# emu_lsu

### src/rtl/emu_lsu_pkg.sv
// emu_lsu_pkg -- shared definitions for the emu_lsu load/store unit.
//   * RV32 load/store funct3 width codes
//   * FSM state enum
//   * RWTYP_WORD: fixed access type presented on the word-RAM port
//   * funct3_legal(): funct3/direction legality check
package emu_lsu_pkg;

    localparam logic [2:0] F3_B  = 3'b000;  // LB / SB
    localparam logic [2:0] F3_H  = 3'b001;  // LH / SH
    localparam logic [2:0] F3_W  = 3'b010;  // LW / SW
    localparam logic [2:0] F3_BU = 3'b100;  // LBU (load only)
    localparam logic [2:0] F3_HU = 3'b101;  // LHU (load only)

    localparam logic [2:0] RWTYP_WORD = 3'b010;

    typedef enum logic [2:0] {
        IDLE = 3'd0,
        RD   = 3'd1,
        WAIT = 3'd2,
        WR   = 3'd3,
        RESP = 3'd4
    } state_t;

    // Unsigned variants exist only for loads.
    function automatic logic funct3_legal(input logic [2:0] f3, input logic we);
        case (f3)
            F3_B, F3_H, F3_W: funct3_legal = 1'b1;
            F3_BU, F3_HU:     funct3_legal = ~we;
            default:          funct3_legal = 1'b0;
        endcase
    endfunction

endpackage

### src/rtl/emu_lsu_align.sv
// emu_lsu_align -- combinational sub-word lane handling for emu_lsu.
// Ports:
//   funct3     in   width code of the registered request
//   lane       in   addr[1:0] of the registered request
//   word       in   word read from RAM
//   wdata      in   right-aligned store data
//   load_data  out  selected lane, sign- or zero-extended (whole word for LW)
//   store_word out  word with the selected lane(s) replaced by wdata (wdata for SW)
module emu_lsu_align
    import emu_lsu_pkg::*;
#(
    parameter int DATA_WIDTH = 32
) (
    input  logic [2:0]            funct3,
    input  logic [1:0]            lane,
    input  logic [DATA_WIDTH-1:0] word,
    input  logic [DATA_WIDTH-1:0] wdata,
    output logic [DATA_WIDTH-1:0] load_data,
    output logic [DATA_WIDTH-1:0] store_word
);

    logic [4:0] byte_off;
    logic [4:0] half_off;
    logic [7:0] sel_byte;
    logic [15:0] sel_half;

    // Halfwords ignore addr[0]: the lane is chosen by addr[1] alone.
    assign byte_off = {lane, 3'b000};
    assign half_off = {lane[1], 4'b0000};
    assign sel_byte = word[byte_off +: 8];
    assign sel_half = word[half_off +: 16];

    always_comb begin
        load_data = word;
        case (funct3)
            F3_B:    load_data = {{(DATA_WIDTH-8){sel_byte[7]}}, sel_byte};
            F3_BU:   load_data = {{(DATA_WIDTH-8){1'b0}}, sel_byte};
            F3_H:    load_data = {{(DATA_WIDTH-16){sel_half[15]}}, sel_half};
            F3_HU:   load_data = {{(DATA_WIDTH-16){1'b0}}, sel_half};
            default: load_data = word;
        endcase
    end

    always_comb begin
        store_word = word;
        case (funct3)
            F3_B:    store_word[byte_off +: 8]  = wdata[7:0];
            F3_H:    store_word[half_off +: 16] = wdata[15:0];
            default: store_word = wdata;
        endcase
    end

endmodule

### src/rtl/emu_lsu.sv
// emu_lsu -- RV32 load/store unit in front of a word-wide RAM.
// Sub-word stores are done as read-modify-write; sub-word loads are
// extracted and extended internally, so the RAM only sees word accesses.
// Optional feature: define MISALIGN_TRAP_EN to reject misaligned halfword
// and word accesses with rsp_err instead of ignoring the low address bits.
// Ports:
//   clk, rstn                       clock, asynchronous active-low reset
//   req_valid/req_ready             request handshake (ready only in IDLE)
//   req_we, req_funct3, req_addr, req_wdata   request fields
//   rsp_valid, rsp_rdata, rsp_err   one-cycle completion pulse and result
//   mem_rwtyp, mem_addr, mem_data, mem_wren, mem_rden   word-RAM port
//   mem_q                           RAM read data, one cycle after mem_rden
module emu_lsu
    import emu_lsu_pkg::*;
#(
    parameter int ADDR_WIDTH = 32,
    parameter int DATA_WIDTH = 32
) (
    input  logic                  clk,
    input  logic                  rstn,
    input  logic                  req_valid,
    output logic                  req_ready,
    input  logic                  req_we,
    input  logic [2:0]            req_funct3,
    input  logic [ADDR_WIDTH-1:0] req_addr,
    input  logic [DATA_WIDTH-1:0] req_wdata,
    output logic                  rsp_valid,
    output logic [DATA_WIDTH-1:0] rsp_rdata,
    output logic                  rsp_err,
    output logic [2:0]            mem_rwtyp,
    output logic [ADDR_WIDTH-1:0] mem_addr,
    output logic [DATA_WIDTH-1:0] mem_data,
    output logic                  mem_wren,
    output logic                  mem_rden,
    input  logic [DATA_WIDTH-1:0] mem_q
);

    state_t                state;
    logic                  we_q;
    logic [2:0]            f3_q;
    logic [1:0]            lane_q;
    logic [DATA_WIDTH-1:0] wdata_q;
    logic                  bad_req;
    logic [DATA_WIDTH-1:0] load_data;
    logic [DATA_WIDTH-1:0] store_word;

    assign mem_rwtyp = RWTYP_WORD;

    always_comb begin
        bad_req = ~funct3_legal(req_funct3, req_we);
`ifdef MISALIGN_TRAP_EN
        if ((req_funct3 == F3_H || req_funct3 == F3_HU) && req_addr[0])
            bad_req = 1'b1;
        if (req_funct3 == F3_W && req_addr[1:0] != 2'b00)
            bad_req = 1'b1;
`endif
    end

    emu_lsu_align #(.DATA_WIDTH(DATA_WIDTH)) u_align (
        .funct3     (f3_q),
        .lane       (lane_q),
        .word       (mem_q),
        .wdata      (wdata_q),
        .load_data  (load_data),
        .store_word (store_word)
    );

    always_ff @(posedge clk or negedge rstn) begin
        if (!rstn) begin
            state     <= IDLE;
            req_ready <= 1'b1;
            rsp_valid <= 1'b0;
            rsp_rdata <= '0;
            rsp_err   <= 1'b0;
            mem_wren  <= 1'b0;
            mem_rden  <= 1'b0;
            mem_addr  <= '0;
            mem_data  <= '0;
            we_q      <= 1'b0;
            f3_q      <= 3'b000;
            lane_q    <= 2'b00;
            wdata_q   <= '0;
        end else begin
            case (state)
                IDLE: begin
                    if (req_valid) begin
                        req_ready <= 1'b0;
                        we_q      <= req_we;
                        f3_q      <= req_funct3;
                        lane_q    <= req_addr[1:0];
                        wdata_q   <= req_wdata;
                        if (bad_req) begin
                            state     <= RESP;
                            rsp_valid <= 1'b1;
                            rsp_err   <= 1'b1;
                            rsp_rdata <= '0;
                        end else begin
                            mem_addr <= {req_addr[ADDR_WIDTH-1:2], 2'b00};
                            if (req_we && req_funct3 == F3_W) begin
                                // Full-word store needs no read.
                                state    <= WR;
                                mem_wren <= 1'b1;
                                mem_data <= req_wdata;
                            end else begin
                                // Loads and sub-word stores read first.
                                state    <= RD;
                                mem_rden <= 1'b1;
                            end
                        end
                    end
                end
                RD: begin
                    mem_rden <= 1'b0;
                    state    <= WAIT;
                end
                WAIT: begin
                    // mem_q is valid now; consume it before it returns to zero.
                    if (we_q) begin
                        state    <= WR;
                        mem_wren <= 1'b1;
                        mem_data <= store_word;
                    end else begin
                        state     <= RESP;
                        rsp_valid <= 1'b1;
                        rsp_rdata <= load_data;
                    end
                end
                WR: begin
                    mem_wren  <= 1'b0;
                    state     <= RESP;
                    rsp_valid <= 1'b1;
                    rsp_rdata <= '0;
                end
                RESP: begin
                    rsp_valid <= 1'b0;
                    rsp_err   <= 1'b0;
                    rsp_rdata <= '0;
                    req_ready <= 1'b1;
                    state     <= IDLE;
                end
                default: begin
                    state     <= IDLE;
                    req_ready <= 1'b1;
                    rsp_valid <= 1'b0;
                    rsp_err   <= 1'b0;
                    mem_wren  <= 1'b0;
                    mem_rden  <= 1'b0;
                end
            endcase
        end
    end

endmodule

### config.mk
export PLATFORM = sky130hd
export DESIGN_NAME = emu_lsu
export DESIGN_NICKNAME = d
export VERILOG_FILES = /design/src/rtl/emu_lsu_pkg.sv /design/src/rtl/emu_lsu_align.sv /design/src/rtl/emu_lsu.sv
export SDC_FILE = /design/constraint.sdc
export NUM_CORES = 1
export LEC_CHECK = 0
export CORE_ASPECT_RATIO = 1.25
export CORE_MARGIN = 2
export CORE_UTILIZATION = 30
export CTS_CLUSTER_DIAMETER = 60
export CTS_CLUSTER_SIZE = 14
export DETAILED_ROUTE_END_ITERATION = 7
export GPL_ROUTABILITY_DRIVEN = 0
export GPL_TIMING_DRIVEN = 0
export PLACE_DENSITY_LB_ADDON = 0.2
export REMOVE_ABC_BUFFERS = 1
export SYNTH_ARGS = -nofsm -noshare
export SYNTH_HDL_FRONTEND = slang
export SYNTH_SLANG_ARGS = --single-unit
### constraint.sdc
create_clock -name clk -period 3.5 [get_ports clk]
set_clock_uncertainty 0.05 [all_clocks]
set_input_delay 0.7 -clock clk [delete_from_list [all_inputs] [get_ports clk]]
set_output_delay 0.7 -clock clk [all_outputs]
set_load 0.1 [all_outputs]
==> Table 3: Implementation characteristics <==
Summary of implementation characteristics

Parameter                              Value

Critical path
  Crit path largest cell delay    about 700 ps
  Depth of the worst register-to-register path    8
  Required time reported for the critical path endpoint    3740 ps
  Worst reg2reg endpoint    mem_data[18]
  Worst EP arrival    3440 ps

Floorplanning
  Height of the die    178 microns
  Total die size    roughly 25000 sq um
  Width of the die    143 microns

Logic synthesis
  Post-Synthesis Mean Instance Area    11.0 sq um
  Flop and latch count out of synthesis    about 140
  Largest logic family    AND-OR/OR-AND gates
  Cell count after synthesis    660
  Xor and xnor area share after synthesis    0%
  FFs w/ async S/R, synth    100%
  Commonest cells post-synth    dfrtp_1 (139), mux2_2 (67), nor2_1 (42), mux2i_1 (37), a21oi_1 (35)

Drt
  Met2 routed WL    11900 microns
  Tally of nets with antenna violations remaining after routing    0
  Average routed wire per standard cell    20.9 microns
  Top layer in use    met5
  Detailed router's first-iteration violation count    451
  WL final    around 24000 microns
  Vias after detailed routing    approximately 6300
  Initial DRT Pass Iterations    5

Final timing
  Highest attainable clock frequency    312 MHz
  Setup repair after global routing missed its margin    no
  Sum Neg Setup Slack    0 ps

Final layout
  Final cell count without fillers    between 1000 and 1500
  Layout Cell Area excl Fill    10100 sq um
  Number of nets in the layout    940
  Share of layout cells above drive strength 1    14.6%
  Area added between synthesis and finish    40.0%
  Most used logic cell in the final layout    clkdlybuf4s50_1

Clocking
  Number of sinks handled by clock tree synthesis    around 140
  Resized Gates After CTS    0
  TritonCTS clock tree    built
  Hold bufs inserted after CTS    0

Placement
  Estimated wirelength of the detail-placed design    17400 microns
  Standard cell area after detailed placement    9580 sq um
  Worst setup timing slack at the placement stage    -336 ps

Global routing
  Global-route layer with the greatest usage    met2
  Initial antenna violation count    4
  Pin count of the biggest net entering global routing    about 79
  Met1 track demand over resource    23.7%
  Met2 capacity usage during global routing    between 30% and 40%

Status
  Outcome    finished, final reports clean
-- registers in the layout (all words and copies together) (netlist names) --
register	flops
f3_q	3
lane_q	2
mem_addr	30
mem_data	32
mem_rden	1
mem_wren	1
req_ready	1
rsp_err	1
rsp_rdata	32
rsp_valid	1
state	3
wdata_q	32
we_q	1
-- how the worst max path moves through the flow --
stage / endpoint / slack, ps / cells past startpoint
floorplan: mem_data[25] / -150 / 7
global placement: mem_addr[12] / -4340 / 1
finish: mem_data[18] / 300 / 8
detailed placement: mem_addr[15] / -340 / 5
CTS: mem_addr[13] / 50 / 4
global route: mem_data[29] / 120 / 9
-- area by class of cell --
type	count	area, sq um
Multi-Input combinational cell	453	3430
Fill cell	2308	13600
Inverter	10	37.5
Antenna cell	3	7.51
Clock buffer	21	460
Sequential cell	140	3510
Clock inverter	10	68.8
Tap cell	325	407
Timing Repair Buffer	210	2210
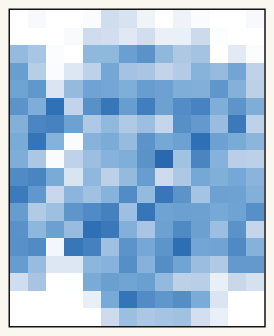
emu_lsu: placement density heat map
The die is cut into 14 by 18 equal tiles; white is low, dark blue is high, 0 to 100% covered.
fullest tile	77%
tiles over 75% full	0.80%
nearly empty tiles	12%
mean over tiles	38%

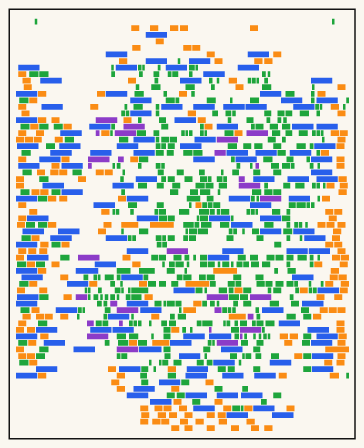
emu_lsu: placed cells, one colour a class
class	colour	cells
flip-flops	blue	140
clock drivers and dummy loads	purple	31
all other logic	green	463
other buffers and delay cells	orange	210
utilization after layout: 42.7%
total core area: 23700 sq um


# spi_master

## src/rtl/spi_pkg.sv

```systemverilog
// rtl/spi_pkg.sv - shared SPI state encoding, mode constants and helpers
package spi_pkg;

  typedef enum logic [2:0] {IDLE, SETUP, HIGH, LOW, DONE} spi_state_t;

  localparam int SPI_CPOL = 0;
  localparam int SPI_CPOL_IDLE_LEVEL = SPI_CPOL;
  localparam int SPI_CPHA = 0;

  // Counter width that holds 0..clk_div-1 without wrapping.
  function automatic int div_width(input int clk_div);
    return $clog2(clk_div) + 1;
  endfunction

endpackage

```

## src/rtl/spi_sck_tick.sv

```systemverilog
// rtl/spi_sck_tick.sv - half-period divider for sck with clear and one-cycle tick
module spi_sck_tick
  import spi_pkg::*;
#(
  parameter int CLK_DIV = 2
) (
  input  logic clk,
  input  logic reset,
  input  logic clear,
  input  logic en,
  output logic tick
);

  localparam int CW = div_width(CLK_DIV);
  localparam logic [CW-1:0] LAST = CW'(CLK_DIV - 1);

  logic [CW-1:0] div_cnt;

  // Holds at LAST rather than wrapping; the owner clears it on every state change.
  always_ff @(posedge clk or posedge reset) begin
    if (reset) begin
      div_cnt <= '0;
    end else if (clear) begin
      div_cnt <= '0;
    end else if (en && (div_cnt != LAST)) begin
      div_cnt <= div_cnt + 1'b1;
    end
  end

  assign tick = en && (div_cnt == LAST);

endmodule

```

## src/rtl/spi_master.sv

```systemverilog
// rtl/spi_master.sv - mode-0 SPI master, one DATA_W-bit MSB-first frame per start
module spi_master
  import spi_pkg::*;
#(
  parameter int DATA_W  = 8,
  parameter int CLK_DIV = 2
) (
  input  logic              clk,
  input  logic              reset,
  input  logic              start,
  input  logic [DATA_W-1:0] tx_data,
  output logic              busy,
  output logic              done,
  output logic [DATA_W-1:0] rx_data,
  output logic              sck,
  output logic              mosi,
  input  logic              miso,
  output logic              cs_n
);

  localparam int BW = $clog2(DATA_W + 1);
  localparam logic [BW-1:0] LAST_BIT = BW'(DATA_W);

  spi_state_t        state;
  spi_state_t        state_next;
  logic [DATA_W-1:0] tx_sh;
  logic [DATA_W-1:0] rx_sh;
  logic [BW-1:0]     bit_cnt;
  logic              tick;
  logic              tick_en;
  logic              tick_clr;

  assign tick_en  = (state == SETUP) || (state == HIGH) || (state == LOW);
  assign tick_clr = (state_next != state);

  spi_sck_tick #(
    .CLK_DIV(CLK_DIV)
  ) u_tick (
    .clk  (clk),
    .reset(reset),
    .clear(tick_clr),
    .en   (tick_en),
    .tick (tick)
  );

  always_ff @(posedge clk or posedge reset) begin
    if (reset) begin
      state <= IDLE;
    end else begin
      state <= state_next;
    end
  end

  always_comb begin
    state_next = state;
    case (state)
      IDLE:    if (start) state_next = SETUP;
      SETUP:   if (tick) state_next = HIGH;
      HIGH:    if (tick) state_next = LOW;
      LOW:     if (tick) state_next = (bit_cnt == LAST_BIT) ? DONE : HIGH;
      DONE:    state_next = IDLE;
      default: state_next = IDLE;
    endcase
  end

  // Every output and shift register moves only on the edge that enters a state,
  // so all outputs come straight from flops.
  always_ff @(posedge clk or posedge reset) begin
    if (reset) begin
      tx_sh   <= '0;
      rx_sh   <= '0;
      bit_cnt <= '0;
      rx_data <= '0;
      busy    <= 1'b0;
      done    <= 1'b0;
      sck     <= 1'b0;
      mosi    <= 1'b0;
      cs_n    <= 1'b1;
    end else if (state_next != state) begin
      case (state_next)
        SETUP: begin
          tx_sh   <= tx_data;
          bit_cnt <= '0;
          cs_n    <= 1'b0;
          busy    <= 1'b1;
          mosi    <= tx_data[DATA_W-1];
          sck     <= 1'b0;
        end
        HIGH: begin
          sck   <= 1'b1;
          rx_sh <= {rx_sh[DATA_W-2:0], miso};
        end
        LOW: begin
          sck     <= 1'b0;
          bit_cnt <= bit_cnt + 1'b1;
          // The final fall leaves the LSB on mosi until DONE.
          if (bit_cnt != (LAST_BIT - 1'b1)) begin
            mosi  <= tx_sh[DATA_W-2];
            tx_sh <= {tx_sh[DATA_W-2:0], 1'b0};
          end
        end
        DONE: begin
          cs_n    <= 1'b1;
          busy    <= 1'b0;
          done    <= 1'b1;
          rx_data <= rx_sh;
          mosi    <= 1'b0;
        end
        IDLE: begin
          done <= 1'b0;
        end
        default: ;
      endcase
    end
  end

endmodule

```

## config.mk

```make
export PLATFORM = sky130hd
export DESIGN_NAME = spi_master
export DESIGN_NICKNAME = d
export VERILOG_FILES = /design/src/rtl/spi_pkg.sv /design/src/rtl/spi_sck_tick.sv /design/src/rtl/spi_master.sv
export SDC_FILE = /design/constraint.sdc
export NUM_CORES = 1
export LEC_CHECK = 0
export CAP_MARGIN = 20
export CORE_MARGIN = 1
export CORE_UTILIZATION = 45
export DETAILED_ROUTE_END_ITERATION = 12
export PLACE_DENSITY = 0.73
export SLEW_MARGIN = 20
export SYNTH_ARGS = -nofsm -noshare
export SYNTH_HDL_FRONTEND = slang
export SYNTH_SLANG_ARGS = --single-unit
```

## constraint.sdc

```tcl
create_clock -name clk -period 1.6 [get_ports clk]
set_input_delay 0.32 -clock clk [delete_from_list [all_inputs] [get_ports clk]]
set_output_delay 0.32 -clock clk [all_outputs]
set_load 0.02 [all_outputs]
```

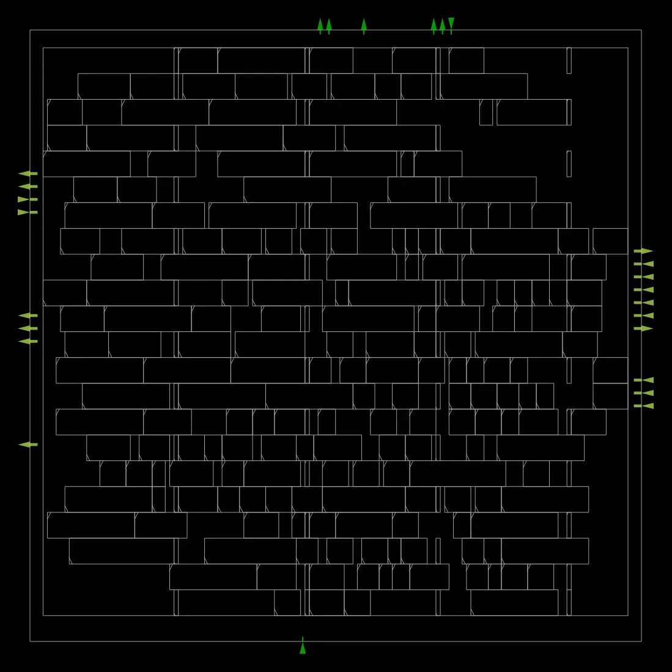
spi_master: cell placement
sequential portion of the cell area: 35.9%
total core area: 3690 sq um
row cnt: 22
count of inserted tapcells: 48
final cell count without fillers: 252

placed cells by master (no fill, tap or decap), drive strengths merged, types with 2 or more instances in the layout:
cell type and instances:
a211oi 7, a21o 4, a21oi 4, a22o 2
a311oi 2, a31oi 6, buf 34, clkbuf 7
clkdlybuf4s50 12, dfrtp 36, dlygate4sd2 3, dlymetal6s2s 9
ha 3, inv 7, mux2 17, mux2i 2
nand2 2, nand2b 4, nand3 8, nand3b 3
nor2 5, nor2b 2, o21ai 9, o41ai 2
or3 2
power by group through the flow:
stage                     Clock (mW)  Sequential, mW  Combinational, mW
after floorplan                    0            1.49               1.20
after global placement             0            1.48               1.89
after detailed placement           0            1.51               1.98
after CTS                      0.857            1.50               2.10
after global routing           0.898            1.55               2.45
final                          0.828            1.51               2.23
worst max path at each step:
stage,slack (ps),end,cells after the start
final,-10,rx_sh[6],7
after global routing,-60,rx_sh[6],7
after CTS,-20,rx_data[2],6
after detailed placement,-170,tx_sh[0],4
after global placement,-110,tx_sh[0],4
after floorplan,-130,rx_data[0],7
cell type report:
class	instances	area share, %
clock buffers	6	3.19
clock inverters	2	1.45
inverters	7	1.01
multi-input cells	93	32.9
flip-flops and latches	37	35.9
well taps	48	2.32
repair buffers	59	23.2
==> Table 3: Implementation characteristics <==
Summary of implementation characteristics

Parameter                              Value

Drt
  Detailed router's first-iteration violation count    167
  Initial DRT Pass Iterations    4
  WL final    slightly below 4000 microns
  Average routed wire per standard cell    approximately 15 microns

Final layout
  Share of layout cells above drive strength 1    37.7%

Logic synthesis
  Netlist area before placement    1750 sq um
  Most frequently used cell type in the post-synthesis netlist    dfrtp_1
  Number of enable flip-flop cells    0
  Xor and xnor area share after synthesis    1.43%
  Cell variety after synth    34

Final timing
  Pins Over Slew Limit    0
  Final WS setup    -12.1 ps
  Worst relative slew slack    78.2%
  Final setup viols    10

Floorplanning
  Width of the die    64.4 microns
  Number of placed I/O pins    25

Critical path
  Depth of the worst register-to-register path    7
  Worst EP arrival    1780 ps
  Type of the setup path with the least slack    reg -> reg

Placement
  Number of placed instances with taps included    237
  Estimated wirelength of the detail-placed design    2710 microns
  IO buf count    24

Global routing
  Met3 usage in global routing    7.04%

Status
  Violated checks    negative setup slack
  Outcome    complete, but fails checks

Clocking
  TritonCTS clock tree    built

Pwr
  VDD IR-drop max    1290 uV

# chan_ctrl_seq

`src/rtl/chan_ctrl_pkg.sv`:
```
// Shared types for the channelizer control sequencer: FSM state encoding and
// config-word bit positions used by chan_ctrl_seq and its size decoder.
package chan_ctrl_pkg;

    typedef enum logic [1:0] {
        S_HOLD = 2'd0,
        S_WAIT = 2'd1,
        S_CFG  = 2'd2,
        S_RUN  = 2'd3
    } state_e;

    localparam int NFFT_LSB    = 0;
    localparam int NFFT_BITS   = 5;
    localparam int FWD_INV_BIT = 8;

endpackage

```
`src/rtl/chan_size_decode.sv`:
```
// Purpose: combinational fft_size -> {legal, log2}; legal = power of two in [MIN_LOG2, MAX_LOG2].
// Latency: 0 cycles (pure combinational). Backpressure: none.
// Zero or non-power-of-two sizes decode as illegal with log2 = 0.
module chan_size_decode #(
    parameter int FFT_SIZE_WIDTH = 12,
    parameter int MIN_LOG2       = 3,
    parameter int MAX_LOG2       = 11
) (
    input  logic [FFT_SIZE_WIDTH-1:0] size_i,
    output logic                      legal_o,
    output logic [4:0]                log2_o
);

    always_comb begin
        legal_o = 1'b0;
        log2_o  = 5'd0;
        // Exactly one bit set means power of two; its index is the log2.
        for (int i = 0; i < FFT_SIZE_WIDTH; i++) begin
            if (size_i == (FFT_SIZE_WIDTH'(1) << i)) begin
                log2_o  = 5'(i);
                legal_o = (i >= MIN_LOG2) && (i <= MAX_LOG2);
            end
        end
    end

endmodule

```
`src/rtl/chan_ctrl_seq.sv`:
```
// Purpose: validate/latch fft_size, stretch datapath reset, sequence FFT aresetn and config beat.
// Latency: reset release to pipe_reset low = RESET_CYCLES+FFT_WAIT+1 cycles (cfg_tready high).
// Backpressure: config beat held until cfg_tready; datapath stays in reset meanwhile.
// Optional: define CHAN_CTRL_ERR_CNT_EN to add a saturating err_cnt output.
module chan_ctrl_seq
    import chan_ctrl_pkg::*;
#(
    parameter int FFT_SIZE_WIDTH = 12,
    parameter int MIN_LOG2       = 3,
    parameter int MAX_LOG2       = 11,
    parameter int DEFAULT_LOG2   = 7,
    parameter int RESET_CYCLES   = 8,
    parameter int FFT_WAIT       = 2,
    parameter int CFG_WIDTH      = 16,
    parameter int FWD_INV        = 1
) (
    input  logic                      clk,
    input  logic                      sync_reset,
    input  logic [FFT_SIZE_WIDTH-1:0] fft_size,
    output logic [FFT_SIZE_WIDTH-1:0] fft_size_out,
    output logic [4:0]                nfft_out,
    output logic                      pipe_reset,
    output logic                      fft_aresetn,
    output logic                      cfg_tvalid,
    output logic [CFG_WIDTH-1:0]      cfg_tdata,
    input  logic                      cfg_tready,
    output logic                      running,
`ifdef CHAN_CTRL_ERR_CNT_EN
    output logic [7:0]                err_cnt,
`endif
    output logic                      size_err
);

    localparam int CNT_MAX = (RESET_CYCLES > FFT_WAIT) ? RESET_CYCLES : FFT_WAIT;
    localparam int CNT_W   = (CNT_MAX > 2) ? $clog2(CNT_MAX) : 1;

    localparam logic [CNT_W-1:0]          HOLD_INIT    = CNT_W'(RESET_CYCLES - 1);
    localparam logic [CNT_W-1:0]          WAIT_INIT    = CNT_W'(FFT_WAIT - 1);
    localparam logic [FFT_SIZE_WIDTH-1:0] DEFAULT_SIZE = FFT_SIZE_WIDTH'(1) << DEFAULT_LOG2;
    localparam logic [4:0]                DEFAULT_NFFT = 5'(DEFAULT_LOG2);

    function automatic logic [CFG_WIDTH-1:0] cfg_word(input logic [4:0] nfft);
        logic [CFG_WIDTH-1:0] w;
        w                          = '0;
        w[NFFT_LSB +: NFFT_BITS]   = nfft;
        w[FWD_INV_BIT]             = 1'(FWD_INV);
        return w;
    endfunction

    state_e                      state_q, state_d;
    logic [CNT_W-1:0]            cnt_q, cnt_d;
    logic [FFT_SIZE_WIDTH-1:0]   size_q, size_d;
    logic [4:0]                  nfft_q, nfft_d;
    logic [FFT_SIZE_WIDTH-1:0]   rej_q, rej_d;
    logic                        err_d;
    logic                        change;

    logic                        pipe_reset_q;
    logic                        aresetn_q;
    logic                        cfg_tvalid_q;
    logic [CFG_WIDTH-1:0]        cfg_tdata_q;
    logic                        running_q;
    logic                        size_err_q;

    logic                        dec_legal;
    logic [4:0]                  dec_log2;

    chan_size_decode #(
        .FFT_SIZE_WIDTH (FFT_SIZE_WIDTH),
        .MIN_LOG2       (MIN_LOG2),
        .MAX_LOG2       (MAX_LOG2)
    ) u_size_decode (
        .size_i  (fft_size),
        .legal_o (dec_legal),
        .log2_o  (dec_log2)
    );

    assign change = (fft_size != '0) && (fft_size != size_q);

    always_comb begin
        state_d = state_q;
        cnt_d   = cnt_q;
        size_d  = size_q;
        nfft_d  = nfft_q;
        rej_d   = rej_q;
        err_d   = 1'b0;

        case (state_q)
            S_HOLD: begin
                if (cnt_q == '0) begin
                    state_d = S_WAIT;
                    cnt_d   = WAIT_INIT;
                end else begin
                    cnt_d = cnt_q - 1'b1;
                end
            end
            S_WAIT: begin
                if (cnt_q == '0) begin
                    state_d = S_CFG;
                end else begin
                    cnt_d = cnt_q - 1'b1;
                end
            end
            S_CFG: begin
                if (cfg_tvalid_q && cfg_tready) begin
                    state_d = S_RUN;
                end
            end
            S_RUN:   state_d = S_RUN;
            default: state_d = S_HOLD;
        endcase

        // A legal new size overrides any in-flight step, including a same-cycle config accept.
        if (change) begin
            if (dec_legal) begin
                size_d  = fft_size;
                nfft_d  = dec_log2;
                state_d = S_HOLD;
                cnt_d   = HOLD_INIT;
                rej_d   = '0;
            end else if (fft_size != rej_q) begin
                err_d = 1'b1;
                rej_d = fft_size;
            end
        end
    end

    always_ff @(posedge clk) begin
        if (sync_reset) begin
            state_q      <= S_HOLD;
            cnt_q        <= HOLD_INIT;
            size_q       <= DEFAULT_SIZE;
            nfft_q       <= DEFAULT_NFFT;
            rej_q        <= '0;
            pipe_reset_q <= 1'b1;
            aresetn_q    <= 1'b0;
            cfg_tvalid_q <= 1'b0;
            cfg_tdata_q  <= cfg_word(DEFAULT_NFFT);
            running_q    <= 1'b0;
            size_err_q   <= 1'b0;
        end else begin
            state_q      <= state_d;
            cnt_q        <= cnt_d;
            size_q       <= size_d;
            nfft_q       <= nfft_d;
            rej_q        <= rej_d;
            pipe_reset_q <= (state_d != S_RUN);
            aresetn_q    <= (state_d != S_HOLD);
            cfg_tvalid_q <= (state_d == S_CFG);
            cfg_tdata_q  <= cfg_word(nfft_d);
            running_q    <= (state_d == S_RUN);
            size_err_q   <= err_d;
        end
    end

`ifdef CHAN_CTRL_ERR_CNT_EN
    logic [7:0] err_cnt_q;

    always_ff @(posedge clk) begin
        if (sync_reset) begin
            err_cnt_q <= 8'd0;
        end else if (err_d && (err_cnt_q != 8'hFF)) begin
            err_cnt_q <= err_cnt_q + 8'd1;
        end
    end

    assign err_cnt = err_cnt_q;
`endif

    assign fft_size_out = size_q;
    assign nfft_out     = nfft_q;
    assign pipe_reset   = pipe_reset_q;
    assign fft_aresetn  = aresetn_q;
    assign cfg_tvalid   = cfg_tvalid_q;
    assign cfg_tdata    = cfg_tdata_q;
    assign running      = running_q;
    assign size_err     = size_err_q;

endmodule
```
`config.mk`:
```
export PLATFORM = sky130hd
export DESIGN_NAME = chan_ctrl_seq
export DESIGN_NICKNAME = d
export VERILOG_FILES = /design/src/rtl/chan_ctrl_pkg.sv /design/src/rtl/chan_size_decode.sv /design/src/rtl/chan_ctrl_seq.sv
export SDC_FILE = /design/constraint.sdc
export NUM_CORES = 1
export LEC_CHECK = 0
export ABC_CLOCK_PERIOD_IN_PS = 4950
export CAP_MARGIN = 40
export CORE_ASPECT_RATIO = 1.1
export CORE_MARGIN = 2
export CORE_UTILIZATION = 54
export DETAILED_ROUTE_END_ITERATION = 8
export PLACE_DENSITY = 0.81
export SYNTH_ARGS = -nofsm -noshare
export SYNTH_HDL_FRONTEND = slang
export SYNTH_HIERARCHICAL = 1
export SYNTH_SLANG_ARGS = --single-unit
```
`constraint.sdc`:
```
create_clock -name clk -period 4.95 [get_ports clk]
set_input_delay 0.7425 -clock clk [delete_from_list [all_inputs] [get_ports clk]]
set_output_delay 0.7425 -clock clk [all_outputs]
set_load 0.005 [all_outputs]
```
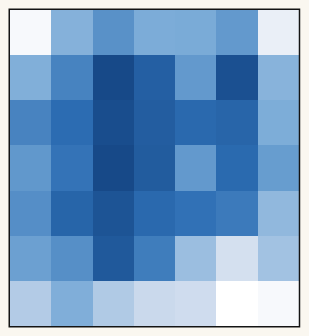
chan_ctrl_seq: placement density heat map
The die is cut into 7 by 7 equal tiles; white is low, dark blue is high, 0 to 100% covered.
nearly empty tiles	2.0%
mean over tiles	56%
fullest tile	90%

==> Table 3: Implementation characteristics <==
Summary of implementation characteristics

Parameter                              Value

Logic synthesis
  Number of enable flip-flop cells    0
  Fraction of the mapped netlist area in compound gates    about a tenth
  Chip area line of the yosys report    2350 sq um
  Basic-gate share of the synthesized area counting and, or, nand and nor cells    around 28%
  Number of warnings reported in the yosys synthesis log    6
  Share of synthesized area spent on multiplexers    just under 6%
  Area fraction in full adders, half adders and majority gates    1.59%
  Proportion of synthesized chip area in sequential cells    roughly a third
  Cell variety after synth    46
  Top flip-flop cell by instance count after synthesis    dfxtp_1
  Flop and latch count out of synthesis    39

Status
  Outcome    finished, final reports clean

Critical path
  Worst EP arrival    3970 ps
  Reg2reg start    fft_size_out[10]
  Crit path largest cell delay    ~650 ps
  Type of the setup path with the least slack    in -> reg
  Flop-to-flop setup slack    approximately 2500 ps
  Crit path buf inv count    1
  Depth of the worst register-to-register path    5
  Type of element capturing the critical path    flop

Global routing
  Global-route wire length before repair    between 8000 and 9000 microns
  Tot GR Track Use    22.1%
  Vias in the first global route    1768

Final layout
  Number of clock buffers in the layout    5
  Layout Cell Area excl Fill    2840 sq um
  Layout multi-input combinational cell count    192
  Top class by area    multi-input combinational cells
  Area occupied by registers    781 sq um
  Share of cell area taken by multi-input logic gates    48.8%
  Seq Cell Count    39
  Most used logic cell in the final layout    clkdlybuf4s50_1

Pwr
  VDD IR-drop max    191 uV
  Pleak    1.12 nW

Floorplanning
  Total die size    4910 sq um
  Row cnt    25

Drt
  WL final    roughly 5100 microns
  Met2 routed WL    approximately 2400 microns
  Initial DRT Pass Iterations    4
  Total met3 wirelength after detailed routing    295 microns
  DRC    0

Clocking
  Number of sinks handled by clock tree synthesis    39
  Post-CTS setup buffers    0
  Cts bufs inserted    5
  H-tree depth    2
  TritonCTS clock tree    built

Run
  # Max-Cap Violations    0

Final timing
  Hold Vio Cnt, Final    0
  Final setup viols    0
  Sum Neg Setup Slack    0 ps
  Final WS setup    around 1200 ps
  Final period demand of the worst path    3760 ps
  Ratio of final minimum period to clock period    76.0%

Placement
  Standard cell area after detailed placement    2700 sq um
  Worst setup timing slack at the placement stage    981 ps
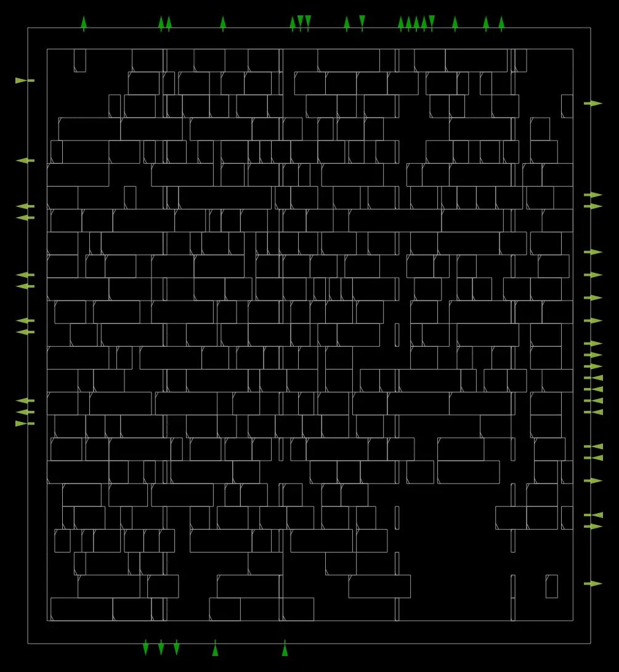
chan_ctrl_seq: cell placement
count of inserted tapcells: 54
total core area: 4250 sq um

-- how the worst min path moves through the flow --
stage	to
finish	rej_q[1]
global route	cfg_tdata[4]
CTS	rej_q[1]
detailed placement	rej_q[0]
global placement	rej_q[7]
floorplan	rej_q[10]
-- registers in the layout, indices dropped and copies added, names as in the netlist --
signal and count:
fft_size_out 12, rej_q 12, cfg_tdata 5, cnt_q 3
state_q 2, cfg_tvalid 1, fft_aresetn 1, pipe_reset 1
running 1, size_err 1
-- synth_stat cells (4+ instances only) --
cell / count / area, sq um
buf_4: 19 / 143
clkbuf_1: 9 / 33.8
dfxtp_1: 39 / 781
inv_1: 6 / 22.5
mux2i_1: 14 / 140
nand2b_1: 21 / 131
nand3_1: 5 / 25.0
nand4b_1: 13 / 114
nor2_1: 14 / 52.6
nor3_1: 4 / 20.0
nor4_1: 12 / 75.1
o21ai_0: 16 / 80.1
or3b_2: 9 / 78.8
xnor2_1: 6 / 52.6
xor2_1: 25 / 219
-- power breakdown --
part / switching, mW / total [mW] / internal [mW]
Sequential: 0.00518 / 0.327 / 0.322
Clock: 0.115 / 0.316 / 0.201
Combinational: 0.0470 / 0.0893 / 0.0423

# hazard_scoreboard

### config.mk
export PLATFORM = sky130hd
export DESIGN_NAME = hazard_scoreboard
export DESIGN_NICKNAME = d
export VERILOG_FILES = /design/src/rtl/hazard_scoreboard_pkg.sv /design/src/rtl/hazard_scoreboard_sb_entry.sv /design/src/rtl/hazard_scoreboard.sv
export SDC_FILE = /design/constraint.sdc
export NUM_CORES = 1
export LEC_CHECK = 0
export ABC_CLOCK_PERIOD_IN_PS = 6300
export CAP_MARGIN = 10
export CORE_ASPECT_RATIO = 1.25
export CORE_MARGIN = 3
export CORE_UTILIZATION = 30
export CTS_CLUSTER_SIZE = 10
export DETAILED_ROUTE_END_ITERATION = 10
export PLACE_DENSITY = 0.51
export SYNTH_ARGS = -nofsm -noshare
export SYNTH_HDL_FRONTEND = slang
export SYNTH_SLANG_ARGS = --single-unit
### constraint.sdc
create_clock -name clk -period 6.3 [get_ports clk]
set_input_delay 1.26 -clock clk [delete_from_list [all_inputs] [get_ports clk]]
set_output_delay 1.26 -clock clk [all_outputs]
set_load 0.005 [all_outputs]
### src/rtl/hazard_scoreboard_pkg.sv
// ---------------------------------------------------------------------------
// hazard_scoreboard_pkg
//   Shared opcode defines (RV32 major opcodes used by the scoreboard) and the
//   default result latency per opcode class, i.e. the number of cycles between
//   an instruction leaving ID and its result reaching the forwarding point.
//   No ports; imported by hazard_scoreboard and available to benches.
// ---------------------------------------------------------------------------
`ifndef HAZARD_SCOREBOARD_OPCODES
`define HAZARD_SCOREBOARD_OPCODES
`define OPC_LOAD   7'b0000011
`define OPC_STORE  7'b0100011
`define OPC_BRANCH 7'b1100011
`define OPC_OP     7'b0110011
`endif

package hazard_scoreboard_pkg;

    // Default forwarding latency per opcode class (ID issues issue_lat from these).
    localparam int LAT_ALU  = 0;
    localparam int LAT_LOAD = 1;
    localparam int LAT_MUL  = 3;
    localparam int LAT_DIV  = 4;

    // Branches and stores carry an rd-shaped field that is not a destination.
    function automatic logic writes_rd(input logic [6:0] opcode);
        return (opcode != `OPC_BRANCH) && (opcode != `OPC_STORE);
    endfunction

endpackage

### src/rtl/hazard_scoreboard_sb_entry.sv
// ---------------------------------------------------------------------------
// sb_entry
//   One scoreboard slot: pending bit plus a saturating countdown to the cycle
//   the register's result becomes forwardable.
//   Ports:
//     clk, rst_n  - clock, synchronous active-low reset
//     set/set_lat - new producer issued for this register with its latency
//     clr         - writeback retires this register
//     flush       - squash entries whose result is still in flight
//     pending/cnt - current state
// ---------------------------------------------------------------------------
module sb_entry #(
    parameter int LAT_W = 3
) (
    input  logic             clk,
    input  logic             rst_n,
    input  logic             set,
    input  logic [LAT_W-1:0] set_lat,
    input  logic             clr,
    input  logic             flush,
    output logic             pending,
    output logic [LAT_W-1:0] cnt
);

    logic             pending_q, pending_d;
    logic [LAT_W-1:0] cnt_q, cnt_d;

    always_comb begin
        pending_d = pending_q;
        cnt_d     = (cnt_q != '0) ? cnt_q - LAT_W'(1) : '0;
        if (clr) begin
            pending_d = 1'b0;
        end
        // Flush looks at the pre-decrement count and overrides a same-cycle
        // issue; an issue otherwise overrides a same-cycle retire.
        if (flush) begin
            if (cnt_q != '0) begin
                pending_d = 1'b0;
            end
        end else if (set) begin
            pending_d = 1'b1;
            cnt_d     = set_lat;
        end
        // Idle slots keep a zero count so a later flush test is trivially clean.
        if (!pending_d) begin
            cnt_d = '0;
        end
    end

    always_ff @(posedge clk) begin
        if (!rst_n) begin
            pending_q <= 1'b0;
            cnt_q     <= '0;
        end else begin
            pending_q <= pending_d;
            cnt_q     <= cnt_d;
        end
    end

    assign pending = pending_q;
    assign cnt     = cnt_q;

endmodule

### src/rtl/hazard_scoreboard.sv
// ---------------------------------------------------------------------------
// hazard_scoreboard
//   Tracks in-flight destination registers whose results are not yet
//   forwardable and stalls ID when a used source operand depends on one.
//   Ports:
//     clk, rst_n            - clock, synchronous active-low reset
//     issue_*               - instruction leaving ID (opcode, rd, latency)
//     rs1/rs2_addr, _used   - ID source operands
//     wb_valid, wb_rd       - register writeback (retire)
//     flush                 - squash of younger instructions
//     stall                 - combinational hold of IF/ID, bubble into EX
//     busy                  - per-register pending vector (bit 0 always 0)
//     stall_cycles          - stall cycle counter (only with
//                             HAZARD_SCOREBOARD_STATS_EN defined)
// ---------------------------------------------------------------------------
module hazard_scoreboard
    import hazard_scoreboard_pkg::*;
#(
    parameter int NREG  = 32,
    parameter int LAT_W = 3
) (
    input  logic             clk,
    input  logic             rst_n,
    input  logic             issue_valid,
    input  logic [6:0]       issue_opcode,
    input  logic [4:0]       issue_rd,
    input  logic [LAT_W-1:0] issue_lat,
    input  logic [4:0]       rs1_addr,
    input  logic [4:0]       rs2_addr,
    input  logic             rs1_used,
    input  logic             rs2_used,
    input  logic             wb_valid,
    input  logic [4:0]       wb_rd,
    input  logic             flush,
    output logic             stall,
    output logic [NREG-1:0]  busy
`ifdef HAZARD_SCOREBOARD_STATS_EN
    ,
    output logic [31:0]      stall_cycles
`endif
);

    logic [NREG-1:0]  pend_vec;
    logic [LAT_W-1:0] cnt_vec [NREG];
    logic             issue_en;

    // An issue presented while stalled is not a real issue.
    assign issue_en = issue_valid && !stall && (issue_rd != 5'd0) && writes_rd(issue_opcode);

    assign pend_vec[0] = 1'b0;
    assign cnt_vec[0]  = '0;

    for (genvar g = 1; g < NREG; g++) begin : g_entry
        sb_entry #(
            .LAT_W   (LAT_W)
        ) u_entry (
            .clk     (clk),
            .rst_n   (rst_n),
            .set     (issue_en && (issue_rd == 5'(g))),
            .set_lat (issue_lat),
            .clr     (wb_valid && (wb_rd == 5'(g))),
            .flush   (flush),
            .pending (pend_vec[g]),
            .cnt     (cnt_vec[g])
        );
    end

    always_comb begin
        stall = 1'b0;
        if (rs1_used && (rs1_addr != 5'd0) && pend_vec[rs1_addr] && (cnt_vec[rs1_addr] != '0)) begin
            stall = 1'b1;
        end
        if (rs2_used && (rs2_addr != 5'd0) && pend_vec[rs2_addr] && (cnt_vec[rs2_addr] != '0)) begin
            stall = 1'b1;
        end
    end

    assign busy = pend_vec;

`ifdef HAZARD_SCOREBOARD_STATS_EN
    logic [31:0] stall_cycles_q, stall_cycles_d;

    always_comb begin
        stall_cycles_d = stall_cycles_q + {31'd0, stall};
    end

    always_ff @(posedge clk) begin
        if (!rst_n) begin
            stall_cycles_q <= '0;
        end else begin
            stall_cycles_q <= stall_cycles_d;
        end
    end

    assign stall_cycles = stall_cycles_q;
`endif

endmodule

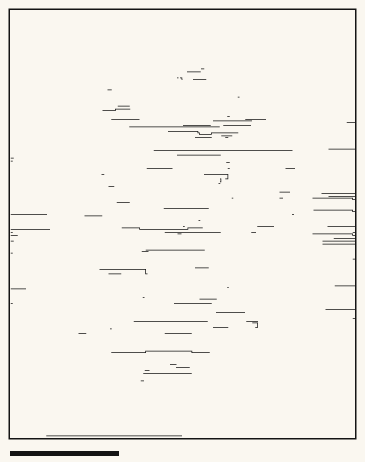
hazard_scoreboard: M3 wires
Scale bar: 50 microns.
longest straight run	63.2 microns
wire length on this layer	958 microns
share of all routed wire	3.5%
main direction	horizontal

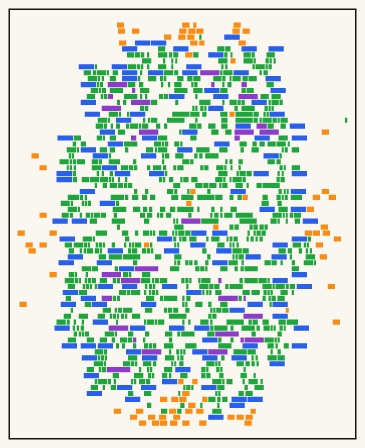
hazard_scoreboard: placed cells, one colour a class
class	colour	cells
clock drivers and dummy loads	purple	32
flip-flops	blue	124
other buffers and delay cells	orange	79
all other logic	green	793

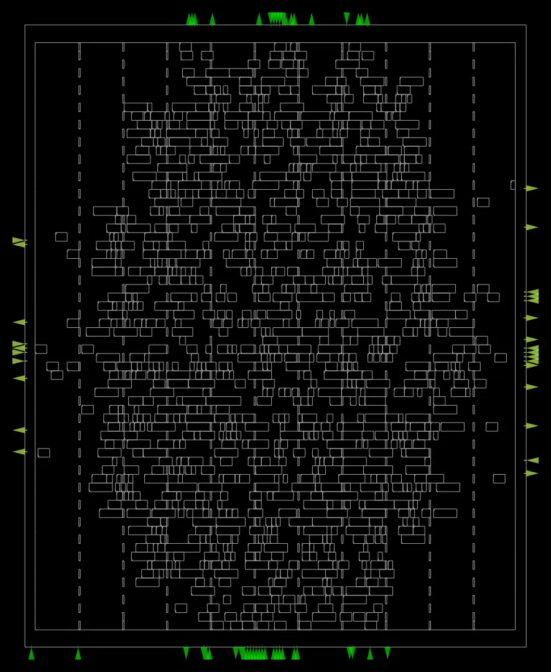
hazard_scoreboard: cell placement
sequential portion of the cell area: 24.9%
total core area: 28000 sq um
row cnt: 68
Seq Cell Count: 124

[flip-flops by register name (all words and copies together) (netlist names)]
register                 flops
g_entry.u_entry.cnt         93
g_entry.u_entry.pending     31
[Yosys cell counts, types with 10 or more instances]
cell / n / area share [%]
nand3_4: 20 / 4.0
mux4_2: 12 / 3.1
nor2_1: 39 / 1.7
a21oi_1: 40 / 2.3
ha_1: 62 / 9.0
nor4_1: 15 / 1.1
a21boi_0: 28 / 2.4
nor3_1: 56 / 3.2
o221ai_1: 22 / 2.2
nand3_1: 44 / 2.5
mux2i_1: 72 / 8.3
or3_1: 31 / 2.2
clkbuf_1: 33 / 1.4
mux2_1: 19 / 2.5
a211oi_1: 11 / 0.95
nand2_1: 118 / 5.1
buf_4: 34 / 2.9
inv_1: 98 / 4.2
dfxtp_1: 124 / 29
o221a_2: 10 / 1.3
[routing by layer]
layer	wire length [microns]	up-vias	share of wire, %	global-route usage (%)
met2	14000	141	51	32.1
met4	622	0	2.3	6.12
met5	0	-	0	0
met1	11900	3503	43	22.3
li1	-	3529	-	-
met3	958	36	3.5	3.00
==> Table 3: Implementation characteristics <==
Summary of implementation characteristics

Parameter                              Value

Logic synthesis
  Chip area line of the yosys report    8660 sq um
  Post-Synthesis Mean Instance Area    8.64 sq um
  Netlist area before placement    just under 9000 sq um
  Top flip-flop cell by instance count after synthesis    dfxtp_1
  Proportion of synthesized chip area in sequential cells    28.7%

Global routing
  Tot GR Track Use    a little under a fifth
  Vias in the first global route    between 7000 and 8000

Final layout
  Number of non-clock buffers    79
  Logic area    around 5300 sq um
  Number of clock buffers in the layout    20
  Most instantiated logic cells after routing    dfxtp_1 (124), nand2_1 (118), inv_1 (98)

Floorplanning
  Core utilization at floorplan    30.9%
  Total die size    31000 sq um

Final timing
  Hold Vio Cnt, Final    0
  Worst hold slack after final layout    577 ps

Pwr
  Reported net switching power    between 0.5 and 0.6 mW
  Clk network pwr share    51.5%
  Comb. pwr    around 0.17 mW
  Power per standard cell area    199 nW/um^2

Run
  OpenROAD warnings    89

Status
  Outcome    finished, final reports clean

Critical path
  Worst reg2reg endpoint    g_entry[7].u_entry.cnt[1]
  Largest delay share family, worst path    buffers and inverters
  Worst EP arrival    approximately 4200 ps

Clocking
  CTS root buffer    clkbuf_16
  Clock Tree Buf Depth    2
  CTS clk-pin slew, worst paths    60 ps
  Resized Gates After CTS    0

Hold path
  Worst Hold Endpoint    g_entry[8].u_entry.pending

Placement
  Estimated wirelength of the detail-placed design    18800 microns

# serial_word_tx

## config.mk

```make
export PLATFORM = sky130hd
export DESIGN_NAME = serial_word_tx
export DESIGN_NICKNAME = d
export VERILOG_FILES = /design/src/rtl/serial_word_tx.sv
export SDC_FILE = /design/constraint.sdc
export NUM_CORES = 1
export LEC_CHECK = 0
export ABC_AREA = 0
export ABC_CLOCK_PERIOD_IN_PS = 2900
export CAP_MARGIN = 20
export CORE_MARGIN = 3
export CORE_UTILIZATION = 32
export DETAILED_ROUTE_END_ITERATION = 8
export PLACE_DENSITY = 0.6
export SYNTH_ARGS = -nofsm -noshare
export SYNTH_HDL_FRONTEND = slang
export SYNTH_SLANG_ARGS = --single-unit
```

## constraint.sdc

```tcl
create_clock -name CLK -period 2.9 [get_ports CLK]
set_input_delay 0.58 -clock CLK [delete_from_list [all_inputs] [get_ports CLK]]
set_output_delay 0.58 -clock CLK [all_outputs]
set_load 0.03 [all_outputs]
```

## src/rtl/serial_word_tx.sv

```systemverilog
// rtl/serial_word_tx.sv - parallel word to MSB-first serial transmitter with idle gap and abort
module serial_word_tx #(
  parameter int   WIDTH      = 12,
  parameter int   GAP_CYCLES = 2,
  parameter logic IDLE_LEVEL = 1'b0
) (
  input  logic             CLK,
  input  logic             RESET,
  input  logic             in_valid,
  input  logic [WIDTH-1:0] in_data,
  input  logic             abort,
  output logic             in_ready,
  output logic             x,
  output logic             frame,
  output logic             done,
  output logic [3:0]       bit_idx,
  output logic [1:0]       state
);

  typedef enum logic [1:0] {
    S_IDLE  = 2'b00,
    S_SHIFT = 2'b01,
    S_GAP   = 2'b10,
    S_BAD   = 2'b11
  } state_t;

  localparam logic [3:0] LAST_IDX = 4'(WIDTH - 1);
  // Clamped so a zero gap does not produce a negative compare value.
  localparam logic [3:0] GAP_LAST = (GAP_CYCLES > 0) ? 4'(GAP_CYCLES - 1) : 4'd0;

  state_t           st;
  logic [WIDTH-1:0] shreg;
  logic [3:0]       gap_cnt;

  always_ff @(posedge CLK) begin
    if (RESET) begin
      st      <= S_IDLE;
      shreg   <= '0;
      bit_idx <= '0;
      gap_cnt <= '0;
      done    <= 1'b0;
    end else begin
      done <= 1'b0;
      if (abort && (st == S_SHIFT || st == S_GAP)) begin
        st      <= S_IDLE;
        bit_idx <= '0;
        gap_cnt <= '0;
      end else begin
        case (st)
          S_IDLE: begin
            if (in_valid) begin
              shreg   <= in_data;
              bit_idx <= '0;
              st      <= S_SHIFT;
            end
          end
          S_SHIFT: begin
            if (bit_idx == LAST_IDX) begin
              done    <= 1'b1;
              bit_idx <= '0;
              if (GAP_CYCLES > 0) begin
                st      <= S_GAP;
                gap_cnt <= '0;
              end else begin
                st <= S_IDLE;
              end
            end else begin
              shreg   <= {shreg[WIDTH-2:0], 1'b0};
              bit_idx <= bit_idx + 4'd1;
            end
          end
          S_GAP: begin
            // Counter is cleared on exit so it never reaches GAP_CYCLES.
            if (gap_cnt == GAP_LAST) begin
              st      <= S_IDLE;
              gap_cnt <= '0;
            end else begin
              gap_cnt <= gap_cnt + 4'd1;
            end
          end
          default: st <= S_IDLE;
        endcase
      end
    end
  end

  assign state    = st;
  assign in_ready = (st == S_IDLE);
  assign frame    = (st == S_SHIFT);
  assign x        = (st == S_SHIFT) ? shreg[WIDTH-1] : IDLE_LEVEL;

endmodule

```

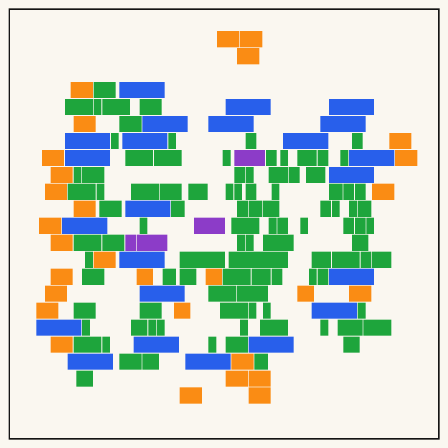
serial_word_tx: placed cells, one colour a class
class	colour	cells
all other logic	green	101
flip-flops	blue	23
other buffers and delay cells	orange	29
clock drivers and dummy loads	purple	4
utilization after layout: 43.0%
Layout Cell Area excl Fill: 1600 sq um

==> Table 3: Implementation characteristics <==
Summary of implementation characteristics

Parameter                              Value

Final layout
  Share of cell area taken by multi-input logic gates    45.8%
  Number of nets in the layout    181
  Share of layout cells above drive strength 1    roughly 15%
  Logic area    731 sq um
  Number of non-clock buffers    29
  Seq Cell Count    23
  Layout multi-input combinational cell count    96
  Max FFs per register    12
  Area added between synthesis and finish    27.3%

Clocking
  Number of sinks handled by clock tree synthesis    23
  Clock Tree Buf Depth    2

Critical path
  Worst EP arrival    1790 ps
  Worst reg2reg endpoint    shreg[11]
  Type of element capturing the critical path    primary output
  Depth of the worst register-to-register path    8
  Crit path buf inv count    2

Logic synthesis
  Top flip-flop cell by instance count after synthesis    dfxtp_1
  Top cells by area    dfxtp_1 (37%), mux2i_1 (9.6%), a211oi_2 (8.0%)
  Xor and xnor area share after synthesis    0%
  Share of synthesized area spent on multiplexers    a little under an eighth
  Chip area line of the yosys report    ~1300 sq um
  Basic-gate share of the synthesized area counting and, or, nand and nor cells    about 18%
  Area fraction in full adders, half adders and majority gates    6.99%

Final timing
  Highest attainable clock frequency    423 MHz
  Worst relative slew slack    between 60% and 70%
  Setup repair after global routing missed its margin    no

Status
  Outcome    finished, final reports clean

Floorplanning
  Total core area    3720 sq um

Global routing
  Vias in the first global route    1035
  Total gr overflow    0
  Global-route wire length before repair    4490 microns

Pwr
  Combinational share of power    35.2%
  VDD IR-drop max    270 uV
  Reported net switching power    between 0.2 and 0.3 mW
  Register share of total power    42.4%

Drt
  Average routed wire per standard cell    ~13 microns
  Initial DRT Pass Iterations    4

Run
  # Max-Cap Violations    0

Placement
  IO buf count    25
## worst max path at each step
stage / slack, ps / endpoint / depth (start not counted) / startpoint
5_1_grt: 400 / x / 4 / state[1]
2_1_floorplan: 500 / x / 4 / state[0]
6_report: 530 / x / 4 / state[1]
3_3_place_gp: 820 / x / 4 / state[1]
4_1_cts: 510 / x / 4 / state[1]
3_5_place_dp: 760 / shreg[11] / 6 / in_valid
## stage by stage
step           total power [mW]  setup WS [ps]  hold slack, ps  cells
2_1_floorplan             0.614            502             460    131
3_5_place_dp              0.698            760             494    201
3_3_place_gp              0.689            815             474    201
5_1_grt                   0.938            397             524    205
4_1_cts                   0.898            507             505    205
6_report                  0.883            535             500    205
## placed cells by master, fill, tap and decap left out, types with 5 or more instances in the layout
| master | instances |
|---|---|
| clkdlybuf4s50_1 | 25 |
| nor2_1 | 23 |
| a211oi_2 | 8 |
| dfxtp_1 | 23 |
| mux2i_1 | 12 |
| ha_1 | 7 |
| inv_1 | 5 |
| a21oi_1 | 9 |
## per-layer routing
layer,share of wire (%),track usage [%],vias to the layer above
li1,-,-,520
met1,42,14.2,473
met2,51,22.5,23
met3,6.2,4.05,4
met4,0.89,2.98,0
met5,0,0,-

# hamming_serial_dec

<file path="config.mk">
export PLATFORM = sky130hd
export DESIGN_NAME = hamming_serial_dec
export DESIGN_NICKNAME = d
export VERILOG_FILES = /design/src/rtl/hamming_pkg.sv /design/src/rtl/hamming_syndrome_correct.sv /design/src/rtl/hamming_serial_dec.sv
export SDC_FILE = /design/constraint.sdc
export NUM_CORES = 1
export LEC_CHECK = 0
export ABC_AREA = 0
export CAP_MARGIN = 30
export CORE_AREA = 3 3 90 92
export CTS_CLUSTER_SIZE = 28
export DETAILED_ROUTE_END_ITERATION = 7
export DIE_AREA = 0 0 93 95
export PLACE_DENSITY = 0.64
export SETUP_SLACK_MARGIN = 0.05
export SLEW_MARGIN = 20
export SYNTH_ARGS = -nofsm -noshare
export SYNTH_HDL_FRONTEND = slang
export SYNTH_SLANG_ARGS = --single-unit
</file>
<file path="constraint.sdc">
create_clock -name clk -period 7.75 [get_ports clk]
set_input_delay 1.55 -clock clk [delete_from_list [all_inputs] [get_ports clk]]
set_output_delay 1.55 -clock clk [all_outputs]
set_load 0.02 [all_outputs]
</file>
<file path="src/rtl/hamming_pkg.sv">
// Shared helpers for the parametrised serial Hamming decoder: codeword geometry,
// data-position mapping and the output-side state encoding.
package hamming_pkg;

  function automatic int N_OF(input int r);
    return (1 << r) - 1;
  endfunction

  function automatic int K_OF(input int r);
    return N_OF(r) - r;
  endfunction

  function automatic bit is_pow2(input int pos);
    return (pos > 0) && ((pos & (pos - 1)) == 0);
  endfunction

  // Data bit i lives at the i-th non-power-of-two position, counting from 1.
  function automatic int data_pos(input int i, input int r);
    int cnt;
    int res;
    cnt = 0;
    res = 0;
    for (int p = 1; p <= 63; p++) begin
      if (p <= N_OF(r) && !is_pow2(p)) begin
        if (cnt == i) res = p;
        cnt++;
      end
    end
    return res;
  endfunction

  typedef enum logic {
    OUT_IDLE  = 1'b0,
    OUT_SHIFT = 1'b1
  } out_state_e;

endpackage

</file>
<file path="src/rtl/hamming_syndrome_correct.sv">
// Combinational Hamming syndrome computation, single-bit correction and data
// extraction; frame bit 0 holds codeword position 1.
module hamming_syndrome_correct
  import hamming_pkg::*;
#(
  parameter int R = 4,
  localparam int N = N_OF(R),
  localparam int K = K_OF(R)
) (
  input  logic [N-1:0] frame,
  input  logic         correct_en,
  output logic [K-1:0] data,
  output logic [R-1:0] syndrome
);

  // Positions whose index has bit j set; bit p-1 of the mask is position p.
  function automatic logic [N-1:0] cover_mask(input int j);
    logic [N-1:0] m;
    m = '0;
    for (int p = N; p >= 1; p--)
      m = {m[N-2:0], ((p >> j) & 1) == 1};
    return m;
  endfunction

  logic [N-1:0] flip;
  logic [N-1:0] fixed;

  for (genvar j = 0; j < R; j++) begin : g_syn
    localparam logic [N-1:0] MASK = cover_mask(j);
    assign syndrome[j] = ^(frame & MASK);
  end

  // A non-zero syndrome is always a legal position because N = 2^R-1.
  assign flip  = (correct_en && syndrome != '0) ? (N'(1) << (syndrome - R'(1))) : '0;
  assign fixed = frame ^ flip;

  for (genvar g = 0; g < K; g++) begin : g_ext
    localparam int P = data_pos(g, R);
    assign data[g] = fixed[P-1];
  end

endmodule

</file>
<file path="src/rtl/hamming_serial_dec.sv">
// Double-buffered bit-serial Hamming SEC decoder with valid/ready on both sides.
// Define HAMMING_SECDED_EN for SECDED framing (N+1 bits, overall parity, err_double).
module hamming_serial_dec
  import hamming_pkg::*;
#(
  parameter int R     = 4,
  parameter int CNT_W = 16
) (
  input  logic             clk,
  input  logic             RST,
  input  logic             flush,
  input  logic             sl_in,
  input  logic             sl_in_valid,
  output logic             sl_in_ready,
  output logic             sl_out,
  output logic             sl_out_valid,
  input  logic             sl_out_ready,
  output logic             err_single,
  output logic [R-1:0]     syndrome,
`ifdef HAMMING_SECDED_EN
  output logic             err_double,
`endif
  output logic [CNT_W-1:0] err_count
);

  localparam int N  = N_OF(R);
  localparam int K  = K_OF(R);
`ifdef HAMMING_SECDED_EN
  localparam int FL = N + 1;
`else
  localparam int FL = N;
`endif
  localparam int CW = $clog2(FL);
  localparam int KW = $clog2(K);

  function automatic logic [CNT_W-1:0] sat_inc(input logic [CNT_W-1:0] v);
    return (&v) ? v : v + CNT_W'(1);
  endfunction

  logic [CW-1:0] in_cnt;
  logic [FL-1:0] in_sr;
  logic          in_full;
  logic          in_acc;
  logic          in_last;
  logic          frame_avail;
  logic [FL-1:0] cur_frame;

  out_state_e    state_q;
  out_state_e    state_d;
  logic [K-1:0]  out_sr;
  logic [KW-1:0] out_cnt;
  logic          out_acc;
  logic          out_last;
  logic          load_ok;
  logic          load;

  logic [K-1:0]  dec_data;
  logic [R-1:0]  dec_syn;
  logic          correct_en;
  logic          is_single;
`ifdef HAMMING_SECDED_EN
  logic          par_odd;
  logic          is_double;
`endif

  // Input stage: serial bits shift in from the top so position 1 ends at bit 0.
  assign sl_in_ready = ~in_full;
  assign in_acc      = sl_in_valid & ~in_full;
  assign in_last     = in_acc & (in_cnt == CW'(FL - 1));
  assign cur_frame   = in_full ? in_sr : {sl_in, in_sr[FL-1:1]};
  assign frame_avail = ~flush & (in_full | in_last);

  assign out_acc  = (state_q == OUT_SHIFT) & sl_out_ready;
  assign out_last = out_acc & (out_cnt == KW'(K - 1));
  assign load_ok  = (state_q == OUT_IDLE) | out_last;
  assign load     = frame_avail & load_ok;

  always_ff @(posedge clk or negedge RST) begin
    if (!RST) begin
      in_cnt  <= '0;
      in_sr   <= '0;
      in_full <= 1'b0;
    end else if (flush) begin
      in_cnt  <= '0;
      in_full <= 1'b0;
    end else begin
      if (in_acc) begin
        in_sr  <= {sl_in, in_sr[FL-1:1]};
        in_cnt <= in_last ? '0 : in_cnt + CW'(1);
      end
      if (load)         in_full <= 1'b0;
      else if (in_last) in_full <= 1'b1;
    end
  end

  // Decode stage: combinational correction on the frame being transferred.
  hamming_syndrome_correct #(.R(R)) u_dec (
    .frame      (cur_frame[N-1:0]),
    .correct_en (correct_en),
    .data       (dec_data),
    .syndrome   (dec_syn)
  );

`ifdef HAMMING_SECDED_EN
  // Even overall parity means an even number of flips: correcting would make it worse.
  assign par_odd    = ^cur_frame;
  assign correct_en = par_odd;
  assign is_single  = par_odd;
  assign is_double  = ~par_odd & (dec_syn != '0);
`else
  assign correct_en = 1'b1;
  assign is_single  = |dec_syn;
`endif

  // Output stage: two-process FSM draining the output register.
  always_ff @(posedge clk or negedge RST) begin
    if (!RST) state_q <= OUT_IDLE;
    else      state_q <= state_d;
  end

  always_comb begin
    state_d      = state_q;
    sl_out_valid = 1'b0;
    sl_out       = 1'b0;
    case (state_q)
      OUT_IDLE: begin
        if (load) state_d = OUT_SHIFT;
      end
      OUT_SHIFT: begin
        sl_out_valid = 1'b1;
        sl_out       = out_sr[0];
        if (out_last && !load) state_d = OUT_IDLE;
      end
      default: state_d = OUT_IDLE;
    endcase
  end

  always_ff @(posedge clk or negedge RST) begin
    if (!RST) begin
      out_sr     <= '0;
      out_cnt    <= '0;
      err_single <= 1'b0;
      syndrome   <= '0;
      err_count  <= '0;
`ifdef HAMMING_SECDED_EN
      err_double <= 1'b0;
`endif
    end else begin
      err_single <= load & is_single;
`ifdef HAMMING_SECDED_EN
      err_double <= load & is_double;
`endif
      if (load) begin
        out_sr   <= dec_data;
        out_cnt  <= '0;
        syndrome <= dec_syn;
        if (is_single) err_count <= sat_inc(err_count);
      end else if (out_acc) begin
        out_sr  <= out_sr >> 1;
        out_cnt <= out_cnt + KW'(1);
      end
    end
  end

endmodule

</file>
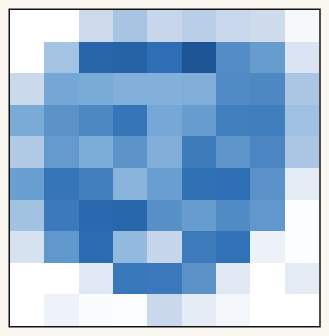
hamming_serial_dec: placement density heat map
The die is cut into 9 by 10 equal tiles; white is low, dark blue is high, 0 to 100% covered.
tiles over 75% full	6.7%
fullest tile	86%
nearly empty tiles	13%
mean over tiles	42%

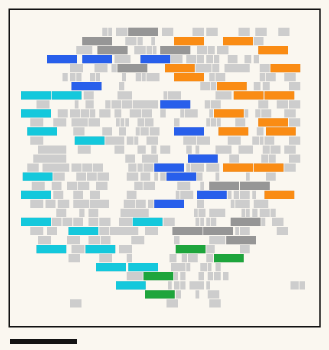
hamming_serial_dec: where the registers sit
Scale bar: 20 microns. Other sequential cells in the stronger grey, the rest of the logic in the fainter grey.
netlist name	colour	placed flops
in_sr	cyan	15
out_sr	blue	11
err_count	orange	16
in_cnt	green	4

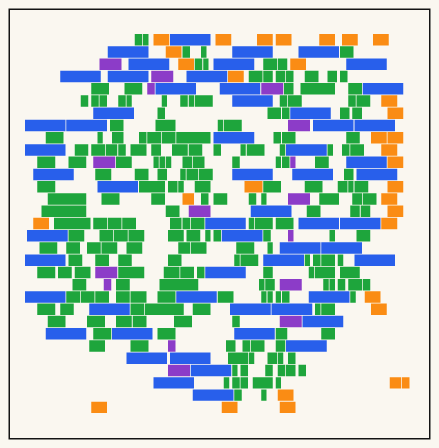
hamming_serial_dec: placed cells, one colour a class
class	colour	cells
clock drivers and dummy loads	purple	16
other buffers and delay cells	orange	32
flip-flops	blue	57
all other logic	green	226
total core area: 7290 sq um
row cnt: 31
utilization after layout: 52.4%
sequential portion of the cell area: 37.3%
Layout Cell Area excl Fill: 3820 sq um

==> Table 3: Implementation characteristics <==
Summary of implementation characteristics

Parameter                              Value

Pwr
  Combinational share of power    between 50% and 60%
  Switching fraction of total power    between 40% and 50%
  Power per standard cell area    436 nW/um^2
  Reported net switching power    approximately 0.73 mW
  Pleak    1.67 nW
  Power Sequential    0.443 mW
  VDD IR-drop max    276 uV
  Power dissipated in the clock network    approximately 0.24 mW

Logic synthesis
  Xor and xnor area share after synthesis    17.7%
  Share of synthesized area spent on multiplexers    15.0%
  Flop and latch count out of synthesis    57
  Mapped Nets    314
  Top flip-flop cell by instance count after synthesis    dfrtp_1
  Most frequently used cell type in the post-synthesis netlist    dfrtp_1
  Cell count after synthesis    302
  Fraction of the mapped netlist area in compound gates    4.98%
  Chip area line of the yosys report    3320 sq um
  Yosys stat cell total    302
  Proportion of synthesized chip area in sequential cells    43.0%
  Number of warnings reported in the yosys synthesis log    0

Global routing
  Pin count of the biggest net entering global routing    58

Critical path
  Largest delay share family, worst path    buffers and inverters
  Most Frequent Cell on Critical Path    xnor2_1
  Flop-to-flop setup slack    4290 ps
  Type of element capturing the critical path    flop
  Crit path largest cell delay    around 600 ps
  Worst EP arrival    4340 ps
  Depth of the worst register-to-register path    10
  Critical path peak fanout    10
  Required time reported for the critical path endpoint    7960 ps

Clocking
  CTS root buffer    clkbuf_8
  Cts bufs inserted    9
  Clock Tree Buf Depth    2
  Resized Gates After CTS    0

Drt
  Detail-routed via count per cell    5.06
  Average routed wire per standard cell    14.1 microns
  Tally of nets with antenna violations remaining after routing    0
  Initial DRT Pass Iterations    4

Floorplanning
  Total die size    8840 sq um
  Core utilization at floorplan    45.5%

Final layout
  Share of cell area taken by multi-input logic gates    46.2%
  Non-Clock Buffer Area Fraction    8.15%
  Layout multi-input combinational cell count    roughly 220
  Diodes inserted    0
  Share of layout cells above drive strength 1    17.5%
  Most used logic cell in the final layout    dfrtp_1
  Logic area    ~1800 sq um
  Number of inserted filler cells in the final layout    666

Placement
  Estimated wirelength of the detail-placed design    4090 microns
  IO buf count    29

Status
  Outcome    finished, final reports clean

Final timing
  Highest attainable clock frequency    243 MHz
  Ratio of final minimum period to clock period    53.2%

Hold path
  Hold Path Depth    2
## worst max path at each step
stage,start,to,slack (ps),depth (start not counted)
finish,sl_in,out_sr[0],3630,11
global route,sl_in,out_sr[9],3480,12
CTS,sl_in,out_sr[0],3280,10
detailed placement,sl_in,out_sr[0],2960,10
global placement,sl_in,out_sr[6],3100,10
floorplan,sl_in,out_sr[0],4140,10
## per-stage QoR
stage	area (sq um)	power, mW	setup WS (ps)	std cells
floorplan	3320	1.25	4140	302
detailed placement	3630	1.40	2960	412
CTS	3800	1.66	3280	428
global placement	3630	1.37	3100	412
finish	3820	1.67	3630	430
global route	3820	1.78	3480	430
## cells by family after synthesis
family	Yosys count
AOI/OAI and AO/OA	29
buffers and inverters	24
muxes	45
and+or+nand+nor	83
adders and majority gates	6
xor gates and xnor gates	58
DFF	57
## flip-flops by register name (all words and copies together), names as in the netlist
signal / cells
out_cnt: 4
in_cnt: 4
syndrome: 4
in_full: 1
out_sr: 11
err_count: 16
state_q: 1
in_sr: 15
err_single: 1
## per-layer routing
metal	wire (microns)	GRT usage, %	vias up
li1	-	-	1080
met1	2850	18.4	1056
met5	0	0	-
met4	46	5.13	0
met3	254	4.86	4
met2	2910	23.2	36

# tt_um_hoene_input_arbiter

tt_um_hoene_input_arbiter, where the registers sit:
Scale bar: 20 microns. Other sequential cells in the stronger grey, the rest of the logic in the fainter grey.
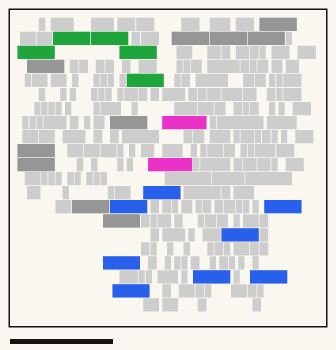
**src/rtl/tt_um_hoene_input_arbiter_pkg.sv**
```systemverilog
// Shared definitions for the input arbiter.
// Holds the arbiter state encoding and the word geometry that
// tt_um_hoene_protocol_select also relies on.
package tt_um_hoene_input_arbiter_pkg;

    // Arbiter states; encodings are shared with protocol_select
    typedef enum logic [1:0] {
        ST_IDLE  = 2'd0,
        ST_LOCK0 = 2'd1,
        ST_LOCK1 = 2'd2,
        ST_HOLD  = 2'd3
    } state_t;

    localparam int unsigned WORD_BITS = 32;
    localparam int unsigned CNT_W     = $clog2(WORD_BITS);

endpackage

```
**src/rtl/tt_um_hoene_idle_timer.sv**
```systemverilog
// Saturating TW-bit up-counter shared by the idle timeout and the hold-off gap.
// Ports:
//   clk, rst  : clock, synchronous active-high reset
//   clr       : force the count to 0 (wins over en)
//   en        : count up by one while below limit
//   limit     : terminal value; the count saturates here
//   expired   : count == limit (combinational)
module tt_um_hoene_idle_timer #(
    parameter int unsigned TW = 8
) (
    input  logic          clk,
    input  logic          rst,
    input  logic          clr,
    input  logic          en,
    input  logic [TW-1:0] limit,
    output logic          expired
);

    logic [TW-1:0] r_count;
    logic          w_expired;

    assign w_expired = (r_count == limit);
    assign expired   = w_expired;

    // Count register; holds at the terminal value instead of wrapping
    always_ff @(posedge clk) begin
        if (rst || clr) begin
            r_count <= '0;
        end else if (en && !w_expired) begin
            r_count <= r_count + TW'(1);
        end
    end

endmodule

```
**src/rtl/tt_um_hoene_input_arbiter.sv**
```systemverilog
// Selects DIN or BIN as the source for protocol_select, locking onto the first
// stream that strobes with sync and holding it until sync loss or idle timeout,
// followed by a hold-off gap before re-arbitration.
// Ports:
//   clk, rst                     : clock, synchronous active-high reset
//   din_data/din_clk/din_sync    : DIN decoder bit, strobe, lock
//   bin_data/bin_clk/bin_sync    : BIN decoder bit, strobe, lock
//   out_data/out_clk/out_sync    : selected bit, strobe, stream valid (registered)
//   in0selected                  : DIN owns the lock (registered)
//   bit_counter[4:0]             : bit index within the word for out_clk (registered)
//   frame_error                  : one-cycle pulse when the lock drops mid-word
module tt_um_hoene_input_arbiter
    import tt_um_hoene_input_arbiter_pkg::*;
#(
    parameter int unsigned IDLE_TIMEOUT = 255,
    parameter int unsigned HOLDOFF      = 16,
    parameter int unsigned TW           = 8
) (
    input  logic             clk,
    input  logic             rst,
    input  logic             din_data,
    input  logic             din_clk,
    input  logic             din_sync,
    input  logic             bin_data,
    input  logic             bin_clk,
    input  logic             bin_sync,
    output logic             out_data,
    output logic             out_clk,
    output logic             out_sync,
    output logic             in0selected,
    output logic [CNT_W-1:0] bit_counter,
    output logic             frame_error
);

    localparam logic [TW-1:0] LIM_IDLE = TW'(IDLE_TIMEOUT - 1);
    localparam logic [TW-1:0] LIM_HOLD = TW'(HOLDOFF - 1);

    state_t            r_state,       w_state_nxt;
    logic [CNT_W-1:0]  r_cnt,         w_cnt_nxt;
    logic [CNT_W-1:0]  r_bit_counter, w_bc_nxt;
    logic              r_out_data,    w_data_nxt;
    logic              r_out_clk,     w_clk_nxt;
    logic              r_out_sync,    w_sync_nxt;
    logic              r_in0,         w_in0_nxt;
    logic              r_ferr,        w_ferr_nxt;

    logic              w_timer_clr;
    logic              w_timer_en;
    logic              w_timer_exp;
    logic [TW-1:0]     w_timer_lim;
    logic              w_own_data;
    logic              w_own_clk;
    logic              w_own_sync;

    // One timer serves both the idle timeout and the hold-off; they never overlap
    assign w_timer_lim = (r_state == ST_HOLD) ? LIM_HOLD : LIM_IDLE;

    tt_um_hoene_idle_timer #(
        .TW (TW)
    ) u_timer (
        .clk     (clk),
        .rst     (rst),
        .clr     (w_timer_clr),
        .en      (w_timer_en),
        .limit   (w_timer_lim),
        .expired (w_timer_exp)
    );

    // Owning stream in the lock states
    assign w_own_data = (r_state == ST_LOCK0) ? din_data : bin_data;
    assign w_own_clk  = (r_state == ST_LOCK0) ? din_clk  : bin_clk;
    assign w_own_sync = (r_state == ST_LOCK0) ? din_sync : bin_sync;

    // State and output registers
    always_ff @(posedge clk) begin
        if (rst) begin
            r_state       <= ST_IDLE;
            r_cnt         <= '0;
            r_bit_counter <= '0;
            r_out_data    <= 1'b0;
            r_out_clk     <= 1'b0;
            r_out_sync    <= 1'b0;
            r_in0         <= 1'b0;
            r_ferr        <= 1'b0;
        end else begin
            r_state       <= w_state_nxt;
            r_cnt         <= w_cnt_nxt;
            r_bit_counter <= w_bc_nxt;
            r_out_data    <= w_data_nxt;
            r_out_clk     <= w_clk_nxt;
            r_out_sync    <= w_sync_nxt;
            r_in0         <= w_in0_nxt;
            r_ferr        <= w_ferr_nxt;
        end
    end

    // Next-state and next-output logic
    always_comb begin
        w_state_nxt = r_state;
        w_cnt_nxt   = r_cnt;
        w_bc_nxt    = r_bit_counter;
        w_data_nxt  = r_out_data;
        w_clk_nxt   = 1'b0;
        w_sync_nxt  = 1'b0;
        w_in0_nxt   = 1'b0;
        w_ferr_nxt  = 1'b0;
        w_timer_clr = 1'b0;
        w_timer_en  = 1'b0;

        case (r_state)
            ST_IDLE: begin
                w_timer_clr = 1'b1;
                w_cnt_nxt   = '0;
                w_bc_nxt    = '0;
                // Starting strobe is forwarded on the lock transition; DIN wins ties
                if (din_sync && din_clk) begin
                    w_state_nxt = ST_LOCK0;
                    w_data_nxt  = din_data;
                    w_clk_nxt   = 1'b1;
                    w_sync_nxt  = 1'b1;
                    w_in0_nxt   = 1'b1;
                    w_bc_nxt    = r_cnt;
                    w_cnt_nxt   = r_cnt + CNT_W'(1);
                end else if (bin_sync && bin_clk) begin
                    w_state_nxt = ST_LOCK1;
                    w_data_nxt  = bin_data;
                    w_clk_nxt   = 1'b1;
                    w_sync_nxt  = 1'b1;
                    w_bc_nxt    = r_cnt;
                    w_cnt_nxt   = r_cnt + CNT_W'(1);
                end
            end

            ST_LOCK0, ST_LOCK1: begin
                w_timer_en = 1'b1;
                // Sync loss beats a same-cycle strobe; a strobe beats the timeout
                if (!w_own_sync || (!w_own_clk && w_timer_exp)) begin
                    w_state_nxt = ST_HOLD;
                    w_ferr_nxt  = (r_cnt != '0);
                    w_cnt_nxt   = '0;
                    w_bc_nxt    = '0;
                    w_timer_clr = 1'b1;
                end else begin
                    w_sync_nxt = 1'b1;
                    w_in0_nxt  = (r_state == ST_LOCK0);
                    if (w_own_clk) begin
                        w_data_nxt  = w_own_data;
                        w_clk_nxt   = 1'b1;
                        w_bc_nxt    = r_cnt;
                        w_cnt_nxt   = r_cnt + CNT_W'(1);
                        w_timer_clr = 1'b1;
                    end
                end
            end

            ST_HOLD: begin
                w_timer_en = 1'b1;
                w_cnt_nxt  = '0;
                w_bc_nxt   = '0;
                if (w_timer_exp) begin
                    w_state_nxt = ST_IDLE;
                    w_timer_clr = 1'b1;
                end
            end

            default: begin
                w_state_nxt = ST_IDLE;
            end
        endcase
    end

    assign out_data    = r_out_data;
    assign out_clk     = r_out_clk;
    assign out_sync    = r_out_sync;
    assign in0selected = r_in0;
    assign bit_counter = r_bit_counter;
    assign frame_error = r_ferr;

endmodule

```
**config.mk**
```make
export PLATFORM = sky130hd
export DESIGN_NAME = tt_um_hoene_input_arbiter
export DESIGN_NICKNAME = d
export VERILOG_FILES = /design/src/rtl/tt_um_hoene_input_arbiter_pkg.sv /design/src/rtl/tt_um_hoene_idle_timer.sv /design/src/rtl/tt_um_hoene_input_arbiter.sv
export SDC_FILE = /design/constraint.sdc
export NUM_CORES = 1
export LEC_CHECK = 0
export ABC_AREA = 1
export CAP_MARGIN = 10
export CORE_MARGIN = 1
export CORE_UTILIZATION = 45
export CTS_CLUSTER_DIAMETER = 80
export DETAILED_ROUTE_END_ITERATION = 8
export GPL_TIMING_DRIVEN = 0
export PLACE_DENSITY = 0.69
export SLEW_MARGIN = 10
export SYNTH_ARGS = -nofsm -noshare
export SYNTH_HDL_FRONTEND = slang
export SYNTH_SLANG_ARGS = --single-unit
```
**constraint.sdc**
```tcl
create_clock -name clk -period 1.6 [get_ports clk]
set_input_delay 0.24 -clock clk [delete_from_list [all_inputs] [get_ports clk]]
set_output_delay 0.24 -clock clk [all_outputs]
set_load 0.02 [all_outputs]
```
==> Table 3: Implementation characteristics <==
Summary of implementation characteristics

Parameter                              Value

Pwr
  VDD IR-drop max    583 uV
  Power per standard cell area    1230 nW/um^2

Floorplanning
  Number of placed I/O pins    18
  Width of the die    61.3 microns

Logic synthesis
  Number of warnings reported in the yosys synthesis log    0
  Mapped Nets    235
  Cell variety after synth    30
  Yosys stat cell total    220
  Share of synthesized area spent on multiplexers    0%
  Number of enable flip-flop cells    0
  Commonest cells post-synth    nand2_1 (50), inv_1 (32), dfxtp_1 (25), a21oi_1 (17), nand3_1 (16)
  Top cells by area    dfxtp_1 (32%), nand2_1 (12%), inv_1 (7.6%)
  Flop and latch count out of synthesis    25

Global routing
  Tot GR Track Use    between 10% and 20%
  Vias in the first global route    about 1300

Final layout
  Area occupied by registers    508 sq um
  Share of layout cells above drive strength 1    25.0%
  Max FFs per register    8

Final timing
  Worst hold slack after final layout    between 100 and 150 ps
  Ratio of final minimum period to clock period    99.5%
  Hold Vio Cnt, Final    0
  Worst relative slew slack    about four fifths

Critical path
  Required time reported for the critical path endpoint    about 1800 ps
  Worst Setup Start Kind    flop
  Flop-to-flop setup slack    about 8.4 ps
  Reg2reg start    r_state[1]

Drt
  Initial DRT Pass Iterations    4
  Tally of nets with antenna violations remaining after routing    0

Status
  Outcome    finished, final reports clean
About 'where the registers sit' of tt_um_hoene_input_arbiter:
netlist name	colour	placed flops
bit_counter	green	5
u_timer.r_count	blue	8
r_state	magenta	2
not coloured	10
utilization after layout: 60.2%
Power Sequential: 0.819 mW

[routing by layer]
layer  track usage [%]  vias to the layer above
met3              2.94                        5
met4              8.77                        0
met1              26.4                      688
met2              30.3                       29
met5                 0                        -
li1                  -                      766
[where the power goes]
part	switching (mW)	total (mW)	internal (mW)	leakage [nW]
registers	0.0913	0.819	0.728	0.204
logic	0.856	1.39	0.537	0.686
clock network	0.186	0.279	0.0937	0.0177
total	1.13	2.49	1.36	0.908
[stage by stage]
stage               TNS (ps)  util (%)  total power [mW]
finish                     0      60.2              2.49
global route            -876      60.2              2.70
CTS                        0      57.3              2.38
detailed placement     -3870      53.5              1.92
global placement       -3760      53.5              1.91
floorplan                  0         -              1.62
[worst max path at each step]
stage                     from            endpoint  slack [ps]  cells after the start
floorplan           r_state[0]      bit_counter[3]          10                      8
global placement      din_sync      bit_counter[3]        -290                      9
detailed placement    din_sync            r_cnt[0]        -290                      9
CTS                 r_state[0]  u_timer.r_count[1]         0.7                     10
global route        r_state[1]            r_cnt[4]         -70                     10
finish              r_state[1]            r_cnt[0]           8                     10

# perf_counter_bank

perf_counter_bank, placed cells, one colour a class:
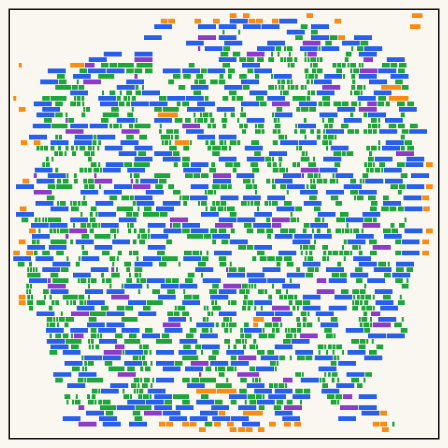
--- config.mk ---
export PLATFORM = sky130hd
export DESIGN_NAME = perf_counter_bank
export DESIGN_NICKNAME = d
export VERILOG_FILES = /design/src/rtl/perf_counter_bank.sv
export SDC_FILE = /design/constraint.sdc
export NUM_CORES = 1
export LEC_CHECK = 0
export CORE_UTILIZATION = 40
export CTS_CLUSTER_SIZE = 24
export DETAILED_ROUTE_END_ITERATION = 6
export GPL_TIMING_DRIVEN = 0
export PLACE_DENSITY_LB_ADDON = 0.15
export REMOVE_ABC_BUFFERS = 1
export SLEW_MARGIN = 10
export SYNTH_ARGS = -nofsm -noshare
export SYNTH_HDL_FRONTEND = slang
export SYNTH_SLANG_ARGS = --single-unit
--- constraint.sdc ---
create_clock -name clk -period 10.5 [get_ports clk]
set_input_delay 1.575 -clock clk [delete_from_list [all_inputs] [get_ports clk]]
set_output_delay 1.575 -clock clk [all_outputs]
set_load 0.005 [all_outputs]
--- src/rtl/perf_counter_bank.sv ---
// perf_counter_bank: cycle counter plus maskable event counters with overflow, snapshot and registered read
module perf_counter_bank #(
   parameter int NUM_EVT       = 4,
   parameter int CNT_W         = 32,
   parameter int SAT_MODE      = 0,
   parameter int FREEZE_ON_OVF = 0
) (
   input  logic                           clk,
   input  logic                           rst,
   input  logic                           cnt_en_i,
   input  logic [NUM_EVT-1:0]             evt_i,
   input  logic [NUM_EVT-1:0]             evt_mask_i,
   input  logic                           clr_i,
   input  logic                           snap_i,
   input  logic [$clog2(NUM_EVT+1)-1:0]   rd_sel_i,
   input  logic                           rd_shadow_i,
   output logic [CNT_W-1:0]               rd_data_o,
   output logic [NUM_EVT:0]               ovf_o,
   output logic                           frozen_o
);
   localparam int N  = NUM_EVT + 1;
   localparam int SW = $clog2(N);
   localparam logic [CNT_W-1:0] MAX = '1;
   localparam logic [CNT_W-1:0] ONE = CNT_W'(1);
   logic [CNT_W-1:0] r_cnt [N];
   logic [CNT_W-1:0] r_shd [N];
   logic [CNT_W-1:0] r_rd;
   logic [N-1:0]     r_ovf;
   logic             w_act;
   logic [N-1:0]     w_inc;
   logic [CNT_W-1:0] w_rd;
   assign w_act     = cnt_en_i & ~frozen_o;
   assign w_inc     = {evt_i & evt_mask_i & {NUM_EVT{w_act}}, w_act};
   assign ovf_o     = r_ovf;
   assign frozen_o  = (FREEZE_ON_OVF != 0) & (|r_ovf);
   assign rd_data_o = r_rd;
   // live counters, shadows and sticky overflow; clear wins over increment, snap sees pre-edge values
   always_ff @(posedge clk or posedge rst) begin
      if (rst) begin
         for (int i = 0; i < N; i++) begin
            r_cnt[i] <= '0;
            r_shd[i] <= '0;
         end
         r_ovf <= '0;
      end else begin
         for (int i = 0; i < N; i++) begin
            if (snap_i) r_shd[i] <= r_cnt[i];
            if (clr_i) begin
               r_cnt[i] <= '0;
               r_ovf[i] <= 1'b0;
            end else if (w_inc[i]) begin
               r_cnt[i] <= (r_cnt[i] == MAX) ? ((SAT_MODE != 0) ? MAX : '0) : r_cnt[i] + ONE;
               if (r_cnt[i] == MAX) r_ovf[i] <= 1'b1;
            end
         end
      end
   end
   // read mux over live or shadow bank; unused selects return zero
   always_comb begin
      w_rd = '0;
      for (int k = 0; k < N; k++)
         if (rd_sel_i == SW'(k)) w_rd = rd_shadow_i ? r_shd[k] : r_cnt[k];
   end
   // one-cycle registered read port
   always_ff @(posedge clk or posedge rst) begin
      if (rst) r_rd <= '0;
      else     r_rd <= w_rd;
   end
endmodule

==> Table 3: Implementation characteristics <==
Summary of implementation characteristics

Parameter                              Value

Final timing
  Final setup viols    0
  Final period demand of the worst path    4390 ps
  Final WS setup    6110 ps
  Worst relative slew slack    18.7%
  Highest attainable clock frequency    228 MHz

Global routing
  Met1 track demand over resource    slightly below 30%
  Pin count of the biggest net entering global routing    113
  Tot GR Track Use    20.5%

Run
  OpenROAD warnings    27
  # Max-Cap Violations    0

Final layout
  Logic area    8120 sq um
  Diodes inserted    0

Logic synthesis
  Proportion of synthesized chip area in sequential cells    roughly 51%
  Chip area line of the yosys report    17400 sq um
  Fraction of the mapped netlist area in compound gates    under 10%

Drt
  Met2 routed WL    20000 microns
  Detail-routed via count per cell    5.45
  Vias after detailed routing    11700

Clocking
  CTS clk-pin slew, worst paths    60 ps
  Skew-Pair Late Insertion Delay    roughly 560 ps
  Post-CTS setup buffers    0

Critical path
  Launching element of the worst setup path    cnt_en_i
  Flop-to-flop setup slack    around 7400 ps
  Type of element capturing the critical path    flop
  Type of the setup path with the least slack    in -> reg

Hold path
  Source of the worst hold timing path    r_shd[68]
  Min-delay worst type    reg -> reg

Placement
  Worst setup timing slack at the placement stage    5560 ps
  Final weighted congestion of routability-driven global placement    0.791

Pwr
  Overall power after layout    2.91 mW
  VDD IR-drop max    approximately 83 uV

Floorplanning
  Core utilization at floorplan    40.5%

Status
  Outcome    finished, final reports clean
About 'placed cells, one colour a class' of perf_counter_bank:
class	colour	cells
all other logic	green	1070
clock drivers and dummy loads	purple	68
flip-flops	blue	357
other buffers and delay cells	orange	63
utilization after layout: 46.2%
Layout Cell Area excl Fill: 19900 sq um

[cell families after synthesis]
| logic type | Yosys count |
|---|---|
| mux | 288 |
| other cells | 1 |
| buf+inv | 103 |
| compound gates | 100 |
| simple gates | 512 |
| flops | 357 |
| xor+xnor | 146 |
| fa+ha+maj | 5 |
[layout make-up]
class | count | share of cell area (%)
repair buffers | 63 | 3.81
flip-flops and latches | 357 | 44.9
inverters | 18 | 0.377
clock inverters | 7 | 0.321
multi-input cells | 1052 | 40.8
clock buffers | 61 | 6.14
well taps | 585 | 3.68
[registers in the layout, indices dropped and copies added (netlist names)]
name       cells
r_shd        160
rd_data_o     32
r_cnt        160
ovf_o          5
[power by group]
| group | switching (mW) | total, mW | leakage, nW | internal, mW |
|---|---|---|---|---|
| logic | 0.0918 | 0.136 | 3.47 | 0.0441 |
| registers | 0.00410 | 1.38 | 4.98 | 1.38 |
| clock network | 0.565 | 1.39 | 0.639 | 0.822 |
[per-stage QoR]
step	instances	hold slack (ps)
4_1_cts	2143	505
6_report	2143	500
2_1_floorplan	1427	475
3_3_place_gp	2065	484
5_1_grt	2143	514
3_5_place_dp	2075	492

# video_cmd_sequencer

`src/rtl/video_cmd_sequencer.sv`:
```
// video_cmd_sequencer: FIFO-buffered, strictly in-order issue of bank/sprite writes and status queries.
// Writes are held back while the monitor prints a frame; undefined opcodes are discarded and flagged.
module video_cmd_sequencer #(
    parameter int OPCODE_W   = 4,
    parameter int DATA_W     = 32,
    parameter int DEPTH      = 8,
    parameter int NUM_FIELDS = 3,
    parameter int OP_MEM     = 3,
    parameter int OP_STATUS  = 4
) (
    input  logic                clk,
    input  logic                reset,
    input  logic                instr_valid,
    input  logic [OPCODE_W-1:0] instr_opcode,
    input  logic [DATA_W-1:0]   instr_data,
    output logic                instr_ready,
    input  logic                printing_screen,
    output logic                busy,
    output logic                reg_wr,
    output logic [OPCODE_W-1:0] reg_field,
    output logic                mem_wr,
    output logic [DATA_W-1:0]   wr_data,
    output logic                mux_file_register,
    output logic                mux_out,
    output logic                status_valid,
    output logic                status_busy,
    output logic                illegal_op
);
    localparam int PTR_W = $clog2(DEPTH);
    localparam logic [PTR_W:0] FULL = (PTR_W + 1)'(DEPTH);

    typedef enum logic [2:0] {IDLE, DECODE, WAIT_PRINT, EXEC_BANK, EXEC_MEM, STATUS} state_t;

    state_t              state;
    logic [OPCODE_W-1:0] fifo_op   [DEPTH];
    logic [DATA_W-1:0]   fifo_data [DEPTH];
    logic [PTR_W-1:0]    rd_ptr, wr_ptr;
    logic [PTR_W:0]      count;
    logic [OPCODE_W-1:0] head_op;
    logic [DATA_W-1:0]   head_data;
    logic                is_bank, is_mem, is_status, push, pop;

    assign head_op     = fifo_op[rd_ptr];
    assign head_data   = fifo_data[rd_ptr];
    assign is_bank     = head_op < OPCODE_W'(NUM_FIELDS);
    assign is_mem      = head_op == OPCODE_W'(OP_MEM);
    assign is_status   = head_op == OPCODE_W'(OP_STATUS);
    assign instr_ready = count != FULL;
    assign push        = instr_valid && instr_ready;
    // The head leaves the FIFO as its issue cycle ends, or straight out of DECODE when it is undefined.
    assign pop         = state == EXEC_BANK || state == EXEC_MEM || state == STATUS ||
                         (state == DECODE && !(is_bank || is_mem || is_status));
    assign busy        = count != '0 || state != IDLE;
    assign status_busy = status_valid && printing_screen;

    always_ff @(posedge clk) begin
        if (push) begin
            fifo_op[wr_ptr]   <= instr_opcode;
            fifo_data[wr_ptr] <= instr_data;
        end
    end

    always_ff @(posedge clk or negedge reset) begin
        if (!reset) begin
            rd_ptr <= '0;
            wr_ptr <= '0;
            count  <= '0;
        end else begin
            if (push)
                wr_ptr <= wr_ptr + PTR_W'(1);
            if (pop)
                rd_ptr <= rd_ptr + PTR_W'(1);
            if (push && !pop)
                count <= count + 1'b1;
            else if (pop && !push)
                count <= count - 1'b1;
        end
    end

    // Outputs are registered alongside the state so each one reflects the state being entered.
    always_ff @(posedge clk or negedge reset) begin
        if (!reset) begin
            state             <= IDLE;
            reg_wr            <= 1'b0;
            reg_field         <= '0;
            mem_wr            <= 1'b0;
            wr_data           <= '0;
            mux_file_register <= 1'b0;
            mux_out           <= 1'b0;
            status_valid      <= 1'b0;
            illegal_op        <= 1'b0;
        end else begin
            reg_wr            <= 1'b0;
            reg_field         <= '0;
            mem_wr            <= 1'b0;
            wr_data           <= '0;
            mux_file_register <= 1'b0;
            mux_out           <= 1'b0;
            status_valid      <= 1'b0;
            illegal_op        <= 1'b0;
            case (state)
                IDLE:
                    if (count != '0)
                        state <= DECODE;
                DECODE:
                    if ((is_bank || is_mem) && printing_screen)
                        state <= WAIT_PRINT;
                    else if (is_bank) begin
                        state             <= EXEC_BANK;
                        reg_wr            <= 1'b1;
                        reg_field         <= head_op;
                        wr_data           <= head_data;
                        mux_file_register <= 1'b1;
                        mux_out           <= 1'b1;
                    end else if (is_mem) begin
                        state   <= EXEC_MEM;
                        mem_wr  <= 1'b1;
                        wr_data <= head_data;
                        mux_out <= 1'b1;
                    end else if (is_status) begin
                        state        <= STATUS;
                        status_valid <= 1'b1;
                    end else begin
                        state      <= IDLE;
                        illegal_op <= 1'b1;
                    end
                WAIT_PRINT:
                    if (!printing_screen)
                        state <= DECODE;
                default:
                    state <= IDLE;
            endcase
        end
    end
endmodule
```
`config.mk`:
```
export PLATFORM = sky130hd
export DESIGN_NAME = video_cmd_sequencer
export DESIGN_NICKNAME = d
export VERILOG_FILES = /design/src/rtl/video_cmd_sequencer.sv
export SDC_FILE = /design/constraint.sdc
export NUM_CORES = 1
export LEC_CHECK = 0
export ABC_CLOCK_PERIOD_IN_PS = 3760
export CAP_MARGIN = 20
export CORE_ASPECT_RATIO = 2
export CORE_MARGIN = 4
export CORE_UTILIZATION = 25
export CTS_BUF_LIST = sky130_fd_sc_hd__clkbuf_8
export CTS_CLUSTER_SIZE = 25
export DETAILED_ROUTE_END_ITERATION = 8
export HOLD_SLACK_MARGIN = 0.15
export SYNTH_ARGS = -nofsm -noshare
export SYNTH_HDL_FRONTEND = slang
export SYNTH_SLANG_ARGS = --single-unit
```
`constraint.sdc`:
```
create_clock -name clk -period 3.76 [get_ports clk]
set_input_delay 0.376 -clock clk [delete_from_list [all_inputs] [get_ports clk]]
set_output_delay 0.376 -clock clk [all_outputs]
set_load 0.1 [all_outputs]
```
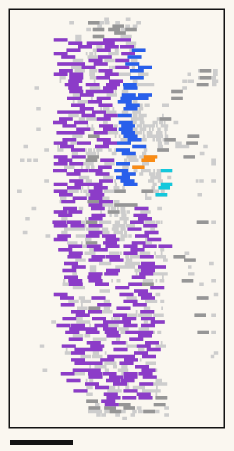
video_cmd_sequencer: where the registers sit
Scale bar: 50 microns. Other sequential cells in the stronger grey, the rest of the logic in the fainter grey.
netlist name	colour	placed flops
fifo_op	blue	32
count	cyan	4
rd_ptr	orange	3
fifo_data	purple	256

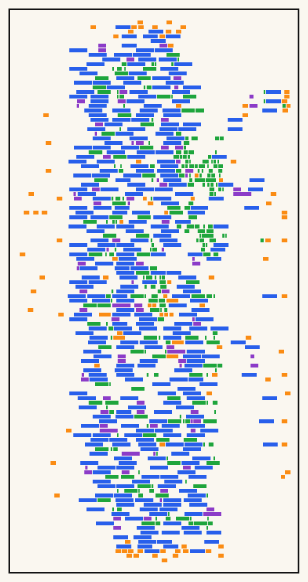
video_cmd_sequencer: placed cells, one colour a class
class	colour	cells
flip-flops	blue	342
clock drivers and dummy loads	purple	86
all other logic	green	264
other buffers and delay cells	orange	103

worst paths after layout:
check	start	to	slack [ps]	depth (start not counted)
setup / recovery	rd_ptr[0]	count[3]	470	12
hold / removal	reset	wr_data[25]	410	2
setup reg to reg	rd_ptr[0]	count[3]	470	12
hold reg to reg	count[3]	count[3]	530	1
max in group asynchronous	reset	rd_ptr[0]	2690	2
min in group clk	instr_data[1]	fifo_data[6][1]	520	1
logic make-up (layout without fill, tap and decap cells):
| kind of cell | Yosys count | after routing | share of synthesized area [%] |
|---|---|---|---|
| AND/OR/NAND/NOR | 115 | 115 | 4.02 |
| flip-flops | 342 | 342 | 77.3 |
| AND-OR/OR-AND | 46 | 46 | 2.87 |
| buffers and inverters | 33 | 193 | 1.42 |
| XOR/XNOR | 8 | 8 | 0.542 |
| other | 1 | 6 | 0.0290 |
| multiplexers | 83 | 83 | 13.1 |
| adder cells (fa/ha/maj) | 6 | 6 | 0.639 |
routing by layer:
layer | global-route usage [%] | up-vias | part of all wire, %
li1 | - | 2753 | -
met5 | 0 | - | 0.092
met3 | 2.57 | 62 | 5.1
met2 | 18.9 | 134 | 55
met1 | 11.1 | 3233 | 37
met4 | 4.04 | 4 | 3.0
==> Table 3: Implementation characteristics <==
Summary of implementation characteristics

Parameter                              Value

Status
  Outcome    finished, final reports clean

Final layout
  Non-Clock Buffer Area Fraction    6.61%
  Seq Cell Count    342
  Most instantiated logic cells after routing    edfxtp_1 (288), clkdlybuf4s50_1 (82), nand2_1 (71)
  Logic area    around 2800 sq um

Logic synthesis
  Post-Synthesis Mean Instance Area    20.4 sq um
  Yosys top cell area share    about two thirds
  Proportion of synthesized chip area in sequential cells    77.3%
  Chip area line of the yosys report    12900 sq um
  Most frequently used cell type in the post-synthesis netlist    edfxtp_1
  Yosys stat cell total    roughly 630
  Cell variety after synth    around 47

Pwr
  Leading power group    registers
  Power dissipated in the clock network    3.20 mW
  VDD IR-drop max    roughly 260 uV
  Reported net switching power    around 4.0 mW
  Switching fraction of total power    between 30% and 40%

Critical path
  Cells along the critical path    mux2_2 -> or3_1 -> o2111ai_1 -> o31a_4 -> ha_1 -> inv_1 -> ha_1 -> a21o_1 -> a21oi_1 -> xnor2_1 -> nor2_1 -> xor2_1
  Cell with the largest stage delay on the worst path    dfrtp_4
  Most Frequent Cell on Critical Path    ha_1
  Worst EP arrival    3760 ps

Clocking
  CTS root buffer    clkbuf_8
  Post-CTS setup buffers    0
  CTS clk-pin slew, worst paths    80 ps
  Resized Gates After CTS    0
  Skew-Pair Late Insertion Delay    590 ps

Placement
  Number of placed instances with taps included    1362
  IO buf count    84
  Worst setup timing slack at the placement stage    ~460 ps
  Estimated wirelength of the detail-placed design    16800 microns

Final timing
  Final WS setup    475 ps
  Ratio of final minimum period to clock period    87.4%
  Worst hold slack after final layout    408 ps
  Highest attainable clock frequency    304 MHz
  Pins Over Slew Limit    0

Global routing
  Global-route wire length before repair    42800 microns
  Pin count of the biggest net entering global routing    approximately 67

Drt
  Vias after detailed routing    ~6200
  DRC    0

Run
  OpenROAD warnings    26

Floorplanning
  Row cnt    117

# pixel_compare_counter

File: src/rtl/thresh_result_checker_pkg.sv
`default_nettype none
// ============================================================================
//  Module   : thresh_result_checker_pkg
//  Purpose  : Shared definitions for the thresholding result checker.
//             Holds the default widths and pixel count used as parameter
//             defaults, plus the scan state encoding.
//  Contents : DEF_A_WIDTH    - SRAM address width default
//             DEF_D_WIDTH    - pixel/data width default
//             DEF_NUM_PIXELS - pixel count default (320x240 image)
//             DEF_C_WIDTH    - match/mismatch counter width default
//             state_e        - S_IDLE / S_READ / S_DRAIN / S_DONE
//  Revision : 1.0 - initial release
// ============================================================================
package thresh_result_checker_pkg;

   localparam int DEF_A_WIDTH    = 17;
   localparam int DEF_D_WIDTH    = 8;
   localparam int DEF_NUM_PIXELS = 76800;
   localparam int DEF_C_WIDTH    = 17;

   // Scan sequencer states.
   typedef enum logic [1:0] {
      S_IDLE  = 2'd0,
      S_READ  = 2'd1,
      S_DRAIN = 2'd2,
      S_DONE  = 2'd3
   } state_e;

endpackage : thresh_result_checker_pkg
`default_nettype wire

File: src/rtl/thresh_result_checker_pixel_compare_counter.sv
`default_nettype none
// ============================================================================
//  Module   : pixel_compare_counter
//  Purpose  : Compare stage of the result checker. Tracks which SRAM reads
//             are in flight, compares the returned output/reference pixels
//             and counts matches and mismatches. Optionally records the
//             address of the first mismatch (CHECKER_FAIL_CAPTURE_EN).
//  Ports    : clk_i        - clock, rising edge
//             rst_ni       - asynchronous active-low reset
//             clr_i        - clears counters (and capture) on a new scan
//             en_i         - SRAM enable as presented to the memories
//             addr_i       - SRAM address as presented (capture build only)
//             b_data_i     - output SRAM read data
//             r_data_i     - reference SRAM read data
//             correct_o    - count of equal pixel pairs
//             incorrect_o  - count of unequal pixel pairs
//             fail_seen_o  - a mismatch was seen (capture build only)
//             fail_addr_o  - first mismatching address (capture build only)
//  Macros   : CHECKER_FAIL_CAPTURE_EN - builds the first-mismatch capture
//  Revision : 1.0 - initial release
// ============================================================================
module pixel_compare_counter
   import thresh_result_checker_pkg::*;
#(
`ifdef CHECKER_FAIL_CAPTURE_EN
   parameter int A_WIDTH = DEF_A_WIDTH,
`endif
   parameter int D_WIDTH = DEF_D_WIDTH,
   parameter int C_WIDTH = DEF_C_WIDTH
) (
   input  logic               clk_i,
   input  logic               rst_ni,
   input  logic               clr_i,
   input  logic               en_i,
`ifdef CHECKER_FAIL_CAPTURE_EN
   input  logic [A_WIDTH-1:0] addr_i,
`endif
   input  logic [D_WIDTH-1:0] b_data_i,
   input  logic [D_WIDTH-1:0] r_data_i,
   output logic [C_WIDTH-1:0] correct_o,
   output logic [C_WIDTH-1:0] incorrect_o
`ifdef CHECKER_FAIL_CAPTURE_EN
   ,
   output logic               fail_seen_o,
   output logic [A_WIDTH-1:0] fail_addr_o
`endif
);

   // The memories sample address/enable on the edge after they are
   // presented and return data one cycle later, so a read launched at
   // edge k is compared at edge k+1. valid_q marks that slot.
   logic               valid_q;
   logic [C_WIDTH-1:0] correct_q;
   logic [C_WIDTH-1:0] incorrect_q;
   logic               pix_match;

   assign pix_match = (b_data_i == r_data_i);

   always_ff @(posedge clk_i or negedge rst_ni) begin
      if (!rst_ni) begin
         valid_q <= 1'b0;
      end else begin
         valid_q <= en_i;
      end
   end

   // Exactly one counter moves per valid compare. A scan never compares
   // more than NUM_PIXELS pairs and C_WIDTH holds NUM_PIXELS, so neither
   // counter can wrap.
   always_ff @(posedge clk_i or negedge rst_ni) begin
      if (!rst_ni) begin
         correct_q   <= '0;
         incorrect_q <= '0;
      end else if (clr_i) begin
         correct_q   <= '0;
         incorrect_q <= '0;
      end else if (valid_q) begin
         if (pix_match) begin
            correct_q <= correct_q + C_WIDTH'(1);
         end else begin
            incorrect_q <= incorrect_q + C_WIDTH'(1);
         end
      end
   end

   assign correct_o   = correct_q;
   assign incorrect_o = incorrect_q;

`ifdef CHECKER_FAIL_CAPTURE_EN
   // The address travels alongside valid_q so the captured value is the
   // address whose data is being compared, including the final compare
   // made while the sequencer holds the address in DRAIN.
   logic [A_WIDTH-1:0] cmp_addr_q;
   logic               fail_seen_q;
   logic [A_WIDTH-1:0] fail_addr_q;

   always_ff @(posedge clk_i or negedge rst_ni) begin
      if (!rst_ni) begin
         cmp_addr_q <= '0;
      end else if (en_i) begin
         cmp_addr_q <= addr_i;
      end
   end

   // Only the first mismatch of a scan is recorded.
   always_ff @(posedge clk_i or negedge rst_ni) begin
      if (!rst_ni) begin
         fail_seen_q <= 1'b0;
         fail_addr_q <= '0;
      end else if (clr_i) begin
         fail_seen_q <= 1'b0;
         fail_addr_q <= '0;
      end else if (valid_q && !pix_match && !fail_seen_q) begin
         fail_seen_q <= 1'b1;
         fail_addr_q <= cmp_addr_q;
      end
   end

   assign fail_seen_o = fail_seen_q;
   assign fail_addr_o = fail_addr_q;
`endif

endmodule : pixel_compare_counter
`default_nettype wire

File: config.mk
export PLATFORM = sky130hd
export DESIGN_NAME = pixel_compare_counter
export DESIGN_NICKNAME = d
export VERILOG_FILES = /design/src/rtl/thresh_result_checker_pkg.sv /design/src/rtl/thresh_result_checker_pixel_compare_counter.sv
export SDC_FILE = /design/constraint.sdc
export NUM_CORES = 1
export LEC_CHECK = 0
export ABC_AREA = 0
export CORE_UTILIZATION = 40
export CTS_CLUSTER_SIZE = 8
export DETAILED_ROUTE_END_ITERATION = 12
export PLACE_DENSITY = 0.68
export REMOVE_ABC_BUFFERS = 1
export SETUP_SLACK_MARGIN = 0.3
export SYNTH_ARGS = -nofsm -noshare
export SYNTH_HDL_FRONTEND = slang
export SYNTH_SLANG_ARGS = --single-unit
export TNS_END_PERCENT = 5
File: constraint.sdc
create_clock -name clk_i -period 2.5 [get_ports clk_i]
set_input_delay 0.375 -clock clk_i [delete_from_list [all_inputs] [get_ports clk_i]]
set_output_delay 0.375 -clock clk_i [all_outputs]
set_load 0.03 [all_outputs]
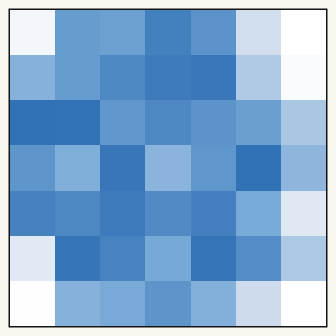
pixel_compare_counter: placement density heat map
The die is cut into 7 by 7 equal tiles; white is low, dark blue is high, 0 to 100% covered.
fullest tile	74%
mean over tiles	49%
nearly empty tiles	6.1%

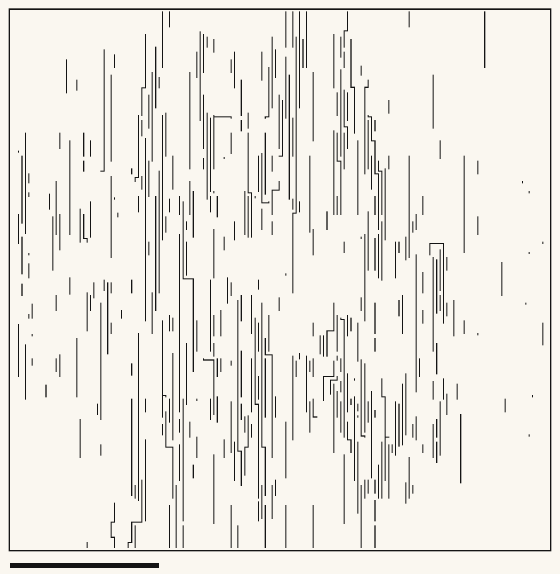
pixel_compare_counter: metal 2
Scale bar: 20 microns.
nets with wire on the layer	229
main direction	vertical

==> Table 3: Implementation characteristics <==
Summary of implementation characteristics

Parameter                              Value

Clocking
  H-tree depth    2
  Cts bufs inserted    5
  CTS clk-pin slew, worst paths    70 ps
  Clock Tree Buf Depth    2
  Post-CTS setup buffers    0

Logic synthesis
  Netlist area before placement    1990 sq um
  Cell type with the highest aggregate area in the netlist    dfrtp_1
  FFs w/ async S/R, synth    100%
  Yosys stat cell total    between 200 and 250
  Post-Synthesis Mean Instance Area    between 9 and 10 sq um
  Yosys top cell area share    between 40% and 50%
  Commonest cells post-synth    dfrtp_1 (35), nor2_1 (26), xnor2_1 (20), a21oi_1 (11), nand4_1 (10)

Floorplanning
  Total core area    between 4000 and 5000 sq um

Critical path
  Worst reg2reg endpoint    incorrect_o[16]
  Flop-to-flop setup slack    760 ps
  Launching element of the worst setup path    b_data_i[6]
  Depth of the worst register-to-register path    5
  Worst Setup Start Kind    primary input

Global routing
  Initial antenna violation count    0
  Tot GR Track Use    18.6%

Final timing
  Worst relative slew slack    69.8%
  Highest attainable clock frequency    508 MHz
  Worst hold slack after final layout    506 ps
  Final setup viols    0
  Final period demand of the worst path    approximately 2000 ps
  Sum Neg Setup Slack    0 ps
  Worst clock skew    3.78 ps

Drt
  Detail-routed via count per cell    5.20
  Initial DRT Pass Iterations    4
  Detailed router's first-iteration violation count    about 170

Pwr
  Power per standard cell area    432 nW/um^2
  Combinational share of power    about a tenth
  Register share of total power    50.0%
  VDD IR-drop max    286 uV
  Clk network pwr share    40.4%

Final layout
  Most instantiated logic cells after routing    clkdlybuf4s50_1 (53), dfrtp_1 (35), nor2_1 (26)
  Diodes inserted    0

Status
  Outcome    finished, final reports clean

Hold path
  Min-delay worst type    in -> async

Placement
  Estimated wirelength of the detail-placed design    2970 microns
==> routing by layer <==
metal	part of all wire, %	global-route usage, %
met4	2.2	9.37
met1	47	26.0
met2	44	26.8
met3	6.0	4.58
met5	0	0
==> power groups by stage <==
stage / Clock (mW) / Sequential, mW / Combinational, mW
floorplan: 0 / 0.593 / 0.0338
global placement: 0 / 0.587 / 0.111
detailed placement: 0 / 0.587 / 0.112
CTS: 0.478 / 0.576 / 0.112
global route: 0.498 / 0.577 / 0.123
finish: 0.466 / 0.576 / 0.110
==> cells by family after synthesis <==
family                   count (synthesis)  share of synthesized area [%]
AND-OR/OR-AND                           32                           10.6
XOR/XNOR                                27                           11.9
adder cells (fa/ha/maj)                  2                           1.26
buffers and inverters                   17                           4.47
flip-flops                              35                           44.1
multiplexers                             4                           2.14
AND/OR/NAND/NOR                         87                           25.6
==> final cells by class <==
type,instances,area [sq um]
Sequential cell,35,876
Fill cell,456,2090
Clock buffer,8,100
Tap cell,67,83.8
Multi-Input combinational cell,152,1020
Inverter,7,26.3
Timing Repair Buffer,57,561
==> registers in the layout, summed over array words and instances, names as in the netlist <==
| signal | count |
|---|---|
| incorrect_o | 17 |
| correct_o | 17 |
| valid_q | 1 |

# round_arbiter_ctrl

round_arbiter_ctrl, where the registers sit:
Scale bar: 20 microns. Other sequential cells in the stronger grey, the rest of the logic in the fainter grey.
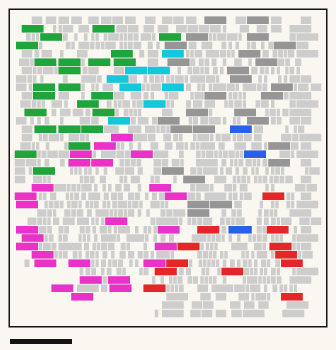
round_arbiter_ctrl, placement density heat map:
The die is cut into 10 by 10 equal tiles; white is low, dark blue is high, 0 to 100% covered.
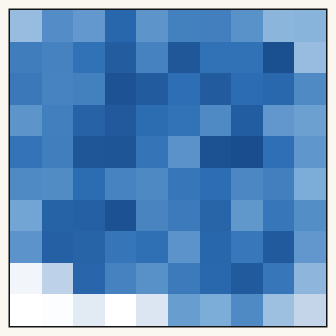
<file path="config.mk">
export PLATFORM = sky130hd
export DESIGN_NAME = round_arbiter_ctrl
export DESIGN_NICKNAME = d
export VERILOG_FILES = /design/src/rtl/game_pkg.sv /design/src/rtl/rr_arb2.sv /design/src/rtl/round_arbiter_ctrl.sv
export SDC_FILE = /design/constraint.sdc
export NUM_CORES = 1
export LEC_CHECK = 0
export ABC_AREA = 1
export CORE_MARGIN = 1
export CORE_UTILIZATION = 50
export DETAILED_ROUTE_END_ITERATION = 7
export MAX_ROUTING_LAYER = met4
export PLACE_DENSITY_LB_ADDON = 0.15
export SYNTH_ARGS = -nofsm -noshare
export SYNTH_HDL_FRONTEND = slang
export SYNTH_SLANG_ARGS = --single-unit
</file>
<file path="constraint.sdc">
create_clock -name CLK -period 2.6 [get_ports CLK]
set_input_delay 0.65 -clock CLK [delete_from_list [all_inputs] [get_ports CLK]]
set_output_delay 0.65 -clock CLK [all_outputs]
set_load 0.05 [all_outputs]
</file>
<file path="src/rtl/game_pkg.sv">
// Shared types and codes for the two-player factorization game controller.
package game_pkg;

  localparam int DIGIT_W = 4;
  localparam int ANS_W   = 3 * DIGIT_W;
  localparam int Q_W     = 24;

  typedef enum logic [3:0] {
    ST_IDLE    = 4'd0,
    ST_FETCH   = 4'd1,
    ST_WAIT_Q  = 4'd2,
    ST_ANSWER  = 4'd3,
    ST_CHECK   = 4'd4,
    ST_RESOLVE = 4'd5,
    ST_NEXT    = 4'd6,
    ST_DONE    = 4'd7
  } state_t;

  localparam logic [1:0] J_NONE = 2'b00;
  localparam logic [1:0] J_OK   = 2'b01;
  localparam logic [1:0] J_NG   = 2'b11;
  localparam logic [1:0] J_TMO  = 2'b10;

  localparam logic [1:0] RES_IDLE = 2'b00;
  localparam logic [1:0] RES_OK   = 2'b01;
  localparam logic [1:0] RES_NG   = 2'b11;

endpackage

</file>
<file path="src/rtl/rr_arb2.sv">
// Two-way round-robin arbiter with per-requester lockout masks.
// Pointer records the last contested winner; index 0 = P1.
module rr_arb2 (
  input  logic       CLK,
  input  logic       RST,
  input  logic [1:0] req,
  input  logic [1:0] lock,
  input  logic       upd_en,
  output logic [1:0] grant
);

  logic       ptr;
  logic [1:0] elig;

  assign elig = req & ~lock;

  // On contention the requester opposite the pointer wins.
  always_comb begin
    grant = '0;
    if (elig == 2'b11) grant = ptr ? 2'b01 : 2'b10;
    else               grant = elig;
  end

  always_ff @(posedge CLK) begin
    if (RST)                            ptr <= 1'b0;
    else if (upd_en && elig == 2'b11)   ptr <= ~ptr;
  end

endmodule

</file>
<file path="src/rtl/round_arbiter_ctrl.sv">
// Game sequencer: question fetch, P1/P2 arbitration onto the shared checker, scoring.
// Optional WRONG_PENALTY_EN: wrong verdicts also decrement the offender's score (floor 0).
module round_arbiter_ctrl
  import game_pkg::*;
#(
  parameter int NUM_Q   = 8,
  parameter int TIMEOUT = 50_000_000,
  parameter int CHK_LAT = 2,
  parameter int SCORE_W = 8
) (
  input  logic               CLK,
  input  logic               RST,
  input  logic               START,
  output logic               Q_REQ,
  output logic [7:0]         Q_IDX,
  input  logic               Q_VALID,
  input  logic [23:0]        QUESTION,
  input  logic               P1_SUBMIT,
  input  logic [11:0]        P1_ANS,
  input  logic               P2_SUBMIT,
  input  logic [11:0]        P2_ANS,
  output logic [11:0]        CHK_ANS,
  output logic [23:0]        CHK_Q,
  input  logic [1:0]         CHK_RESULT,
  output logic [SCORE_W-1:0] SCORE1,
  output logic [SCORE_W-1:0] SCORE2,
  output logic [7:0]         ROUND,
  output logic [3:0]         STATE,
  output logic [1:0]         JUDGE,
  output logic               JUDGE_WHO,
  output logic               DONE
);

  localparam int TMR_W = $clog2(TIMEOUT + 1);
  localparam int CHK_W = $clog2(CHK_LAT + 2);
  localparam logic [TMR_W-1:0] TMO_LAST   = TMR_W'(TIMEOUT - 1);
  localparam logic [CHK_W-1:0] CHK_LAST   = CHK_W'(CHK_LAT);
  localparam logic [7:0]       LAST_ROUND = 8'(NUM_Q - 1);

  state_t             state, state_nxt;
  logic [7:0]         round;
  logic [SCORE_W-1:0] score1, score2;
  logic [Q_W-1:0]     chk_q;
  logic [ANS_W-1:0]   ans_l;
  logic [1:0]         judge;
  logic               judge_who;
  logic               win;
  logic [1:0]         lock;
  logic [1:0]         res_l;
  logic [TMR_W-1:0]   timer;
  logic [CHK_W-1:0]   chk_cnt;

  logic               tmo_hit, arb_en;
  logic [1:0]         req, grant;
  logic [ANS_W-1:0]   grant_ans;

  // Timeout takes priority over any submit arriving in the same cycle.
  assign tmo_hit   = (state == ST_ANSWER) && (timer == TMO_LAST);
  assign arb_en    = (state == ST_ANSWER) && !tmo_hit;
  assign req       = arb_en ? {P2_SUBMIT, P1_SUBMIT} : 2'b00;
  assign grant_ans = grant[1] ? P2_ANS : P1_ANS;

  rr_arb2 u_arb (
    .CLK    (CLK),
    .RST    (RST),
    .req    (req),
    .lock   (lock),
    .upd_en (arb_en),
    .grant  (grant)
  );

  always_ff @(posedge CLK) begin
    if (RST) state <= ST_IDLE;
    else     state <= state_nxt;
  end

  always_comb begin
    state_nxt = state;
    case (state)
      ST_IDLE, ST_DONE: if (START) state_nxt = ST_FETCH;
      ST_FETCH:         state_nxt = ST_WAIT_Q;
      ST_WAIT_Q:        if (Q_VALID) state_nxt = ST_ANSWER;
      ST_ANSWER: begin
        if (tmo_hit)     state_nxt = ST_NEXT;
        else if (|grant) state_nxt = (grant_ans == '0) ? ST_RESOLVE : ST_CHECK;
      end
      ST_CHECK:         if (chk_cnt == CHK_LAST) state_nxt = ST_RESOLVE;
      ST_RESOLVE:       state_nxt = (res_l == RES_OK || lock[~win]) ? ST_NEXT : ST_ANSWER;
      ST_NEXT:          state_nxt = (round == LAST_ROUND) ? ST_DONE : ST_FETCH;
      default:          state_nxt = ST_IDLE;
    endcase
  end

  always_ff @(posedge CLK) begin
    if (RST) begin
      round     <= '0;
      score1    <= '0;
      score2    <= '0;
      chk_q     <= '0;
      ans_l     <= '0;
      judge     <= J_NONE;
      judge_who <= 1'b0;
      win       <= 1'b0;
      lock      <= '0;
      res_l     <= RES_IDLE;
      timer     <= '0;
      chk_cnt   <= '0;
    end else begin
      case (state)
        ST_IDLE, ST_DONE: begin
          if (START) begin
            round  <= '0;
            score1 <= '0;
            score2 <= '0;
          end
        end
        ST_WAIT_Q: begin
          if (Q_VALID) begin
            chk_q <= QUESTION;
            lock  <= '0;
            timer <= '0;
          end
        end
        ST_ANSWER: begin
          if (tmo_hit) begin
            judge <= J_TMO;
          end else begin
            timer <= timer + 1'b1;
            // An all-zero answer bypasses the checker and stays pre-judged wrong.
            if (|grant) begin
              win     <= grant[1];
              ans_l   <= grant_ans;
              chk_cnt <= '0;
              res_l   <= RES_NG;
            end
          end
        end
        ST_CHECK: begin
          chk_cnt <= chk_cnt + 1'b1;
          if (chk_cnt == CHK_LAST) res_l <= CHK_RESULT;
        end
        ST_RESOLVE: begin
          judge_who <= win;
          if (res_l == RES_OK) begin
            judge <= J_OK;
            if (!win) begin
              if (score1 != '1) score1 <= score1 + 1'b1;
            end else begin
              if (score2 != '1) score2 <= score2 + 1'b1;
            end
          end else begin
            judge     <= J_NG;
            lock[win] <= 1'b1;
`ifdef WRONG_PENALTY_EN
            if (!win) begin
              if (score1 != '0) score1 <= score1 - 1'b1;
            end else begin
              if (score2 != '0) score2 <= score2 - 1'b1;
            end
`endif
          end
        end
        ST_NEXT: round <= round + 1'b1;
        default: ;
      endcase
    end
  end

  assign Q_REQ     = (state == ST_FETCH);
  assign Q_IDX     = (state == ST_FETCH) ? round : '0;
  assign CHK_ANS   = (state == ST_CHECK) ? ans_l : '0;
  assign CHK_Q     = chk_q;
  assign SCORE1    = score1;
  assign SCORE2    = score2;
  assign ROUND     = round;
  assign STATE     = state;
  assign JUDGE     = judge;
  assign JUDGE_WHO = judge_who;
  assign DONE      = (state == ST_DONE);

endmodule

</file>
==> Table 3: Implementation characteristics <==
Summary of implementation characteristics

Parameter                              Value

Hold path
  Source of the worst hold timing path    JUDGE[0]
  Min-delay worst type    reg -> reg
  Worst Hold Endpoint    JUDGE[0]

Drt
  DRC    0
  Detail-routed via count per cell    5.14
  Total met3 wirelength after detailed routing    774 microns
  Initial DRT Pass Iterations    5
  Detailed router's first-iteration violation count    222
  Top layer in use    met4

Final timing
  Hold Vio Cnt, Final    0
  Highest attainable clock frequency    403 MHz
  Final setup viols    0
  Sum Neg Setup Slack    0 ps
  Ratio of final minimum period to clock period    95.5%
  Pins Over Slew Limit    0
  Actual transition at the worst max-transition pin    543 ps

Clocking
  Post-CTS setup buffers    0
  TritonCTS clock tree    built
  H-tree depth    3
  CTS root buffer    clkbuf_8
  Hold bufs inserted after CTS    0
  Skew-Pair Late Insertion Delay    approximately 370 ps

Critical path
  Cell with the largest stage delay on the worst path    dfxtp_2
  Required time reported for the critical path endpoint    1950 ps
  Critical path peak fanout    8
  Cells along the critical path    inv_2 -> nor2_2 -> inv_1 -> nor2_2 -> inv_1 -> nor2_2 -> buf_12
  Type of the setup path with the least slack    reg -> out

Logic synthesis
  Cell type with the highest aggregate area in the netlist    dfxtp_1
  Xor and xnor area share after synthesis    1.38%
  Fraction of the mapped netlist area in compound gates    16.2%
  Cell count after synthesis    just over 700
  Mapped Nets    783
  Share of synthesized area spent on multiplexers    0%
  FFs w/ async S/R, synth    0%
  Number of warnings reported in the yosys synthesis log    0
  Basic-gate share of the synthesized area counting and, or, nand and nor cells    31.5%
  Top flip-flop cell by instance count after synthesis    dfxtp_1

Final layout
  Layout Cell Area excl Fill    between 6000 and 7000 sq um
  Most instantiated logic cells after routing    nand2_1 (117), clkdlybuf4s50_1 (109), nor2_1 (108)
  Most used logic cell in the final layout    nand2_1
  Number of non-clock buffers    144
  Area added between synthesis and finish    36.8%

Floorplanning
  Total core area    9770 sq um
  Row cnt    36
  Number of placed I/O pins    between 100 and 150

Status
  Outcome    finished, final reports clean

Global routing
  Pin count of the biggest net entering global routing    29

Pwr
  Register share of total power    39.4%
  Pleak    ~2.7 nW
  Power per standard cell area    669 nW/um^2
About 'where the registers sit' of round_arbiter_ctrl:
netlist name	colour	placed flops
STATE	blue	3
timer	magenta	26
CHK_Q	green	24
ans_l	red	12
SCORE2	cyan	8
sequential portion of the cell area: 28.9%
Power Sequential: 1.83 mW
utilization after layout: 70.9%
area occupied by registers: 2000 sq um

About 'placement density heat map' of round_arbiter_ctrl:
fullest tile	88%
mean over tiles	64%
nearly empty tiles	3.0%
emptiest ninth of the die	lower left
tiles over 75% full	31%

[worst max-delay path by stage]
stage	start	end	slack, ps	cells past startpoint
after floorplan	STATE[2]	CHK_ANS[10]	-170	5
after global placement	P2_SUBMIT	STATE[0]	240	12
after detailed placement	P2_SUBMIT	STATE[0]	130	12
after CTS	STATE[0]	Q_IDX[4]	110	7
after global routing	STATE[0]	Q_IDX[5]	-30	7
final	STATE[0]	Q_IDX[4]	120	7
[metal layers]
metal | track usage (%) | up-vias
met2 | 42.4 | 155
met4 | 7.47 | 0
met3 | 4.88 | 19
met1 | 32.6 | 2332
li1 | - | 2594
met5 | - | -
[power groups by stage]
stage	combinational (mW)	clock, mW	sequential (mW)
after floorplan	0.953	0	2.21
after global placement	1.85	0	1.85
after detailed placement	1.89	0	1.86
after CTS	1.89	0.923	1.82
after global routing	2.07	0.991	1.85
final	1.89	0.914	1.83
[flip-flops by register name, indices dropped and copies added (netlist names), 3 cells and up]
name,cells
CHK_Q,24
SCORE1,8
ans_l,12
SCORE2,8
timer,26
ROUND,8
STATE,3
[worst min-delay path: stages, from the launching register on]
cell	delay, ps
dfxtp_1	330
nand2_1	60
a21oi_1	50

# nibble_packer

nibble_packer, cell placement:
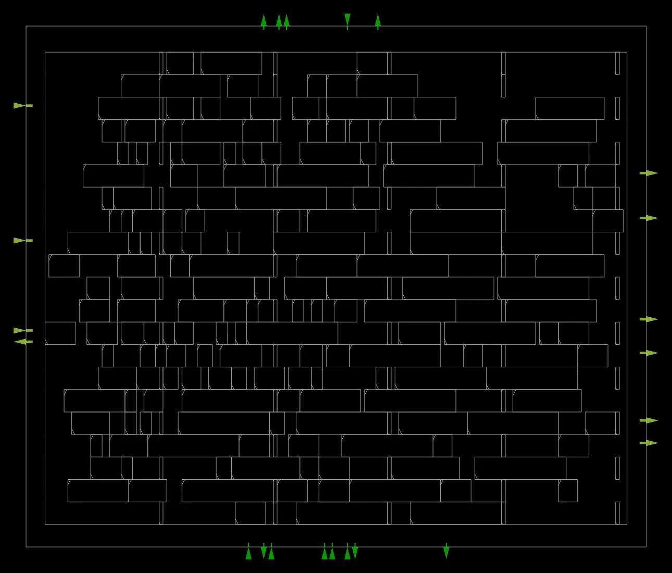
<file path="config.mk">
export PLATFORM = sky130hd
export DESIGN_NAME = nibble_packer
export DESIGN_NICKNAME = d
export VERILOG_FILES = /design/src/rtl/nibble_packer.sv
export SDC_FILE = /design/constraint.sdc
export NUM_CORES = 1
export LEC_CHECK = 0
export ABC_CLOCK_PERIOD_IN_PS = 3800
export CAP_MARGIN = 25
export CORE_AREA = 2 2 73 61
export DETAILED_ROUTE_END_ITERATION = 12
export DIE_AREA = 0 0 75 63
export PLACE_DENSITY = 0.75
export SKIP_CTS_REPAIR_TIMING = 1
export SYNTH_ARGS = -nofsm -noshare
export SYNTH_HDL_FRONTEND = slang
export SYNTH_SLANG_ARGS = --single-unit
</file>
<file path="constraint.sdc">
create_clock -name clk -period 3.8 [get_ports clk]
set_input_delay 0.57 -clock clk [delete_from_list [all_inputs] [get_ports clk]]
set_output_delay 0.57 -clock clk [all_outputs]
set_load 0.02 [all_outputs]
</file>
<file path="src/rtl/nibble_packer.sv">
// nibble_packer: packs a valid/ready nibble stream into bytes behind a small FWFT byte FIFO
module nibble_packer #(
    parameter int DEPTH      = 4,
    parameter bit HIGH_FIRST = 1'b0
) (
    input  logic                     clk,
    input  logic                     rst_n,
    input  logic [3:0]               in_nibble_i,
    input  logic                     in_valid_i,
    output logic                     in_ready_o,
    input  logic                     flush_i,
    output logic [7:0]               out_byte_o,
    output logic                     out_valid_o,
    input  logic                     out_ready_i,
    output logic [$clog2(DEPTH):0]   level_o,
    output logic                     half_held_o
);
    localparam int AW = $clog2(DEPTH);

    typedef enum logic [1:0] {EMPTY, HALF, FLUSH_PEND} state_t;

    state_t        state_q, state_d;
    logic [3:0]    hold_q, hold_d;
    logic [7:0]    mem_q [DEPTH];
    logic [AW-1:0] wr_q, rd_q;
    logic [AW:0]   level_q, level_d;
    logic          full, accept, pop, push;
    logic [7:0]    push_byte;

    assign full        = level_q == (AW+1)'(DEPTH);
    assign in_ready_o  = rst_n && (state_q == EMPTY || (state_q == HALF && !full && !flush_i));
    assign accept      = in_valid_i && in_ready_o;
    assign out_valid_o = level_q != '0;
    assign pop         = out_valid_o && out_ready_i;
    assign out_byte_o  = out_valid_o ? mem_q[rd_q] : 8'h00;
    assign level_o     = level_q;
    assign half_held_o = state_q != EMPTY;
    assign level_d     = level_q + (AW+1)'(push) - (AW+1)'(pop);

    // Pack decision: hold the first nibble, push a full or padded byte, park a blocked flush
    always_comb begin
        state_d   = state_q;
        hold_d    = hold_q;
        push      = 1'b0;
        push_byte = HIGH_FIRST ? {hold_q, 4'h0} : {4'h0, hold_q};
        case (state_q)
            EMPTY: begin
                if (accept) begin
                    hold_d  = in_nibble_i;
                    state_d = HALF;
                end
            end
            HALF: begin
                if (flush_i) begin
                    push    = !full;
                    state_d = full ? FLUSH_PEND : EMPTY;
                end else if (accept) begin
                    push      = 1'b1;
                    push_byte = HIGH_FIRST ? {hold_q, in_nibble_i} : {in_nibble_i, hold_q};
                    state_d   = EMPTY;
                end
            end
            FLUSH_PEND: begin
                // a pop in the same cycle frees the slot the padded byte lands in
                if (!full || pop) begin
                    push    = 1'b1;
                    state_d = EMPTY;
                end
            end
            default: state_d = EMPTY;
        endcase
    end

    // State, held nibble and FIFO storage/pointers; reset drops everything buffered
    always_ff @(posedge clk) begin
        if (!rst_n) begin
            state_q <= EMPTY;
            hold_q  <= 4'h0;
            wr_q    <= '0;
            rd_q    <= '0;
            level_q <= '0;
        end else begin
            state_q <= state_d;
            hold_q  <= hold_d;
            level_q <= level_d;
            if (push) begin
                mem_q[wr_q] <= push_byte;
                wr_q        <= wr_q + 1'b1;
            end
            if (pop) rd_q <= rd_q + 1'b1;
        end
    end
endmodule

</file>
==> Table 3: Implementation characteristics <==
Summary of implementation characteristics

Parameter                              Value

Status
  Outcome    finished, final reports clean

Global routing
  Vias in the first global route    1266
  Initial antenna violation count    0
  Met1 track demand over resource    22.4%

Clocking
  Clock Tree Buf Depth    2
  TritonCTS clock tree    built
  CTS clk-pin slew, worst paths    80 ps

Final timing
  Final period demand of the worst path    3130 ps
  Setup repair after global routing missed its margin    no
  Worst clock skew    6.09 ps
  Worst relative slew slack    61.3%

Drt
  Tally of nets with antenna violations remaining after routing    0
  Top layer in use    met4
  Met1 wire length    1580 microns
  WL final    3770 microns

Critical path
  Required time reported for the critical path endpoint    around 4000 ps
  Critical path peak fanout    6
  Cell with the largest stage delay on the worst path    clkdlybuf4s50_1
  Crit path buf inv count    4
  Launching element of the worst setup path    in_valid_i
  Largest delay share family, worst path    adder cells

Logic synthesis
  Commonest cells post-synth    edfxtp_1 (32), dfxtp_1 (15), nand2_1 (15), and2_1 (12), ha_1 (10)
  Chip area line of the yosys report    2120 sq um
  Proportion of synthesized chip area in sequential cells    around 60%
  Top flip-flop cell by instance count after synthesis    edfxtp_1
  Flop and latch count out of synthesis    47

Final layout
  Number of nets in the layout    between 150 and 200
  Max FFs per register    32

Pwr
  Overall power after layout    ~1.5 mW
  Reported net switching power    0.483 mW
  Switching fraction of total power    32.6%

Run
  # Max-Cap Violations    0

Placement
  Standard cell area after detailed placement    2390 sq um
  IO buf count    22
Notes on 'cell placement' of nibble_packer above:
Seq Cell Count: 47
row cnt: 21
total core area: 4020 sq um
count of inserted tapcells: 57

[area by class of cell]
type                            count  area, sq um
Clock buffer                        6         72.6
Clock inverter                      2         8.76
Fill cell                         339         1550
Inverter                            9         36.3
Multi-Input combinational cell     89          791
Sequential cell                    47         1260
Tap cell                           57         71.3
Timing Repair Buffer               23          228
[power by group through the flow]
stage	combinational [mW]	clock [mW]	sequential [mW]
floorplan	0.364	0	0.638
global placement	0.543	0	0.657
detailed placement	0.557	0	0.662
CTS	0.558	0.288	0.650
global route	0.594	0.309	0.660
finish	0.550	0.284	0.647
[worst min path at each step]
| stage | from | to | slack [ps] | depth (start not counted) |
|---|---|---|---|---|
| after floorplan | state_q[1] | state_q[1] | 450 | 2 |
| after global placement | state_q[1] | state_q[1] | 470 | 2 |
| after detailed placement | state_q[0] | state_q[0] | 480 | 2 |
| after CTS | state_q[0] | state_q[0] | 490 | 2 |
| after global routing | state_q[0] | state_q[0] | 540 | 2 |
| final | state_q[0] | state_q[0] | 480 | 2 |
[cells by family after synthesis]
logic type	share of synthesized area, %
AOI/OAI and AO/OA	4.55
xor gates and xnor gates	1.65
adders and majority gates	6.86
buffers and inverters	3.07
DFF	59.6
muxes	10.4
and+or+nand+nor	13.9

# cache_port_arbiter

cache_port_arbiter, M3 wires:
Scale bar: 50 microns.
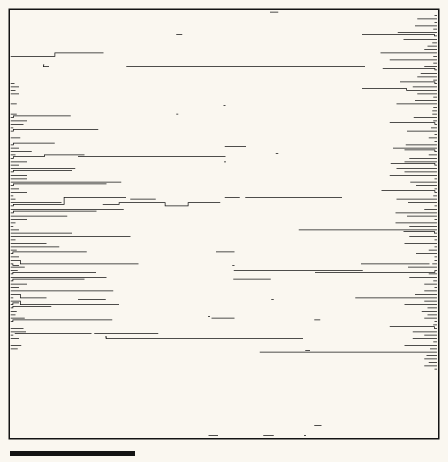
cache_port_arbiter, cell placement:
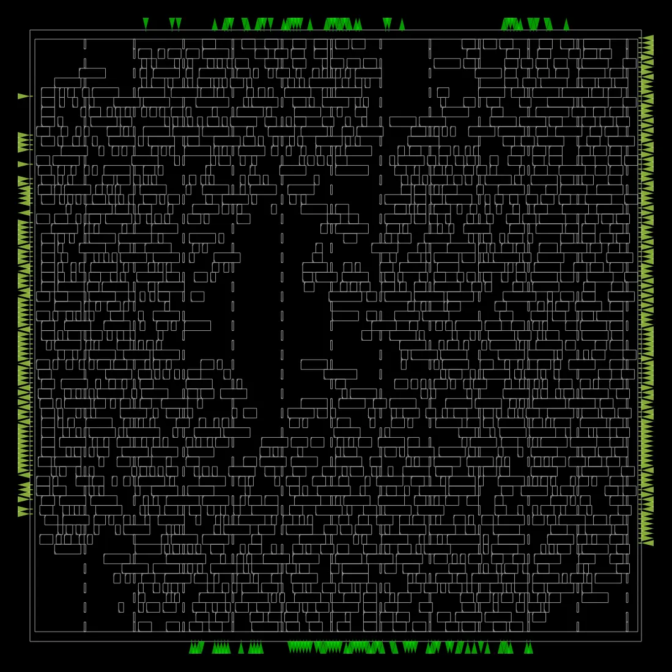
cache_port_arbiter, placement density heat map:
The die is cut into 17 by 17 equal tiles; white is low, dark blue is high, 0 to 100% covered.
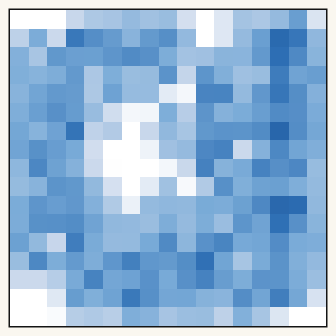
$ cat src/rtl/cache_pkg.sv
// Shared cache-side types and widths for the core/cache boundary.
// Address layout is {tag, index, offset}.
package cache_pkg;

    localparam int CACHE_ADDR_W   = 27;
    localparam int CACHE_DATA_W   = 32;
    localparam int CACHE_TAG_W    = 13;
    localparam int CACHE_INDEX_W  = 10;
    localparam int CACHE_OFFSET_W = 4;

    typedef enum logic {IDLE, WAIT} arb_state_t;
    typedef enum logic {OP_RD, OP_WR} op_t;

    // Write wins when a requester pulses both enables in one cycle.
    function automatic op_t op_of(input logic wr_en);
        return wr_en ? OP_WR : OP_RD;
    endfunction

endpackage

$ cat src/rtl/cache_req_slot.sv
// One-deep request slot for a single requester: captures a pulsed request,
// holds it until the arbiter frees it, and flags protocol overruns.
module cache_req_slot
    import cache_pkg::*;
#(
    parameter int ADDR_W = CACHE_ADDR_W,
    parameter int DATA_W = CACHE_DATA_W
) (
    input  logic              clk,
    input  logic              rst,
    input  logic              rd_en,
    input  logic              wr_en,
    input  logic [ADDR_W-1:0] addr,
    input  logic [DATA_W-1:0] wr_data,
    input  logic              free,
    output logic              busy,
    output op_t               op,
    output logic [ADDR_W-1:0] slot_addr,
    output logic [DATA_W-1:0] slot_data,
    output logic              err_overrun
);

    logic pulse;
    assign pulse = rd_en | wr_en;

    // NOTE: state is updated with <= so every register in this block samples
    // the pre-edge values, independent of statement order.
    always_ff @(posedge clk) begin
        if (rst) begin
            busy        <= 1'b0;
            op          <= OP_RD;
            // NOTE: the payload is reset as well so nothing downstream can
            // observe stale X data after rst, even though busy guards it.
            slot_addr   <= '0;
            slot_data   <= '0;
            err_overrun <= 1'b0;
        end else begin
            if (free) begin
                busy <= 1'b0;
            end
            if (pulse && !busy) begin
                busy      <= 1'b1;
                op        <= op_of(wr_en);
                slot_addr <= addr;
                slot_data <= wr_data;
            end
            if ((pulse && busy) || (rd_en && wr_en)) begin
                err_overrun <= 1'b1;
            end
        end
    end

endmodule

$ cat src/rtl/cache_port_arbiter.sv
// Round-robin arbiter sharing the single core-side cache port between
// instruction fetch (requester 0) and load/store (requester 1).
module cache_port_arbiter
    import cache_pkg::*;
#(
    parameter int ADDR_W      = CACHE_ADDR_W,
    parameter int DATA_W      = CACHE_DATA_W,
    parameter int TIMEOUT_CYC = 1023
) (
    input  logic              clk,
    input  logic              rst,
    input  logic [1:0]        rq_rd_en,
    input  logic [1:0]        rq_wr_en,
    input  logic [ADDR_W-1:0] rq0_addr,
    input  logic [ADDR_W-1:0] rq1_addr,
    input  logic [DATA_W-1:0] rq0_wr_data,
    input  logic [DATA_W-1:0] rq1_wr_data,
    output logic [1:0]        rq_busy,
    output logic [1:0]        rq_rd_fin,
    output logic [1:0]        rq_wr_fin,
    output logic [DATA_W-1:0] rq_rd_data,
    output logic              core2cache_rd_en,
    output logic              core2cache_wr_en,
    output logic [ADDR_W-1:0] core2cache_rd_addr,
    output logic [ADDR_W-1:0] core2cache_wr_addr,
    output logic [DATA_W-1:0] core2cache_wr_data,
    input  logic              cache2core_rd_fin,
    input  logic              cache2core_wr_fin,
    input  logic [DATA_W-1:0] cache2core_rd_data,
    output logic [1:0]        err_overrun,
    output logic              err_timeout
);

    localparam logic [9:0] TO_LAST = 10'(TIMEOUT_CYC - 1);

    logic [ADDR_W-1:0] rq_addr   [2];
    logic [DATA_W-1:0] rq_data   [2];
    op_t               slot_op   [2];
    logic [ADDR_W-1:0] slot_addr [2];
    logic [DATA_W-1:0] slot_data [2];
    logic [1:0]        slot_free;

    assign rq_addr[0] = rq0_addr;
    assign rq_addr[1] = rq1_addr;
    assign rq_data[0] = rq0_wr_data;
    assign rq_data[1] = rq1_wr_data;

    for (genvar i = 0; i < 2; i++) begin : g_slot
        cache_req_slot #(.ADDR_W(ADDR_W), .DATA_W(DATA_W)) u_slot (
            .clk         (clk),
            .rst         (rst),
            .rd_en       (rq_rd_en[i]),
            .wr_en       (rq_wr_en[i]),
            .addr        (rq_addr[i]),
            .wr_data     (rq_data[i]),
            .free        (slot_free[i]),
            .busy        (rq_busy[i]),
            .op          (slot_op[i]),
            .slot_addr   (slot_addr[i]),
            .slot_data   (slot_data[i]),
            .err_overrun (err_overrun[i])
        );
    end

    arb_state_t state;
    op_t        cur_op;
    logic       grant;
    logic       last_grant;
    logic [9:0] wait_cnt;

    logic arb_grant;
    logic fin_match;
    logic timeout_hit;
    logic done;

    // NOTE: every signal gets a default at the top of always_comb so no path
    // leaves it unassigned, which would otherwise infer a latch.
    always_comb begin
        arb_grant   = 1'b0;
        fin_match   = 1'b0;
        timeout_hit = 1'b0;
        slot_free   = 2'b00;
        if (&rq_busy) begin
            arb_grant = ~last_grant;
        end else begin
            arb_grant = rq_busy[1];
        end
        if (state == WAIT) begin
            fin_match   = (cur_op == OP_WR) ? cache2core_wr_fin : cache2core_rd_fin;
            timeout_hit = (wait_cnt == TO_LAST);
        end
        done = fin_match || timeout_hit;
        if (done) begin
            slot_free[grant] = 1'b1;
        end
    end

    always_ff @(posedge clk) begin
        if (rst) begin
            state              <= IDLE;
            cur_op             <= OP_RD;
            grant              <= 1'b0;
            last_grant         <= 1'b1;
            wait_cnt           <= '0;
            rq_rd_fin          <= '0;
            rq_wr_fin          <= '0;
            rq_rd_data         <= '0;
            core2cache_rd_en   <= 1'b0;
            core2cache_wr_en   <= 1'b0;
            core2cache_rd_addr <= '0;
            core2cache_wr_addr <= '0;
            core2cache_wr_data <= '0;
            err_timeout        <= 1'b0;
        end else begin
            core2cache_rd_en <= 1'b0;
            core2cache_wr_en <= 1'b0;
            rq_rd_fin        <= '0;
            rq_wr_fin        <= '0;
            case (state)
                IDLE: begin
                    if (|rq_busy) begin
                        grant      <= arb_grant;
                        last_grant <= arb_grant;
                        cur_op     <= slot_op[arb_grant];
                        wait_cnt   <= '0;
                        state      <= WAIT;
                        if (slot_op[arb_grant] == OP_WR) begin
                            core2cache_wr_en   <= 1'b1;
                            core2cache_wr_addr <= slot_addr[arb_grant];
                            core2cache_wr_data <= slot_data[arb_grant];
                        end else begin
                            core2cache_rd_en   <= 1'b1;
                            core2cache_rd_addr <= slot_addr[arb_grant];
                        end
                    end
                end
                WAIT: begin
                    if (done) begin
                        if (cur_op == OP_WR) begin
                            rq_wr_fin[grant] <= 1'b1;
                        end else begin
                            rq_rd_fin[grant] <= 1'b1;
                            // An aborted read returns zero rather than bus garbage.
                            rq_rd_data <= fin_match ? cache2core_rd_data : '0;
                        end
                        if (!fin_match) begin
                            err_timeout <= 1'b1;
                        end
                        state <= IDLE;
                    end else begin
                        wait_cnt <= wait_cnt + 10'd1;
                    end
                end
            endcase
        end
    end

endmodule

$ cat config.mk
export PLATFORM = sky130hd
export DESIGN_NAME = cache_port_arbiter
export DESIGN_NICKNAME = d
export VERILOG_FILES = /design/src/rtl/cache_pkg.sv /design/src/rtl/cache_req_slot.sv /design/src/rtl/cache_port_arbiter.sv
export SDC_FILE = /design/constraint.sdc
export NUM_CORES = 1
export LEC_CHECK = 0
export CAP_MARGIN = 10
export CELL_PAD_IN_SITES_DETAIL_PLACEMENT = 1
export CELL_PAD_IN_SITES_GLOBAL_PLACEMENT = 1
export CORE_UTILIZATION = 35
export CTS_CLUSTER_DIAMETER = 100
export CTS_CLUSTER_SIZE = 28
export DETAILED_ROUTE_END_ITERATION = 16
export PLACE_DENSITY_LB_ADDON = 0.3
export SETUP_SLACK_MARGIN = 0.3
export SLEW_MARGIN = 10
export SYNTH_ARGS = -nofsm -noshare
export SYNTH_HDL_FRONTEND = slang
export SYNTH_HIERARCHICAL = 1
export SYNTH_SLANG_ARGS = --single-unit
export TNS_END_PERCENT = 100
$ cat constraint.sdc
create_clock -name clk -period 2.75 [get_ports clk]
set_input_delay 0.4125 -clock clk [delete_from_list [all_inputs] [get_ports clk]]
set_output_delay 0.4125 -clock clk [all_outputs]
set_load 0.05 [all_outputs]
==> Table 3: Implementation characteristics <==
Summary of implementation characteristics

Parameter                              Value

Logic synthesis
  Yosys top cell area share    approximately 53%
  Cell count after synthesis    roughly 1100
  Number of enable flip-flop cells    0
  Proportion of synthesized chip area in sequential cells    52.5%
  Chip area line of the yosys report    10000 sq um
  Yosys stat cell total    1116
  Cell type with the highest aggregate area in the netlist    dfxtp_1
  Top flip-flop cell by instance count after synthesis    dfxtp_1
  Post-Synthesis Mean Instance Area    approximately 9 sq um

Pwr
  Clk network pwr share    25.1%
  Switching fraction of total power    32.1%
  Comb. pwr    2.23 mW
  Leading power group    registers

Floorplanning
  Height of the die    about 170 microns
  Number of placed I/O pins    287
  Total die size    between 20000 and 30000 sq um
  Width of the die    approximately 170 microns

Critical path
  Flop-to-flop setup slack    620 ps
  Largest delay share family, worst path    buffers and inverters
  Required time reported for the critical path endpoint    between 2000 and 2500 ps
  Crit path buf inv count    1
  Reg2reg start    wait_cnt[0]

Hold path
  Hold Path Depth    3
  Source of the worst hold timing path    rst

Drt
  Detailed router's first-iteration violation count    335
  Total met3 wirelength after detailed routing    2590 microns
  Detail-routed via count per cell    4.99
  Initial DRT Pass Iterations    4
  Tally of nets with antenna violations remaining after routing    0
  DRC    0
  Average routed wire per standard cell    17.4 microns

Final layout
  Final cell count without fillers    1726
  Number of nets in the layout    between 1500 and 2000
  Layout Cell Area excl Fill    13500 sq um

Placement
  Standard cell area after detailed placement    13100 sq um
  Worst setup timing slack at the placement stage    354 ps
  Final weighted congestion of routability-driven global placement    approximately 0.77

Final timing
  Highest attainable clock frequency    468 MHz
  Final period demand of the worst path    approximately 2100 ps
  Final WS setup    614 ps
  Pins Over Slew Limit    0

Global routing
  Vias in the first global route    8751

Clocking
  Hold bufs inserted after CTS    0
  CTS root buffer    clkbuf_16
  Resized Gates After CTS    1

Status
  Outcome    finished, final reports clean
## Picture notes: 'M3 wires' of cache_port_arbiter
main direction	horizontal
share of all routed wire	8.6%
wire length on this layer	2590 microns
WL final: 30100 microns
vias after detailed routing: 8610
met3 usage in global routing: 6.07%

## Picture notes: 'cell placement' of cache_port_arbiter
row cnt: 61
total core area: 28000 sq um
count of inserted tapcells: 378

## Picture notes: 'placement density heat map' of cache_port_arbiter
mean over tiles	44%
emptiest ninth of the die	centre
fullest tile	78%
tiles over 75% full	1.7%

==> final cells by class <==
class / count / share of cell area (%)
diodes: 1 / 0.0186
clock buffers: 13 / 2.41
clock inverters: 3 / 0.344
inverters: 9 / 0.251
multi-input cells: 755 / 31.5
flip-flops and latches: 263 / 39.1
well taps: 378 / 3.51
repair buffers: 304 / 22.8
==> cell usage after synthesis, drive strengths merged (2+ instances only) <==
library cell    n
nand2         306
dfxtp         263
a21oi         128
nor2          103
a211oi         56
buf            52
clkbuf         37
a22o           32
a311oi         32
mux2i          29
inv             9
nor3            9
nand2b          7
nor2b           5
nand4           4
o21ai           4
xnor2           4
and3            3
and4            3
o21ba           3
o21bai          3
ha              2
mux2            2
nor4b           2
o2111a          2
o22ai           2
==> state kept, by name (all words and copies together), names as in the netlist, 2 cells and up <==
name / count
core2cache_rd_addr: 27
core2cache_wr_addr: 27
core2cache_wr_data: 32
g_slot.u_slot/busy: 2
g_slot.u_slot/err_overrun: 2
g_slot.u_slot/op: 2
g_slot.u_slot/slot_addr: 54
g_slot.u_slot/slot_data: 64
rq_rd_data: 32
rq_rd_fin: 2
rq_wr_fin: 2
wait_cnt: 10

# fractal_sync_arb

### src/rtl/fractal_sync_arb.sv
// fractal_sync_arb: per-node request arbiter/controller of the fractal sync tree.
// Takes barrier requests from the east/north (en) and west/south (ws) children.
// A request whose level equals NODE_LEVEL is terminated here against a direct-mapped
// arrival register file. A request with a higher level is forwarded to the parent.
// A request with a lower level is dropped and flagged on err_o. Local completions and
// parent responses are merged onto the single child-response channel.
//
// Ports:
//   clk_i, rst_ni                          clock, async active-low reset
//   en_valid_i/en_ready_o/en_level_i/en_id_i   east/north child request
//   ws_valid_i/ws_ready_o/ws_level_i/ws_id_i   west/south child request
//   up_valid_o/up_ready_i/up_level_o/up_id_o/up_src_o   request to parent (registered)
//   dn_valid_i/dn_ready_o/dn_id_i/dn_dst_i  response from parent
//   rsp_valid_o/rsp_ready_i/rsp_id_o/rsp_dst_o   response to children (registered)
//   err_o                                  one-cycle protocol error pulse
module fractal_sync_arb #(
  parameter int unsigned  LVL_WIDTH  = 4,
  parameter int unsigned  ID_WIDTH   = 2,
  parameter int unsigned  NODE_LEVEL = 1,
  localparam int unsigned SD_WIDTH   = 2
) (
  input  logic                 clk_i,
  input  logic                 rst_ni,
  input  logic                 en_valid_i,
  output logic                 en_ready_o,
  input  logic [LVL_WIDTH-1:0] en_level_i,
  input  logic [ID_WIDTH-1:0]  en_id_i,
  input  logic                 ws_valid_i,
  output logic                 ws_ready_o,
  input  logic [LVL_WIDTH-1:0] ws_level_i,
  input  logic [ID_WIDTH-1:0]  ws_id_i,
  output logic                 up_valid_o,
  input  logic                 up_ready_i,
  output logic [LVL_WIDTH-1:0] up_level_o,
  output logic [ID_WIDTH-1:0]  up_id_o,
  output logic [SD_WIDTH-1:0]  up_src_o,
  input  logic                 dn_valid_i,
  output logic                 dn_ready_o,
  input  logic [ID_WIDTH-1:0]  dn_id_i,
  input  logic [SD_WIDTH-1:0]  dn_dst_i,
  output logic                 rsp_valid_o,
  input  logic                 rsp_ready_i,
  output logic [ID_WIDTH-1:0]  rsp_id_o,
  output logic [SD_WIDTH-1:0]  rsp_dst_o,
  output logic                 err_o
);

  localparam int unsigned          NUM_IDS  = 1 << ID_WIDTH;
  localparam logic [LVL_WIDTH-1:0] NODE_LVL = LVL_WIDTH'(NODE_LEVEL);

  // Source/destination mask: bit0 = east/north, bit1 = west/south.
  typedef enum logic [SD_WIDTH-1:0] {
    SD_NONE       = 2'b00,
    SD_EAST_NORTH = 2'b01,
    SD_WEST_SOUTH = 2'b10,
    SD_BOTH       = 2'b11
  } sd_e;

  // Arrival register file: one EN/WS bit pair per barrier id.
  logic [NUM_IDS-1:0][1:0] rf_q, rf_d;
  // Round-robin pointer: 0 prefers east/north, 1 prefers west/south.
  logic rr_q, rr_d;

  logic                 up_valid_q, up_valid_d;
  logic [LVL_WIDTH-1:0] up_level_q, up_level_d;
  logic [ID_WIDTH-1:0]  up_id_q, up_id_d;
  logic [SD_WIDTH-1:0]  up_src_q, up_src_d;
  logic                 rsp_valid_q, rsp_valid_d;
  logic [ID_WIDTH-1:0]  rsp_id_q, rsp_id_d;
  logic [SD_WIDTH-1:0]  rsp_dst_q, rsp_dst_d;
  logic                 err_q, err_d;

  logic en_loc, en_fwd, en_ill;
  logic ws_loc, ws_fwd, ws_ill;
  logic up_free, rsp_free, loc_slot;

  logic fwd_merge, en_fwd_win, ws_fwd_win, en_fwd_acc, ws_fwd_acc, fwd_rr_hit;

  logic                loc_merge, en_loc_acc, ws_loc_acc, loc_rr_hit;
  logic                cmp_valid, dup_err;
  logic [ID_WIDTH-1:0] cmp_id;
  logic                sel_ws, sel_own, sel_partner, sel_acc;
  logic [ID_WIDTH-1:0] sel_id;

  // Request classification against this node's level.
  always_comb begin
    en_loc = en_valid_i && (en_level_i == NODE_LVL);
    en_fwd = en_valid_i && (en_level_i >  NODE_LVL);
    en_ill = en_valid_i && (en_level_i <  NODE_LVL);
    ws_loc = ws_valid_i && (ws_level_i == NODE_LVL);
    ws_fwd = ws_valid_i && (ws_level_i >  NODE_LVL);
    ws_ill = ws_valid_i && (ws_level_i <  NODE_LVL);
  end

  // Slot availability; a pending parent response always beats a local completion.
  always_comb begin
    up_free  = !up_valid_q  || up_ready_i;
    rsp_free = !rsp_valid_q || rsp_ready_i;
    loc_slot = rsp_free && !dn_valid_i;
  end

  // Forwarding arbitration: identical requests from both children merge into one.
  always_comb begin
    fwd_merge  = en_fwd && ws_fwd && (en_level_i == ws_level_i) && (en_id_i == ws_id_i);
    en_fwd_win = en_fwd && (!ws_fwd || fwd_merge || !rr_q);
    ws_fwd_win = ws_fwd && (!en_fwd || fwd_merge ||  rr_q);
    en_fwd_acc = en_fwd_win && up_free;
    ws_fwd_acc = ws_fwd_win && up_free;
    fwd_rr_hit = en_fwd && ws_fwd && !fwd_merge && up_free;
  end

  // Local termination: arrival RF lookup/update and completion generation.
  always_comb begin
    rf_d        = rf_q;
    loc_merge   = 1'b0;
    en_loc_acc  = 1'b0;
    ws_loc_acc  = 1'b0;
    loc_rr_hit  = 1'b0;
    cmp_valid   = 1'b0;
    cmp_id      = '0;
    dup_err     = 1'b0;
    sel_ws      = 1'b0;
    sel_id      = '0;
    sel_own     = 1'b0;
    sel_partner = 1'b0;
    sel_acc     = 1'b0;

    loc_merge = en_loc && ws_loc && (en_id_i == ws_id_i) && (rf_q[en_id_i] == 2'b00);

    if (loc_merge) begin
      // Both halves arrive together: completion without touching the RF.
      en_loc_acc = loc_slot;
      ws_loc_acc = loc_slot;
      cmp_valid  = loc_slot;
      cmp_id     = en_id_i;
    end else if (en_loc || ws_loc) begin
      sel_ws      = ws_loc && (!en_loc || rr_q);
      sel_id      = sel_ws ? ws_id_i : en_id_i;
      sel_own     = sel_ws ? rf_q[sel_id][1] : rf_q[sel_id][0];
      sel_partner = sel_ws ? rf_q[sel_id][0] : rf_q[sel_id][1];

      if (sel_partner) begin
        // Second half of the barrier: only proceeds when the rsp slot is ours.
        sel_acc = loc_slot;
        if (loc_slot) begin
          rf_d[sel_id] = 2'b00;
          cmp_valid    = 1'b1;
          cmp_id       = sel_id;
        end
      end else if (sel_own) begin
        // Repeated arrival from the same child: swallow it and flag.
        sel_acc = 1'b1;
        dup_err = 1'b1;
      end else begin
        sel_acc = 1'b1;
        if (sel_ws) begin
          rf_d[sel_id][1] = 1'b1;
        end else begin
          rf_d[sel_id][0] = 1'b1;
        end
      end

      en_loc_acc = sel_acc && !sel_ws;
      ws_loc_acc = sel_acc &&  sel_ws;
      loc_rr_hit = sel_acc && en_loc && ws_loc;
    end
  end

  // Handshakes back to the children and the parent.
  always_comb begin
    en_ready_o = en_ill || en_fwd_acc || en_loc_acc;
    ws_ready_o = ws_ill || ws_fwd_acc || ws_loc_acc;
    dn_ready_o = dn_valid_i && rsp_free;
  end

  // Next values of the output slots, pointer and error flag.
  always_comb begin
    up_valid_d  = up_valid_q;
    up_level_d  = up_level_q;
    up_id_d     = up_id_q;
    up_src_d    = up_src_q;
    rsp_valid_d = rsp_valid_q;
    rsp_id_d    = rsp_id_q;
    rsp_dst_d   = rsp_dst_q;
    rr_d        = rr_q ^ (fwd_rr_hit || loc_rr_hit);
    err_d       = en_ill || ws_ill || dup_err;

    if (up_free) begin
      up_valid_d = en_fwd_acc || ws_fwd_acc;
      if (en_fwd_acc) begin
        up_level_d = en_level_i;
        up_id_d    = en_id_i;
        up_src_d   = ws_fwd_acc ? SD_BOTH : SD_EAST_NORTH;
      end else if (ws_fwd_acc) begin
        up_level_d = ws_level_i;
        up_id_d    = ws_id_i;
        up_src_d   = SD_WEST_SOUTH;
      end
    end

    if (rsp_free) begin
      if (dn_valid_i) begin
        rsp_valid_d = 1'b1;
        rsp_id_d    = dn_id_i;
        rsp_dst_d   = dn_dst_i;
      end else if (cmp_valid) begin
        rsp_valid_d = 1'b1;
        rsp_id_d    = cmp_id;
        rsp_dst_d   = SD_BOTH;
      end else begin
        rsp_valid_d = 1'b0;
      end
    end
  end

  // State registers.
  always_ff @(posedge clk_i or negedge rst_ni) begin
    if (!rst_ni) begin
      rf_q        <= '0;
      rr_q        <= 1'b0;
      up_valid_q  <= 1'b0;
      up_level_q  <= '0;
      up_id_q     <= '0;
      up_src_q    <= SD_NONE;
      rsp_valid_q <= 1'b0;
      rsp_id_q    <= '0;
      rsp_dst_q   <= SD_NONE;
      err_q       <= 1'b0;
    end else begin
      rf_q        <= rf_d;
      rr_q        <= rr_d;
      up_valid_q  <= up_valid_d;
      up_level_q  <= up_level_d;
      up_id_q     <= up_id_d;
      up_src_q    <= up_src_d;
      rsp_valid_q <= rsp_valid_d;
      rsp_id_q    <= rsp_id_d;
      rsp_dst_q   <= rsp_dst_d;
      err_q       <= err_d;
    end
  end

  assign up_valid_o  = up_valid_q;
  assign up_level_o  = up_level_q;
  assign up_id_o     = up_id_q;
  assign up_src_o    = up_src_q;
  assign rsp_valid_o = rsp_valid_q;
  assign rsp_id_o    = rsp_id_q;
  assign rsp_dst_o   = rsp_dst_q;
  assign err_o       = err_q;

endmodule
### config.mk
export PLATFORM = sky130hd
export DESIGN_NAME = fractal_sync_arb
export DESIGN_NICKNAME = d
export VERILOG_FILES = /design/src/rtl/fractal_sync_arb.sv
export SDC_FILE = /design/constraint.sdc
export NUM_CORES = 1
export LEC_CHECK = 0
export ABC_AREA = 1
export CAP_MARGIN = 20
export CORE_ASPECT_RATIO = 1.5
export CORE_UTILIZATION = 53
export DETAILED_ROUTE_END_ITERATION = 6
export PLACE_DENSITY = 0.82
export SYNTH_ARGS = -nofsm -noshare
export SYNTH_HDL_FRONTEND = slang
export SYNTH_SLANG_ARGS = --single-unit
### constraint.sdc
create_clock -name clk_i -period 3.9 [get_ports clk_i]
set_input_delay 0.585 -clock clk_i [delete_from_list [all_inputs] [get_ports clk_i]]
set_output_delay 0.585 -clock clk_i [all_outputs]
set_load 0.005 [all_outputs]
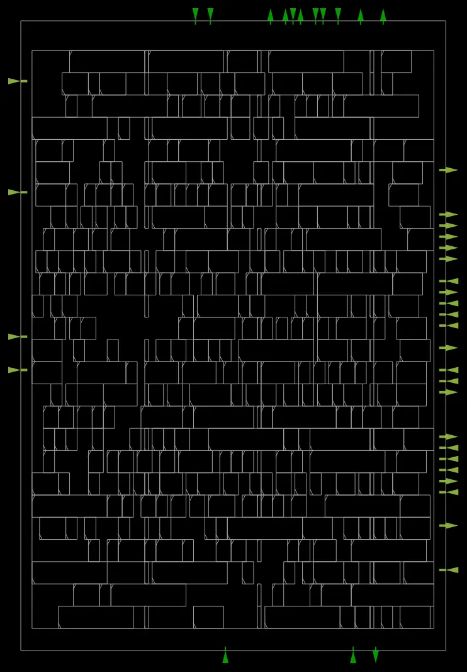
fractal_sync_arb: cell placement
utilization after layout: 72.2%
final cell count without fillers: 376
total core area: 3480 sq um

==> Table 3: Implementation characteristics <==
Summary of implementation characteristics

Parameter                              Value

Status
  Outcome    finished, final reports clean

Clocking
  H-tree depth    1
  CTS clk-pin slew, worst paths    90 ps
  Hold bufs inserted after CTS    0

Drt
  Tally of nets with antenna violations remaining after routing    0
  Average routed wire per standard cell    13.1 microns
  Vias after detailed routing    just under 2000
  Met1 wire length    1960 microns

Hold path
  Min-delay worst type    reg -> reg

Final layout
  Number of inserted filler cells in the final layout    324

Logic synthesis
  Flop and latch count out of synthesis    24
  Post-Synthesis Mean Instance Area    6.89 sq um
  Proportion of synthesized chip area in sequential cells    30.2%
  Cell variety after synth    29
  Mapped Nets    312
  Cell type with the highest aggregate area in the netlist    dfrtp_1
  Cell count after synthesis    289
  Chip area line of the yosys report    around 2000 sq um
  Netlist area before placement    1990 sq um

Global routing
  Tot GR Track Use    approximately 28%
  Met3 usage in global routing    2.98%
  Initial antenna violation count    0
  Global-route wire length before repair    between 8000 and 9000 microns
  Total gr overflow    0

Final timing
  Setup repair after global routing missed its margin    no
  Final period demand of the worst path    between 3000 and 4000 ps
  Hold Vio Cnt, Final    0
  Highest attainable clock frequency    276 MHz
  Worst hold slack after final layout    494 ps
  Final setup viols    0

Pwr
  Register share of total power    35.9%
  VDD IR-drop max    294 uV
  Clk network pwr share    15.8%

Critical path
  Depth of the worst register-to-register path    15
  Worst Setup Start Kind    primary input

Placement
  IO buf count    40

Run
  OpenROAD warnings    26

Floorplanning
  Core utilization at floorplan    57.2%
  Row cnt    26
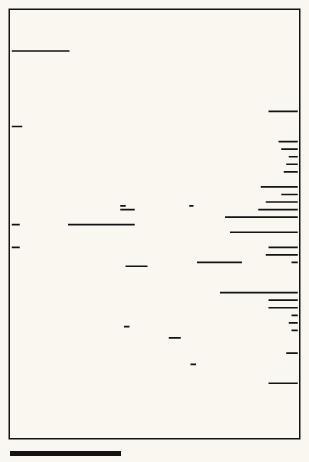
fractal_sync_arb: M3 wires
Scale bar: 20 microns.
longest straight run	13.7 microns
share of all routed wire	3.1%

layout make-up:
cell class              count  area [sq um]  share of cell area [%]
clock buffers               4          55.1                    2.19
inverters                  51           196                    7.81
multi-input cells         208          1140                    45.2
flip-flops and latches     24           601                    23.9
well taps                  42          52.6                    2.09
repair buffers             47           473                    18.8
synthesized netlist by cell type:
cell      instances
nor3_1            4
nor2_8            1
nand2_2           6
nand3_4           3
buf_12            2
nand3_1          29
clkinv_1          3
nand2_8           1
o21ai_4           1
nand3_2           1
clkbuf_1          1
nor4_1            1
inv_1            47
or2_2             2
nand2_1          68
clkinv_4          1
nor2_1           33
xor2_1            5
nor2_2            3
a21oi_1           2
nand4_1           7
dfrtp_1          24
o211ai_1          1
o21ai_2           8
nand2_4           7
o21bai_1          1
buf_2             3
o21ai_0          23
nand4_4           1
sequential cells by signal, indices dropped and copies added (netlist names), 2 cells and up:
| register | cells |
|---|---|
| rsp_dst_o | 2 |
| up_level_o | 4 |
| rsp_id_o | 2 |
| up_id_o | 2 |
| rf_q | 8 |
| up_src_o | 2 |
cell families after synthesis:
group	count (synthesis)	synth area share, %
compound gates	36	11.4
xor+xnor	5	2.20
buf+inv	57	12.8
flops	24	30.2
simple gates	167	43.5

# panel_load_sequencer

panel_load_sequencer, where the registers sit:
Scale bar: 20 microns. Other sequential cells in the stronger grey, the rest of the logic in the fainter grey.
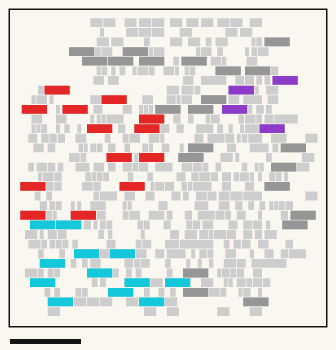
[config.mk]
export PLATFORM = sky130hd
export DESIGN_NAME = panel_load_sequencer
export DESIGN_NICKNAME = d
export VERILOG_FILES = /design/src/rtl/panel_load_sequencer_pkg.sv /design/src/rtl/panel_load_sequencer_hold_timer.sv /design/src/rtl/panel_load_sequencer.sv
export SDC_FILE = /design/constraint.sdc
export NUM_CORES = 1
export LEC_CHECK = 0
export CELL_PAD_IN_SITES_DETAIL_PLACEMENT = 0
export CELL_PAD_IN_SITES_GLOBAL_PLACEMENT = 1
export CORE_MARGIN = 2
export CORE_UTILIZATION = 40
export CTS_CLUSTER_DIAMETER = 150
export DETAILED_ROUTE_END_ITERATION = 8
export PLACE_DENSITY = 0.79
export SKIP_CTS_REPAIR_TIMING = 1
export SLEW_MARGIN = 20
export SYNTH_ARGS = -nofsm -noshare
export SYNTH_HDL_FRONTEND = slang
export SYNTH_SLANG_ARGS = --single-unit
[constraint.sdc]
create_clock -name clk -period 2.67 [get_ports clk]
set_input_delay 0.534 -clock clk [delete_from_list [all_inputs] [get_ports clk]]
set_output_delay 0.534 -clock clk [all_outputs]
set_load 0.01 [all_outputs]
[src/rtl/panel_load_sequencer_pkg.sv]
// -----------------------------------------------------------------------------
// panel_load_sequencer_pkg
//
// Shared definitions for the PDP-8 front-panel load sequencer:
//   - panel_seq_state_t : sequencer state encoding
//   - PANEL_RUN_BIT     : index of the run switch inside the 13-bit switch bus
//   - DEFAULT_START_PC  : PC loaded before the run switch is set (octal 0200)
// -----------------------------------------------------------------------------
package panel_load_sequencer_pkg;

    localparam int          PANEL_RUN_BIT    = 12;
    localparam int          PANEL_DATA_W     = 12;
    localparam int          WORD_COUNT_W     = 13;
    localparam logic [11:0] DEFAULT_START_PC = 12'o0200;

    typedef enum logic [3:0] {
        ST_IDLE      = 4'd0,
        ST_ZPC_SET   = 4'd1,
        ST_ZPC_HI    = 4'd2,
        ST_ZPC_LO    = 4'd3,
        ST_FETCH     = 4'd4,
        ST_DSET      = 4'd5,
        ST_DEP_HI    = 4'd6,
        ST_DEP_LO    = 4'd7,
        ST_SPC_SET   = 4'd8,
        ST_SPC_HI    = 4'd9,
        ST_SPC_LO    = 4'd10,
        ST_RUN       = 4'd11,
        ST_WAIT_RUN  = 4'd12,
        ST_WAIT_HALT = 4'd13,
        ST_DONE      = 4'd14
    } panel_seq_state_t;

endpackage

[src/rtl/panel_load_sequencer_hold_timer.sv]
// -----------------------------------------------------------------------------
// hold_timer
//
// Loadable down-counter that times how long each switch/button level is held.
// A load makes the current state last exactly HOLD_CYCLES clocks: the counter
// restarts at HOLD_CYCLES-1 and `expired` is high in the last held clock.
//
// Ports:
//   clk      in   system clock
//   reset    in   synchronous, active-high
//   load     in   restart the hold interval (asserted on every state entry)
//   expired  out  high while the count is zero (hold interval complete)
// -----------------------------------------------------------------------------
module hold_timer #(
    parameter int HOLD_CYCLES = 10
) (
    input  logic clk,
    input  logic reset,
    input  logic load,
    output logic expired
);

    localparam int             CW     = $clog2(HOLD_CYCLES + 1);
    localparam logic [CW-1:0]  RELOAD = CW'(HOLD_CYCLES - 1);

    logic [CW-1:0] count;

    always_ff @(posedge clk) begin
        if (reset) begin
            count <= '0;
        end else if (load) begin
            count <= RELOAD;
        end else if (count != '0) begin
            count <= count - CW'(1);
        end
    end

    assign expired = (count == '0);

endmodule

[src/rtl/panel_load_sequencer.sv]
// -----------------------------------------------------------------------------
// panel_load_sequencer
//
// Front-panel sequencer for the PDP-8 top level. On `start` it zeroes the PC
// through the load-address button, deposits MEM_WORDS words read from an
// external image ROM (the CPU auto-increments its PC on every deposit), loads
// START_PC, sets the run switch and then waits for the CPU to run and halt,
// pulsing `done` on the halt.
//
// Parameters:
//   HOLD_CYCLES  clocks each switch/button level is held (>= 1)
//   MEM_WORDS    words deposited from address 0 (1..4096)
//   START_PC     PC loaded before the run switch is set
//
// Ports:
//   clk       in   system clock
//   reset     in   synchronous, active-high; returns to IDLE, all outputs 0
//   start     in   one-cycle load-and-run request (ignored unless IDLE)
//   img_addr  out  image ROM read address
//   img_data  in   image ROM data, valid one clock after img_addr
//   sw        out  switches: [11:0] data, [12] run
//   load_pc   out  load-address button (btnl)
//   deposit   out  deposit button (btnd)
//   run_led   in   CPU run indicator
//   busy      out  high from accepted start until done
//   done      out  one-cycle pulse when the program halts
//
// All outputs are registered and take their new value on the clock edge that
// enters the state they belong to.
// -----------------------------------------------------------------------------
module panel_load_sequencer
    import panel_load_sequencer_pkg::*;
#(
    parameter int          HOLD_CYCLES = 10,
    parameter int          MEM_WORDS   = 4096,
    parameter logic [11:0] START_PC    = DEFAULT_START_PC
) (
    input  logic        clk,
    input  logic        reset,
    input  logic        start,
    output logic [11:0] img_addr,
    input  logic [11:0] img_data,
    output logic [12:0] sw,
    output logic        load_pc,
    output logic        deposit,
    input  logic        run_led,
    output logic        busy,
    output logic        done
);

    // 13-bit compare so MEM_WORDS = 4096 ends at 4095 instead of wrapping.
    localparam logic [WORD_COUNT_W-1:0] LAST_WC = WORD_COUNT_W'(MEM_WORDS - 1);

    panel_seq_state_t state, state_next;

    logic [WORD_COUNT_W-1:0] wc, wc_next, wc_plus1;
    logic [11:0]             sw_data_q, sw_data_next;
    logic                    sw_run_q, sw_run_next;
    logic                    load_pc_q, load_pc_next;
    logic                    deposit_q, deposit_next;
    logic                    busy_q, busy_next;
    logic                    done_q, done_next;
    logic [11:0]             img_addr_q, img_addr_next;
    logic                    run_led_q;
    logic                    timer_load;
    logic                    hold_done;

    hold_timer #(
        .HOLD_CYCLES (HOLD_CYCLES)
    ) u_hold_timer (
        .clk     (clk),
        .reset   (reset),
        .load    (timer_load),
        .expired (hold_done)
    );

    // -------------------------------------------------------------------------
    // State and output registers
    // -------------------------------------------------------------------------
    // NOTE: sequential state uses non-blocking assignments so every register
    // samples the pre-edge values computed by the combinational block.
    always_ff @(posedge clk) begin
        if (reset) begin
            state      <= ST_IDLE;
            wc         <= '0;
            sw_data_q  <= '0;
            sw_run_q   <= 1'b0;
            load_pc_q  <= 1'b0;
            deposit_q  <= 1'b0;
            busy_q     <= 1'b0;
            done_q     <= 1'b0;
            img_addr_q <= '0;
            run_led_q  <= 1'b0;
        end else begin
            state      <= state_next;
            wc         <= wc_next;
            sw_data_q  <= sw_data_next;
            sw_run_q   <= sw_run_next;
            load_pc_q  <= load_pc_next;
            deposit_q  <= deposit_next;
            busy_q     <= busy_next;
            done_q     <= done_next;
            img_addr_q <= img_addr_next;
            run_led_q  <= run_led;
        end
    end

    // -------------------------------------------------------------------------
    // Next-state logic
    // -------------------------------------------------------------------------
    // NOTE: every signal driven here gets a default before the case so no
    // path leaves it unassigned, which would otherwise infer a latch.
    always_comb begin
        state_next = state;

        case (state)
            ST_IDLE:      if (start)     state_next = ST_ZPC_SET;
            ST_ZPC_SET:   if (hold_done) state_next = ST_ZPC_HI;
            ST_ZPC_HI:    if (hold_done) state_next = ST_ZPC_LO;
            ST_ZPC_LO:    if (hold_done) state_next = ST_FETCH;
            ST_FETCH:                    state_next = ST_DSET;
            ST_DSET:      if (hold_done) state_next = ST_DEP_HI;
            ST_DEP_HI:    if (hold_done) state_next = ST_DEP_LO;
            ST_DEP_LO: begin
                if (hold_done) begin
                    state_next = (wc == LAST_WC) ? ST_SPC_SET : ST_FETCH;
                end
            end
            ST_SPC_SET:   if (hold_done) state_next = ST_SPC_HI;
            ST_SPC_HI:    if (hold_done) state_next = ST_SPC_LO;
            ST_SPC_LO:    if (hold_done) state_next = ST_RUN;
            ST_RUN:                      state_next = ST_WAIT_RUN;
            // A low run_led here is never a halt: the CPU must be seen running first.
            ST_WAIT_RUN:  if (run_led)   state_next = ST_WAIT_HALT;
            ST_WAIT_HALT: if (run_led_q && !run_led) state_next = ST_DONE;
            ST_DONE:                     state_next = ST_IDLE;
            default:                     state_next = ST_IDLE;
        endcase

        // Every transition goes to a different state, so a change of state is
        // exactly a state entry and restarts the hold interval.
        timer_load = (state_next != state);
    end

    // -------------------------------------------------------------------------
    // Registered-output next values, updated only on state entry
    // -------------------------------------------------------------------------
    always_comb begin
        wc_next       = wc;
        wc_plus1      = wc + WORD_COUNT_W'(1);
        sw_data_next  = sw_data_q;
        sw_run_next   = sw_run_q;
        load_pc_next  = load_pc_q;
        deposit_next  = deposit_q;
        busy_next     = busy_q;
        done_next     = done_q;
        img_addr_next = img_addr_q;

        if (state_next != state) begin
            case (state_next)
                ST_IDLE: begin
                    wc_next       = '0;
                    sw_data_next  = '0;
                    sw_run_next   = 1'b0;
                    load_pc_next  = 1'b0;
                    deposit_next  = 1'b0;
                    busy_next     = 1'b0;
                    done_next     = 1'b0;
                    img_addr_next = '0;
                end
                ST_ZPC_SET: begin
                    busy_next     = 1'b1;
                    sw_data_next  = '0;
                    wc_next       = '0;
                    img_addr_next = '0;
                end
                ST_ZPC_HI, ST_SPC_HI: load_pc_next = 1'b1;
                ST_ZPC_LO, ST_SPC_LO: load_pc_next = 1'b0;
                ST_FETCH: begin
                    if (state == ST_DEP_LO) begin
                        wc_next = wc_plus1;
                    end
                    img_addr_next = wc_next[11:0];
                end
                ST_DSET:    sw_data_next = img_data;
                ST_DEP_HI:  deposit_next = 1'b1;
                ST_DEP_LO: begin
                    deposit_next = 1'b0;
                    // Present the next address early so a registered ROM has
                    // its data ready by the time DSET captures it. The last
                    // word keeps its address, so img_addr never wraps to 0.
                    if (wc != LAST_WC) begin
                        img_addr_next = wc_plus1[11:0];
                    end
                end
                ST_SPC_SET: sw_data_next = START_PC;
                ST_RUN:     sw_run_next  = 1'b1;
                ST_DONE: begin
                    done_next = 1'b1;
                    busy_next = 1'b0;
                end
                default: ;
            endcase
        end
    end

    assign sw[PANEL_RUN_BIT]     = sw_run_q;
    assign sw[PANEL_DATA_W-1:0]  = sw_data_q;
    assign load_pc               = load_pc_q;
    assign deposit               = deposit_q;
    assign busy                  = busy_q;
    assign done                  = done_q;
    assign img_addr              = img_addr_q;

endmodule

==> Table 3: Implementation characteristics <==
Summary of implementation characteristics

Parameter                              Value

Global routing
  Tot GR Track Use    21.9%
  Initial antenna violation count    0
  Total gr overflow    0

Critical path
  Worst EP arrival    around 2800 ps
  Required time reported for the critical path endpoint    2860 ps

Placement
  Worst setup timing slack at the placement stage    -27.2 ps
  IO buf count    44
  Standard cell area after detailed placement    3600 sq um

Logic synthesis
  Most frequently used cell type in the post-synthesis netlist    dfxtp_1
  Share of synthesized area spent on multiplexers    about 1.8%
  Xor and xnor area share after synthesis    0.904%

Status
  Outcome    finished, final reports clean

Floorplanning
  Total core area    7140 sq um
  Row cnt    31

Final timing
  Hold Vio Cnt, Final    0
  Highest attainable clock frequency    slightly below 400 MHz

Drt
  Vias after detailed routing    3008
  Average routed wire per standard cell    16.0 microns

Clocking
  Skew-Pair Late Insertion Delay    between 300 and 400 ps
Notes on 'where the registers sit' of panel_load_sequencer above:
netlist name	colour	placed flops
u_hold_timer.count	purple	4
wc	red	13
img_addr	cyan	12
utilization after layout: 52.3%
area occupied by registers: 1020 sq um
Power Sequential: 0.958 mW

## tightest hold or removal path, cell delays in order, from the launching register on
cell     delay (ps)
dfxtp_1         330
nand2_1          60
a21oi_1          30
## cell type report
| cell class | count | share of cell area [%] |
|---|---|---|
| Clock inverter | 2 | 0.335 |
| Tap cell | 99 | 3.32 |
| Timing Repair Buffer | 80 | 19.3 |
| Sequential cell | 51 | 27.3 |
| Multi-Input combinational cell | 274 | 46.7 |
| Clock buffer | 6 | 1.94 |
| Inverter | 10 | 1.01 |
## power by group through the flow
stage                     clock network [mW]  logic, mW  registers (mW)
after floorplan                            0       1.12           0.952
after global placement                     0       1.71           0.967
after detailed placement                   0       1.71           0.968
after CTS                              0.463       1.72           0.952
after global routing                   0.496       1.98           0.974
final                                  0.451       1.81           0.958
## worst paths after layout
kind / startpoint / end / slack, ps / cells past startpoint
max: u_hold_timer.count[0] / img_addr[1] / 110 / 9
min: wc[12] / wc[12] / 460 / 2
max reg2reg: u_hold_timer.count[0] / img_addr[1] / 110 / 9
min reg2reg: wc[12] / wc[12] / 460 / 2
## sequential cells by signal, summed over array words and instances (netlist names), 4 cells and up
register            count
img_addr               12
state                   4
wc                     13
sw_data_q              12
u_hold_timer.count      4

# uart_rx_ctrl

===== src/rtl/uart_rx_ctrl.sv =====
// uart_rx_ctrl: receive-side controller between a serial receiver and the CPU bus.
// Each byte presented on the receiver's one-cycle strobe is captured into a
// DEPTH-entry FIFO. The FIFO is exposed through four byte-wide registers:
// DATA (pop), STATUS, CTRL and COUNT. The block tracks overrun and raises a
// level interrupt at a programmable fill threshold.
//
// Ports:
//   clk, rst           clock; synchronous active-high reset
//   rx_data, rx_strobe byte from the receiver, valid only in the strobe cycle
//   addr, rd, wr       register select (0 DATA, 1 STATUS, 2 CTRL, 3 COUNT) and strobes
//   wdata              write data
//   rdata              registered read data, valid the cycle after rd
//   irq                registered level interrupt
module uart_rx_ctrl #(
  parameter int DEPTH      = 16,
  parameter int AW         = 4,
  parameter int IRQ_THRESH = 1
) (
  input  logic       clk,
  input  logic       rst,
  input  logic [7:0] rx_data,
  input  logic       rx_strobe,
  input  logic [1:0] addr,
  input  logic       rd,
  input  logic       wr,
  input  logic [7:0] wdata,
  output logic [7:0] rdata,
  output logic       irq
);

  localparam logic [1:0]  A_DATA   = 2'd0;
  localparam logic [1:0]  A_STATUS = 2'd1;
  localparam logic [1:0]  A_CTRL   = 2'd2;
  localparam logic [1:0]  A_COUNT  = 2'd3;
  localparam logic [AW:0] DEPTH_C  = (AW+1)'(DEPTH);
  localparam logic [AW:0] THRESH_C = (AW+1)'(IRQ_THRESH);
  localparam logic [AW:0] CNT_ONE  = (AW+1)'(1'b1);
  localparam logic [AW-1:0] PTR_ONE = AW'(1'b1);

  logic [7:0]    mem_r [DEPTH];
  logic [AW-1:0] wp_r, rp_r, wp_next_s, rp_next_s;
  logic [AW:0]   count_r, count_next_s;
  logic          overrun_r, overrun_next_s;
  logic          ie_r, ie_next_s;
  logic [7:0]    rdata_r, rdata_next_s;
  logic          irq_r, irq_next_s;
  logic          full_s, empty_s, pop_s, push_s, flush_s, ovf_set_s, ovf_clr_s;

  // Next-state computation for pointers, occupancy, flags and read data
  always_comb begin
    full_s    = (count_r == DEPTH_C);
    empty_s   = (count_r == {(AW+1){1'b0}});
    pop_s     = rd && (addr == A_DATA) && !empty_s;
    flush_s   = wr && (addr == A_CTRL) && wdata[1];
    // A pop in the same cycle frees a slot, so a full FIFO still accepts the byte.
    push_s    = rx_strobe && !flush_s && (!full_s || pop_s);
    ovf_set_s = rx_strobe && !flush_s && full_s && !pop_s;
    ovf_clr_s = wr && (addr == A_STATUS) && wdata[2];

    count_next_s = count_r;
    wp_next_s    = wp_r;
    rp_next_s    = rp_r;
    if (flush_s) begin
      count_next_s = {(AW+1){1'b0}};
      wp_next_s    = {AW{1'b0}};
      rp_next_s    = {AW{1'b0}};
    end else begin
      if (push_s) begin
        wp_next_s = wp_r + PTR_ONE;
      end else begin
        wp_next_s = wp_r;
      end
      if (pop_s) begin
        rp_next_s = rp_r + PTR_ONE;
      end else begin
        rp_next_s = rp_r;
      end
      if (push_s && !pop_s) begin
        count_next_s = count_r + CNT_ONE;
      end else if (pop_s && !push_s) begin
        count_next_s = count_r - CNT_ONE;
      end else begin
        count_next_s = count_r;
      end
    end

    // Set wins over a clear landing in the same cycle.
    if (ovf_set_s) begin
      overrun_next_s = 1'b1;
    end else if (ovf_clr_s) begin
      overrun_next_s = 1'b0;
    end else begin
      overrun_next_s = overrun_r;
    end

    if (wr && (addr == A_CTRL)) begin
      ie_next_s = wdata[0];
    end else begin
      ie_next_s = ie_r;
    end

    // Reads see pre-update state, so rd with a CTRL write returns the old ie.
    rdata_next_s = rdata_r;
    if (rd) begin
      case (addr)
        A_DATA:   rdata_next_s = empty_s ? 8'h00 : mem_r[rp_r];
        A_STATUS: rdata_next_s = {4'b0000, irq_r, overrun_r, full_s, !empty_s};
        A_CTRL:   rdata_next_s = {7'b0000000, ie_r};
        A_COUNT:  rdata_next_s = 8'(count_r);
        default:  rdata_next_s = 8'h00;
      endcase
    end else begin
      rdata_next_s = rdata_r;
    end

    irq_next_s = ie_next_s && ((count_next_s >= THRESH_C) || overrun_next_s);
  end

  // Control and status registers with synchronous reset
  always_ff @(posedge clk) begin
    if (rst) begin
      wp_r      <= {AW{1'b0}};
      rp_r      <= {AW{1'b0}};
      count_r   <= {(AW+1){1'b0}};
      overrun_r <= 1'b0;
      ie_r      <= 1'b0;
      rdata_r   <= 8'h00;
      irq_r     <= 1'b0;
    end else begin
      wp_r      <= wp_next_s;
      rp_r      <= rp_next_s;
      count_r   <= count_next_s;
      overrun_r <= overrun_next_s;
      ie_r      <= ie_next_s;
      rdata_r   <= rdata_next_s;
      irq_r     <= irq_next_s;
    end
  end

  // FIFO storage; contents need no reset since occupancy gates every read
  always_ff @(posedge clk) begin
    if (push_s && !rst) begin
      mem_r[wp_r] <= rx_data;
    end
  end

  assign rdata = rdata_r;
  assign irq   = irq_r;

endmodule


===== config.mk =====
export PLATFORM = sky130hd
export DESIGN_NAME = uart_rx_ctrl
export DESIGN_NICKNAME = d
export VERILOG_FILES = /design/src/rtl/uart_rx_ctrl.sv
export SDC_FILE = /design/constraint.sdc
export NUM_CORES = 1
export LEC_CHECK = 0
export ABC_CLOCK_PERIOD_IN_PS = 2690
export CAP_MARGIN = 0
export CELL_PAD_IN_SITES_DETAIL_PLACEMENT = 1
export CELL_PAD_IN_SITES_GLOBAL_PLACEMENT = 1
export CORE_ASPECT_RATIO = 0.75
export CORE_MARGIN = 5
export CORE_UTILIZATION = 51
export CTS_CLUSTER_DIAMETER = 40
export CTS_CLUSTER_SIZE = 40
export DETAILED_ROUTE_END_ITERATION = 10
export GPL_TIMING_DRIVEN = 0
export PLACE_DENSITY = 0.87
export SLEW_MARGIN = 20
export SYNTH_ARGS = -nofsm -noshare
export SYNTH_HDL_FRONTEND = slang
export SYNTH_SLANG_ARGS = --single-unit

===== constraint.sdc =====
create_clock -name clk -period 2.69 [get_ports clk]
set_clock_uncertainty 0.1 [all_clocks]
set_input_delay 0.538 -clock clk [delete_from_list [all_inputs] [get_ports clk]]
set_output_delay 0.538 -clock clk [all_outputs]
set_load 0.005 [all_outputs]

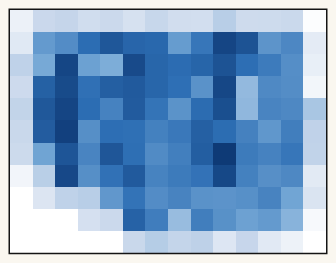
uart_rx_ctrl: placement density heat map
The die is cut into 14 by 11 equal tiles; white is low, dark blue is high, 0 to 100% covered.
nearly empty tiles	7.1%
tiles over 75% full	24%
densest ninth of the die	centre

==> Table 3: Implementation characteristics <==
Summary of implementation characteristics

Parameter                              Value

Status
  Outcome    finished, final reports clean

Run
  # Max-Cap Violations    0

Pwr
  Reported net switching power    around 1.3 mW
  Register share of total power    between 40% and 50%
  Comb. pwr    0.526 mW
  Power dissipated in the clock network    2.31 mW
  Leading power group    registers
  Overall power after layout    5.52 mW

Logic synthesis
  Proportion of synthesized chip area in sequential cells    68.2%
  FFs w/ async S/R, synth    0%
  Cell variety after synth    around 49
  Flop and latch count out of synthesis    156
  Cell type with the highest aggregate area in the netlist    edfxtp_1
  Top cells by area    edfxtp_1 (60%), dfxtp_1 (8.7%), mux4_2 (8.0%)
  Commonest cells post-synth    edfxtp_1 (128), nor2_1 (45), dfxtp_1 (28), mux4_2 (23), nand2_1 (18)
  Chip area line of the yosys report    roughly 6500 sq um
  Top flip-flop cell by instance count after synthesis    edfxtp_1
  Yosys top cell area share    roughly three fifths
  Yosys stat cell total    376
  Number of warnings reported in the yosys synthesis log    0
  Largest logic family    multiplexers
  Cell count after synthesis    376
  Area fraction in full adders, half adders and majority gates    1.36%

Final layout
  Area added between synthesis and finish    23.5%
  Share of layout cells above drive strength 1    27.3%
  Final cell count without fillers    between 600 and 700

Floorplanning
  Total die size    15000 sq um
  Height of the die    107 microns
  Core utilization at floorplan    52.3%

Hold path
  Min-delay worst type    reg -> reg

Global routing
  Vias in the first global route    4173
  Total gr overflow    0
  Global-route wire length before repair    26600 microns
  Met1 track demand over resource    30.3%
  Pin count of the biggest net entering global routing    17
  Global-route layer with the greatest usage    met2

Clocking
  Hold bufs inserted after CTS    0
  TritonCTS clock tree    built
  Clock Tree Buf Depth    2
  Skew-Pair Late Insertion Delay    420 ps
  Number of sinks handled by clock tree synthesis    about 160

Final timing
  Pins Over Slew Limit    0
  Sum Neg Setup Slack    0 ps
  Highest attainable clock frequency    379 MHz
  Worst hold slack after final layout    around 400 ps
  Hold Vio Cnt, Final    0
  Worst relative slew slack    42.2%
  Actual transition at the worst max-transition pin    867 ps
  Final period demand of the worst path    2640 ps

Placement
  Number of placed instances with taps included    567
  Final weighted congestion of routability-driven global placement    0.822
  Standard cell area after detailed placement    6920 sq um

Drt
  Tally of nets with antenna violations remaining after routing    0
  WL final    between 15000 and 20000 microns
  Top layer in use    met4
  DRC    0
  Average routed wire per standard cell    28.7 microns
  Detail-routed via count per cell    slightly above 6
  Met2 routed WL    slightly above 9000 microns
  Initial DRT Pass Iterations    5

Critical path
  Worst Setup Start Kind    primary input
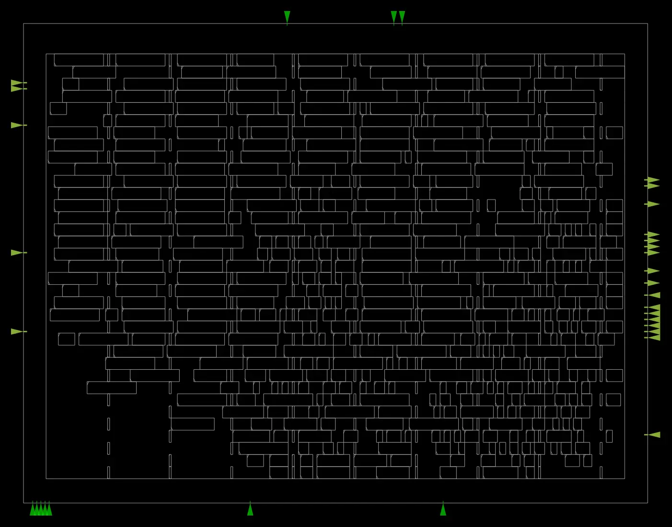
uart_rx_ctrl: cell placement
number of inserted filler cells in the final layout: 1079
total core area: 12300 sq um
Seq Cell Count: 156
utilization after layout: 64.6%
row cnt: 35

critical path: stages:
cell and delay [ps]:
clkdlybuf4s50_1 520, buf_2 240, nand4b_1 230, nand2_1 210, a31oi_4 250, buf_12 160
nand2_2 160, nor2_4 160, buf_4 190
cell families (layout without fill, tap and decap cells):
logic type	Yosys count	in the layout
AND-OR/OR-AND	35	35
XOR/XNOR	9	9
adder cells (fa/ha/maj)	7	7
buffers and inverters	26	116
flip-flops	156	156
multiplexers	45	45
AND/OR/NAND/NOR	98	98
registers in the layout, indices dropped and copies added (netlist names), named ones only:
register / count
rp_r: 4
overrun_r: 1
wp_r: 4
irq: 1
ie_r: 1
rdata: 8
count_r: 5
mem_r: 128
area by class of cell:
cell class | instances | area, sq um | area share [%]
Sequential cell | 156 | 4400 | 55.2
Timing Repair Buffer | 60 | 588 | 7.37
Clock inverter | 13 | 128 | 1.60
Inverter | 6 | 22.5 | 0.282
Multi-Input combinational cell | 194 | 2080 | 26.0
Tap cell | 166 | 208 | 2.60
Clock buffer | 18 | 429 | 5.38
Buffer | 19 | 121 | 1.52
what timing repair did:
item / 4_1_cts / 5_1_grt
setup buffers: 28 / 7
pin swaps: 16 / 0
setup endpoints to repair: 130 / 133
resized: 33 / 10

# tone_gen

tone_gen, placement density heat map:
The die is cut into 9 by 9 equal tiles; white is low, dark blue is high, 0 to 100% covered.
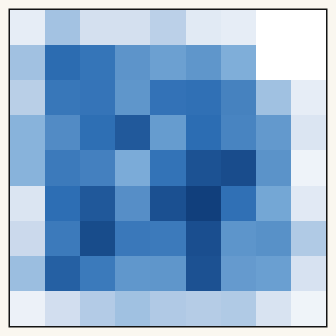
`src/rtl/tone_pkg.sv`:
```
// Shared widths and a small elaboration helper for the tone generator.
package tone_pkg;
  localparam int PERIOD_W = 8;
  localparam int MIX_W    = 2;

  function automatic int pc_width(input int prescale);
    if (prescale > 1) begin
      return $clog2(prescale);
    end else begin
      return 1;
    end
  endfunction
endpackage

```
`src/rtl/tone_channel.sv`:
```
// One square-wave channel: each level lasts the captured half-period, measured in ticks.
module tone_channel
  import tone_pkg::*;
(
  input  logic                clk,
  input  logic                rst_n,
  input  logic                tick,
  input  logic [PERIOD_W-1:0] per,
  output logic                sq
);

  logic [PERIOD_W-1:0] per_q, per_d;
  logic [PERIOD_W-1:0] cnt_q, cnt_d;
  logic [PERIOD_W-1:0] active_q, active_d;
  logic                sq_q, sq_d;

  // Period changes are only honoured at a level boundary (cnt == 0), so no runt pulses.
  always_comb begin
    per_d    = per;
    cnt_d    = cnt_q;
    active_d = active_q;
    sq_d     = sq_q;
    if (tick) begin
      if (cnt_q != {PERIOD_W{1'b0}}) begin
        cnt_d = cnt_q - {{(PERIOD_W-1){1'b0}}, 1'b1};
      end else begin
        active_d = per_q;
        if (per_q == {PERIOD_W{1'b0}}) begin
          sq_d  = 1'b0;
          cnt_d = {PERIOD_W{1'b0}};
        end else if (active_q == {PERIOD_W{1'b0}}) begin
          sq_d  = 1'b1;
          cnt_d = per_q - {{(PERIOD_W-1){1'b0}}, 1'b1};
        end else begin
          sq_d  = ~sq_q;
          cnt_d = per_q - {{(PERIOD_W-1){1'b0}}, 1'b1};
        end
      end
    end else begin
      cnt_d = cnt_q;
    end
  end

  // Channel state registers.
  always_ff @(posedge clk or negedge rst_n) begin
    if (!rst_n) begin
      per_q    <= {PERIOD_W{1'b0}};
      cnt_q    <= {PERIOD_W{1'b0}};
      active_q <= {PERIOD_W{1'b0}};
      sq_q     <= 1'b0;
    end else begin
      per_q    <= per_d;
      cnt_q    <= cnt_d;
      active_q <= active_d;
      sq_q     <= sq_d;
    end
  end

  assign sq = sq_q;

endmodule

```
`src/rtl/tone_gen.sv`:
```
// Two-channel square-wave tone generator with a shared prescaler, 2-bit mix and
// first-order sigma-delta PDM output.
module tone_gen
  import tone_pkg::*;
#(
  parameter int PRESCALE = 1000
) (
  input  logic                clk,
  input  logic                rst_n,
  input  logic [PERIOD_W-1:0] freq1,
  input  logic [PERIOD_W-1:0] freq2,
  output logic                sq1,
  output logic                sq2,
  output logic [MIX_W-1:0]    mix,
  output logic                pdm_out
);

  localparam int              PC_W   = pc_width(PRESCALE);
  localparam logic [PC_W-1:0] PC_MAX = PC_W'(PRESCALE - 1);

  logic [PC_W-1:0]  pc_q, pc_d;
  logic             tick_s;
  logic             sq1_s, sq2_s;
  logic [MIX_W-1:0] mix_q, mix_d;
  logic [MIX_W-1:0] sum_s;
  logic             acc_q, acc_d;
  logic             pdm_q, pdm_d;

  tone_channel u_ch1 (
    .clk   (clk),
    .rst_n (rst_n),
    .tick  (tick_s),
    .per   (freq1),
    .sq    (sq1_s)
  );

  tone_channel u_ch2 (
    .clk   (clk),
    .rst_n (rst_n),
    .tick  (tick_s),
    .per   (freq2),
    .sq    (sq2_s)
  );

  // Prescaler, mix and PDM next-state; s >= 2 is just the top bit, and s - 2 leaves the low bit.
  always_comb begin
    tick_s = (pc_q == PC_MAX);
    if (tick_s) begin
      pc_d = {PC_W{1'b0}};
    end else begin
      pc_d = pc_q + {{(PC_W-1){1'b0}}, 1'b1};
    end
    mix_d = {1'b0, sq1_s} + {1'b0, sq2_s};
    sum_s = {1'b0, acc_q} + mix_q;
    pdm_d = sum_s[1];
    acc_d = sum_s[0];
  end

  // Prescaler, mix and PDM registers.
  always_ff @(posedge clk or negedge rst_n) begin
    if (!rst_n) begin
      pc_q  <= {PC_W{1'b0}};
      mix_q <= {MIX_W{1'b0}};
      acc_q <= 1'b0;
      pdm_q <= 1'b0;
    end else begin
      pc_q  <= pc_d;
      mix_q <= mix_d;
      acc_q <= acc_d;
      pdm_q <= pdm_d;
    end
  end

  assign sq1     = sq1_s;
  assign sq2     = sq2_s;
  assign mix     = mix_q;
  assign pdm_out = pdm_q;

endmodule

```
`config.mk`:
```
export PLATFORM = sky130hd
export DESIGN_NAME = tone_gen
export DESIGN_NICKNAME = d
export VERILOG_FILES = /design/src/rtl/tone_pkg.sv /design/src/rtl/tone_channel.sv /design/src/rtl/tone_gen.sv
export SDC_FILE = /design/constraint.sdc
export NUM_CORES = 1
export LEC_CHECK = 0
export CAP_MARGIN = 20
export CORE_MARGIN = 4
export CORE_UTILIZATION = 44
export CTS_CLUSTER_SIZE = 40
export DETAILED_ROUTE_END_ITERATION = 16
export PLACE_DENSITY_LB_ADDON = 0.1
export SYNTH_ARGS = -nofsm -noshare
export SYNTH_HDL_FRONTEND = slang
export SYNTH_SLANG_ARGS = --single-unit
```
`constraint.sdc`:
```
create_clock -name clk -period 1.8 [get_ports clk]
set_input_delay 0.45 -clock clk [delete_from_list [all_inputs] [get_ports clk]]
set_output_delay 0.45 -clock clk [all_outputs]
set_load 0.02 [all_outputs]
```
==> Table 3: Implementation characteristics <==
Summary of implementation characteristics

Parameter                              Value

Status
  Outcome    complete, but fails checks
  Violated checks    negative setup slack

Clocking
  Hold bufs inserted after CTS    0
  CTS root buffer    clkbuf_8
  CTS clk-pin slew, worst paths    70 ps
  Number of sinks handled by clock tree synthesis    ~64
  Skew-Pair Late Insertion Delay    between 300 and 400 ps

Final layout
  Number of nets in the layout    395
  Most used logic cell in the final layout    dfrtp_1
  Most instantiated logic cells after routing    dfrtp_1 (64), buf_4 (53), nor2_1 (19)
  Number of inserted filler cells in the final layout    563
  Max FFs per register    10

Critical path
  Cell with the largest stage delay on the worst path    or4b_4
  Launching element of the worst setup path    u_ch1.cnt_q[0]
  Worst reg2reg endpoint    u_ch1.cnt_q[7]
  Worst Setup Start Kind    flop
  Crit path buf inv count    1
  Depth of the worst register-to-register path    6
  Largest delay share family, worst path    simple AND/OR/NAND/NOR gates

Global routing
  Pin count of the biggest net entering global routing    roughly 65
  Global-route wire length before repair    11600 microns
  Met1 track demand over resource    22.7%
  Tot GR Track Use    approximately 18%
  Vias in the first global route    2467

Logic synthesis
  Share of synthesized area spent on multiplexers    under 10%
  Basic-gate share of the synthesized area counting and, or, nand and nor cells    18.9%
  Proportion of synthesized chip area in sequential cells    slightly above 50%
  Top flip-flop cell by instance count after synthesis    dfrtp_1
  Xor and xnor area share after synthesis    3.92%
  Most frequently used cell type in the post-synthesis netlist    dfrtp_1
  Fraction of the mapped netlist area in compound gates    a little over an eighth
  Cell variety after synth    61
  Netlist area before placement    3120 sq um
  FFs w/ async S/R, synth    100%
  Yosys top cell area share    51.3%
  Chip area line of the yosys report    roughly 3100 sq um
  Cell type with the highest aggregate area in the netlist    dfrtp_1

Final timing
  Final setup viols    16
  Worst relative slew slack    64.4%
  Actual transition at the worst max-transition pin    530 ps
  Final WS setup    -80.3 ps
  Pins Over Slew Limit    0
  Setup repair after global routing missed its margin    yes

Placement
  Estimated wirelength of the detail-placed design    4630 microns
  IO buf count    22
  Final weighted congestion of routability-driven global placement    0.789

Drt
  DRC    0
  Total met3 wirelength after detailed routing    224 microns
  Initial DRT Pass Iterations    5
  WL final    6870 microns
  Met1 wire length    3240 microns
  Met2 routed WL    roughly 3300 microns

Hold path
  Min-delay worst type    in -> async

Pwr
  VDD IR-drop max    579 uV
  Power per standard cell area    656 nW/um^2

Floorplanning
  Total die size    roughly 8500 sq um
  Total core area    6830 sq um
  Number of placed I/O pins    23
  Width of the die    92.3 microns

Run
  # Max-Cap Violations    0
## Picture notes: 'placement density heat map' of tone_gen
mean over tiles	49%
densest ninth of the die	centre
fullest tile	94%
emptiest ninth of the die	upper right
tiles over 75% full	16%
nearly empty tiles	4.9%

[stage by stage]
step / power, mW / std cells / hold slack, ps / setup TNS [ps] / util (%)
final: 2.83 / 466 / 99.3 / -636 / 63.1
after global routing: 2.94 / 466 / 129 / -2030 / 63.1
after CTS: 2.86 / 460 / 121 / -451 / 60.6
after detailed placement: 1.65 / 436 / 450 / -1790 / 56.1
after global placement: 1.65 / 436 / 446 / -1460 / 56.1
after floorplan: 1.54 / 281 / 154 / -238 / -
[where the power goes]
part           total (mW)  switching [mW]  internal, mW
Combinational       0.150          0.0716        0.0787
Sequential           1.47          0.0176          1.46
Clock                1.20           0.540         0.663
[logic make-up after synthesis]
kind of cell	Yosys count
xor+xnor	14
buf+inv	20
compound gates	58
flops	64
simple gates	98
mux	16
fa+ha+maj	11
[what timing repair did]
item	in CTS	in global routing
setup buffers	9	5
pin swaps	12	11
gates resized	16	26
gates cloned	0	2
setup endpoints to repair	27	32
[area by class of cell]
class	count	area share [%]
inverters	10	0.871
clock inverters	4	1.05
clock buffers	11	3.28
flip-flops and latches	64	37.2
repair buffers	83	17.1
multi-input cells	198	37.7
well taps	96	2.79

# mcycle_muldiv_flat

mcycle_muldiv_flat, M3 wires:
Scale bar: 50 microns.
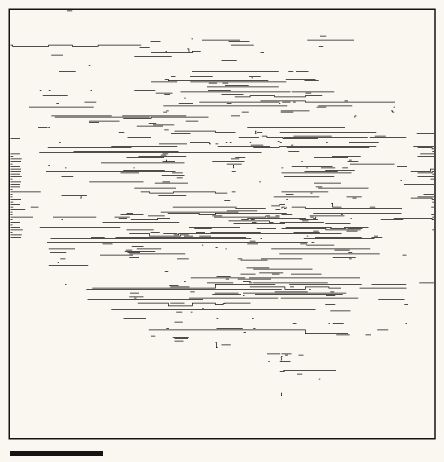
mcycle_muldiv_flat, placed cells, one colour a class:
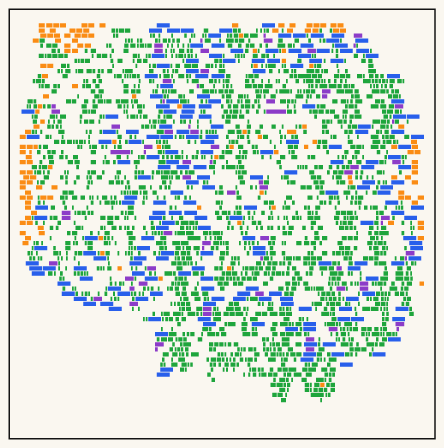
## src/rtl/mcycle_muldiv_if.sv

```systemverilog
// Request/response bundle between the RV32 core and the mcycle_muldiv unit.
interface mcycle_muldiv_if #(
  parameter int WIDTH = 32
);
  logic             Start;
  logic [2:0]       MCycleOp;
  logic [WIDTH-1:0] Operand1;
  logic [WIDTH-1:0] Operand2;
  logic [WIDTH-1:0] Result;
  logic             Busy;
  logic             Done;

  modport master (output Start, MCycleOp, Operand1, Operand2, input Result, Busy, Done);
  modport slave  (input Start, MCycleOp, Operand1, Operand2, output Result, Busy, Done);
endinterface

```

## src/rtl/mcycle_muldiv.sv

```systemverilog
// Iterative RV32 M-extension unit: shift-add multiply and restoring divide, one bit per cycle.
// Optional macro MCYCLE_EARLY_OUT_EN: zero multiplies and division corner cases finish on the accepting edge.
module mcycle_muldiv #(
  parameter int WIDTH = 32
) (
  input logic            CLK,
  input logic            Reset,
  mcycle_muldiv_if.slave bus
);
  localparam int              CW        = $clog2(WIDTH);
  localparam logic [CW-1:0]   CNT_LAST  = CW'(WIDTH - 1);
  localparam logic [1:0]      S_IDLE    = 2'd0;
  localparam logic [1:0]      S_COMPUTE = 2'd1;
  localparam logic [1:0]      S_FINAL   = 2'd2;
  localparam logic [1:0]      S_DONE    = 2'd3;
  localparam logic [2:0]      OP_MUL    = 3'b000;
  localparam logic [2:0]      OP_MULH   = 3'b001;
  localparam logic [2:0]      OP_MULHSU = 3'b010;
  localparam logic [2:0]      OP_MULHU  = 3'b011;
  localparam logic [2:0]      OP_DIV    = 3'b100;
  localparam logic [2:0]      OP_DIVU   = 3'b101;
  localparam logic [2:0]      OP_REM    = 3'b110;
  localparam logic [2:0]      OP_REMU   = 3'b111;
  localparam logic [WIDTH-1:0] ZERO     = {WIDTH{1'b0}};
  localparam logic [WIDTH-1:0] ONES     = {WIDTH{1'b1}};
  localparam logic [WIDTH-1:0] MOST_NEG = {1'b1, {(WIDTH-1){1'b0}}};

  function automatic logic [WIDTH-1:0] neg_w(input logic [WIDTH-1:0] v);
    return ~v + {{(WIDTH-1){1'b0}}, 1'b1};
  endfunction

  function automatic logic [2*WIDTH-1:0] neg_2w(input logic [2*WIDTH-1:0] v);
    return ~v + {{(2*WIDTH-1){1'b0}}, 1'b1};
  endfunction

  logic [1:0]         state_q, state_d;
  logic [CW-1:0]      cnt_q, cnt_d;
  logic [2:0]         op_q, op_d;
  logic [WIDTH-1:0]   op1_q, op1_d;
  logic [WIDTH-1:0]   a_q, a_d;
  logic [2*WIDTH-1:0] prod_q, prod_d;
  logic [WIDTH-1:0]   rem_q, rem_d;
  logic               neg_q, neg_d;
  logic               neg_rem_q, neg_rem_d;
  logic               dz_q, dz_d;
  logic [WIDTH-1:0]   result_q, result_d;
  logic               busy_q, busy_d;
  logic               done_q, done_d;

  logic               accept_s, sgn1_s, sgn2_s;
  logic [WIDTH-1:0]   abs1_s, abs2_s, final_s;
  logic [WIDTH:0]     mul_sum_s, div_shift_s, div_trial_s;
  logic [2*WIDTH-1:0] prod_fix_s;

  // Operand sign decode and magnitudes for the request on the bus
  always_comb begin
    accept_s = bus.Start && ((state_q == S_IDLE) || (state_q == S_DONE));
    case (bus.MCycleOp)
      OP_MULH, OP_DIV, OP_REM: begin
        sgn1_s = bus.Operand1[WIDTH-1];
        sgn2_s = bus.Operand2[WIDTH-1];
      end
      OP_MULHSU: begin
        sgn1_s = bus.Operand1[WIDTH-1];
        sgn2_s = 1'b0;
      end
      default: begin
        sgn1_s = 1'b0;
        sgn2_s = 1'b0;
      end
    endcase
    abs1_s = sgn1_s ? neg_w(bus.Operand1) : bus.Operand1;
    abs2_s = sgn2_s ? neg_w(bus.Operand2) : bus.Operand2;
  end

  // Per-iteration datapath and the sign/corner-case fixup applied in FINAL
  always_comb begin
    mul_sum_s   = {1'b0, prod_q[2*WIDTH-1:WIDTH]} + (prod_q[0] ? {1'b0, a_q} : {(WIDTH+1){1'b0}});
    div_shift_s = {rem_q, prod_q[WIDTH-1]};
    div_trial_s = div_shift_s - {1'b0, a_q};
    prod_fix_s  = neg_q ? neg_2w(prod_q) : prod_q;
    case (op_q)
      OP_MUL:                       final_s = prod_fix_s[WIDTH-1:0];
      OP_MULH, OP_MULHSU, OP_MULHU: final_s = prod_fix_s[2*WIDTH-1:WIDTH];
      OP_DIV, OP_DIVU:              final_s = dz_q ? ONES : (neg_q ? neg_w(prod_q[WIDTH-1:0]) : prod_q[WIDTH-1:0]);
      OP_REM, OP_REMU:              final_s = dz_q ? op1_q : (neg_rem_q ? neg_w(rem_q) : rem_q);
      default:                      final_s = ZERO;
    endcase
  end

`ifdef MCYCLE_EARLY_OUT_EN
  logic             special_s;
  logic [WIDTH-1:0] special_val_s;

  // Requests whose result is known without iterating
  always_comb begin
    special_s     = 1'b0;
    special_val_s = ZERO;
    if (bus.MCycleOp[2]) begin
      if (bus.Operand2 == ZERO) begin
        special_s     = 1'b1;
        special_val_s = bus.MCycleOp[1] ? bus.Operand1 : ONES;
      end else if (!bus.MCycleOp[0] && (bus.Operand1 == MOST_NEG) && (bus.Operand2 == ONES)) begin
        special_s     = 1'b1;
        special_val_s = bus.MCycleOp[1] ? ZERO : MOST_NEG;
      end else begin
        special_s = 1'b0;
      end
    end else if ((bus.Operand1 == ZERO) || (bus.Operand2 == ZERO)) begin
      special_s     = 1'b1;
      special_val_s = ZERO;
    end else begin
      special_s = 1'b0;
    end
  end
`endif

  // Sequencer: accept, iterate WIDTH times, fix up, publish
  always_comb begin
    state_d   = state_q;
    cnt_d     = cnt_q;
    op_d      = op_q;
    op1_d     = op1_q;
    a_d       = a_q;
    prod_d    = prod_q;
    rem_d     = rem_q;
    neg_d     = neg_q;
    neg_rem_d = neg_rem_q;
    dz_d      = dz_q;
    result_d  = result_q;
    busy_d    = busy_q;
    done_d    = 1'b0;
    case (state_q)
      S_IDLE, S_DONE: begin
        if (accept_s) begin
          op_d      = bus.MCycleOp;
          op1_d     = bus.Operand1;
          neg_d     = sgn1_s ^ sgn2_s;
          neg_rem_d = sgn1_s;
          dz_d      = (bus.Operand2 == ZERO);
          cnt_d     = {CW{1'b0}};
          rem_d     = ZERO;
          // Divide keeps the divisor in a_q and shifts the dividend out of prod_q
          if (bus.MCycleOp[2]) begin
            a_d    = abs2_s;
            prod_d = {ZERO, abs1_s};
          end else begin
            a_d    = abs1_s;
            prod_d = {ZERO, abs2_s};
          end
          state_d = S_COMPUTE;
          busy_d  = 1'b1;
`ifdef MCYCLE_EARLY_OUT_EN
          if (special_s) begin
            state_d  = S_DONE;
            busy_d   = 1'b0;
            done_d   = 1'b1;
            result_d = special_val_s;
          end else begin
            state_d = S_COMPUTE;
          end
`endif
        end else begin
          state_d = S_IDLE;
        end
      end
      S_COMPUTE: begin
        if (op_q[2]) begin
          rem_d  = div_trial_s[WIDTH] ? div_shift_s[WIDTH-1:0] : div_trial_s[WIDTH-1:0];
          prod_d = {prod_q[2*WIDTH-1:WIDTH], prod_q[WIDTH-2:0], ~div_trial_s[WIDTH]};
        end else begin
          prod_d = {mul_sum_s, prod_q[WIDTH-1:1]};
        end
        cnt_d = cnt_q + CW'(1);
        if (cnt_q == CNT_LAST) begin
          state_d = S_FINAL;
        end else begin
          state_d = S_COMPUTE;
        end
      end
      S_FINAL: begin
        state_d  = S_DONE;
        busy_d   = 1'b0;
        done_d   = 1'b1;
        result_d = final_s;
      end
      default: begin
        state_d = S_IDLE;
        busy_d  = 1'b0;
      end
    endcase
  end

  // State and datapath registers
  always_ff @(posedge CLK) begin
    if (Reset) begin
      state_q   <= S_IDLE;
      cnt_q     <= {CW{1'b0}};
      op_q      <= 3'b000;
      op1_q     <= ZERO;
      a_q       <= ZERO;
      prod_q    <= {(2*WIDTH){1'b0}};
      rem_q     <= ZERO;
      neg_q     <= 1'b0;
      neg_rem_q <= 1'b0;
      dz_q      <= 1'b0;
      result_q  <= ZERO;
      busy_q    <= 1'b0;
      done_q    <= 1'b0;
    end else begin
      state_q   <= state_d;
      cnt_q     <= cnt_d;
      op_q      <= op_d;
      op1_q     <= op1_d;
      a_q       <= a_d;
      prod_q    <= prod_d;
      rem_q     <= rem_d;
      neg_q     <= neg_d;
      neg_rem_q <= neg_rem_d;
      dz_q      <= dz_d;
      result_q  <= result_d;
      busy_q    <= busy_d;
      done_q    <= done_d;
    end
  end

  assign bus.Result = result_q;
  assign bus.Busy   = busy_q;
  assign bus.Done   = done_q;
endmodule

```

## src/flat_wrapper.sv

```systemverilog
// flat-port wrapper written by rule: the top's interface ports become plain ports
module mcycle_muldiv_flat 
#(
  parameter int WIDTH = 32
)
  (CLK, Reset, bus_Start, bus_MCycleOp, bus_Operand1, bus_Operand2, bus_Result, bus_Busy, bus_Done);
  mcycle_muldiv_if #(.WIDTH(WIDTH)) bus_i ();
  input logic CLK;
  input logic Reset;
  input wire logic [$bits(bus_i.Start)-1:0] bus_Start;
  input wire logic [$bits(bus_i.MCycleOp)-1:0] bus_MCycleOp;
  input wire logic [$bits(bus_i.Operand1)-1:0] bus_Operand1;
  input wire logic [$bits(bus_i.Operand2)-1:0] bus_Operand2;
  output wire logic [$bits(bus_i.Result)-1:0] bus_Result;
  output wire logic [$bits(bus_i.Busy)-1:0] bus_Busy;
  output wire logic [$bits(bus_i.Done)-1:0] bus_Done;
  assign bus_i.Start = bus_Start;
  assign bus_i.MCycleOp = bus_MCycleOp;
  assign bus_i.Operand1 = bus_Operand1;
  assign bus_i.Operand2 = bus_Operand2;
  assign bus_Result = bus_i.Result;
  assign bus_Busy = bus_i.Busy;
  assign bus_Done = bus_i.Done;
  mcycle_muldiv #(.WIDTH(WIDTH)) u_core (.CLK(CLK), .Reset(Reset), .bus(bus_i));
endmodule
```

## config.mk

```make
export PLATFORM = sky130hd
export DESIGN_NAME = mcycle_muldiv_flat
export DESIGN_NICKNAME = d
export VERILOG_FILES = /design/src/rtl/mcycle_muldiv_if.sv /design/src/rtl/mcycle_muldiv.sv /design/src/flat_wrapper.sv
export SDC_FILE = /design/constraint.sdc
export NUM_CORES = 1
export LEC_CHECK = 0
export CAP_MARGIN = 20
export CORE_AREA = 5 5 223 225
export CTS_BUF_LIST = sky130_fd_sc_hd__clkbuf_8
export DETAILED_ROUTE_END_ITERATION = 10
export DIE_AREA = 0 0 228 230
export MAX_ROUTING_LAYER = met4
export SETUP_SLACK_MARGIN = 0.15
export SLEW_MARGIN = 5
export SYNTH_ARGS = -nofsm -noshare
export SYNTH_HDL_FRONTEND = slang
export SYNTH_SLANG_ARGS = --single-unit
```

## constraint.sdc

```tcl
create_clock -name CLK -period 5 [get_ports CLK]
set_input_delay 0.75 -clock CLK [delete_from_list [all_inputs] [get_ports CLK]]
set_output_delay 0.75 -clock CLK [all_outputs]
set_load 0.02 [all_outputs]
```

==> Table 3: Implementation characteristics <==
Summary of implementation characteristics

Parameter                              Value

Logic synthesis
  Top flip-flop cell by instance count after synthesis    dfxtp_1
  Area fraction in full adders, half adders and majority gates    5.75%
  Yosys top cell area share    25.3%
  Netlist area before placement    16400 sq um
  Number of warnings reported in the yosys synthesis log    0
  Fraction of the mapped netlist area in compound gates    26.8%
  Mapped Nets    2408
  Number of enable flip-flop cells    0

Final timing
  Worst relative slew slack    between 30 and 40%
  Final setup viols    0
  Worst clock skew    43.3 ps
  Hold Vio Cnt, Final    0
  Sum Neg Setup Slack    0 ps
  Pins Over Slew Limit    0

Clocking
  CTS clk-pin slew, worst paths    60 ps
  Cts bufs inserted    40
  Clock Tree Buf Depth    3
  H-tree depth    2
  Resized Gates After CTS    0
  CTS root buffer    clkbuf_8
  Skew-Pair Late Insertion Delay    630 ps

Status
  Outcome    finished, final reports clean

Hold path
  Min-delay worst type    reg -> reg

Final layout
  Sequential portion of the cell area    22.1%
  Utilization after layout    between 30% and 40%
  Most instantiated logic cells after routing    nand2_1 (323), nor2_1 (224), a21oi_1 (207)
  Logic area    11400 sq um
  Share of cell area taken by multi-input logic gates    60.9%
  Fraction of area in clock buffers and inverters    4.39%

Critical path
  Required time reported for the critical path endpoint    5490 ps
  Cells along the critical path    buf_4 -> inv_1 -> ha_1 -> fa_1 -> nand2b_1 -> a21o_1 -> a2111o_1 -> nand3_1 -> a31oi_1 -> a21o_1 -> a211oi_4 -> buf_4 -> nor3_1 -> a311o_1
  Launching element of the worst setup path    u_core.prod_q[31]
  Type of the setup path with the least slack    reg -> reg
  Reg2reg start    u_core.prod_q[31]
  Crit path buf inv count    3
  Worst Setup Start Kind    flop

Run
  OpenROAD warnings    27

Global routing
  Total gr overflow    0
  Pin count of the biggest net entering global routing    81
  Global-route wire length before repair    between 100000 and 150000 microns

Drt
  Average routed wire per standard cell    approximately 23 microns
  Initial DRT Pass Iterations    5

Floorplanning
  Width of the die    228 microns
  Total core area    ~47000 sq um
  Height of the die    230 microns

Pwr
  Pleak    7.29 nW
  Switching fraction of total power    36.5%
  Reported net switching power    1.82 mW
  Register share of total power    36.8%
  Leading power group    registers

Placement
  Worst setup timing slack at the placement stage    842 ps
  Number of placed instances with taps included    2869
## Picture notes: 'M3 wires' of mcycle_muldiv_flat
wire length on this layer	6220 microns
share of all routed wire	9.0%
vias after detailed routing: 17400
WL final: 68800 microns

## Picture notes: 'placed cells, one colour a class' of mcycle_muldiv_flat
class	colour	cells
flip-flops	blue	207
other buffers and delay cells	orange	139
clock drivers and dummy loads	purple	70
all other logic	green	1910

## cell usage after synthesis, types with 10 or more instances
| cell | number |
|---|---|
| mux2i_1 | 57 |
| or3_1 | 20 |
| nor4_1 | 24 |
| xnor2_1 | 102 |
| nand3_1 | 40 |
| and2_1 | 11 |
| a221oi_1 | 19 |
| nand4_1 | 19 |
| a31oi_1 | 12 |
| ha_1 | 72 |
| xor2_1 | 88 |
| o41ai_1 | 21 |
| clkbuf_1 | 132 |
| dfxtp_1 | 207 |
| a21oi_1 | 209 |
| nand2b_1 | 14 |
| and3_1 | 10 |
| o211ai_1 | 23 |
| a21o_1 | 29 |
| o31ai_1 | 40 |
| or4_1 | 21 |
| a211oi_1 | 67 |
| or2_2 | 13 |
| inv_1 | 73 |
| nor3_1 | 57 |
| buf_1 | 11 |
| a22oi_1 | 18 |
| nand2_1 | 324 |
| nor2_1 | 225 |
| o21a_1 | 13 |
| o21ai_0 | 165 |
| mux2_2 | 15 |
## routing by layer
metal / global-route usage, % / up-vias / wire length, microns
li1: - / 8239 / -
met1: 34.0 / 8326 / 30200
met2: 37.0 / 716 / 28700
met3: 7.23 / 151 / 6220
met4: 11.6 / 0 / 3680
met5: - / - / 0

# fetch_unit

fetch_unit, placed cells, one colour a class:
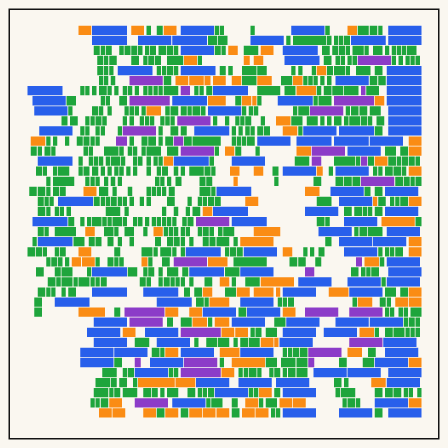
fetch_unit, placement density heat map:
The die is cut into 12 by 12 equal tiles; white is low, dark blue is high, 0 to 100% covered.
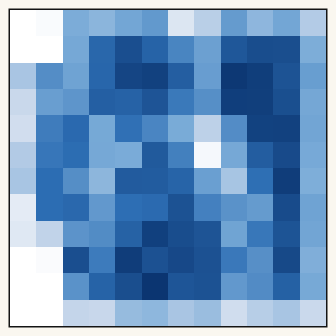
[config.mk]
export PLATFORM = sky130hd
export DESIGN_NAME = fetch_unit
export DESIGN_NICKNAME = d
export VERILOG_FILES = /design/src/rtl/fetch_unit.sv
export SDC_FILE = /design/constraint.sdc
export NUM_CORES = 1
export LEC_CHECK = 0
export ABC_AREA = 1
export CORE_MARGIN = 4
export CORE_UTILIZATION = 50
export CTS_CLUSTER_SIZE = 20
export DETAILED_ROUTE_END_ITERATION = 12
export DONT_BUFFER_PORTS = 1
export GPL_TIMING_DRIVEN = 0
export PLACE_DENSITY = 0.74
export SETUP_SLACK_MARGIN = 0.5
export SYNTH_ARGS = -nofsm -noshare
export SYNTH_HDL_FRONTEND = slang
export SYNTH_SLANG_ARGS = --single-unit
[constraint.sdc]
create_clock -name clk -period 1.8 [get_ports clk]
set_input_delay 0.18 -clock clk [delete_from_list [all_inputs] [get_ports clk]]
set_output_delay 0.18 -clock clk [all_outputs]
set_load 0.01 [all_outputs]
[src/rtl/fetch_unit.sv]
// Instruction-fetch stage: drives PC into a combinational instruction memory and
// hands fetched words to decode through a valid/ready fetch/decode register.
module fetch_unit #(
  parameter logic [31:0] RESET_PC  = 32'h0000_0000,
  parameter int unsigned MEM_WORDS = 256
) (
  input  logic        clk,
  input  logic        reset,
  output logic [31:0] PC,
  input  logic [31:0] Instruction,
  input  logic        branch_taken,
  input  logic [31:0] branch_target,
  input  logic        dec_ready,
  output logic [31:0] instr_out,
  output logic [31:0] instr_pc,
  output logic        instr_valid,
  output logic        fetch_fault,
  output logic [15:0] fetch_count
);

  typedef enum logic [1:0] {
    START = 2'd0,
    RUN   = 2'd1,
    FAULT = 2'd2
  } state_t;

  // One bit wider than the word index so MEM_WORDS = 2^30 still compares correctly.
  localparam logic [30:0] MEM_LIMIT = 31'(MEM_WORDS);

  state_t      state, state_next;
  logic [31:0] pc_next;
  logic [31:0] instr_out_next;
  logic [31:0] instr_pc_next;
  logic        valid_next;
  logic        fault_next;
  logic [15:0] count_next;

  logic advance;
  logic handshake;
  logic pc_in_range;
  logic target_aligned;

  assign advance        = !instr_valid || dec_ready;
  assign handshake      = instr_valid && dec_ready;
  assign pc_in_range    = {1'b0, PC[31:2]} < MEM_LIMIT;
  assign target_aligned = branch_target[1:0] == 2'b00;

  always_ff @(posedge clk or negedge reset) begin
    if (!reset) begin
      state       <= START;
      PC          <= RESET_PC;
      instr_out   <= 32'h0;
      instr_pc    <= 32'h0;
      instr_valid <= 1'b0;
      fetch_fault <= 1'b0;
      fetch_count <= 16'h0;
    end else begin
      state       <= state_next;
      PC          <= pc_next;
      instr_out   <= instr_out_next;
      instr_pc    <= instr_pc_next;
      instr_valid <= valid_next;
      fetch_fault <= fault_next;
      fetch_count <= count_next;
    end
  end

  // A redirect outranks both advance and stall; bad addresses park the stage in FAULT.
  always_comb begin
    state_next     = state;
    pc_next        = PC;
    instr_out_next = instr_out;
    instr_pc_next  = instr_pc;
    valid_next     = instr_valid;
    fault_next     = fetch_fault;
    count_next     = fetch_count;

    case (state)
      START: begin
        state_next = RUN;
        if (branch_taken) begin
          pc_next = branch_target;
        end
      end

      RUN: begin
        if (handshake) begin
          count_next = fetch_count + 16'd1;
        end
        if (branch_taken) begin
          pc_next    = branch_target;
          valid_next = 1'b0;
          if (!target_aligned) begin
            fault_next = 1'b1;
            state_next = FAULT;
          end
        end else if (advance) begin
          if (!pc_in_range) begin
            valid_next = 1'b0;
            fault_next = 1'b1;
            state_next = FAULT;
          end else begin
            instr_out_next = Instruction;
            instr_pc_next  = PC;
            valid_next     = 1'b1;
            pc_next        = PC + 32'd4;
          end
        end
      end

      FAULT: begin
        valid_next = 1'b0;
      end

      default: begin
        valid_next = 1'b0;
        state_next = FAULT;
      end
    endcase
  end

endmodule

==> Table 3: Implementation characteristics <==
Summary of implementation characteristics

Parameter                              Value

Final layout
  Diodes inserted    1
  Share of layout cells above drive strength 1    29.5%

Final timing
  Worst clock skew    between 6 and 7 ps
  Hold Vio Cnt, Final    ~120
  Setup repair after global routing missed its margin    yes
  Worst hold slack after final layout    -539 ps
  Final WS setup    41.6 ps

Critical path
  Cell with the largest stage delay on the worst path    dfrtp_2

Pwr
  Clk network pwr share    54.3%
  Combinational share of power    4.5%

Clocking
  Clock Tree Buf Depth    2
  Cts bufs inserted    17
  TritonCTS clock tree    built

Status
  Violated checks    negative hold slack
  Outcome    complete, but fails checks

Floorplanning
  Total core area    11400 sq um

Drt
  Top layer in use    met4
  Total met3 wirelength after detailed routing    1720 microns
  WL final    19300 microns

Placement
  Number of placed instances with taps included    902

Hold path
  Min-delay worst type    in -> async

Logic synthesis
  Cell count after synthesis    759
Notes on 'placed cells, one colour a class' of fetch_unit above:
class	colour	cells
all other logic	green	614
other buffers and delay cells	orange	105
clock drivers and dummy loads	purple	32
flip-flops	blue	116

Notes on 'placement density heat map' of fetch_unit above:
tiles over 75% full	38%
fullest tile	98%
mean over tiles	59%

[cell families after synthesis]
family | count (synthesis) | share of synthesized area (%)
simple gates | 424 | 30.8
flops | 116 | 50.1
buf+inv | 101 | 7.30
compound gates | 99 | 8.77
xor+xnor | 16 | 2.42
fa+ha+maj | 2 | 0.432
mux | 1 | 0.173
[worst max-delay path, delay by kind of cell (launching register included)]
kind	cells	cell delay, ps
flops	1	480
compound gates	1	130
buf+inv	2	380
simple gates	5	630
[final timing paths]
check,start,to,cells after the start
max,PC[24],instr_out[22],8
min,reset,instr_pc[23],0
max reg2reg,PC[24],instr_out[22],8
min reg2reg,fetch_count[2],fetch_count[2],1
max in group asynchronous,reset,PC[14],0
min in group clk,branch_target[20],PC[20],2
[through the flow]
| step | cell area [sq um] | utilization (%) | total power [mW] |
|---|---|---|---|
| 2_1_floorplan | 5850 | - | 2.91 |
| 3_3_place_gp | 6030 | 53.0 | 2.97 |
| 3_5_place_dp | 6030 | 53.0 | 2.98 |
| 4_1_cts | 7530 | 66.2 | 6.74 |
| 5_1_grt | 8080 | 71.1 | 6.93 |
| 6_report | 8080 | 71.1 | 6.74 |

# uart_rx_ovs

uart_rx_ovs, where the registers sit:
Scale bar: 20 microns. Other sequential cells in the stronger grey, the rest of the logic in the fainter grey.
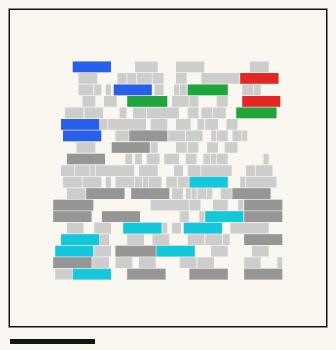
uart_rx_ovs, M3 wires:
Scale bar: 20 microns.
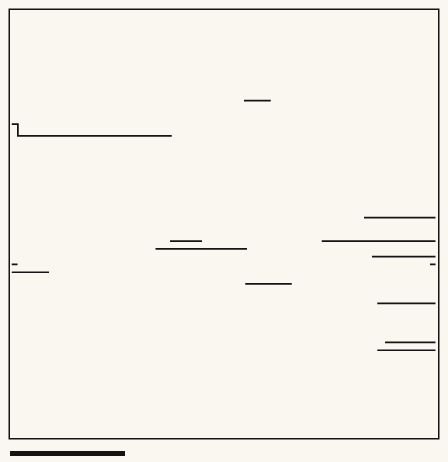
uart_rx_ovs, placement density heat map:
The die is cut into 7 by 7 equal tiles; white is low, dark blue is high, 0 to 100% covered.
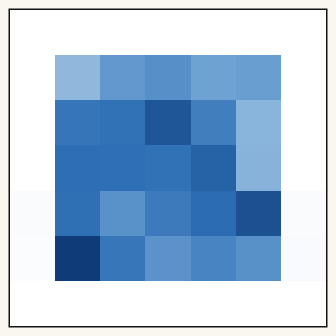
File: config.mk
export PLATFORM = sky130hd
export DESIGN_NAME = uart_rx_ovs
export DESIGN_NICKNAME = d
export VERILOG_FILES = /design/src/rtl/uart_pkg.sv /design/src/rtl/uart_baud_tick.sv /design/src/rtl/uart_rx_ovs.sv
export SDC_FILE = /design/constraint.sdc
export NUM_CORES = 1
export LEC_CHECK = 0
export ABC_CLOCK_PERIOD_IN_PS = 2150
export CAP_MARGIN = 40
export CORE_MARGIN = 10
export CORE_UTILIZATION = 55
export CTS_BUF_LIST = sky130_fd_sc_hd__clkbuf_16
export DETAILED_ROUTE_END_ITERATION = 8
export DONT_BUFFER_PORTS = 1
export PLACE_DENSITY = 0.71
export SLEW_MARGIN = 20
export SYNTH_ARGS = -nofsm -noshare
export SYNTH_HDL_FRONTEND = slang
export SYNTH_SLANG_ARGS = --single-unit
File: constraint.sdc
create_clock -name clk -period 2.15 [get_ports clk]
set_input_delay 0.5375 -clock clk [delete_from_list [all_inputs] [get_ports clk]]
set_output_delay 0.5375 -clock clk [all_outputs]
set_load 0.01 [all_outputs]
File: src/rtl/uart_pkg.sv
// Shared definitions for the oversampling UART receiver: FSM states,
// legal parameter ranges and a counter-width helper.
package uart_pkg;

  typedef enum logic [2:0] {
    IDLE,
    START,
    DATA,
    PARITY,
    STOP,
    BREAK
  } rx_state_t;

  localparam int CLK_DIV_MIN   = 1;
  localparam int CLK_DIV_MAX   = 65535;
  localparam int OVS_MIN       = 4;
  localparam int OVS_MAX       = 16;
  localparam int DATA_BITS_MIN = 5;
  localparam int DATA_BITS_MAX = 9;
  localparam int STOP_BITS_MIN = 1;
  localparam int STOP_BITS_MAX = 2;

  // Width of a counter that must hold 0..n-1, never narrower than one bit.
  function automatic int cnt_w(input int n);
    return (n > 1) ? $clog2(n) : 1;
  endfunction

endpackage

File: src/rtl/uart_baud_tick.sv
// Free-running oversample tick: one-clk pulse every CLK_DIV clks,
// phase restarted by clr so the first tick lands a full period after it.
module uart_baud_tick import uart_pkg::*; #(
  parameter int CLK_DIV = 4
) (
  input  logic clk,
  input  logic rst,
  input  logic clr,
  output logic tick
);

  localparam int              CW   = cnt_w(CLK_DIV);
  localparam logic [CW-1:0]   LAST = CW'(CLK_DIV - 1);

  logic [CW-1:0] cnt;

  always_ff @(posedge clk or posedge rst) begin
    if (rst)                      cnt <= '0;
    else if (clr || cnt == LAST)  cnt <= '0;
    else                          cnt <= cnt + 1'b1;
  end

  assign tick = !clr && (cnt == LAST);

endmodule

File: src/rtl/uart_rx_ovs.sv
// Oversampling UART receiver: start-bit qualification at half a bit,
// mid-bit data/parity/stop sampling, frame/parity error and break handling.
module uart_rx_ovs import uart_pkg::*; #(
  parameter int CLK_DIV    = 4,
  parameter int OVS        = 16,
  parameter int DATA_BITS  = 8,
  parameter int PARITY_EN  = 0,
  parameter int PARITY_ODD = 0,
  parameter int STOP_BITS  = 1
) (
  input  logic                 clk,
  input  logic                 rst,
  input  logic                 rx_data,
  output logic [DATA_BITS-1:0] dout,
  output logic                 en,
  output logic                 parity_err,
  output logic                 frame_err,
  output logic                 busy
);

  if (CLK_DIV < CLK_DIV_MIN || CLK_DIV > CLK_DIV_MAX) begin : g_bad_clk_div
    $error("uart_rx_ovs: CLK_DIV out of range");
  end
  if (OVS < OVS_MIN || OVS > OVS_MAX || (OVS % 2) != 0) begin : g_bad_ovs
    $error("uart_rx_ovs: OVS must be even and within range");
  end
  if (DATA_BITS < DATA_BITS_MIN || DATA_BITS > DATA_BITS_MAX) begin : g_bad_data_bits
    $error("uart_rx_ovs: DATA_BITS out of range");
  end
  if (STOP_BITS < STOP_BITS_MIN || STOP_BITS > STOP_BITS_MAX) begin : g_bad_stop_bits
    $error("uart_rx_ovs: STOP_BITS out of range");
  end
  if (PARITY_EN < 0 || PARITY_EN > 1 || PARITY_ODD < 0 || PARITY_ODD > 1) begin : g_bad_parity
    $error("uart_rx_ovs: PARITY_EN/PARITY_ODD must be 0 or 1");
  end

  localparam int            BW        = $clog2(DATA_BITS + 1);
  localparam int            TW        = cnt_w(OVS);
  localparam logic [TW-1:0] HALF      = TW'(OVS / 2 - 1);
  localparam logic [TW-1:0] FULL      = TW'(OVS - 1);
  localparam logic [BW-1:0] LAST_DATA = BW'(DATA_BITS - 1);
  localparam logic [BW-1:0] LAST_STOP = BW'(STOP_BITS - 1);
  localparam logic          ODD       = (PARITY_ODD != 0);

  rx_state_t            state, state_n;
  logic                 sync0, sync1, rxs;
  logic                 tick, clr, samp, fin, bad_stop;
  logic [TW-1:0]        tcnt;
  logic [BW-1:0]        bcnt;
  logic [DATA_BITS-1:0] shreg;
  logic                 par_bit, ferr_acc;

  // Synchronizer idles high so reset release never looks like a start bit.
  always_ff @(posedge clk or posedge rst) begin
    if (rst) begin
      sync0 <= 1'b1;
      sync1 <= 1'b1;
    end else begin
      sync0 <= rx_data;
      sync1 <= sync0;
    end
  end
  assign rxs = sync1;

  uart_baud_tick #(.CLK_DIV(CLK_DIV)) u_tick (
    .clk  (clk),
    .rst  (rst),
    .clr  (clr),
    .tick (tick)
  );

  always_ff @(posedge clk or posedge rst) begin
    if (rst) state <= IDLE;
    else     state <= state_n;
  end

  always_comb begin
    state_n  = state;
    clr      = 1'b0;
    fin      = 1'b0;
    samp     = tick && (tcnt == ((state == START) ? HALF : FULL));
    bad_stop = ferr_acc | ~rxs;
    case (state)
      IDLE:   if (!rxs) begin
                state_n = START;
                clr     = 1'b1;
              end
      START:  if (samp) state_n = rxs ? IDLE : DATA;
      DATA:   if (samp && bcnt == LAST_DATA) state_n = (PARITY_EN != 0) ? PARITY : STOP;
      PARITY: if (samp) state_n = STOP;
      STOP:   if (samp && bcnt == LAST_STOP) begin
                fin     = 1'b1;
                // All-zero word with a low stop and a still-low line is a break.
                state_n = (bad_stop && shreg == '0 && !rxs) ? BREAK : IDLE;
              end
      BREAK:  if (rxs) state_n = IDLE;
      default: state_n = IDLE;
    endcase
  end

  always_ff @(posedge clk or posedge rst) begin
    if (rst) begin
      tcnt       <= '0;
      bcnt       <= '0;
      shreg      <= '0;
      par_bit    <= 1'b0;
      ferr_acc   <= 1'b0;
      dout       <= '0;
      en         <= 1'b0;
      parity_err <= 1'b0;
      frame_err  <= 1'b0;
    end else begin
      en <= fin;
      if (state_n != state || samp) tcnt <= '0;
      else if (tick)                tcnt <= tcnt + 1'b1;
      if (state_n != state) bcnt <= '0;
      else if (samp)        bcnt <= bcnt + 1'b1;
      if (state == IDLE)           ferr_acc <= 1'b0;
      if (samp && state == DATA)   shreg    <= {rxs, shreg[DATA_BITS-1:1]};
      if (samp && state == PARITY) par_bit  <= rxs;
      if (samp && state == STOP)   ferr_acc <= bad_stop;
      if (fin) begin
        dout       <= shreg;
        frame_err  <= bad_stop;
        parity_err <= (PARITY_EN != 0) ? (par_bit ^ (^shreg) ^ ODD) : 1'b0;
      end
    end
  end

  assign busy = (state != IDLE);

endmodule

==> Table 3: Implementation characteristics <==
Summary of implementation characteristics

Parameter                              Value

Status
  Outcome    finished, final reports clean

Final timing
  Worst hold slack after final layout    214 ps
  Ratio of final minimum period to clock period    100%
  Sum Neg Setup Slack    0 ps
  Final WS setup    roughly 0.37 ps

Drt
  DRC    0
  Detailed router's first-iteration violation count    70
  Initial DRT Pass Iterations    5

Pwr
  Register share of total power    44.2%
  Overall power after layout    about 1.6 mW
  Clk network pwr share    41.8%
  VDD IR-drop max    707 uV

Logic synthesis
  Number of enable flip-flop cells    0
  Top cells by area    dfrtp_1 (49%), mux2_2 (12%), dfstp_2 (3.2%)
  Yosys top cell area share    48.8%
  Cell variety after synth    39
  Cell count after synthesis    135
  Netlist area before placement    around 1600 sq um
  Proportion of synthesized chip area in sequential cells    52.0%
  Top flip-flop cell by instance count after synthesis    dfrtp_1
  Mapped Nets    142

Placement
  Number of placed instances with taps included    about 170
  Standard cell area after detailed placement    1780 sq um
  Estimated wirelength of the detail-placed design    2320 microns

Final layout
  Sequential portion of the cell area    43.7%
  Diodes inserted    0
  Largest registers in the final layout    dout: 8 flops, shreg: 8 flops
  Top class by area    flip-flops and latches
  Number of inserted filler cells in the final layout    224
  Layout Cell Area excl Fill    1960 sq um
  Layout multi-input combinational cell count    90
  Seq Cell Count    34
  Number of nets in the layout    156

Global routing
  Global-route layer with the greatest usage    met2
  Pin count of the biggest net entering global routing    22

Critical path
  Critical path peak fanout    8
  Type of the setup path with the least slack    reg -> reg

Clocking
  Skew-Pair Late Insertion Delay    280 ps
  TritonCTS clock tree    built
  H-tree depth    2
  CTS clk-pin slew, worst paths    around 50 ps

Hold path
  Min-delay worst type    in -> async
Notes on 'where the registers sit' of uart_rx_ovs above:
netlist name	colour	placed flops
state	green	3
shreg	cyan	8
tcnt	blue	4
u_tick.cnt	red	2
Power Sequential: 0.716 mW
area occupied by registers: 857 sq um
utilization after layout: 69.9%

Notes on 'M3 wires' of uart_rx_ovs above:
longest straight run	26.7 microns
main direction	horizontal
nets with wire on the layer	11
wire length on this layer	141 microns
share of all routed wire	4.4%

Notes on 'placement density heat map' of uart_rx_ovs above:
fullest tile	95%
densest ninth of the die	centre
tiles over 75% full	10%
total core area: 2810 sq um
core utilization at floorplan: 58.5%

## power by group through the flow
stage               registers (mW)  logic [mW]  clock network (mW)
floorplan                    0.714       0.186                   0
global placement             0.721       0.216                   0
detailed placement           0.724       0.221                   0
CTS                          0.715       0.230               0.692
global route                 0.722       0.261               0.721
finish                       0.716       0.226               0.677
## worst paths after layout
kind | to | cells after the start | slack, ps | start
max | bcnt[1] | 5 | 0.4 | state[1]
min | u_tick.cnt[0] | 1 | 210 | rst
max reg2reg | bcnt[1] | 5 | 0.4 | state[1]
min reg2reg | rxs | 0 | 360 | sync0
max in group asynchronous | sync0 | 2 | 1350 | rst
min in group clk | sync0 | 0 | 250 | rx_data
## cells by family (layout without fill, tap and decap cells)
logic type | Yosys count | count (layout) | share of synthesized area [%]
buffers and inverters | 11 | 26 | 3.89
AOI/OAI and AO/OA | 17 | 17 | 8.00
xor gates and xnor gates | 7 | 7 | 3.73
adders and majority gates | 4 | 4 | 3.05
and+or+nand+nor | 40 | 40 | 14.9
DFF | 34 | 34 | 52.0
other | 1 | 1 | 0.228
muxes | 21 | 21 | 14.2

# mem_arbiter_flat

mem_arbiter_flat, M3 wires:
Scale bar: 20 microns.
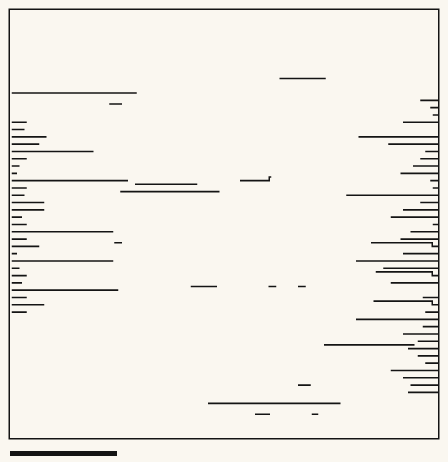
mem_arbiter_flat, placement density heat map:
The die is cut into 8 by 8 equal tiles; white is low, dark blue is high, 0 to 100% covered.
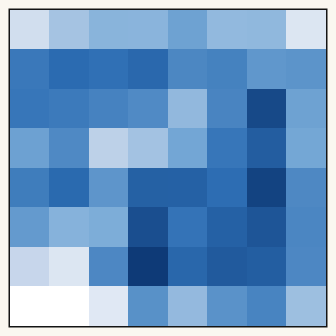
mem_arbiter_flat, cell placement:
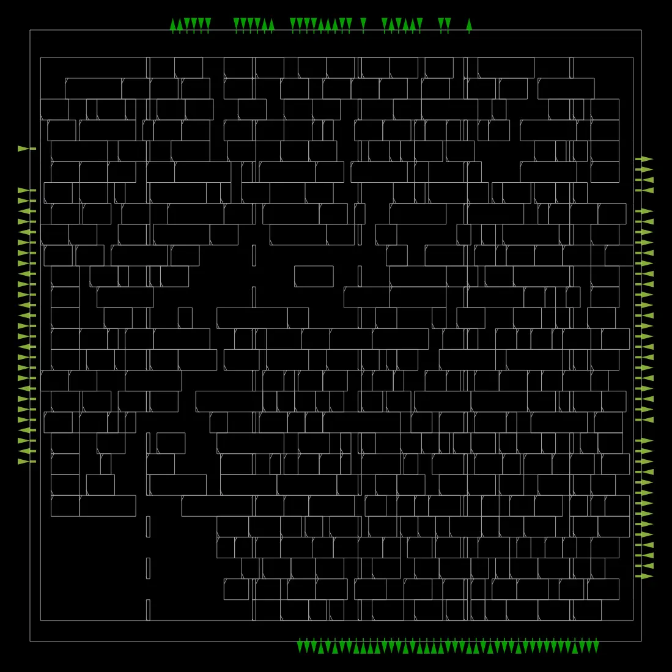
### src/rtl/wisc_mem_pkg.sv
// Shared types and constants for the WISC unified-memory arbiter.
package wisc_mem_pkg;

  // Arbiter control states
  typedef enum logic [1:0] {
    IDLE   = 2'd0,
    ISSUE  = 2'd1,
    I_WAIT = 2'd2,
    D_WAIT = 2'd3
  } arb_state_t;

  // Owner register encoding: which port holds the current grant
  localparam logic OWN_I = 1'b0;
  localparam logic OWN_D = 1'b1;

  // Default bus widths for the WISC pipeline
  localparam int DEF_ADDR_W = 16;
  localparam int DEF_DATA_W = 16;

endpackage

### src/rtl/mem_arbiter_if.sv
// Bundle of the fetch-port, data-port and memory-side signals of the arbiter.
// slave: the arbiter's view. master: the pipeline/memory environment's view.
interface mem_arbiter_if import wisc_mem_pkg::*; #(
  parameter int ADDR_W = DEF_ADDR_W,
  parameter int DATA_W = DEF_DATA_W
);

  // Instruction (fetch) port
  logic              if_req;
  logic [ADDR_W-1:0] if_addr;
  logic              if_flush;
  logic [DATA_W-1:0] if_rdata;
  logic              if_valid;
  logic              if_stall;

  // Data (memory stage) port
  logic              dm_req;
  logic              dm_wr;
  logic [ADDR_W-1:0] dm_addr;
  logic [DATA_W-1:0] dm_wdata;
  logic [DATA_W-1:0] dm_rdata;
  logic              dm_valid;
  logic              dm_stall;

  // Unified memory side
  logic              mem_en;
  logic              mem_wr;
  logic [ADDR_W-1:0] mem_addr;
  logic [DATA_W-1:0] mem_wdata;
  logic [DATA_W-1:0] mem_rdata;
  logic              mem_done;

  modport slave (
    input  if_req, if_addr, if_flush,
    input  dm_req, dm_wr, dm_addr, dm_wdata,
    input  mem_rdata, mem_done,
    output if_rdata, if_valid, if_stall,
    output dm_rdata, dm_valid, dm_stall,
    output mem_en, mem_wr, mem_addr, mem_wdata
  );

  modport master (
    output if_req, if_addr, if_flush,
    output dm_req, dm_wr, dm_addr, dm_wdata,
    output mem_rdata, mem_done,
    input  if_rdata, if_valid, if_stall,
    input  dm_rdata, dm_valid, dm_stall,
    input  mem_en, mem_wr, mem_addr, mem_wdata
  );

endinterface

### src/rtl/arb_starve_ctr.sv
// Fetch starvation counter for mem_arbiter (only built with ARB_STARVE_GUARD_EN).
// Counts data grants made while a fetch is waiting and flags when the
// allowance of STARVE_MAX consecutive data grants is used up.
module arb_starve_ctr import wisc_mem_pkg::*; #(
  parameter int STARVE_MAX = 4
) (
  input  logic clk,
  input  logic rst,          // synchronous, active-low
  input  logic data_grant,   // data grant while if_req pending
  input  logic fetch_grant,  // any fetch grant
  input  logic clr,          // if_req low in IDLE
  output logic starve
);

  localparam int CNT_W = $clog2(STARVE_MAX + 1);
  localparam logic [CNT_W-1:0] CNT_MAX = CNT_W'(STARVE_MAX);

  logic [CNT_W-1:0] cnt_q, cnt_d;

  // Next count: clear on fetch service or idle fetch port, saturate at the limit
  always_comb begin
    cnt_d = cnt_q;
    if (fetch_grant || clr) begin
      cnt_d = '0;
    end else if (data_grant && (cnt_q != CNT_MAX)) begin
      cnt_d = cnt_q + 1'b1;
    end
  end

  // Counter register
  always_ff @(posedge clk) begin
    if (!rst) begin
      cnt_q <= '0;
    end else begin
      cnt_q <= cnt_d;
    end
  end

  assign starve = (cnt_q == CNT_MAX);

endmodule

### src/rtl/mem_arbiter.sv
// mem_arbiter: shares the single-ported unified memory between the fetch
// port and the data port. Data requests win by default (older instruction).
// Optional build macro ARB_STARVE_GUARD_EN bounds how many consecutive data
// grants may pass a waiting fetch.
module mem_arbiter import wisc_mem_pkg::*; #(
  parameter int ADDR_W     = DEF_ADDR_W,
  parameter int DATA_W     = DEF_DATA_W,
  parameter int STARVE_MAX = 4
) (
  input  logic          clk,
  input  logic          rst,   // synchronous, active-low
  mem_arbiter_if.slave  bus
);

  if (STARVE_MAX < 1) begin : g_cfg_check
    $error("mem_arbiter: STARVE_MAX must be at least 1");
  end

  arb_state_t        state_q, state_d;
  logic              owner_q, owner_d;
  logic              killed_q, killed_d;
  logic              mem_en_q, mem_en_d;
  logic              mem_wr_q, mem_wr_d;
  logic [ADDR_W-1:0] mem_addr_q, mem_addr_d;
  logic [DATA_W-1:0] mem_wdata_q, mem_wdata_d;

  logic data_grant;
  logic fetch_grant;
  logic fetch_ok;
  logic starve_hit;
  logic in_wait;
  logic i_done;
  logic d_done;

  // A flush in the grant cycle blocks the fetch for that cycle only
  assign fetch_ok = bus.if_req & ~bus.if_flush;

`ifdef ARB_STARVE_GUARD_EN
  arb_starve_ctr #(
    .STARVE_MAX (STARVE_MAX)
  ) u_starve_ctr (
    .clk         (clk),
    .rst         (rst),
    .data_grant  (data_grant & bus.if_req),
    .fetch_grant (fetch_grant),
    .clr         ((state_q == IDLE) & ~bus.if_req),
    .starve      (starve_hit)
  );
`else
  assign starve_hit = 1'b0;
`endif

  // Grant decision, next state, registered memory request and kill tracking
  always_comb begin
    state_d     = state_q;
    owner_d     = owner_q;
    killed_d    = killed_q;
    mem_en_d    = 1'b0;
    mem_wr_d    = mem_wr_q;
    mem_addr_d  = mem_addr_q;
    mem_wdata_d = mem_wdata_q;
    data_grant  = 1'b0;
    fetch_grant = 1'b0;

    case (state_q)
      IDLE: begin
        if (bus.dm_req && !(starve_hit && fetch_ok)) begin
          data_grant = 1'b1;
        end else if (fetch_ok) begin
          fetch_grant = 1'b1;
        end

        if (data_grant) begin
          owner_d     = OWN_D;
          mem_en_d    = 1'b1;
          mem_wr_d    = bus.dm_wr;
          mem_addr_d  = bus.dm_addr;
          mem_wdata_d = bus.dm_wdata;
          killed_d    = 1'b0;
          state_d     = ISSUE;
        end else if (fetch_grant) begin
          owner_d     = OWN_I;
          mem_en_d    = 1'b1;
          mem_wr_d    = 1'b0;
          mem_addr_d  = bus.if_addr;
          mem_wdata_d = '0;
          killed_d    = 1'b0;
          state_d     = ISSUE;
        end
      end

      ISSUE: begin
        // mem_en is high during this state; mem_done here is ignored
        if ((owner_q == OWN_I) && bus.if_flush) begin
          killed_d = 1'b1;
        end
        state_d = (owner_q == OWN_I) ? I_WAIT : D_WAIT;
      end

      I_WAIT: begin
        if (bus.if_flush) begin
          killed_d = 1'b1;
        end
        if (bus.mem_done) begin
          killed_d = 1'b0;
          state_d  = IDLE;
        end
      end

      D_WAIT: begin
        if (bus.mem_done) begin
          state_d = IDLE;
        end
      end

      default: begin
        state_d = IDLE;
      end
    endcase
  end

  // State and request registers
  always_ff @(posedge clk) begin
    if (!rst) begin
      state_q     <= IDLE;
      owner_q     <= OWN_I;
      killed_q    <= 1'b0;
      mem_en_q    <= 1'b0;
      mem_wr_q    <= 1'b0;
      mem_addr_q  <= '0;
      mem_wdata_q <= '0;
    end else begin
      state_q     <= state_d;
      owner_q     <= owner_d;
      killed_q    <= killed_d;
      mem_en_q    <= mem_en_d;
      mem_wr_q    <= mem_wr_d;
      mem_addr_q  <= mem_addr_d;
      mem_wdata_q <= mem_wdata_d;
    end
  end

  // Completion is combinational from mem_done so the pipeline unfreezes in
  // the same cycle; a killed (or same-cycle flushed) fetch never reports.
  assign in_wait = (state_q == I_WAIT) || (state_q == D_WAIT);
  assign i_done  = in_wait & (owner_q == OWN_I) & bus.mem_done;
  assign d_done  = in_wait & (owner_q == OWN_D) & bus.mem_done;

  assign bus.if_valid  = i_done & ~killed_q & ~bus.if_flush;
  assign bus.dm_valid  = d_done;
  assign bus.if_rdata  = bus.if_valid ? bus.mem_rdata : '0;
  assign bus.dm_rdata  = bus.dm_valid ? bus.mem_rdata : '0;
  assign bus.if_stall  = bus.if_req & ~bus.if_valid;
  assign bus.dm_stall  = bus.dm_req & ~bus.dm_valid;

  assign bus.mem_en    = mem_en_q;
  assign bus.mem_wr    = mem_wr_q;
  assign bus.mem_addr  = mem_addr_q;
  assign bus.mem_wdata = mem_wdata_q;

endmodule
### src/flat_wrapper.sv
// flat-port wrapper written by rule: the top's interface ports become plain ports
module mem_arbiter_flat import wisc_mem_pkg::*;
#(
  parameter int ADDR_W     = DEF_ADDR_W,
  parameter int DATA_W     = DEF_DATA_W,
  parameter int STARVE_MAX = 4
)
  (clk, rst, bus_if_req, bus_if_addr, bus_if_flush, bus_dm_req, bus_dm_wr, bus_dm_addr, bus_dm_wdata, bus_mem_rdata, bus_mem_done, bus_if_rdata, bus_if_valid, bus_if_stall, bus_dm_rdata, bus_dm_valid, bus_dm_stall, bus_mem_en, bus_mem_wr, bus_mem_addr, bus_mem_wdata);
  mem_arbiter_if #(.ADDR_W(ADDR_W), .DATA_W(DATA_W)) bus_i ();
  input  logic clk;
  input  logic rst;
  input wire logic [$bits(bus_i.if_req)-1:0] bus_if_req;
  input wire logic [$bits(bus_i.if_addr)-1:0] bus_if_addr;
  input wire logic [$bits(bus_i.if_flush)-1:0] bus_if_flush;
  input wire logic [$bits(bus_i.dm_req)-1:0] bus_dm_req;
  input wire logic [$bits(bus_i.dm_wr)-1:0] bus_dm_wr;
  input wire logic [$bits(bus_i.dm_addr)-1:0] bus_dm_addr;
  input wire logic [$bits(bus_i.dm_wdata)-1:0] bus_dm_wdata;
  input wire logic [$bits(bus_i.mem_rdata)-1:0] bus_mem_rdata;
  input wire logic [$bits(bus_i.mem_done)-1:0] bus_mem_done;
  output wire logic [$bits(bus_i.if_rdata)-1:0] bus_if_rdata;
  output wire logic [$bits(bus_i.if_valid)-1:0] bus_if_valid;
  output wire logic [$bits(bus_i.if_stall)-1:0] bus_if_stall;
  output wire logic [$bits(bus_i.dm_rdata)-1:0] bus_dm_rdata;
  output wire logic [$bits(bus_i.dm_valid)-1:0] bus_dm_valid;
  output wire logic [$bits(bus_i.dm_stall)-1:0] bus_dm_stall;
  output wire logic [$bits(bus_i.mem_en)-1:0] bus_mem_en;
  output wire logic [$bits(bus_i.mem_wr)-1:0] bus_mem_wr;
  output wire logic [$bits(bus_i.mem_addr)-1:0] bus_mem_addr;
  output wire logic [$bits(bus_i.mem_wdata)-1:0] bus_mem_wdata;
  assign bus_i.if_req = bus_if_req;
  assign bus_i.if_addr = bus_if_addr;
  assign bus_i.if_flush = bus_if_flush;
  assign bus_i.dm_req = bus_dm_req;
  assign bus_i.dm_wr = bus_dm_wr;
  assign bus_i.dm_addr = bus_dm_addr;
  assign bus_i.dm_wdata = bus_dm_wdata;
  assign bus_i.mem_rdata = bus_mem_rdata;
  assign bus_i.mem_done = bus_mem_done;
  assign bus_if_rdata = bus_i.if_rdata;
  assign bus_if_valid = bus_i.if_valid;
  assign bus_if_stall = bus_i.if_stall;
  assign bus_dm_rdata = bus_i.dm_rdata;
  assign bus_dm_valid = bus_i.dm_valid;
  assign bus_dm_stall = bus_i.dm_stall;
  assign bus_mem_en = bus_i.mem_en;
  assign bus_mem_wr = bus_i.mem_wr;
  assign bus_mem_addr = bus_i.mem_addr;
  assign bus_mem_wdata = bus_i.mem_wdata;
  mem_arbiter #(.ADDR_W(ADDR_W), .DATA_W(DATA_W), .STARVE_MAX(STARVE_MAX)) u_core (.clk(clk), .rst(rst), .bus(bus_i));
endmodule
### config.mk
export PLATFORM = sky130hd
export DESIGN_NAME = mem_arbiter_flat
export DESIGN_NICKNAME = d
export VERILOG_FILES = /design/src/rtl/wisc_mem_pkg.sv /design/src/rtl/mem_arbiter_if.sv /design/src/rtl/arb_starve_ctr.sv /design/src/rtl/mem_arbiter.sv /design/src/flat_wrapper.sv
export SDC_FILE = /design/constraint.sdc
export NUM_CORES = 1
export LEC_CHECK = 0
export CORE_UTILIZATION = 34
export CTS_CLUSTER_DIAMETER = 60
export DETAILED_ROUTE_END_ITERATION = 8
export PLACE_DENSITY = 0.78
export SETUP_SLACK_MARGIN = 0.2
export SLEW_MARGIN = 20
export SYNTH_ARGS = -nofsm -noshare
export SYNTH_HDL_FRONTEND = slang
export SYNTH_SLANG_ARGS = --single-unit
### constraint.sdc
create_clock -name clk -period 1.9 [get_ports clk]
set_input_delay 0.285 -clock clk [delete_from_list [all_inputs] [get_ports clk]]
set_output_delay 0.285 -clock clk [all_outputs]
set_load 0.005 [all_outputs]
==> Table 3: Implementation characteristics <==
Summary of implementation characteristics

Parameter                              Value

Floorplanning
  Core utilization at floorplan    36.2%
  Row cnt    27
  Total die size    6360 sq um

Final layout
  Diodes inserted    0
  Most instantiated logic cells after routing    clkdlybuf4s50_1 (104), nand2_1 (37), dfxtp_1 (36)

Logic synthesis
  Yosys top cell area share    between 30% and 40%
  Netlist area before placement    slightly above 2000 sq um
  Cell variety after synth    29
  Chip area line of the yosys report    2050 sq um
  Cell count after synthesis    222
  Number of warnings reported in the yosys synthesis log    0
  Cell type with the highest aggregate area in the netlist    dfxtp_1
  Proportion of synthesized chip area in sequential cells    37.0%
  Mapped Nets    297

Hold path
  Hold Path Depth    2

Final timing
  Final WS setup    -183 ps
  Final setup viols    34
  Setup repair after global routing missed its margin    yes
  Sum Neg Setup Slack    -3210 ps
  Pins Over Slew Limit    0
  Highest attainable clock frequency    480 MHz
  Actual transition at the worst max-transition pin    around 330 ps
  Worst relative slew slack    between 70% and 80%

Critical path
  Required time reported for the critical path endpoint    1620 ps
  Type of element capturing the critical path    primary output
  Cells along the critical path    inv_4 -> ha_4 -> o21ai_4 -> nor2_1 -> buf_4 -> clkdlybuf4s50_1
  Worst reg2reg endpoint    u_core.state_q[0]
  Type of the setup path with the least slack    reg -> out
  Depth of the worst register-to-register path    9
  Worst Setup Start Kind    flop
  Largest delay share family, worst path    buffers and inverters
  Cell with the largest stage delay on the worst path    clkdlybuf4s50_1
  Launching element of the worst setup path    u_core.state_q[0]
  Crit path buf inv count    3

Drt
  Top layer in use    met4
  Total met3 wirelength after detailed routing    524 microns
  Tally of nets with antenna violations remaining after routing    0
  Initial DRT Pass Iterations    4
  Detail-routed via count per cell    4.75

Pwr
  Power per standard cell area    806 nW/um^2
  VDD IR-drop max    542 uV
  Overall power after layout    3.06 mW
  Leading power group    combinational cells
  Reported net switching power    0.987 mW
  Comb. pwr    about 1.5 mW
  Pleak    1.79 nW

Placement
  Standard cell area after detailed placement    3520 sq um
  Worst setup timing slack at the placement stage    -251 ps

Global routing
  Total gr overflow    0

Clocking
  Cts bufs inserted    5
  Post-CTS setup buffers    12
  CTS root buffer    clkbuf_8
  Skew-Pair Late Insertion Delay    280 ps
  CTS clk-pin slew, worst paths    70 ps

Status
  Outcome    complete, but fails checks
  Violated checks    negative setup slack

Run
  OpenROAD warnings    31
Notes on 'M3 wires' of mem_arbiter_flat above:
longest straight run	24.4 microns
wire length on this layer	524 microns

Notes on 'placement density heat map' of mem_arbiter_flat above:
mean over tiles	58%
fullest tile	96%
nearly empty tiles	3.1%
emptiest ninth of the die	lower left
tiles over 75% full	25%

Notes on 'cell placement' of mem_arbiter_flat above:
total core area: 5680 sq um
final cell count without fillers: 458
sequential portion of the cell area: 20.2%

kinds of logic after synthesis:
logic type / count (synthesis) / share of synthesized area, %
fa+ha+maj: 4 / 2.44
simple gates: 101 / 25.8
mux: 18 / 8.77
flops: 38 / 37.0
buf+inv: 20 / 7.06
compound gates: 41 / 18.9
cell type report:
type / count / area [sq um] / share of cell area (%)
Tap cell: 72 / 90.1 / 2.37
Clock buffer: 5 / 68.8 / 1.81
Sequential cell: 38 / 768 / 20.2
Multi-Input combinational cell: 164 / 1220 / 32.0
Inverter: 4 / 17.5 / 0.461
Timing Repair Buffer: 173 / 1630 / 42.9
Clock inverter: 2 / 10.0 / 0.263
state kept, by name (all words and copies together), names as in the netlist:
register              cells
u_core.bus.mem_wdata     16
u_core.killed_q           1
u_core.bus.mem_addr      16
u_core.state_q            2
u_core.owner_q            1
u_core.bus.mem_en         1
u_core.bus.mem_wr         1
per-layer routing:
| layer | global-route usage (%) | vias to the layer above |
|---|---|---|
| met5 | 0 | - |
| met4 | 6.61 | 0 |
| met3 | 5.94 | 9 |
| met2 | 33.2 | 88 |
| met1 | 22.4 | 998 |
| li1 | - | 1082 |

# vreg_wb_ctrl

vreg_wb_ctrl, M3 wires:
Scale bar: 100 microns.
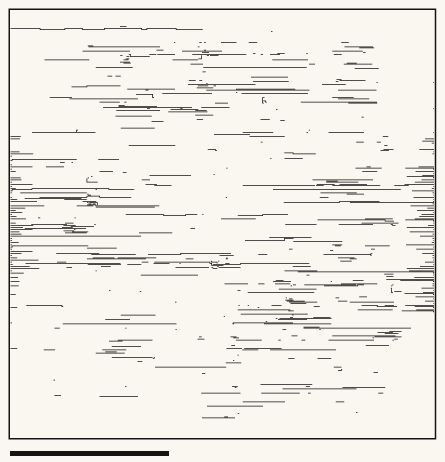
vreg_wb_ctrl, cell placement:
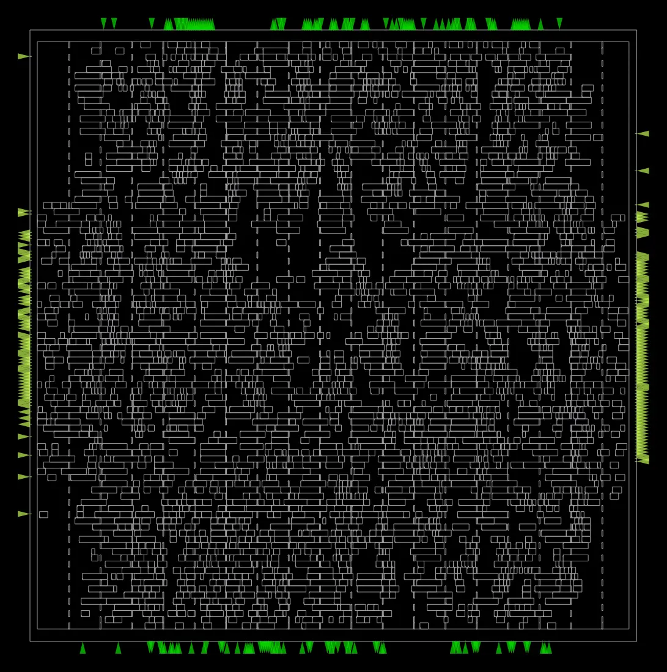
**src/rtl/vreg_wb_ctrl.sv**
```systemverilog
// Write-back buffer for vreg_file: queues execute-unit results, drains one per cycle
// onto the register-file write port, and forwards the youngest pending value per register.
module vreg_wb_ctrl #(
  parameter int DEPTH = 4,
  parameter int VLEN  = 64
) (
  input  logic                     clk,
  input  logic                     rst,
  input  logic                     in_valid,
  output logic                     in_ready,
  input  logic [4:0]               in_vd,
  input  logic [VLEN-1:0]          in_data,
  input  logic                     wb_stall,
  output logic                     wen,
  output logic [4:0]               vd,
  output logic [VLEN-1:0]          wdata,
  input  logic [4:0]               q_vs1,
  input  logic [4:0]               q_vs2,
  output logic                     q_hit1,
  output logic                     q_hit2,
  output logic [VLEN-1:0]          q_data1,
  output logic [VLEN-1:0]          q_data2,
  output logic [$clog2(DEPTH):0]   count
);

  localparam int AW = $clog2(DEPTH);
  localparam int CW = AW + 1;

  logic [AW-1:0]   wr_ptr;
  logic [AW-1:0]   rd_ptr;
  logic [4:0]      mem_vd   [DEPTH];
  logic [VLEN-1:0] mem_data [DEPTH];
  logic            push;
  logic            pop;

  // Results targeting v0 are consumed by the handshake but never stored.
  assign in_ready = (count != CW'(DEPTH));
  assign push     = in_valid && in_ready && (in_vd != 5'd0);
  assign pop      = wen;

  assign wen   = (count != '0) && !wb_stall;
  assign vd    = (count != '0) ? mem_vd[rd_ptr]   : 5'd0;
  assign wdata = (count != '0) ? mem_data[rd_ptr] : '0;

  always_ff @(posedge clk or posedge rst) begin
    if (rst) begin
      wr_ptr <= '0;
      rd_ptr <= '0;
      count  <= '0;
    end else begin
      if (push) wr_ptr <= wr_ptr + AW'(1);
      if (pop)  rd_ptr <= rd_ptr + AW'(1);
      if (push && !pop)      count <= count + CW'(1);
      else if (pop && !push) count <= count - CW'(1);
    end
  end

  // Entry storage carries no reset; occupancy alone decides validity.
  always_ff @(posedge clk) begin
    if (push) begin
      mem_vd[wr_ptr]   <= in_vd;
      mem_data[wr_ptr] <= in_data;
    end
  end

  // Walk oldest to youngest so the last match seen is the youngest pending write.
  always_comb begin
    q_hit1  = 1'b0;
    q_hit2  = 1'b0;
    q_data1 = '0;
    q_data2 = '0;
    for (int k = 0; k < DEPTH; k++) begin
      if (CW'(k) < count) begin
        if ((q_vs1 != 5'd0) && (mem_vd[rd_ptr + AW'(k)] == q_vs1)) begin
          q_hit1  = 1'b1;
          q_data1 = mem_data[rd_ptr + AW'(k)];
        end
        if ((q_vs2 != 5'd0) && (mem_vd[rd_ptr + AW'(k)] == q_vs2)) begin
          q_hit2  = 1'b1;
          q_data2 = mem_data[rd_ptr + AW'(k)];
        end
      end
    end
  end

endmodule

```
**config.mk**
```make
export PLATFORM = sky130hd
export DESIGN_NAME = vreg_wb_ctrl
export DESIGN_NICKNAME = d
export VERILOG_FILES = /design/src/rtl/vreg_wb_ctrl.sv
export SDC_FILE = /design/constraint.sdc
export NUM_CORES = 1
export LEC_CHECK = 0
export CAP_MARGIN = 20
export CORE_AREA = 3 3 264 266
export CTS_BUF_LIST = sky130_fd_sc_hd__clkbuf_4
export DETAILED_ROUTE_END_ITERATION = 6
export DIE_AREA = 0 0 267 269
export PLACE_DENSITY_LB_ADDON = 0.05
export SLEW_MARGIN = 20
export SYNTH_ARGS = -nofsm -noshare
export SYNTH_HDL_FRONTEND = slang
export SYNTH_SLANG_ARGS = --single-unit
```
**constraint.sdc**
```tcl
create_clock -name clk -period 4.04 [get_ports clk]
set_input_delay 0.808 -clock clk [delete_from_list [all_inputs] [get_ports clk]]
set_output_delay 0.808 -clock clk [all_outputs]
set_load 0.01 [all_outputs]
```
==> Table 3: Implementation characteristics <==
Summary of implementation characteristics

Parameter                              Value

Clocking
  Clock Tree Buf Depth    3
  H-tree depth    3
  Post-CTS setup buffers    approximately 48
  Number of sinks handled by clock tree synthesis    283
  Skew-Pair Late Insertion Delay    800 ps

Final timing
  Setup repair after global routing missed its margin    yes
  Hold Vio Cnt, Final    0
  Final setup viols    134
  Highest attainable clock frequency    209 MHz
  Final WS setup    -752 ps

Critical path
  Capture point of the critical path    q_data1[43]
  Type of element capturing the critical path    primary output
  Worst EP arrival    approximately 4000 ps
  Cell with the largest stage delay on the worst path    mux4_2
  Worst Setup Start Kind    flop
  Launching element of the worst setup path    rd_ptr[0]
  Instance count on the critical path    14
  Cells along the critical path    buf_6 -> mux4_2 -> xnor2_2 -> nand4_1 -> buf_6 -> or4b_4 -> buf_12 -> buf_12 -> buf_8 -> buf_8 -> buf_4 -> a21oi_2 -> nor2_1 -> buf_2
  Depth of the worst register-to-register path    11

Pwr
  VDD IR-drop max    423 uV

Final layout
  Share of layout cells above drive strength 1    37.6%
  Most instantiated logic cells after routing    edfxtp_1 (276), nor2_1 (257), nand2_1 (223)
  Number of nets in the layout    between 2000 and 3000
  Final cell count without fillers    3636

Global routing
  Met1 track demand over resource    29.0%
  Global-route layer with the greatest usage    met2

Placement
  Number of placed instances with taps included    3338
  IO buf count    286
  Final weighted congestion of routability-driven global placement    0.853

Logic synthesis
  Xor and xnor area share after synthesis    around 1.9%
  Share of synthesized area spent on multiplexers    a little over 20%
  Cell variety after synth    53
  Cell count after synthesis    2160
  Number of enable flip-flop cells    around 280
  Basic-gate share of the synthesized area counting and, or, nand and nor cells    15.6%
  FFs w/ async S/R, synth    2.47%
  Netlist area before placement    between 20000 and 25000 sq um

Drt
  Tally of nets with antenna violations remaining after routing    0
  Detail-routed via count per cell    ~5.5
  Initial DRT Pass Iterations    5

Status
  Outcome    complete, but fails checks
  Violated checks    negative setup slack
About 'M3 wires' of vreg_wb_ctrl:
longest straight run	85.1 microns
nets with wire on the layer	327
wire length on this layer	6340 microns
main direction	horizontal
vias after detailed routing: 20000
WL final: 92500 microns
met3 usage in global routing: 4.02%

About 'cell placement' of vreg_wb_ctrl:
total core area: 67300 sq um
Seq Cell Count: 283
row cnt: 95

metal layers:
metal,vias to the layer above,wire length [microns]
met5,-,27
met3,169,6340
li1,9122,-
met4,4,2650
met2,821,44200
met1,9880,39300
registers in the layout, indices dropped and copies added (netlist names):
signal and cells:
count 3, rd_ptr 2, wr_ptr 2, mem_vd 20, mem_data 256
per-stage QoR:
step / TNS (ps) / area, sq um / setup WS [ps]
6_report: -85250 / 31100 / -752
5_1_grt: -115960 / 31100 / -982
4_1_cts: -144490 / 27700 / -1010
3_5_place_dp: -67690 / 25700 / -757
3_3_place_gp: -66420 / 25700 / -780
2_1_floorplan: 0 / 20200 / 419
area by class of cell:
type	instances	area (sq um)	area share, %
repair buffers	658	7850	25.3
multi-input cells	1655	12500	40.2
well taps	873	1090	3.52
clock buffers	110	826	2.66
flip-flops and latches	283	8470	27.3
diodes	2	5.00	0.0161
clock inverters	31	231	0.745
inverters	24	116	0.375
power breakdown:
part	total, mW	switching [mW]	internal, mW	leakage, nW
Combinational	17.5	9.70	7.85	9.91
Sequential	4.13	0.256	3.88	2.61
Clock	2.82	1.31	1.51	0.607
Total	24.5	11.3	13.2	13.1


==> screenshots <==
Where the registers sit.
(a)
Scale bar: 100 microns. Other sequential cells in the stronger grey, the rest of the logic in the fainter grey.
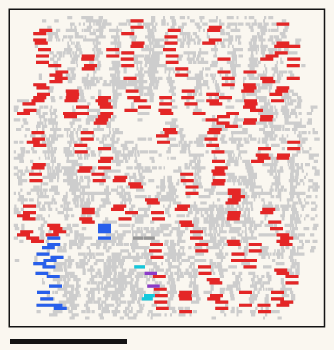
(b)
Scale bar: 20 microns. Other sequential cells in the stronger grey, the rest of the logic in the fainter grey.
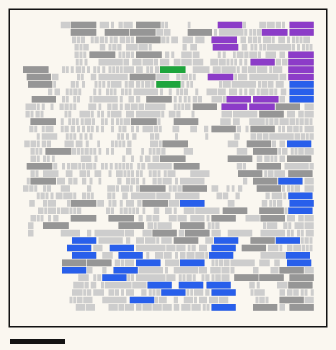
(c)
Scale bar: 20 microns. Other sequential cells in the stronger grey, the rest of the logic in the fainter grey.
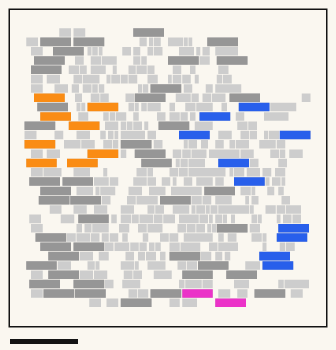
(d)
Scale bar: 20 microns. Other sequential cells in the stronger grey, the rest of the logic in the fainter grey.
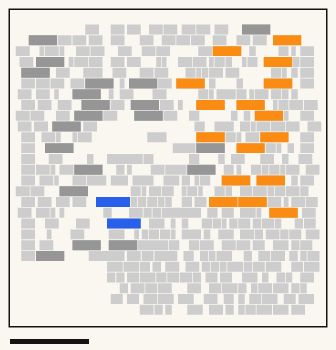
(e)
Scale bar: 50 microns. Other sequential cells in the stronger grey, the rest of the logic in the fainter grey.
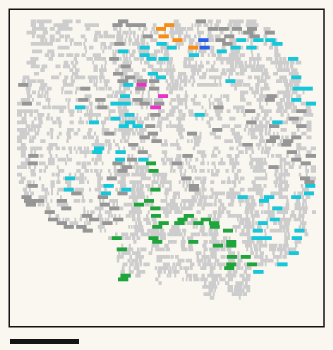
(f)
Scale bar: 50 microns. Other sequential cells in the stronger grey, the rest of the logic in the fainter grey.
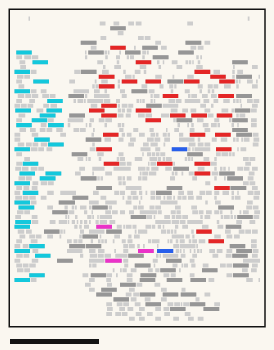
The one with the fewest sequential cells is (d).
The one with the most cells is (a).
(c) comes from tone_gen.
(e) comes from mcycle_muldiv_flat.
(f) comes from emu_lsu.
(a) comes from vreg_wb_ctrl.
(b) comes from fetch_unit.
(d) comes from mem_arbiter_flat.

Key to (a):
netlist name	colour	placed flops
count	cyan	3
mem_vd	blue	20
mem_data	red	256
rd_ptr	purple	2
not coloured	2


==> gallery <==
Placed cells, one colour a class.
image #1
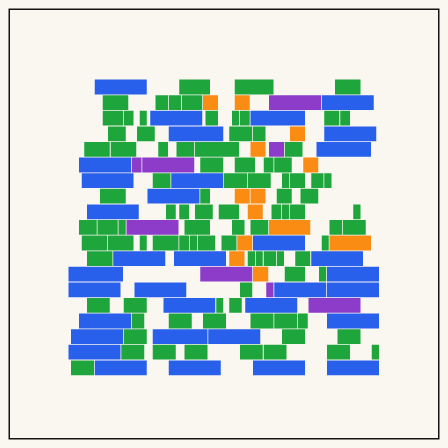
image #2
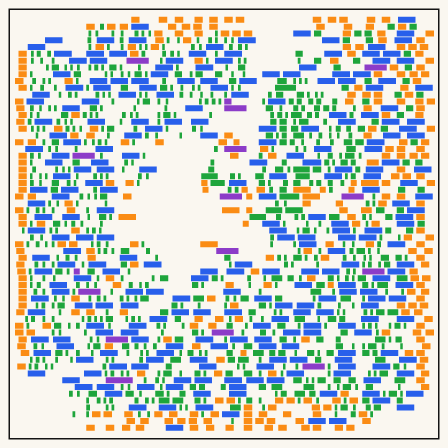
image #3
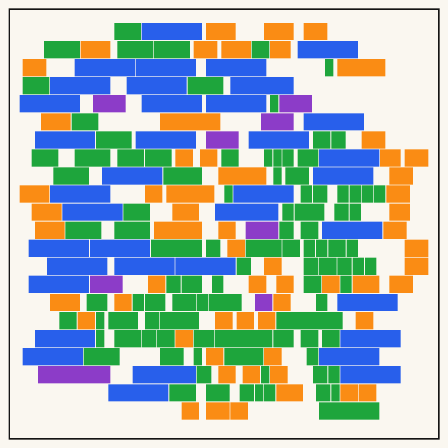
image #4
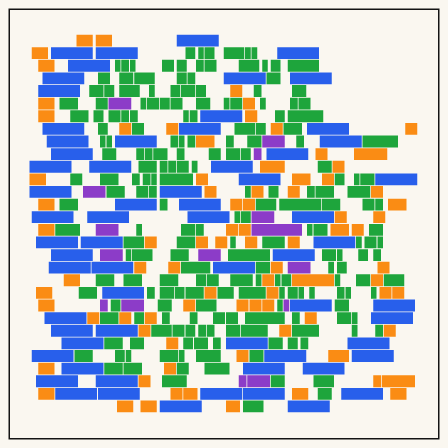
image #5
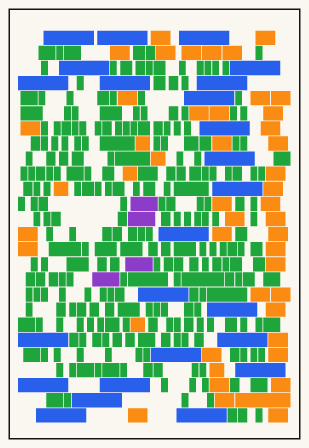
image #6
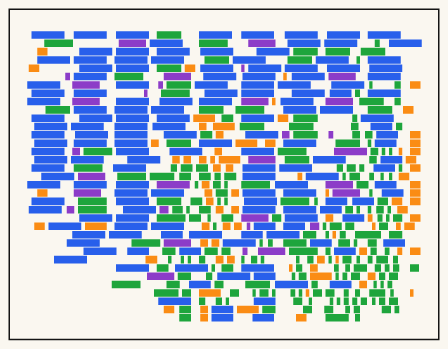
| from | picture |
|---|---|
| spi_master | image #3 |
| uart_rx_ctrl | image #6 |
| uart_rx_ovs | image #1 |
| cache_port_arbiter | image #2 |
| fractal_sync_arb | image #5 |
| tone_gen | image #4 |
The one with the fewest sequential cells is image #5.
The one with the most cells is image #2.

Power figures rest on the tool's default switching activity, not on a simulated workload.
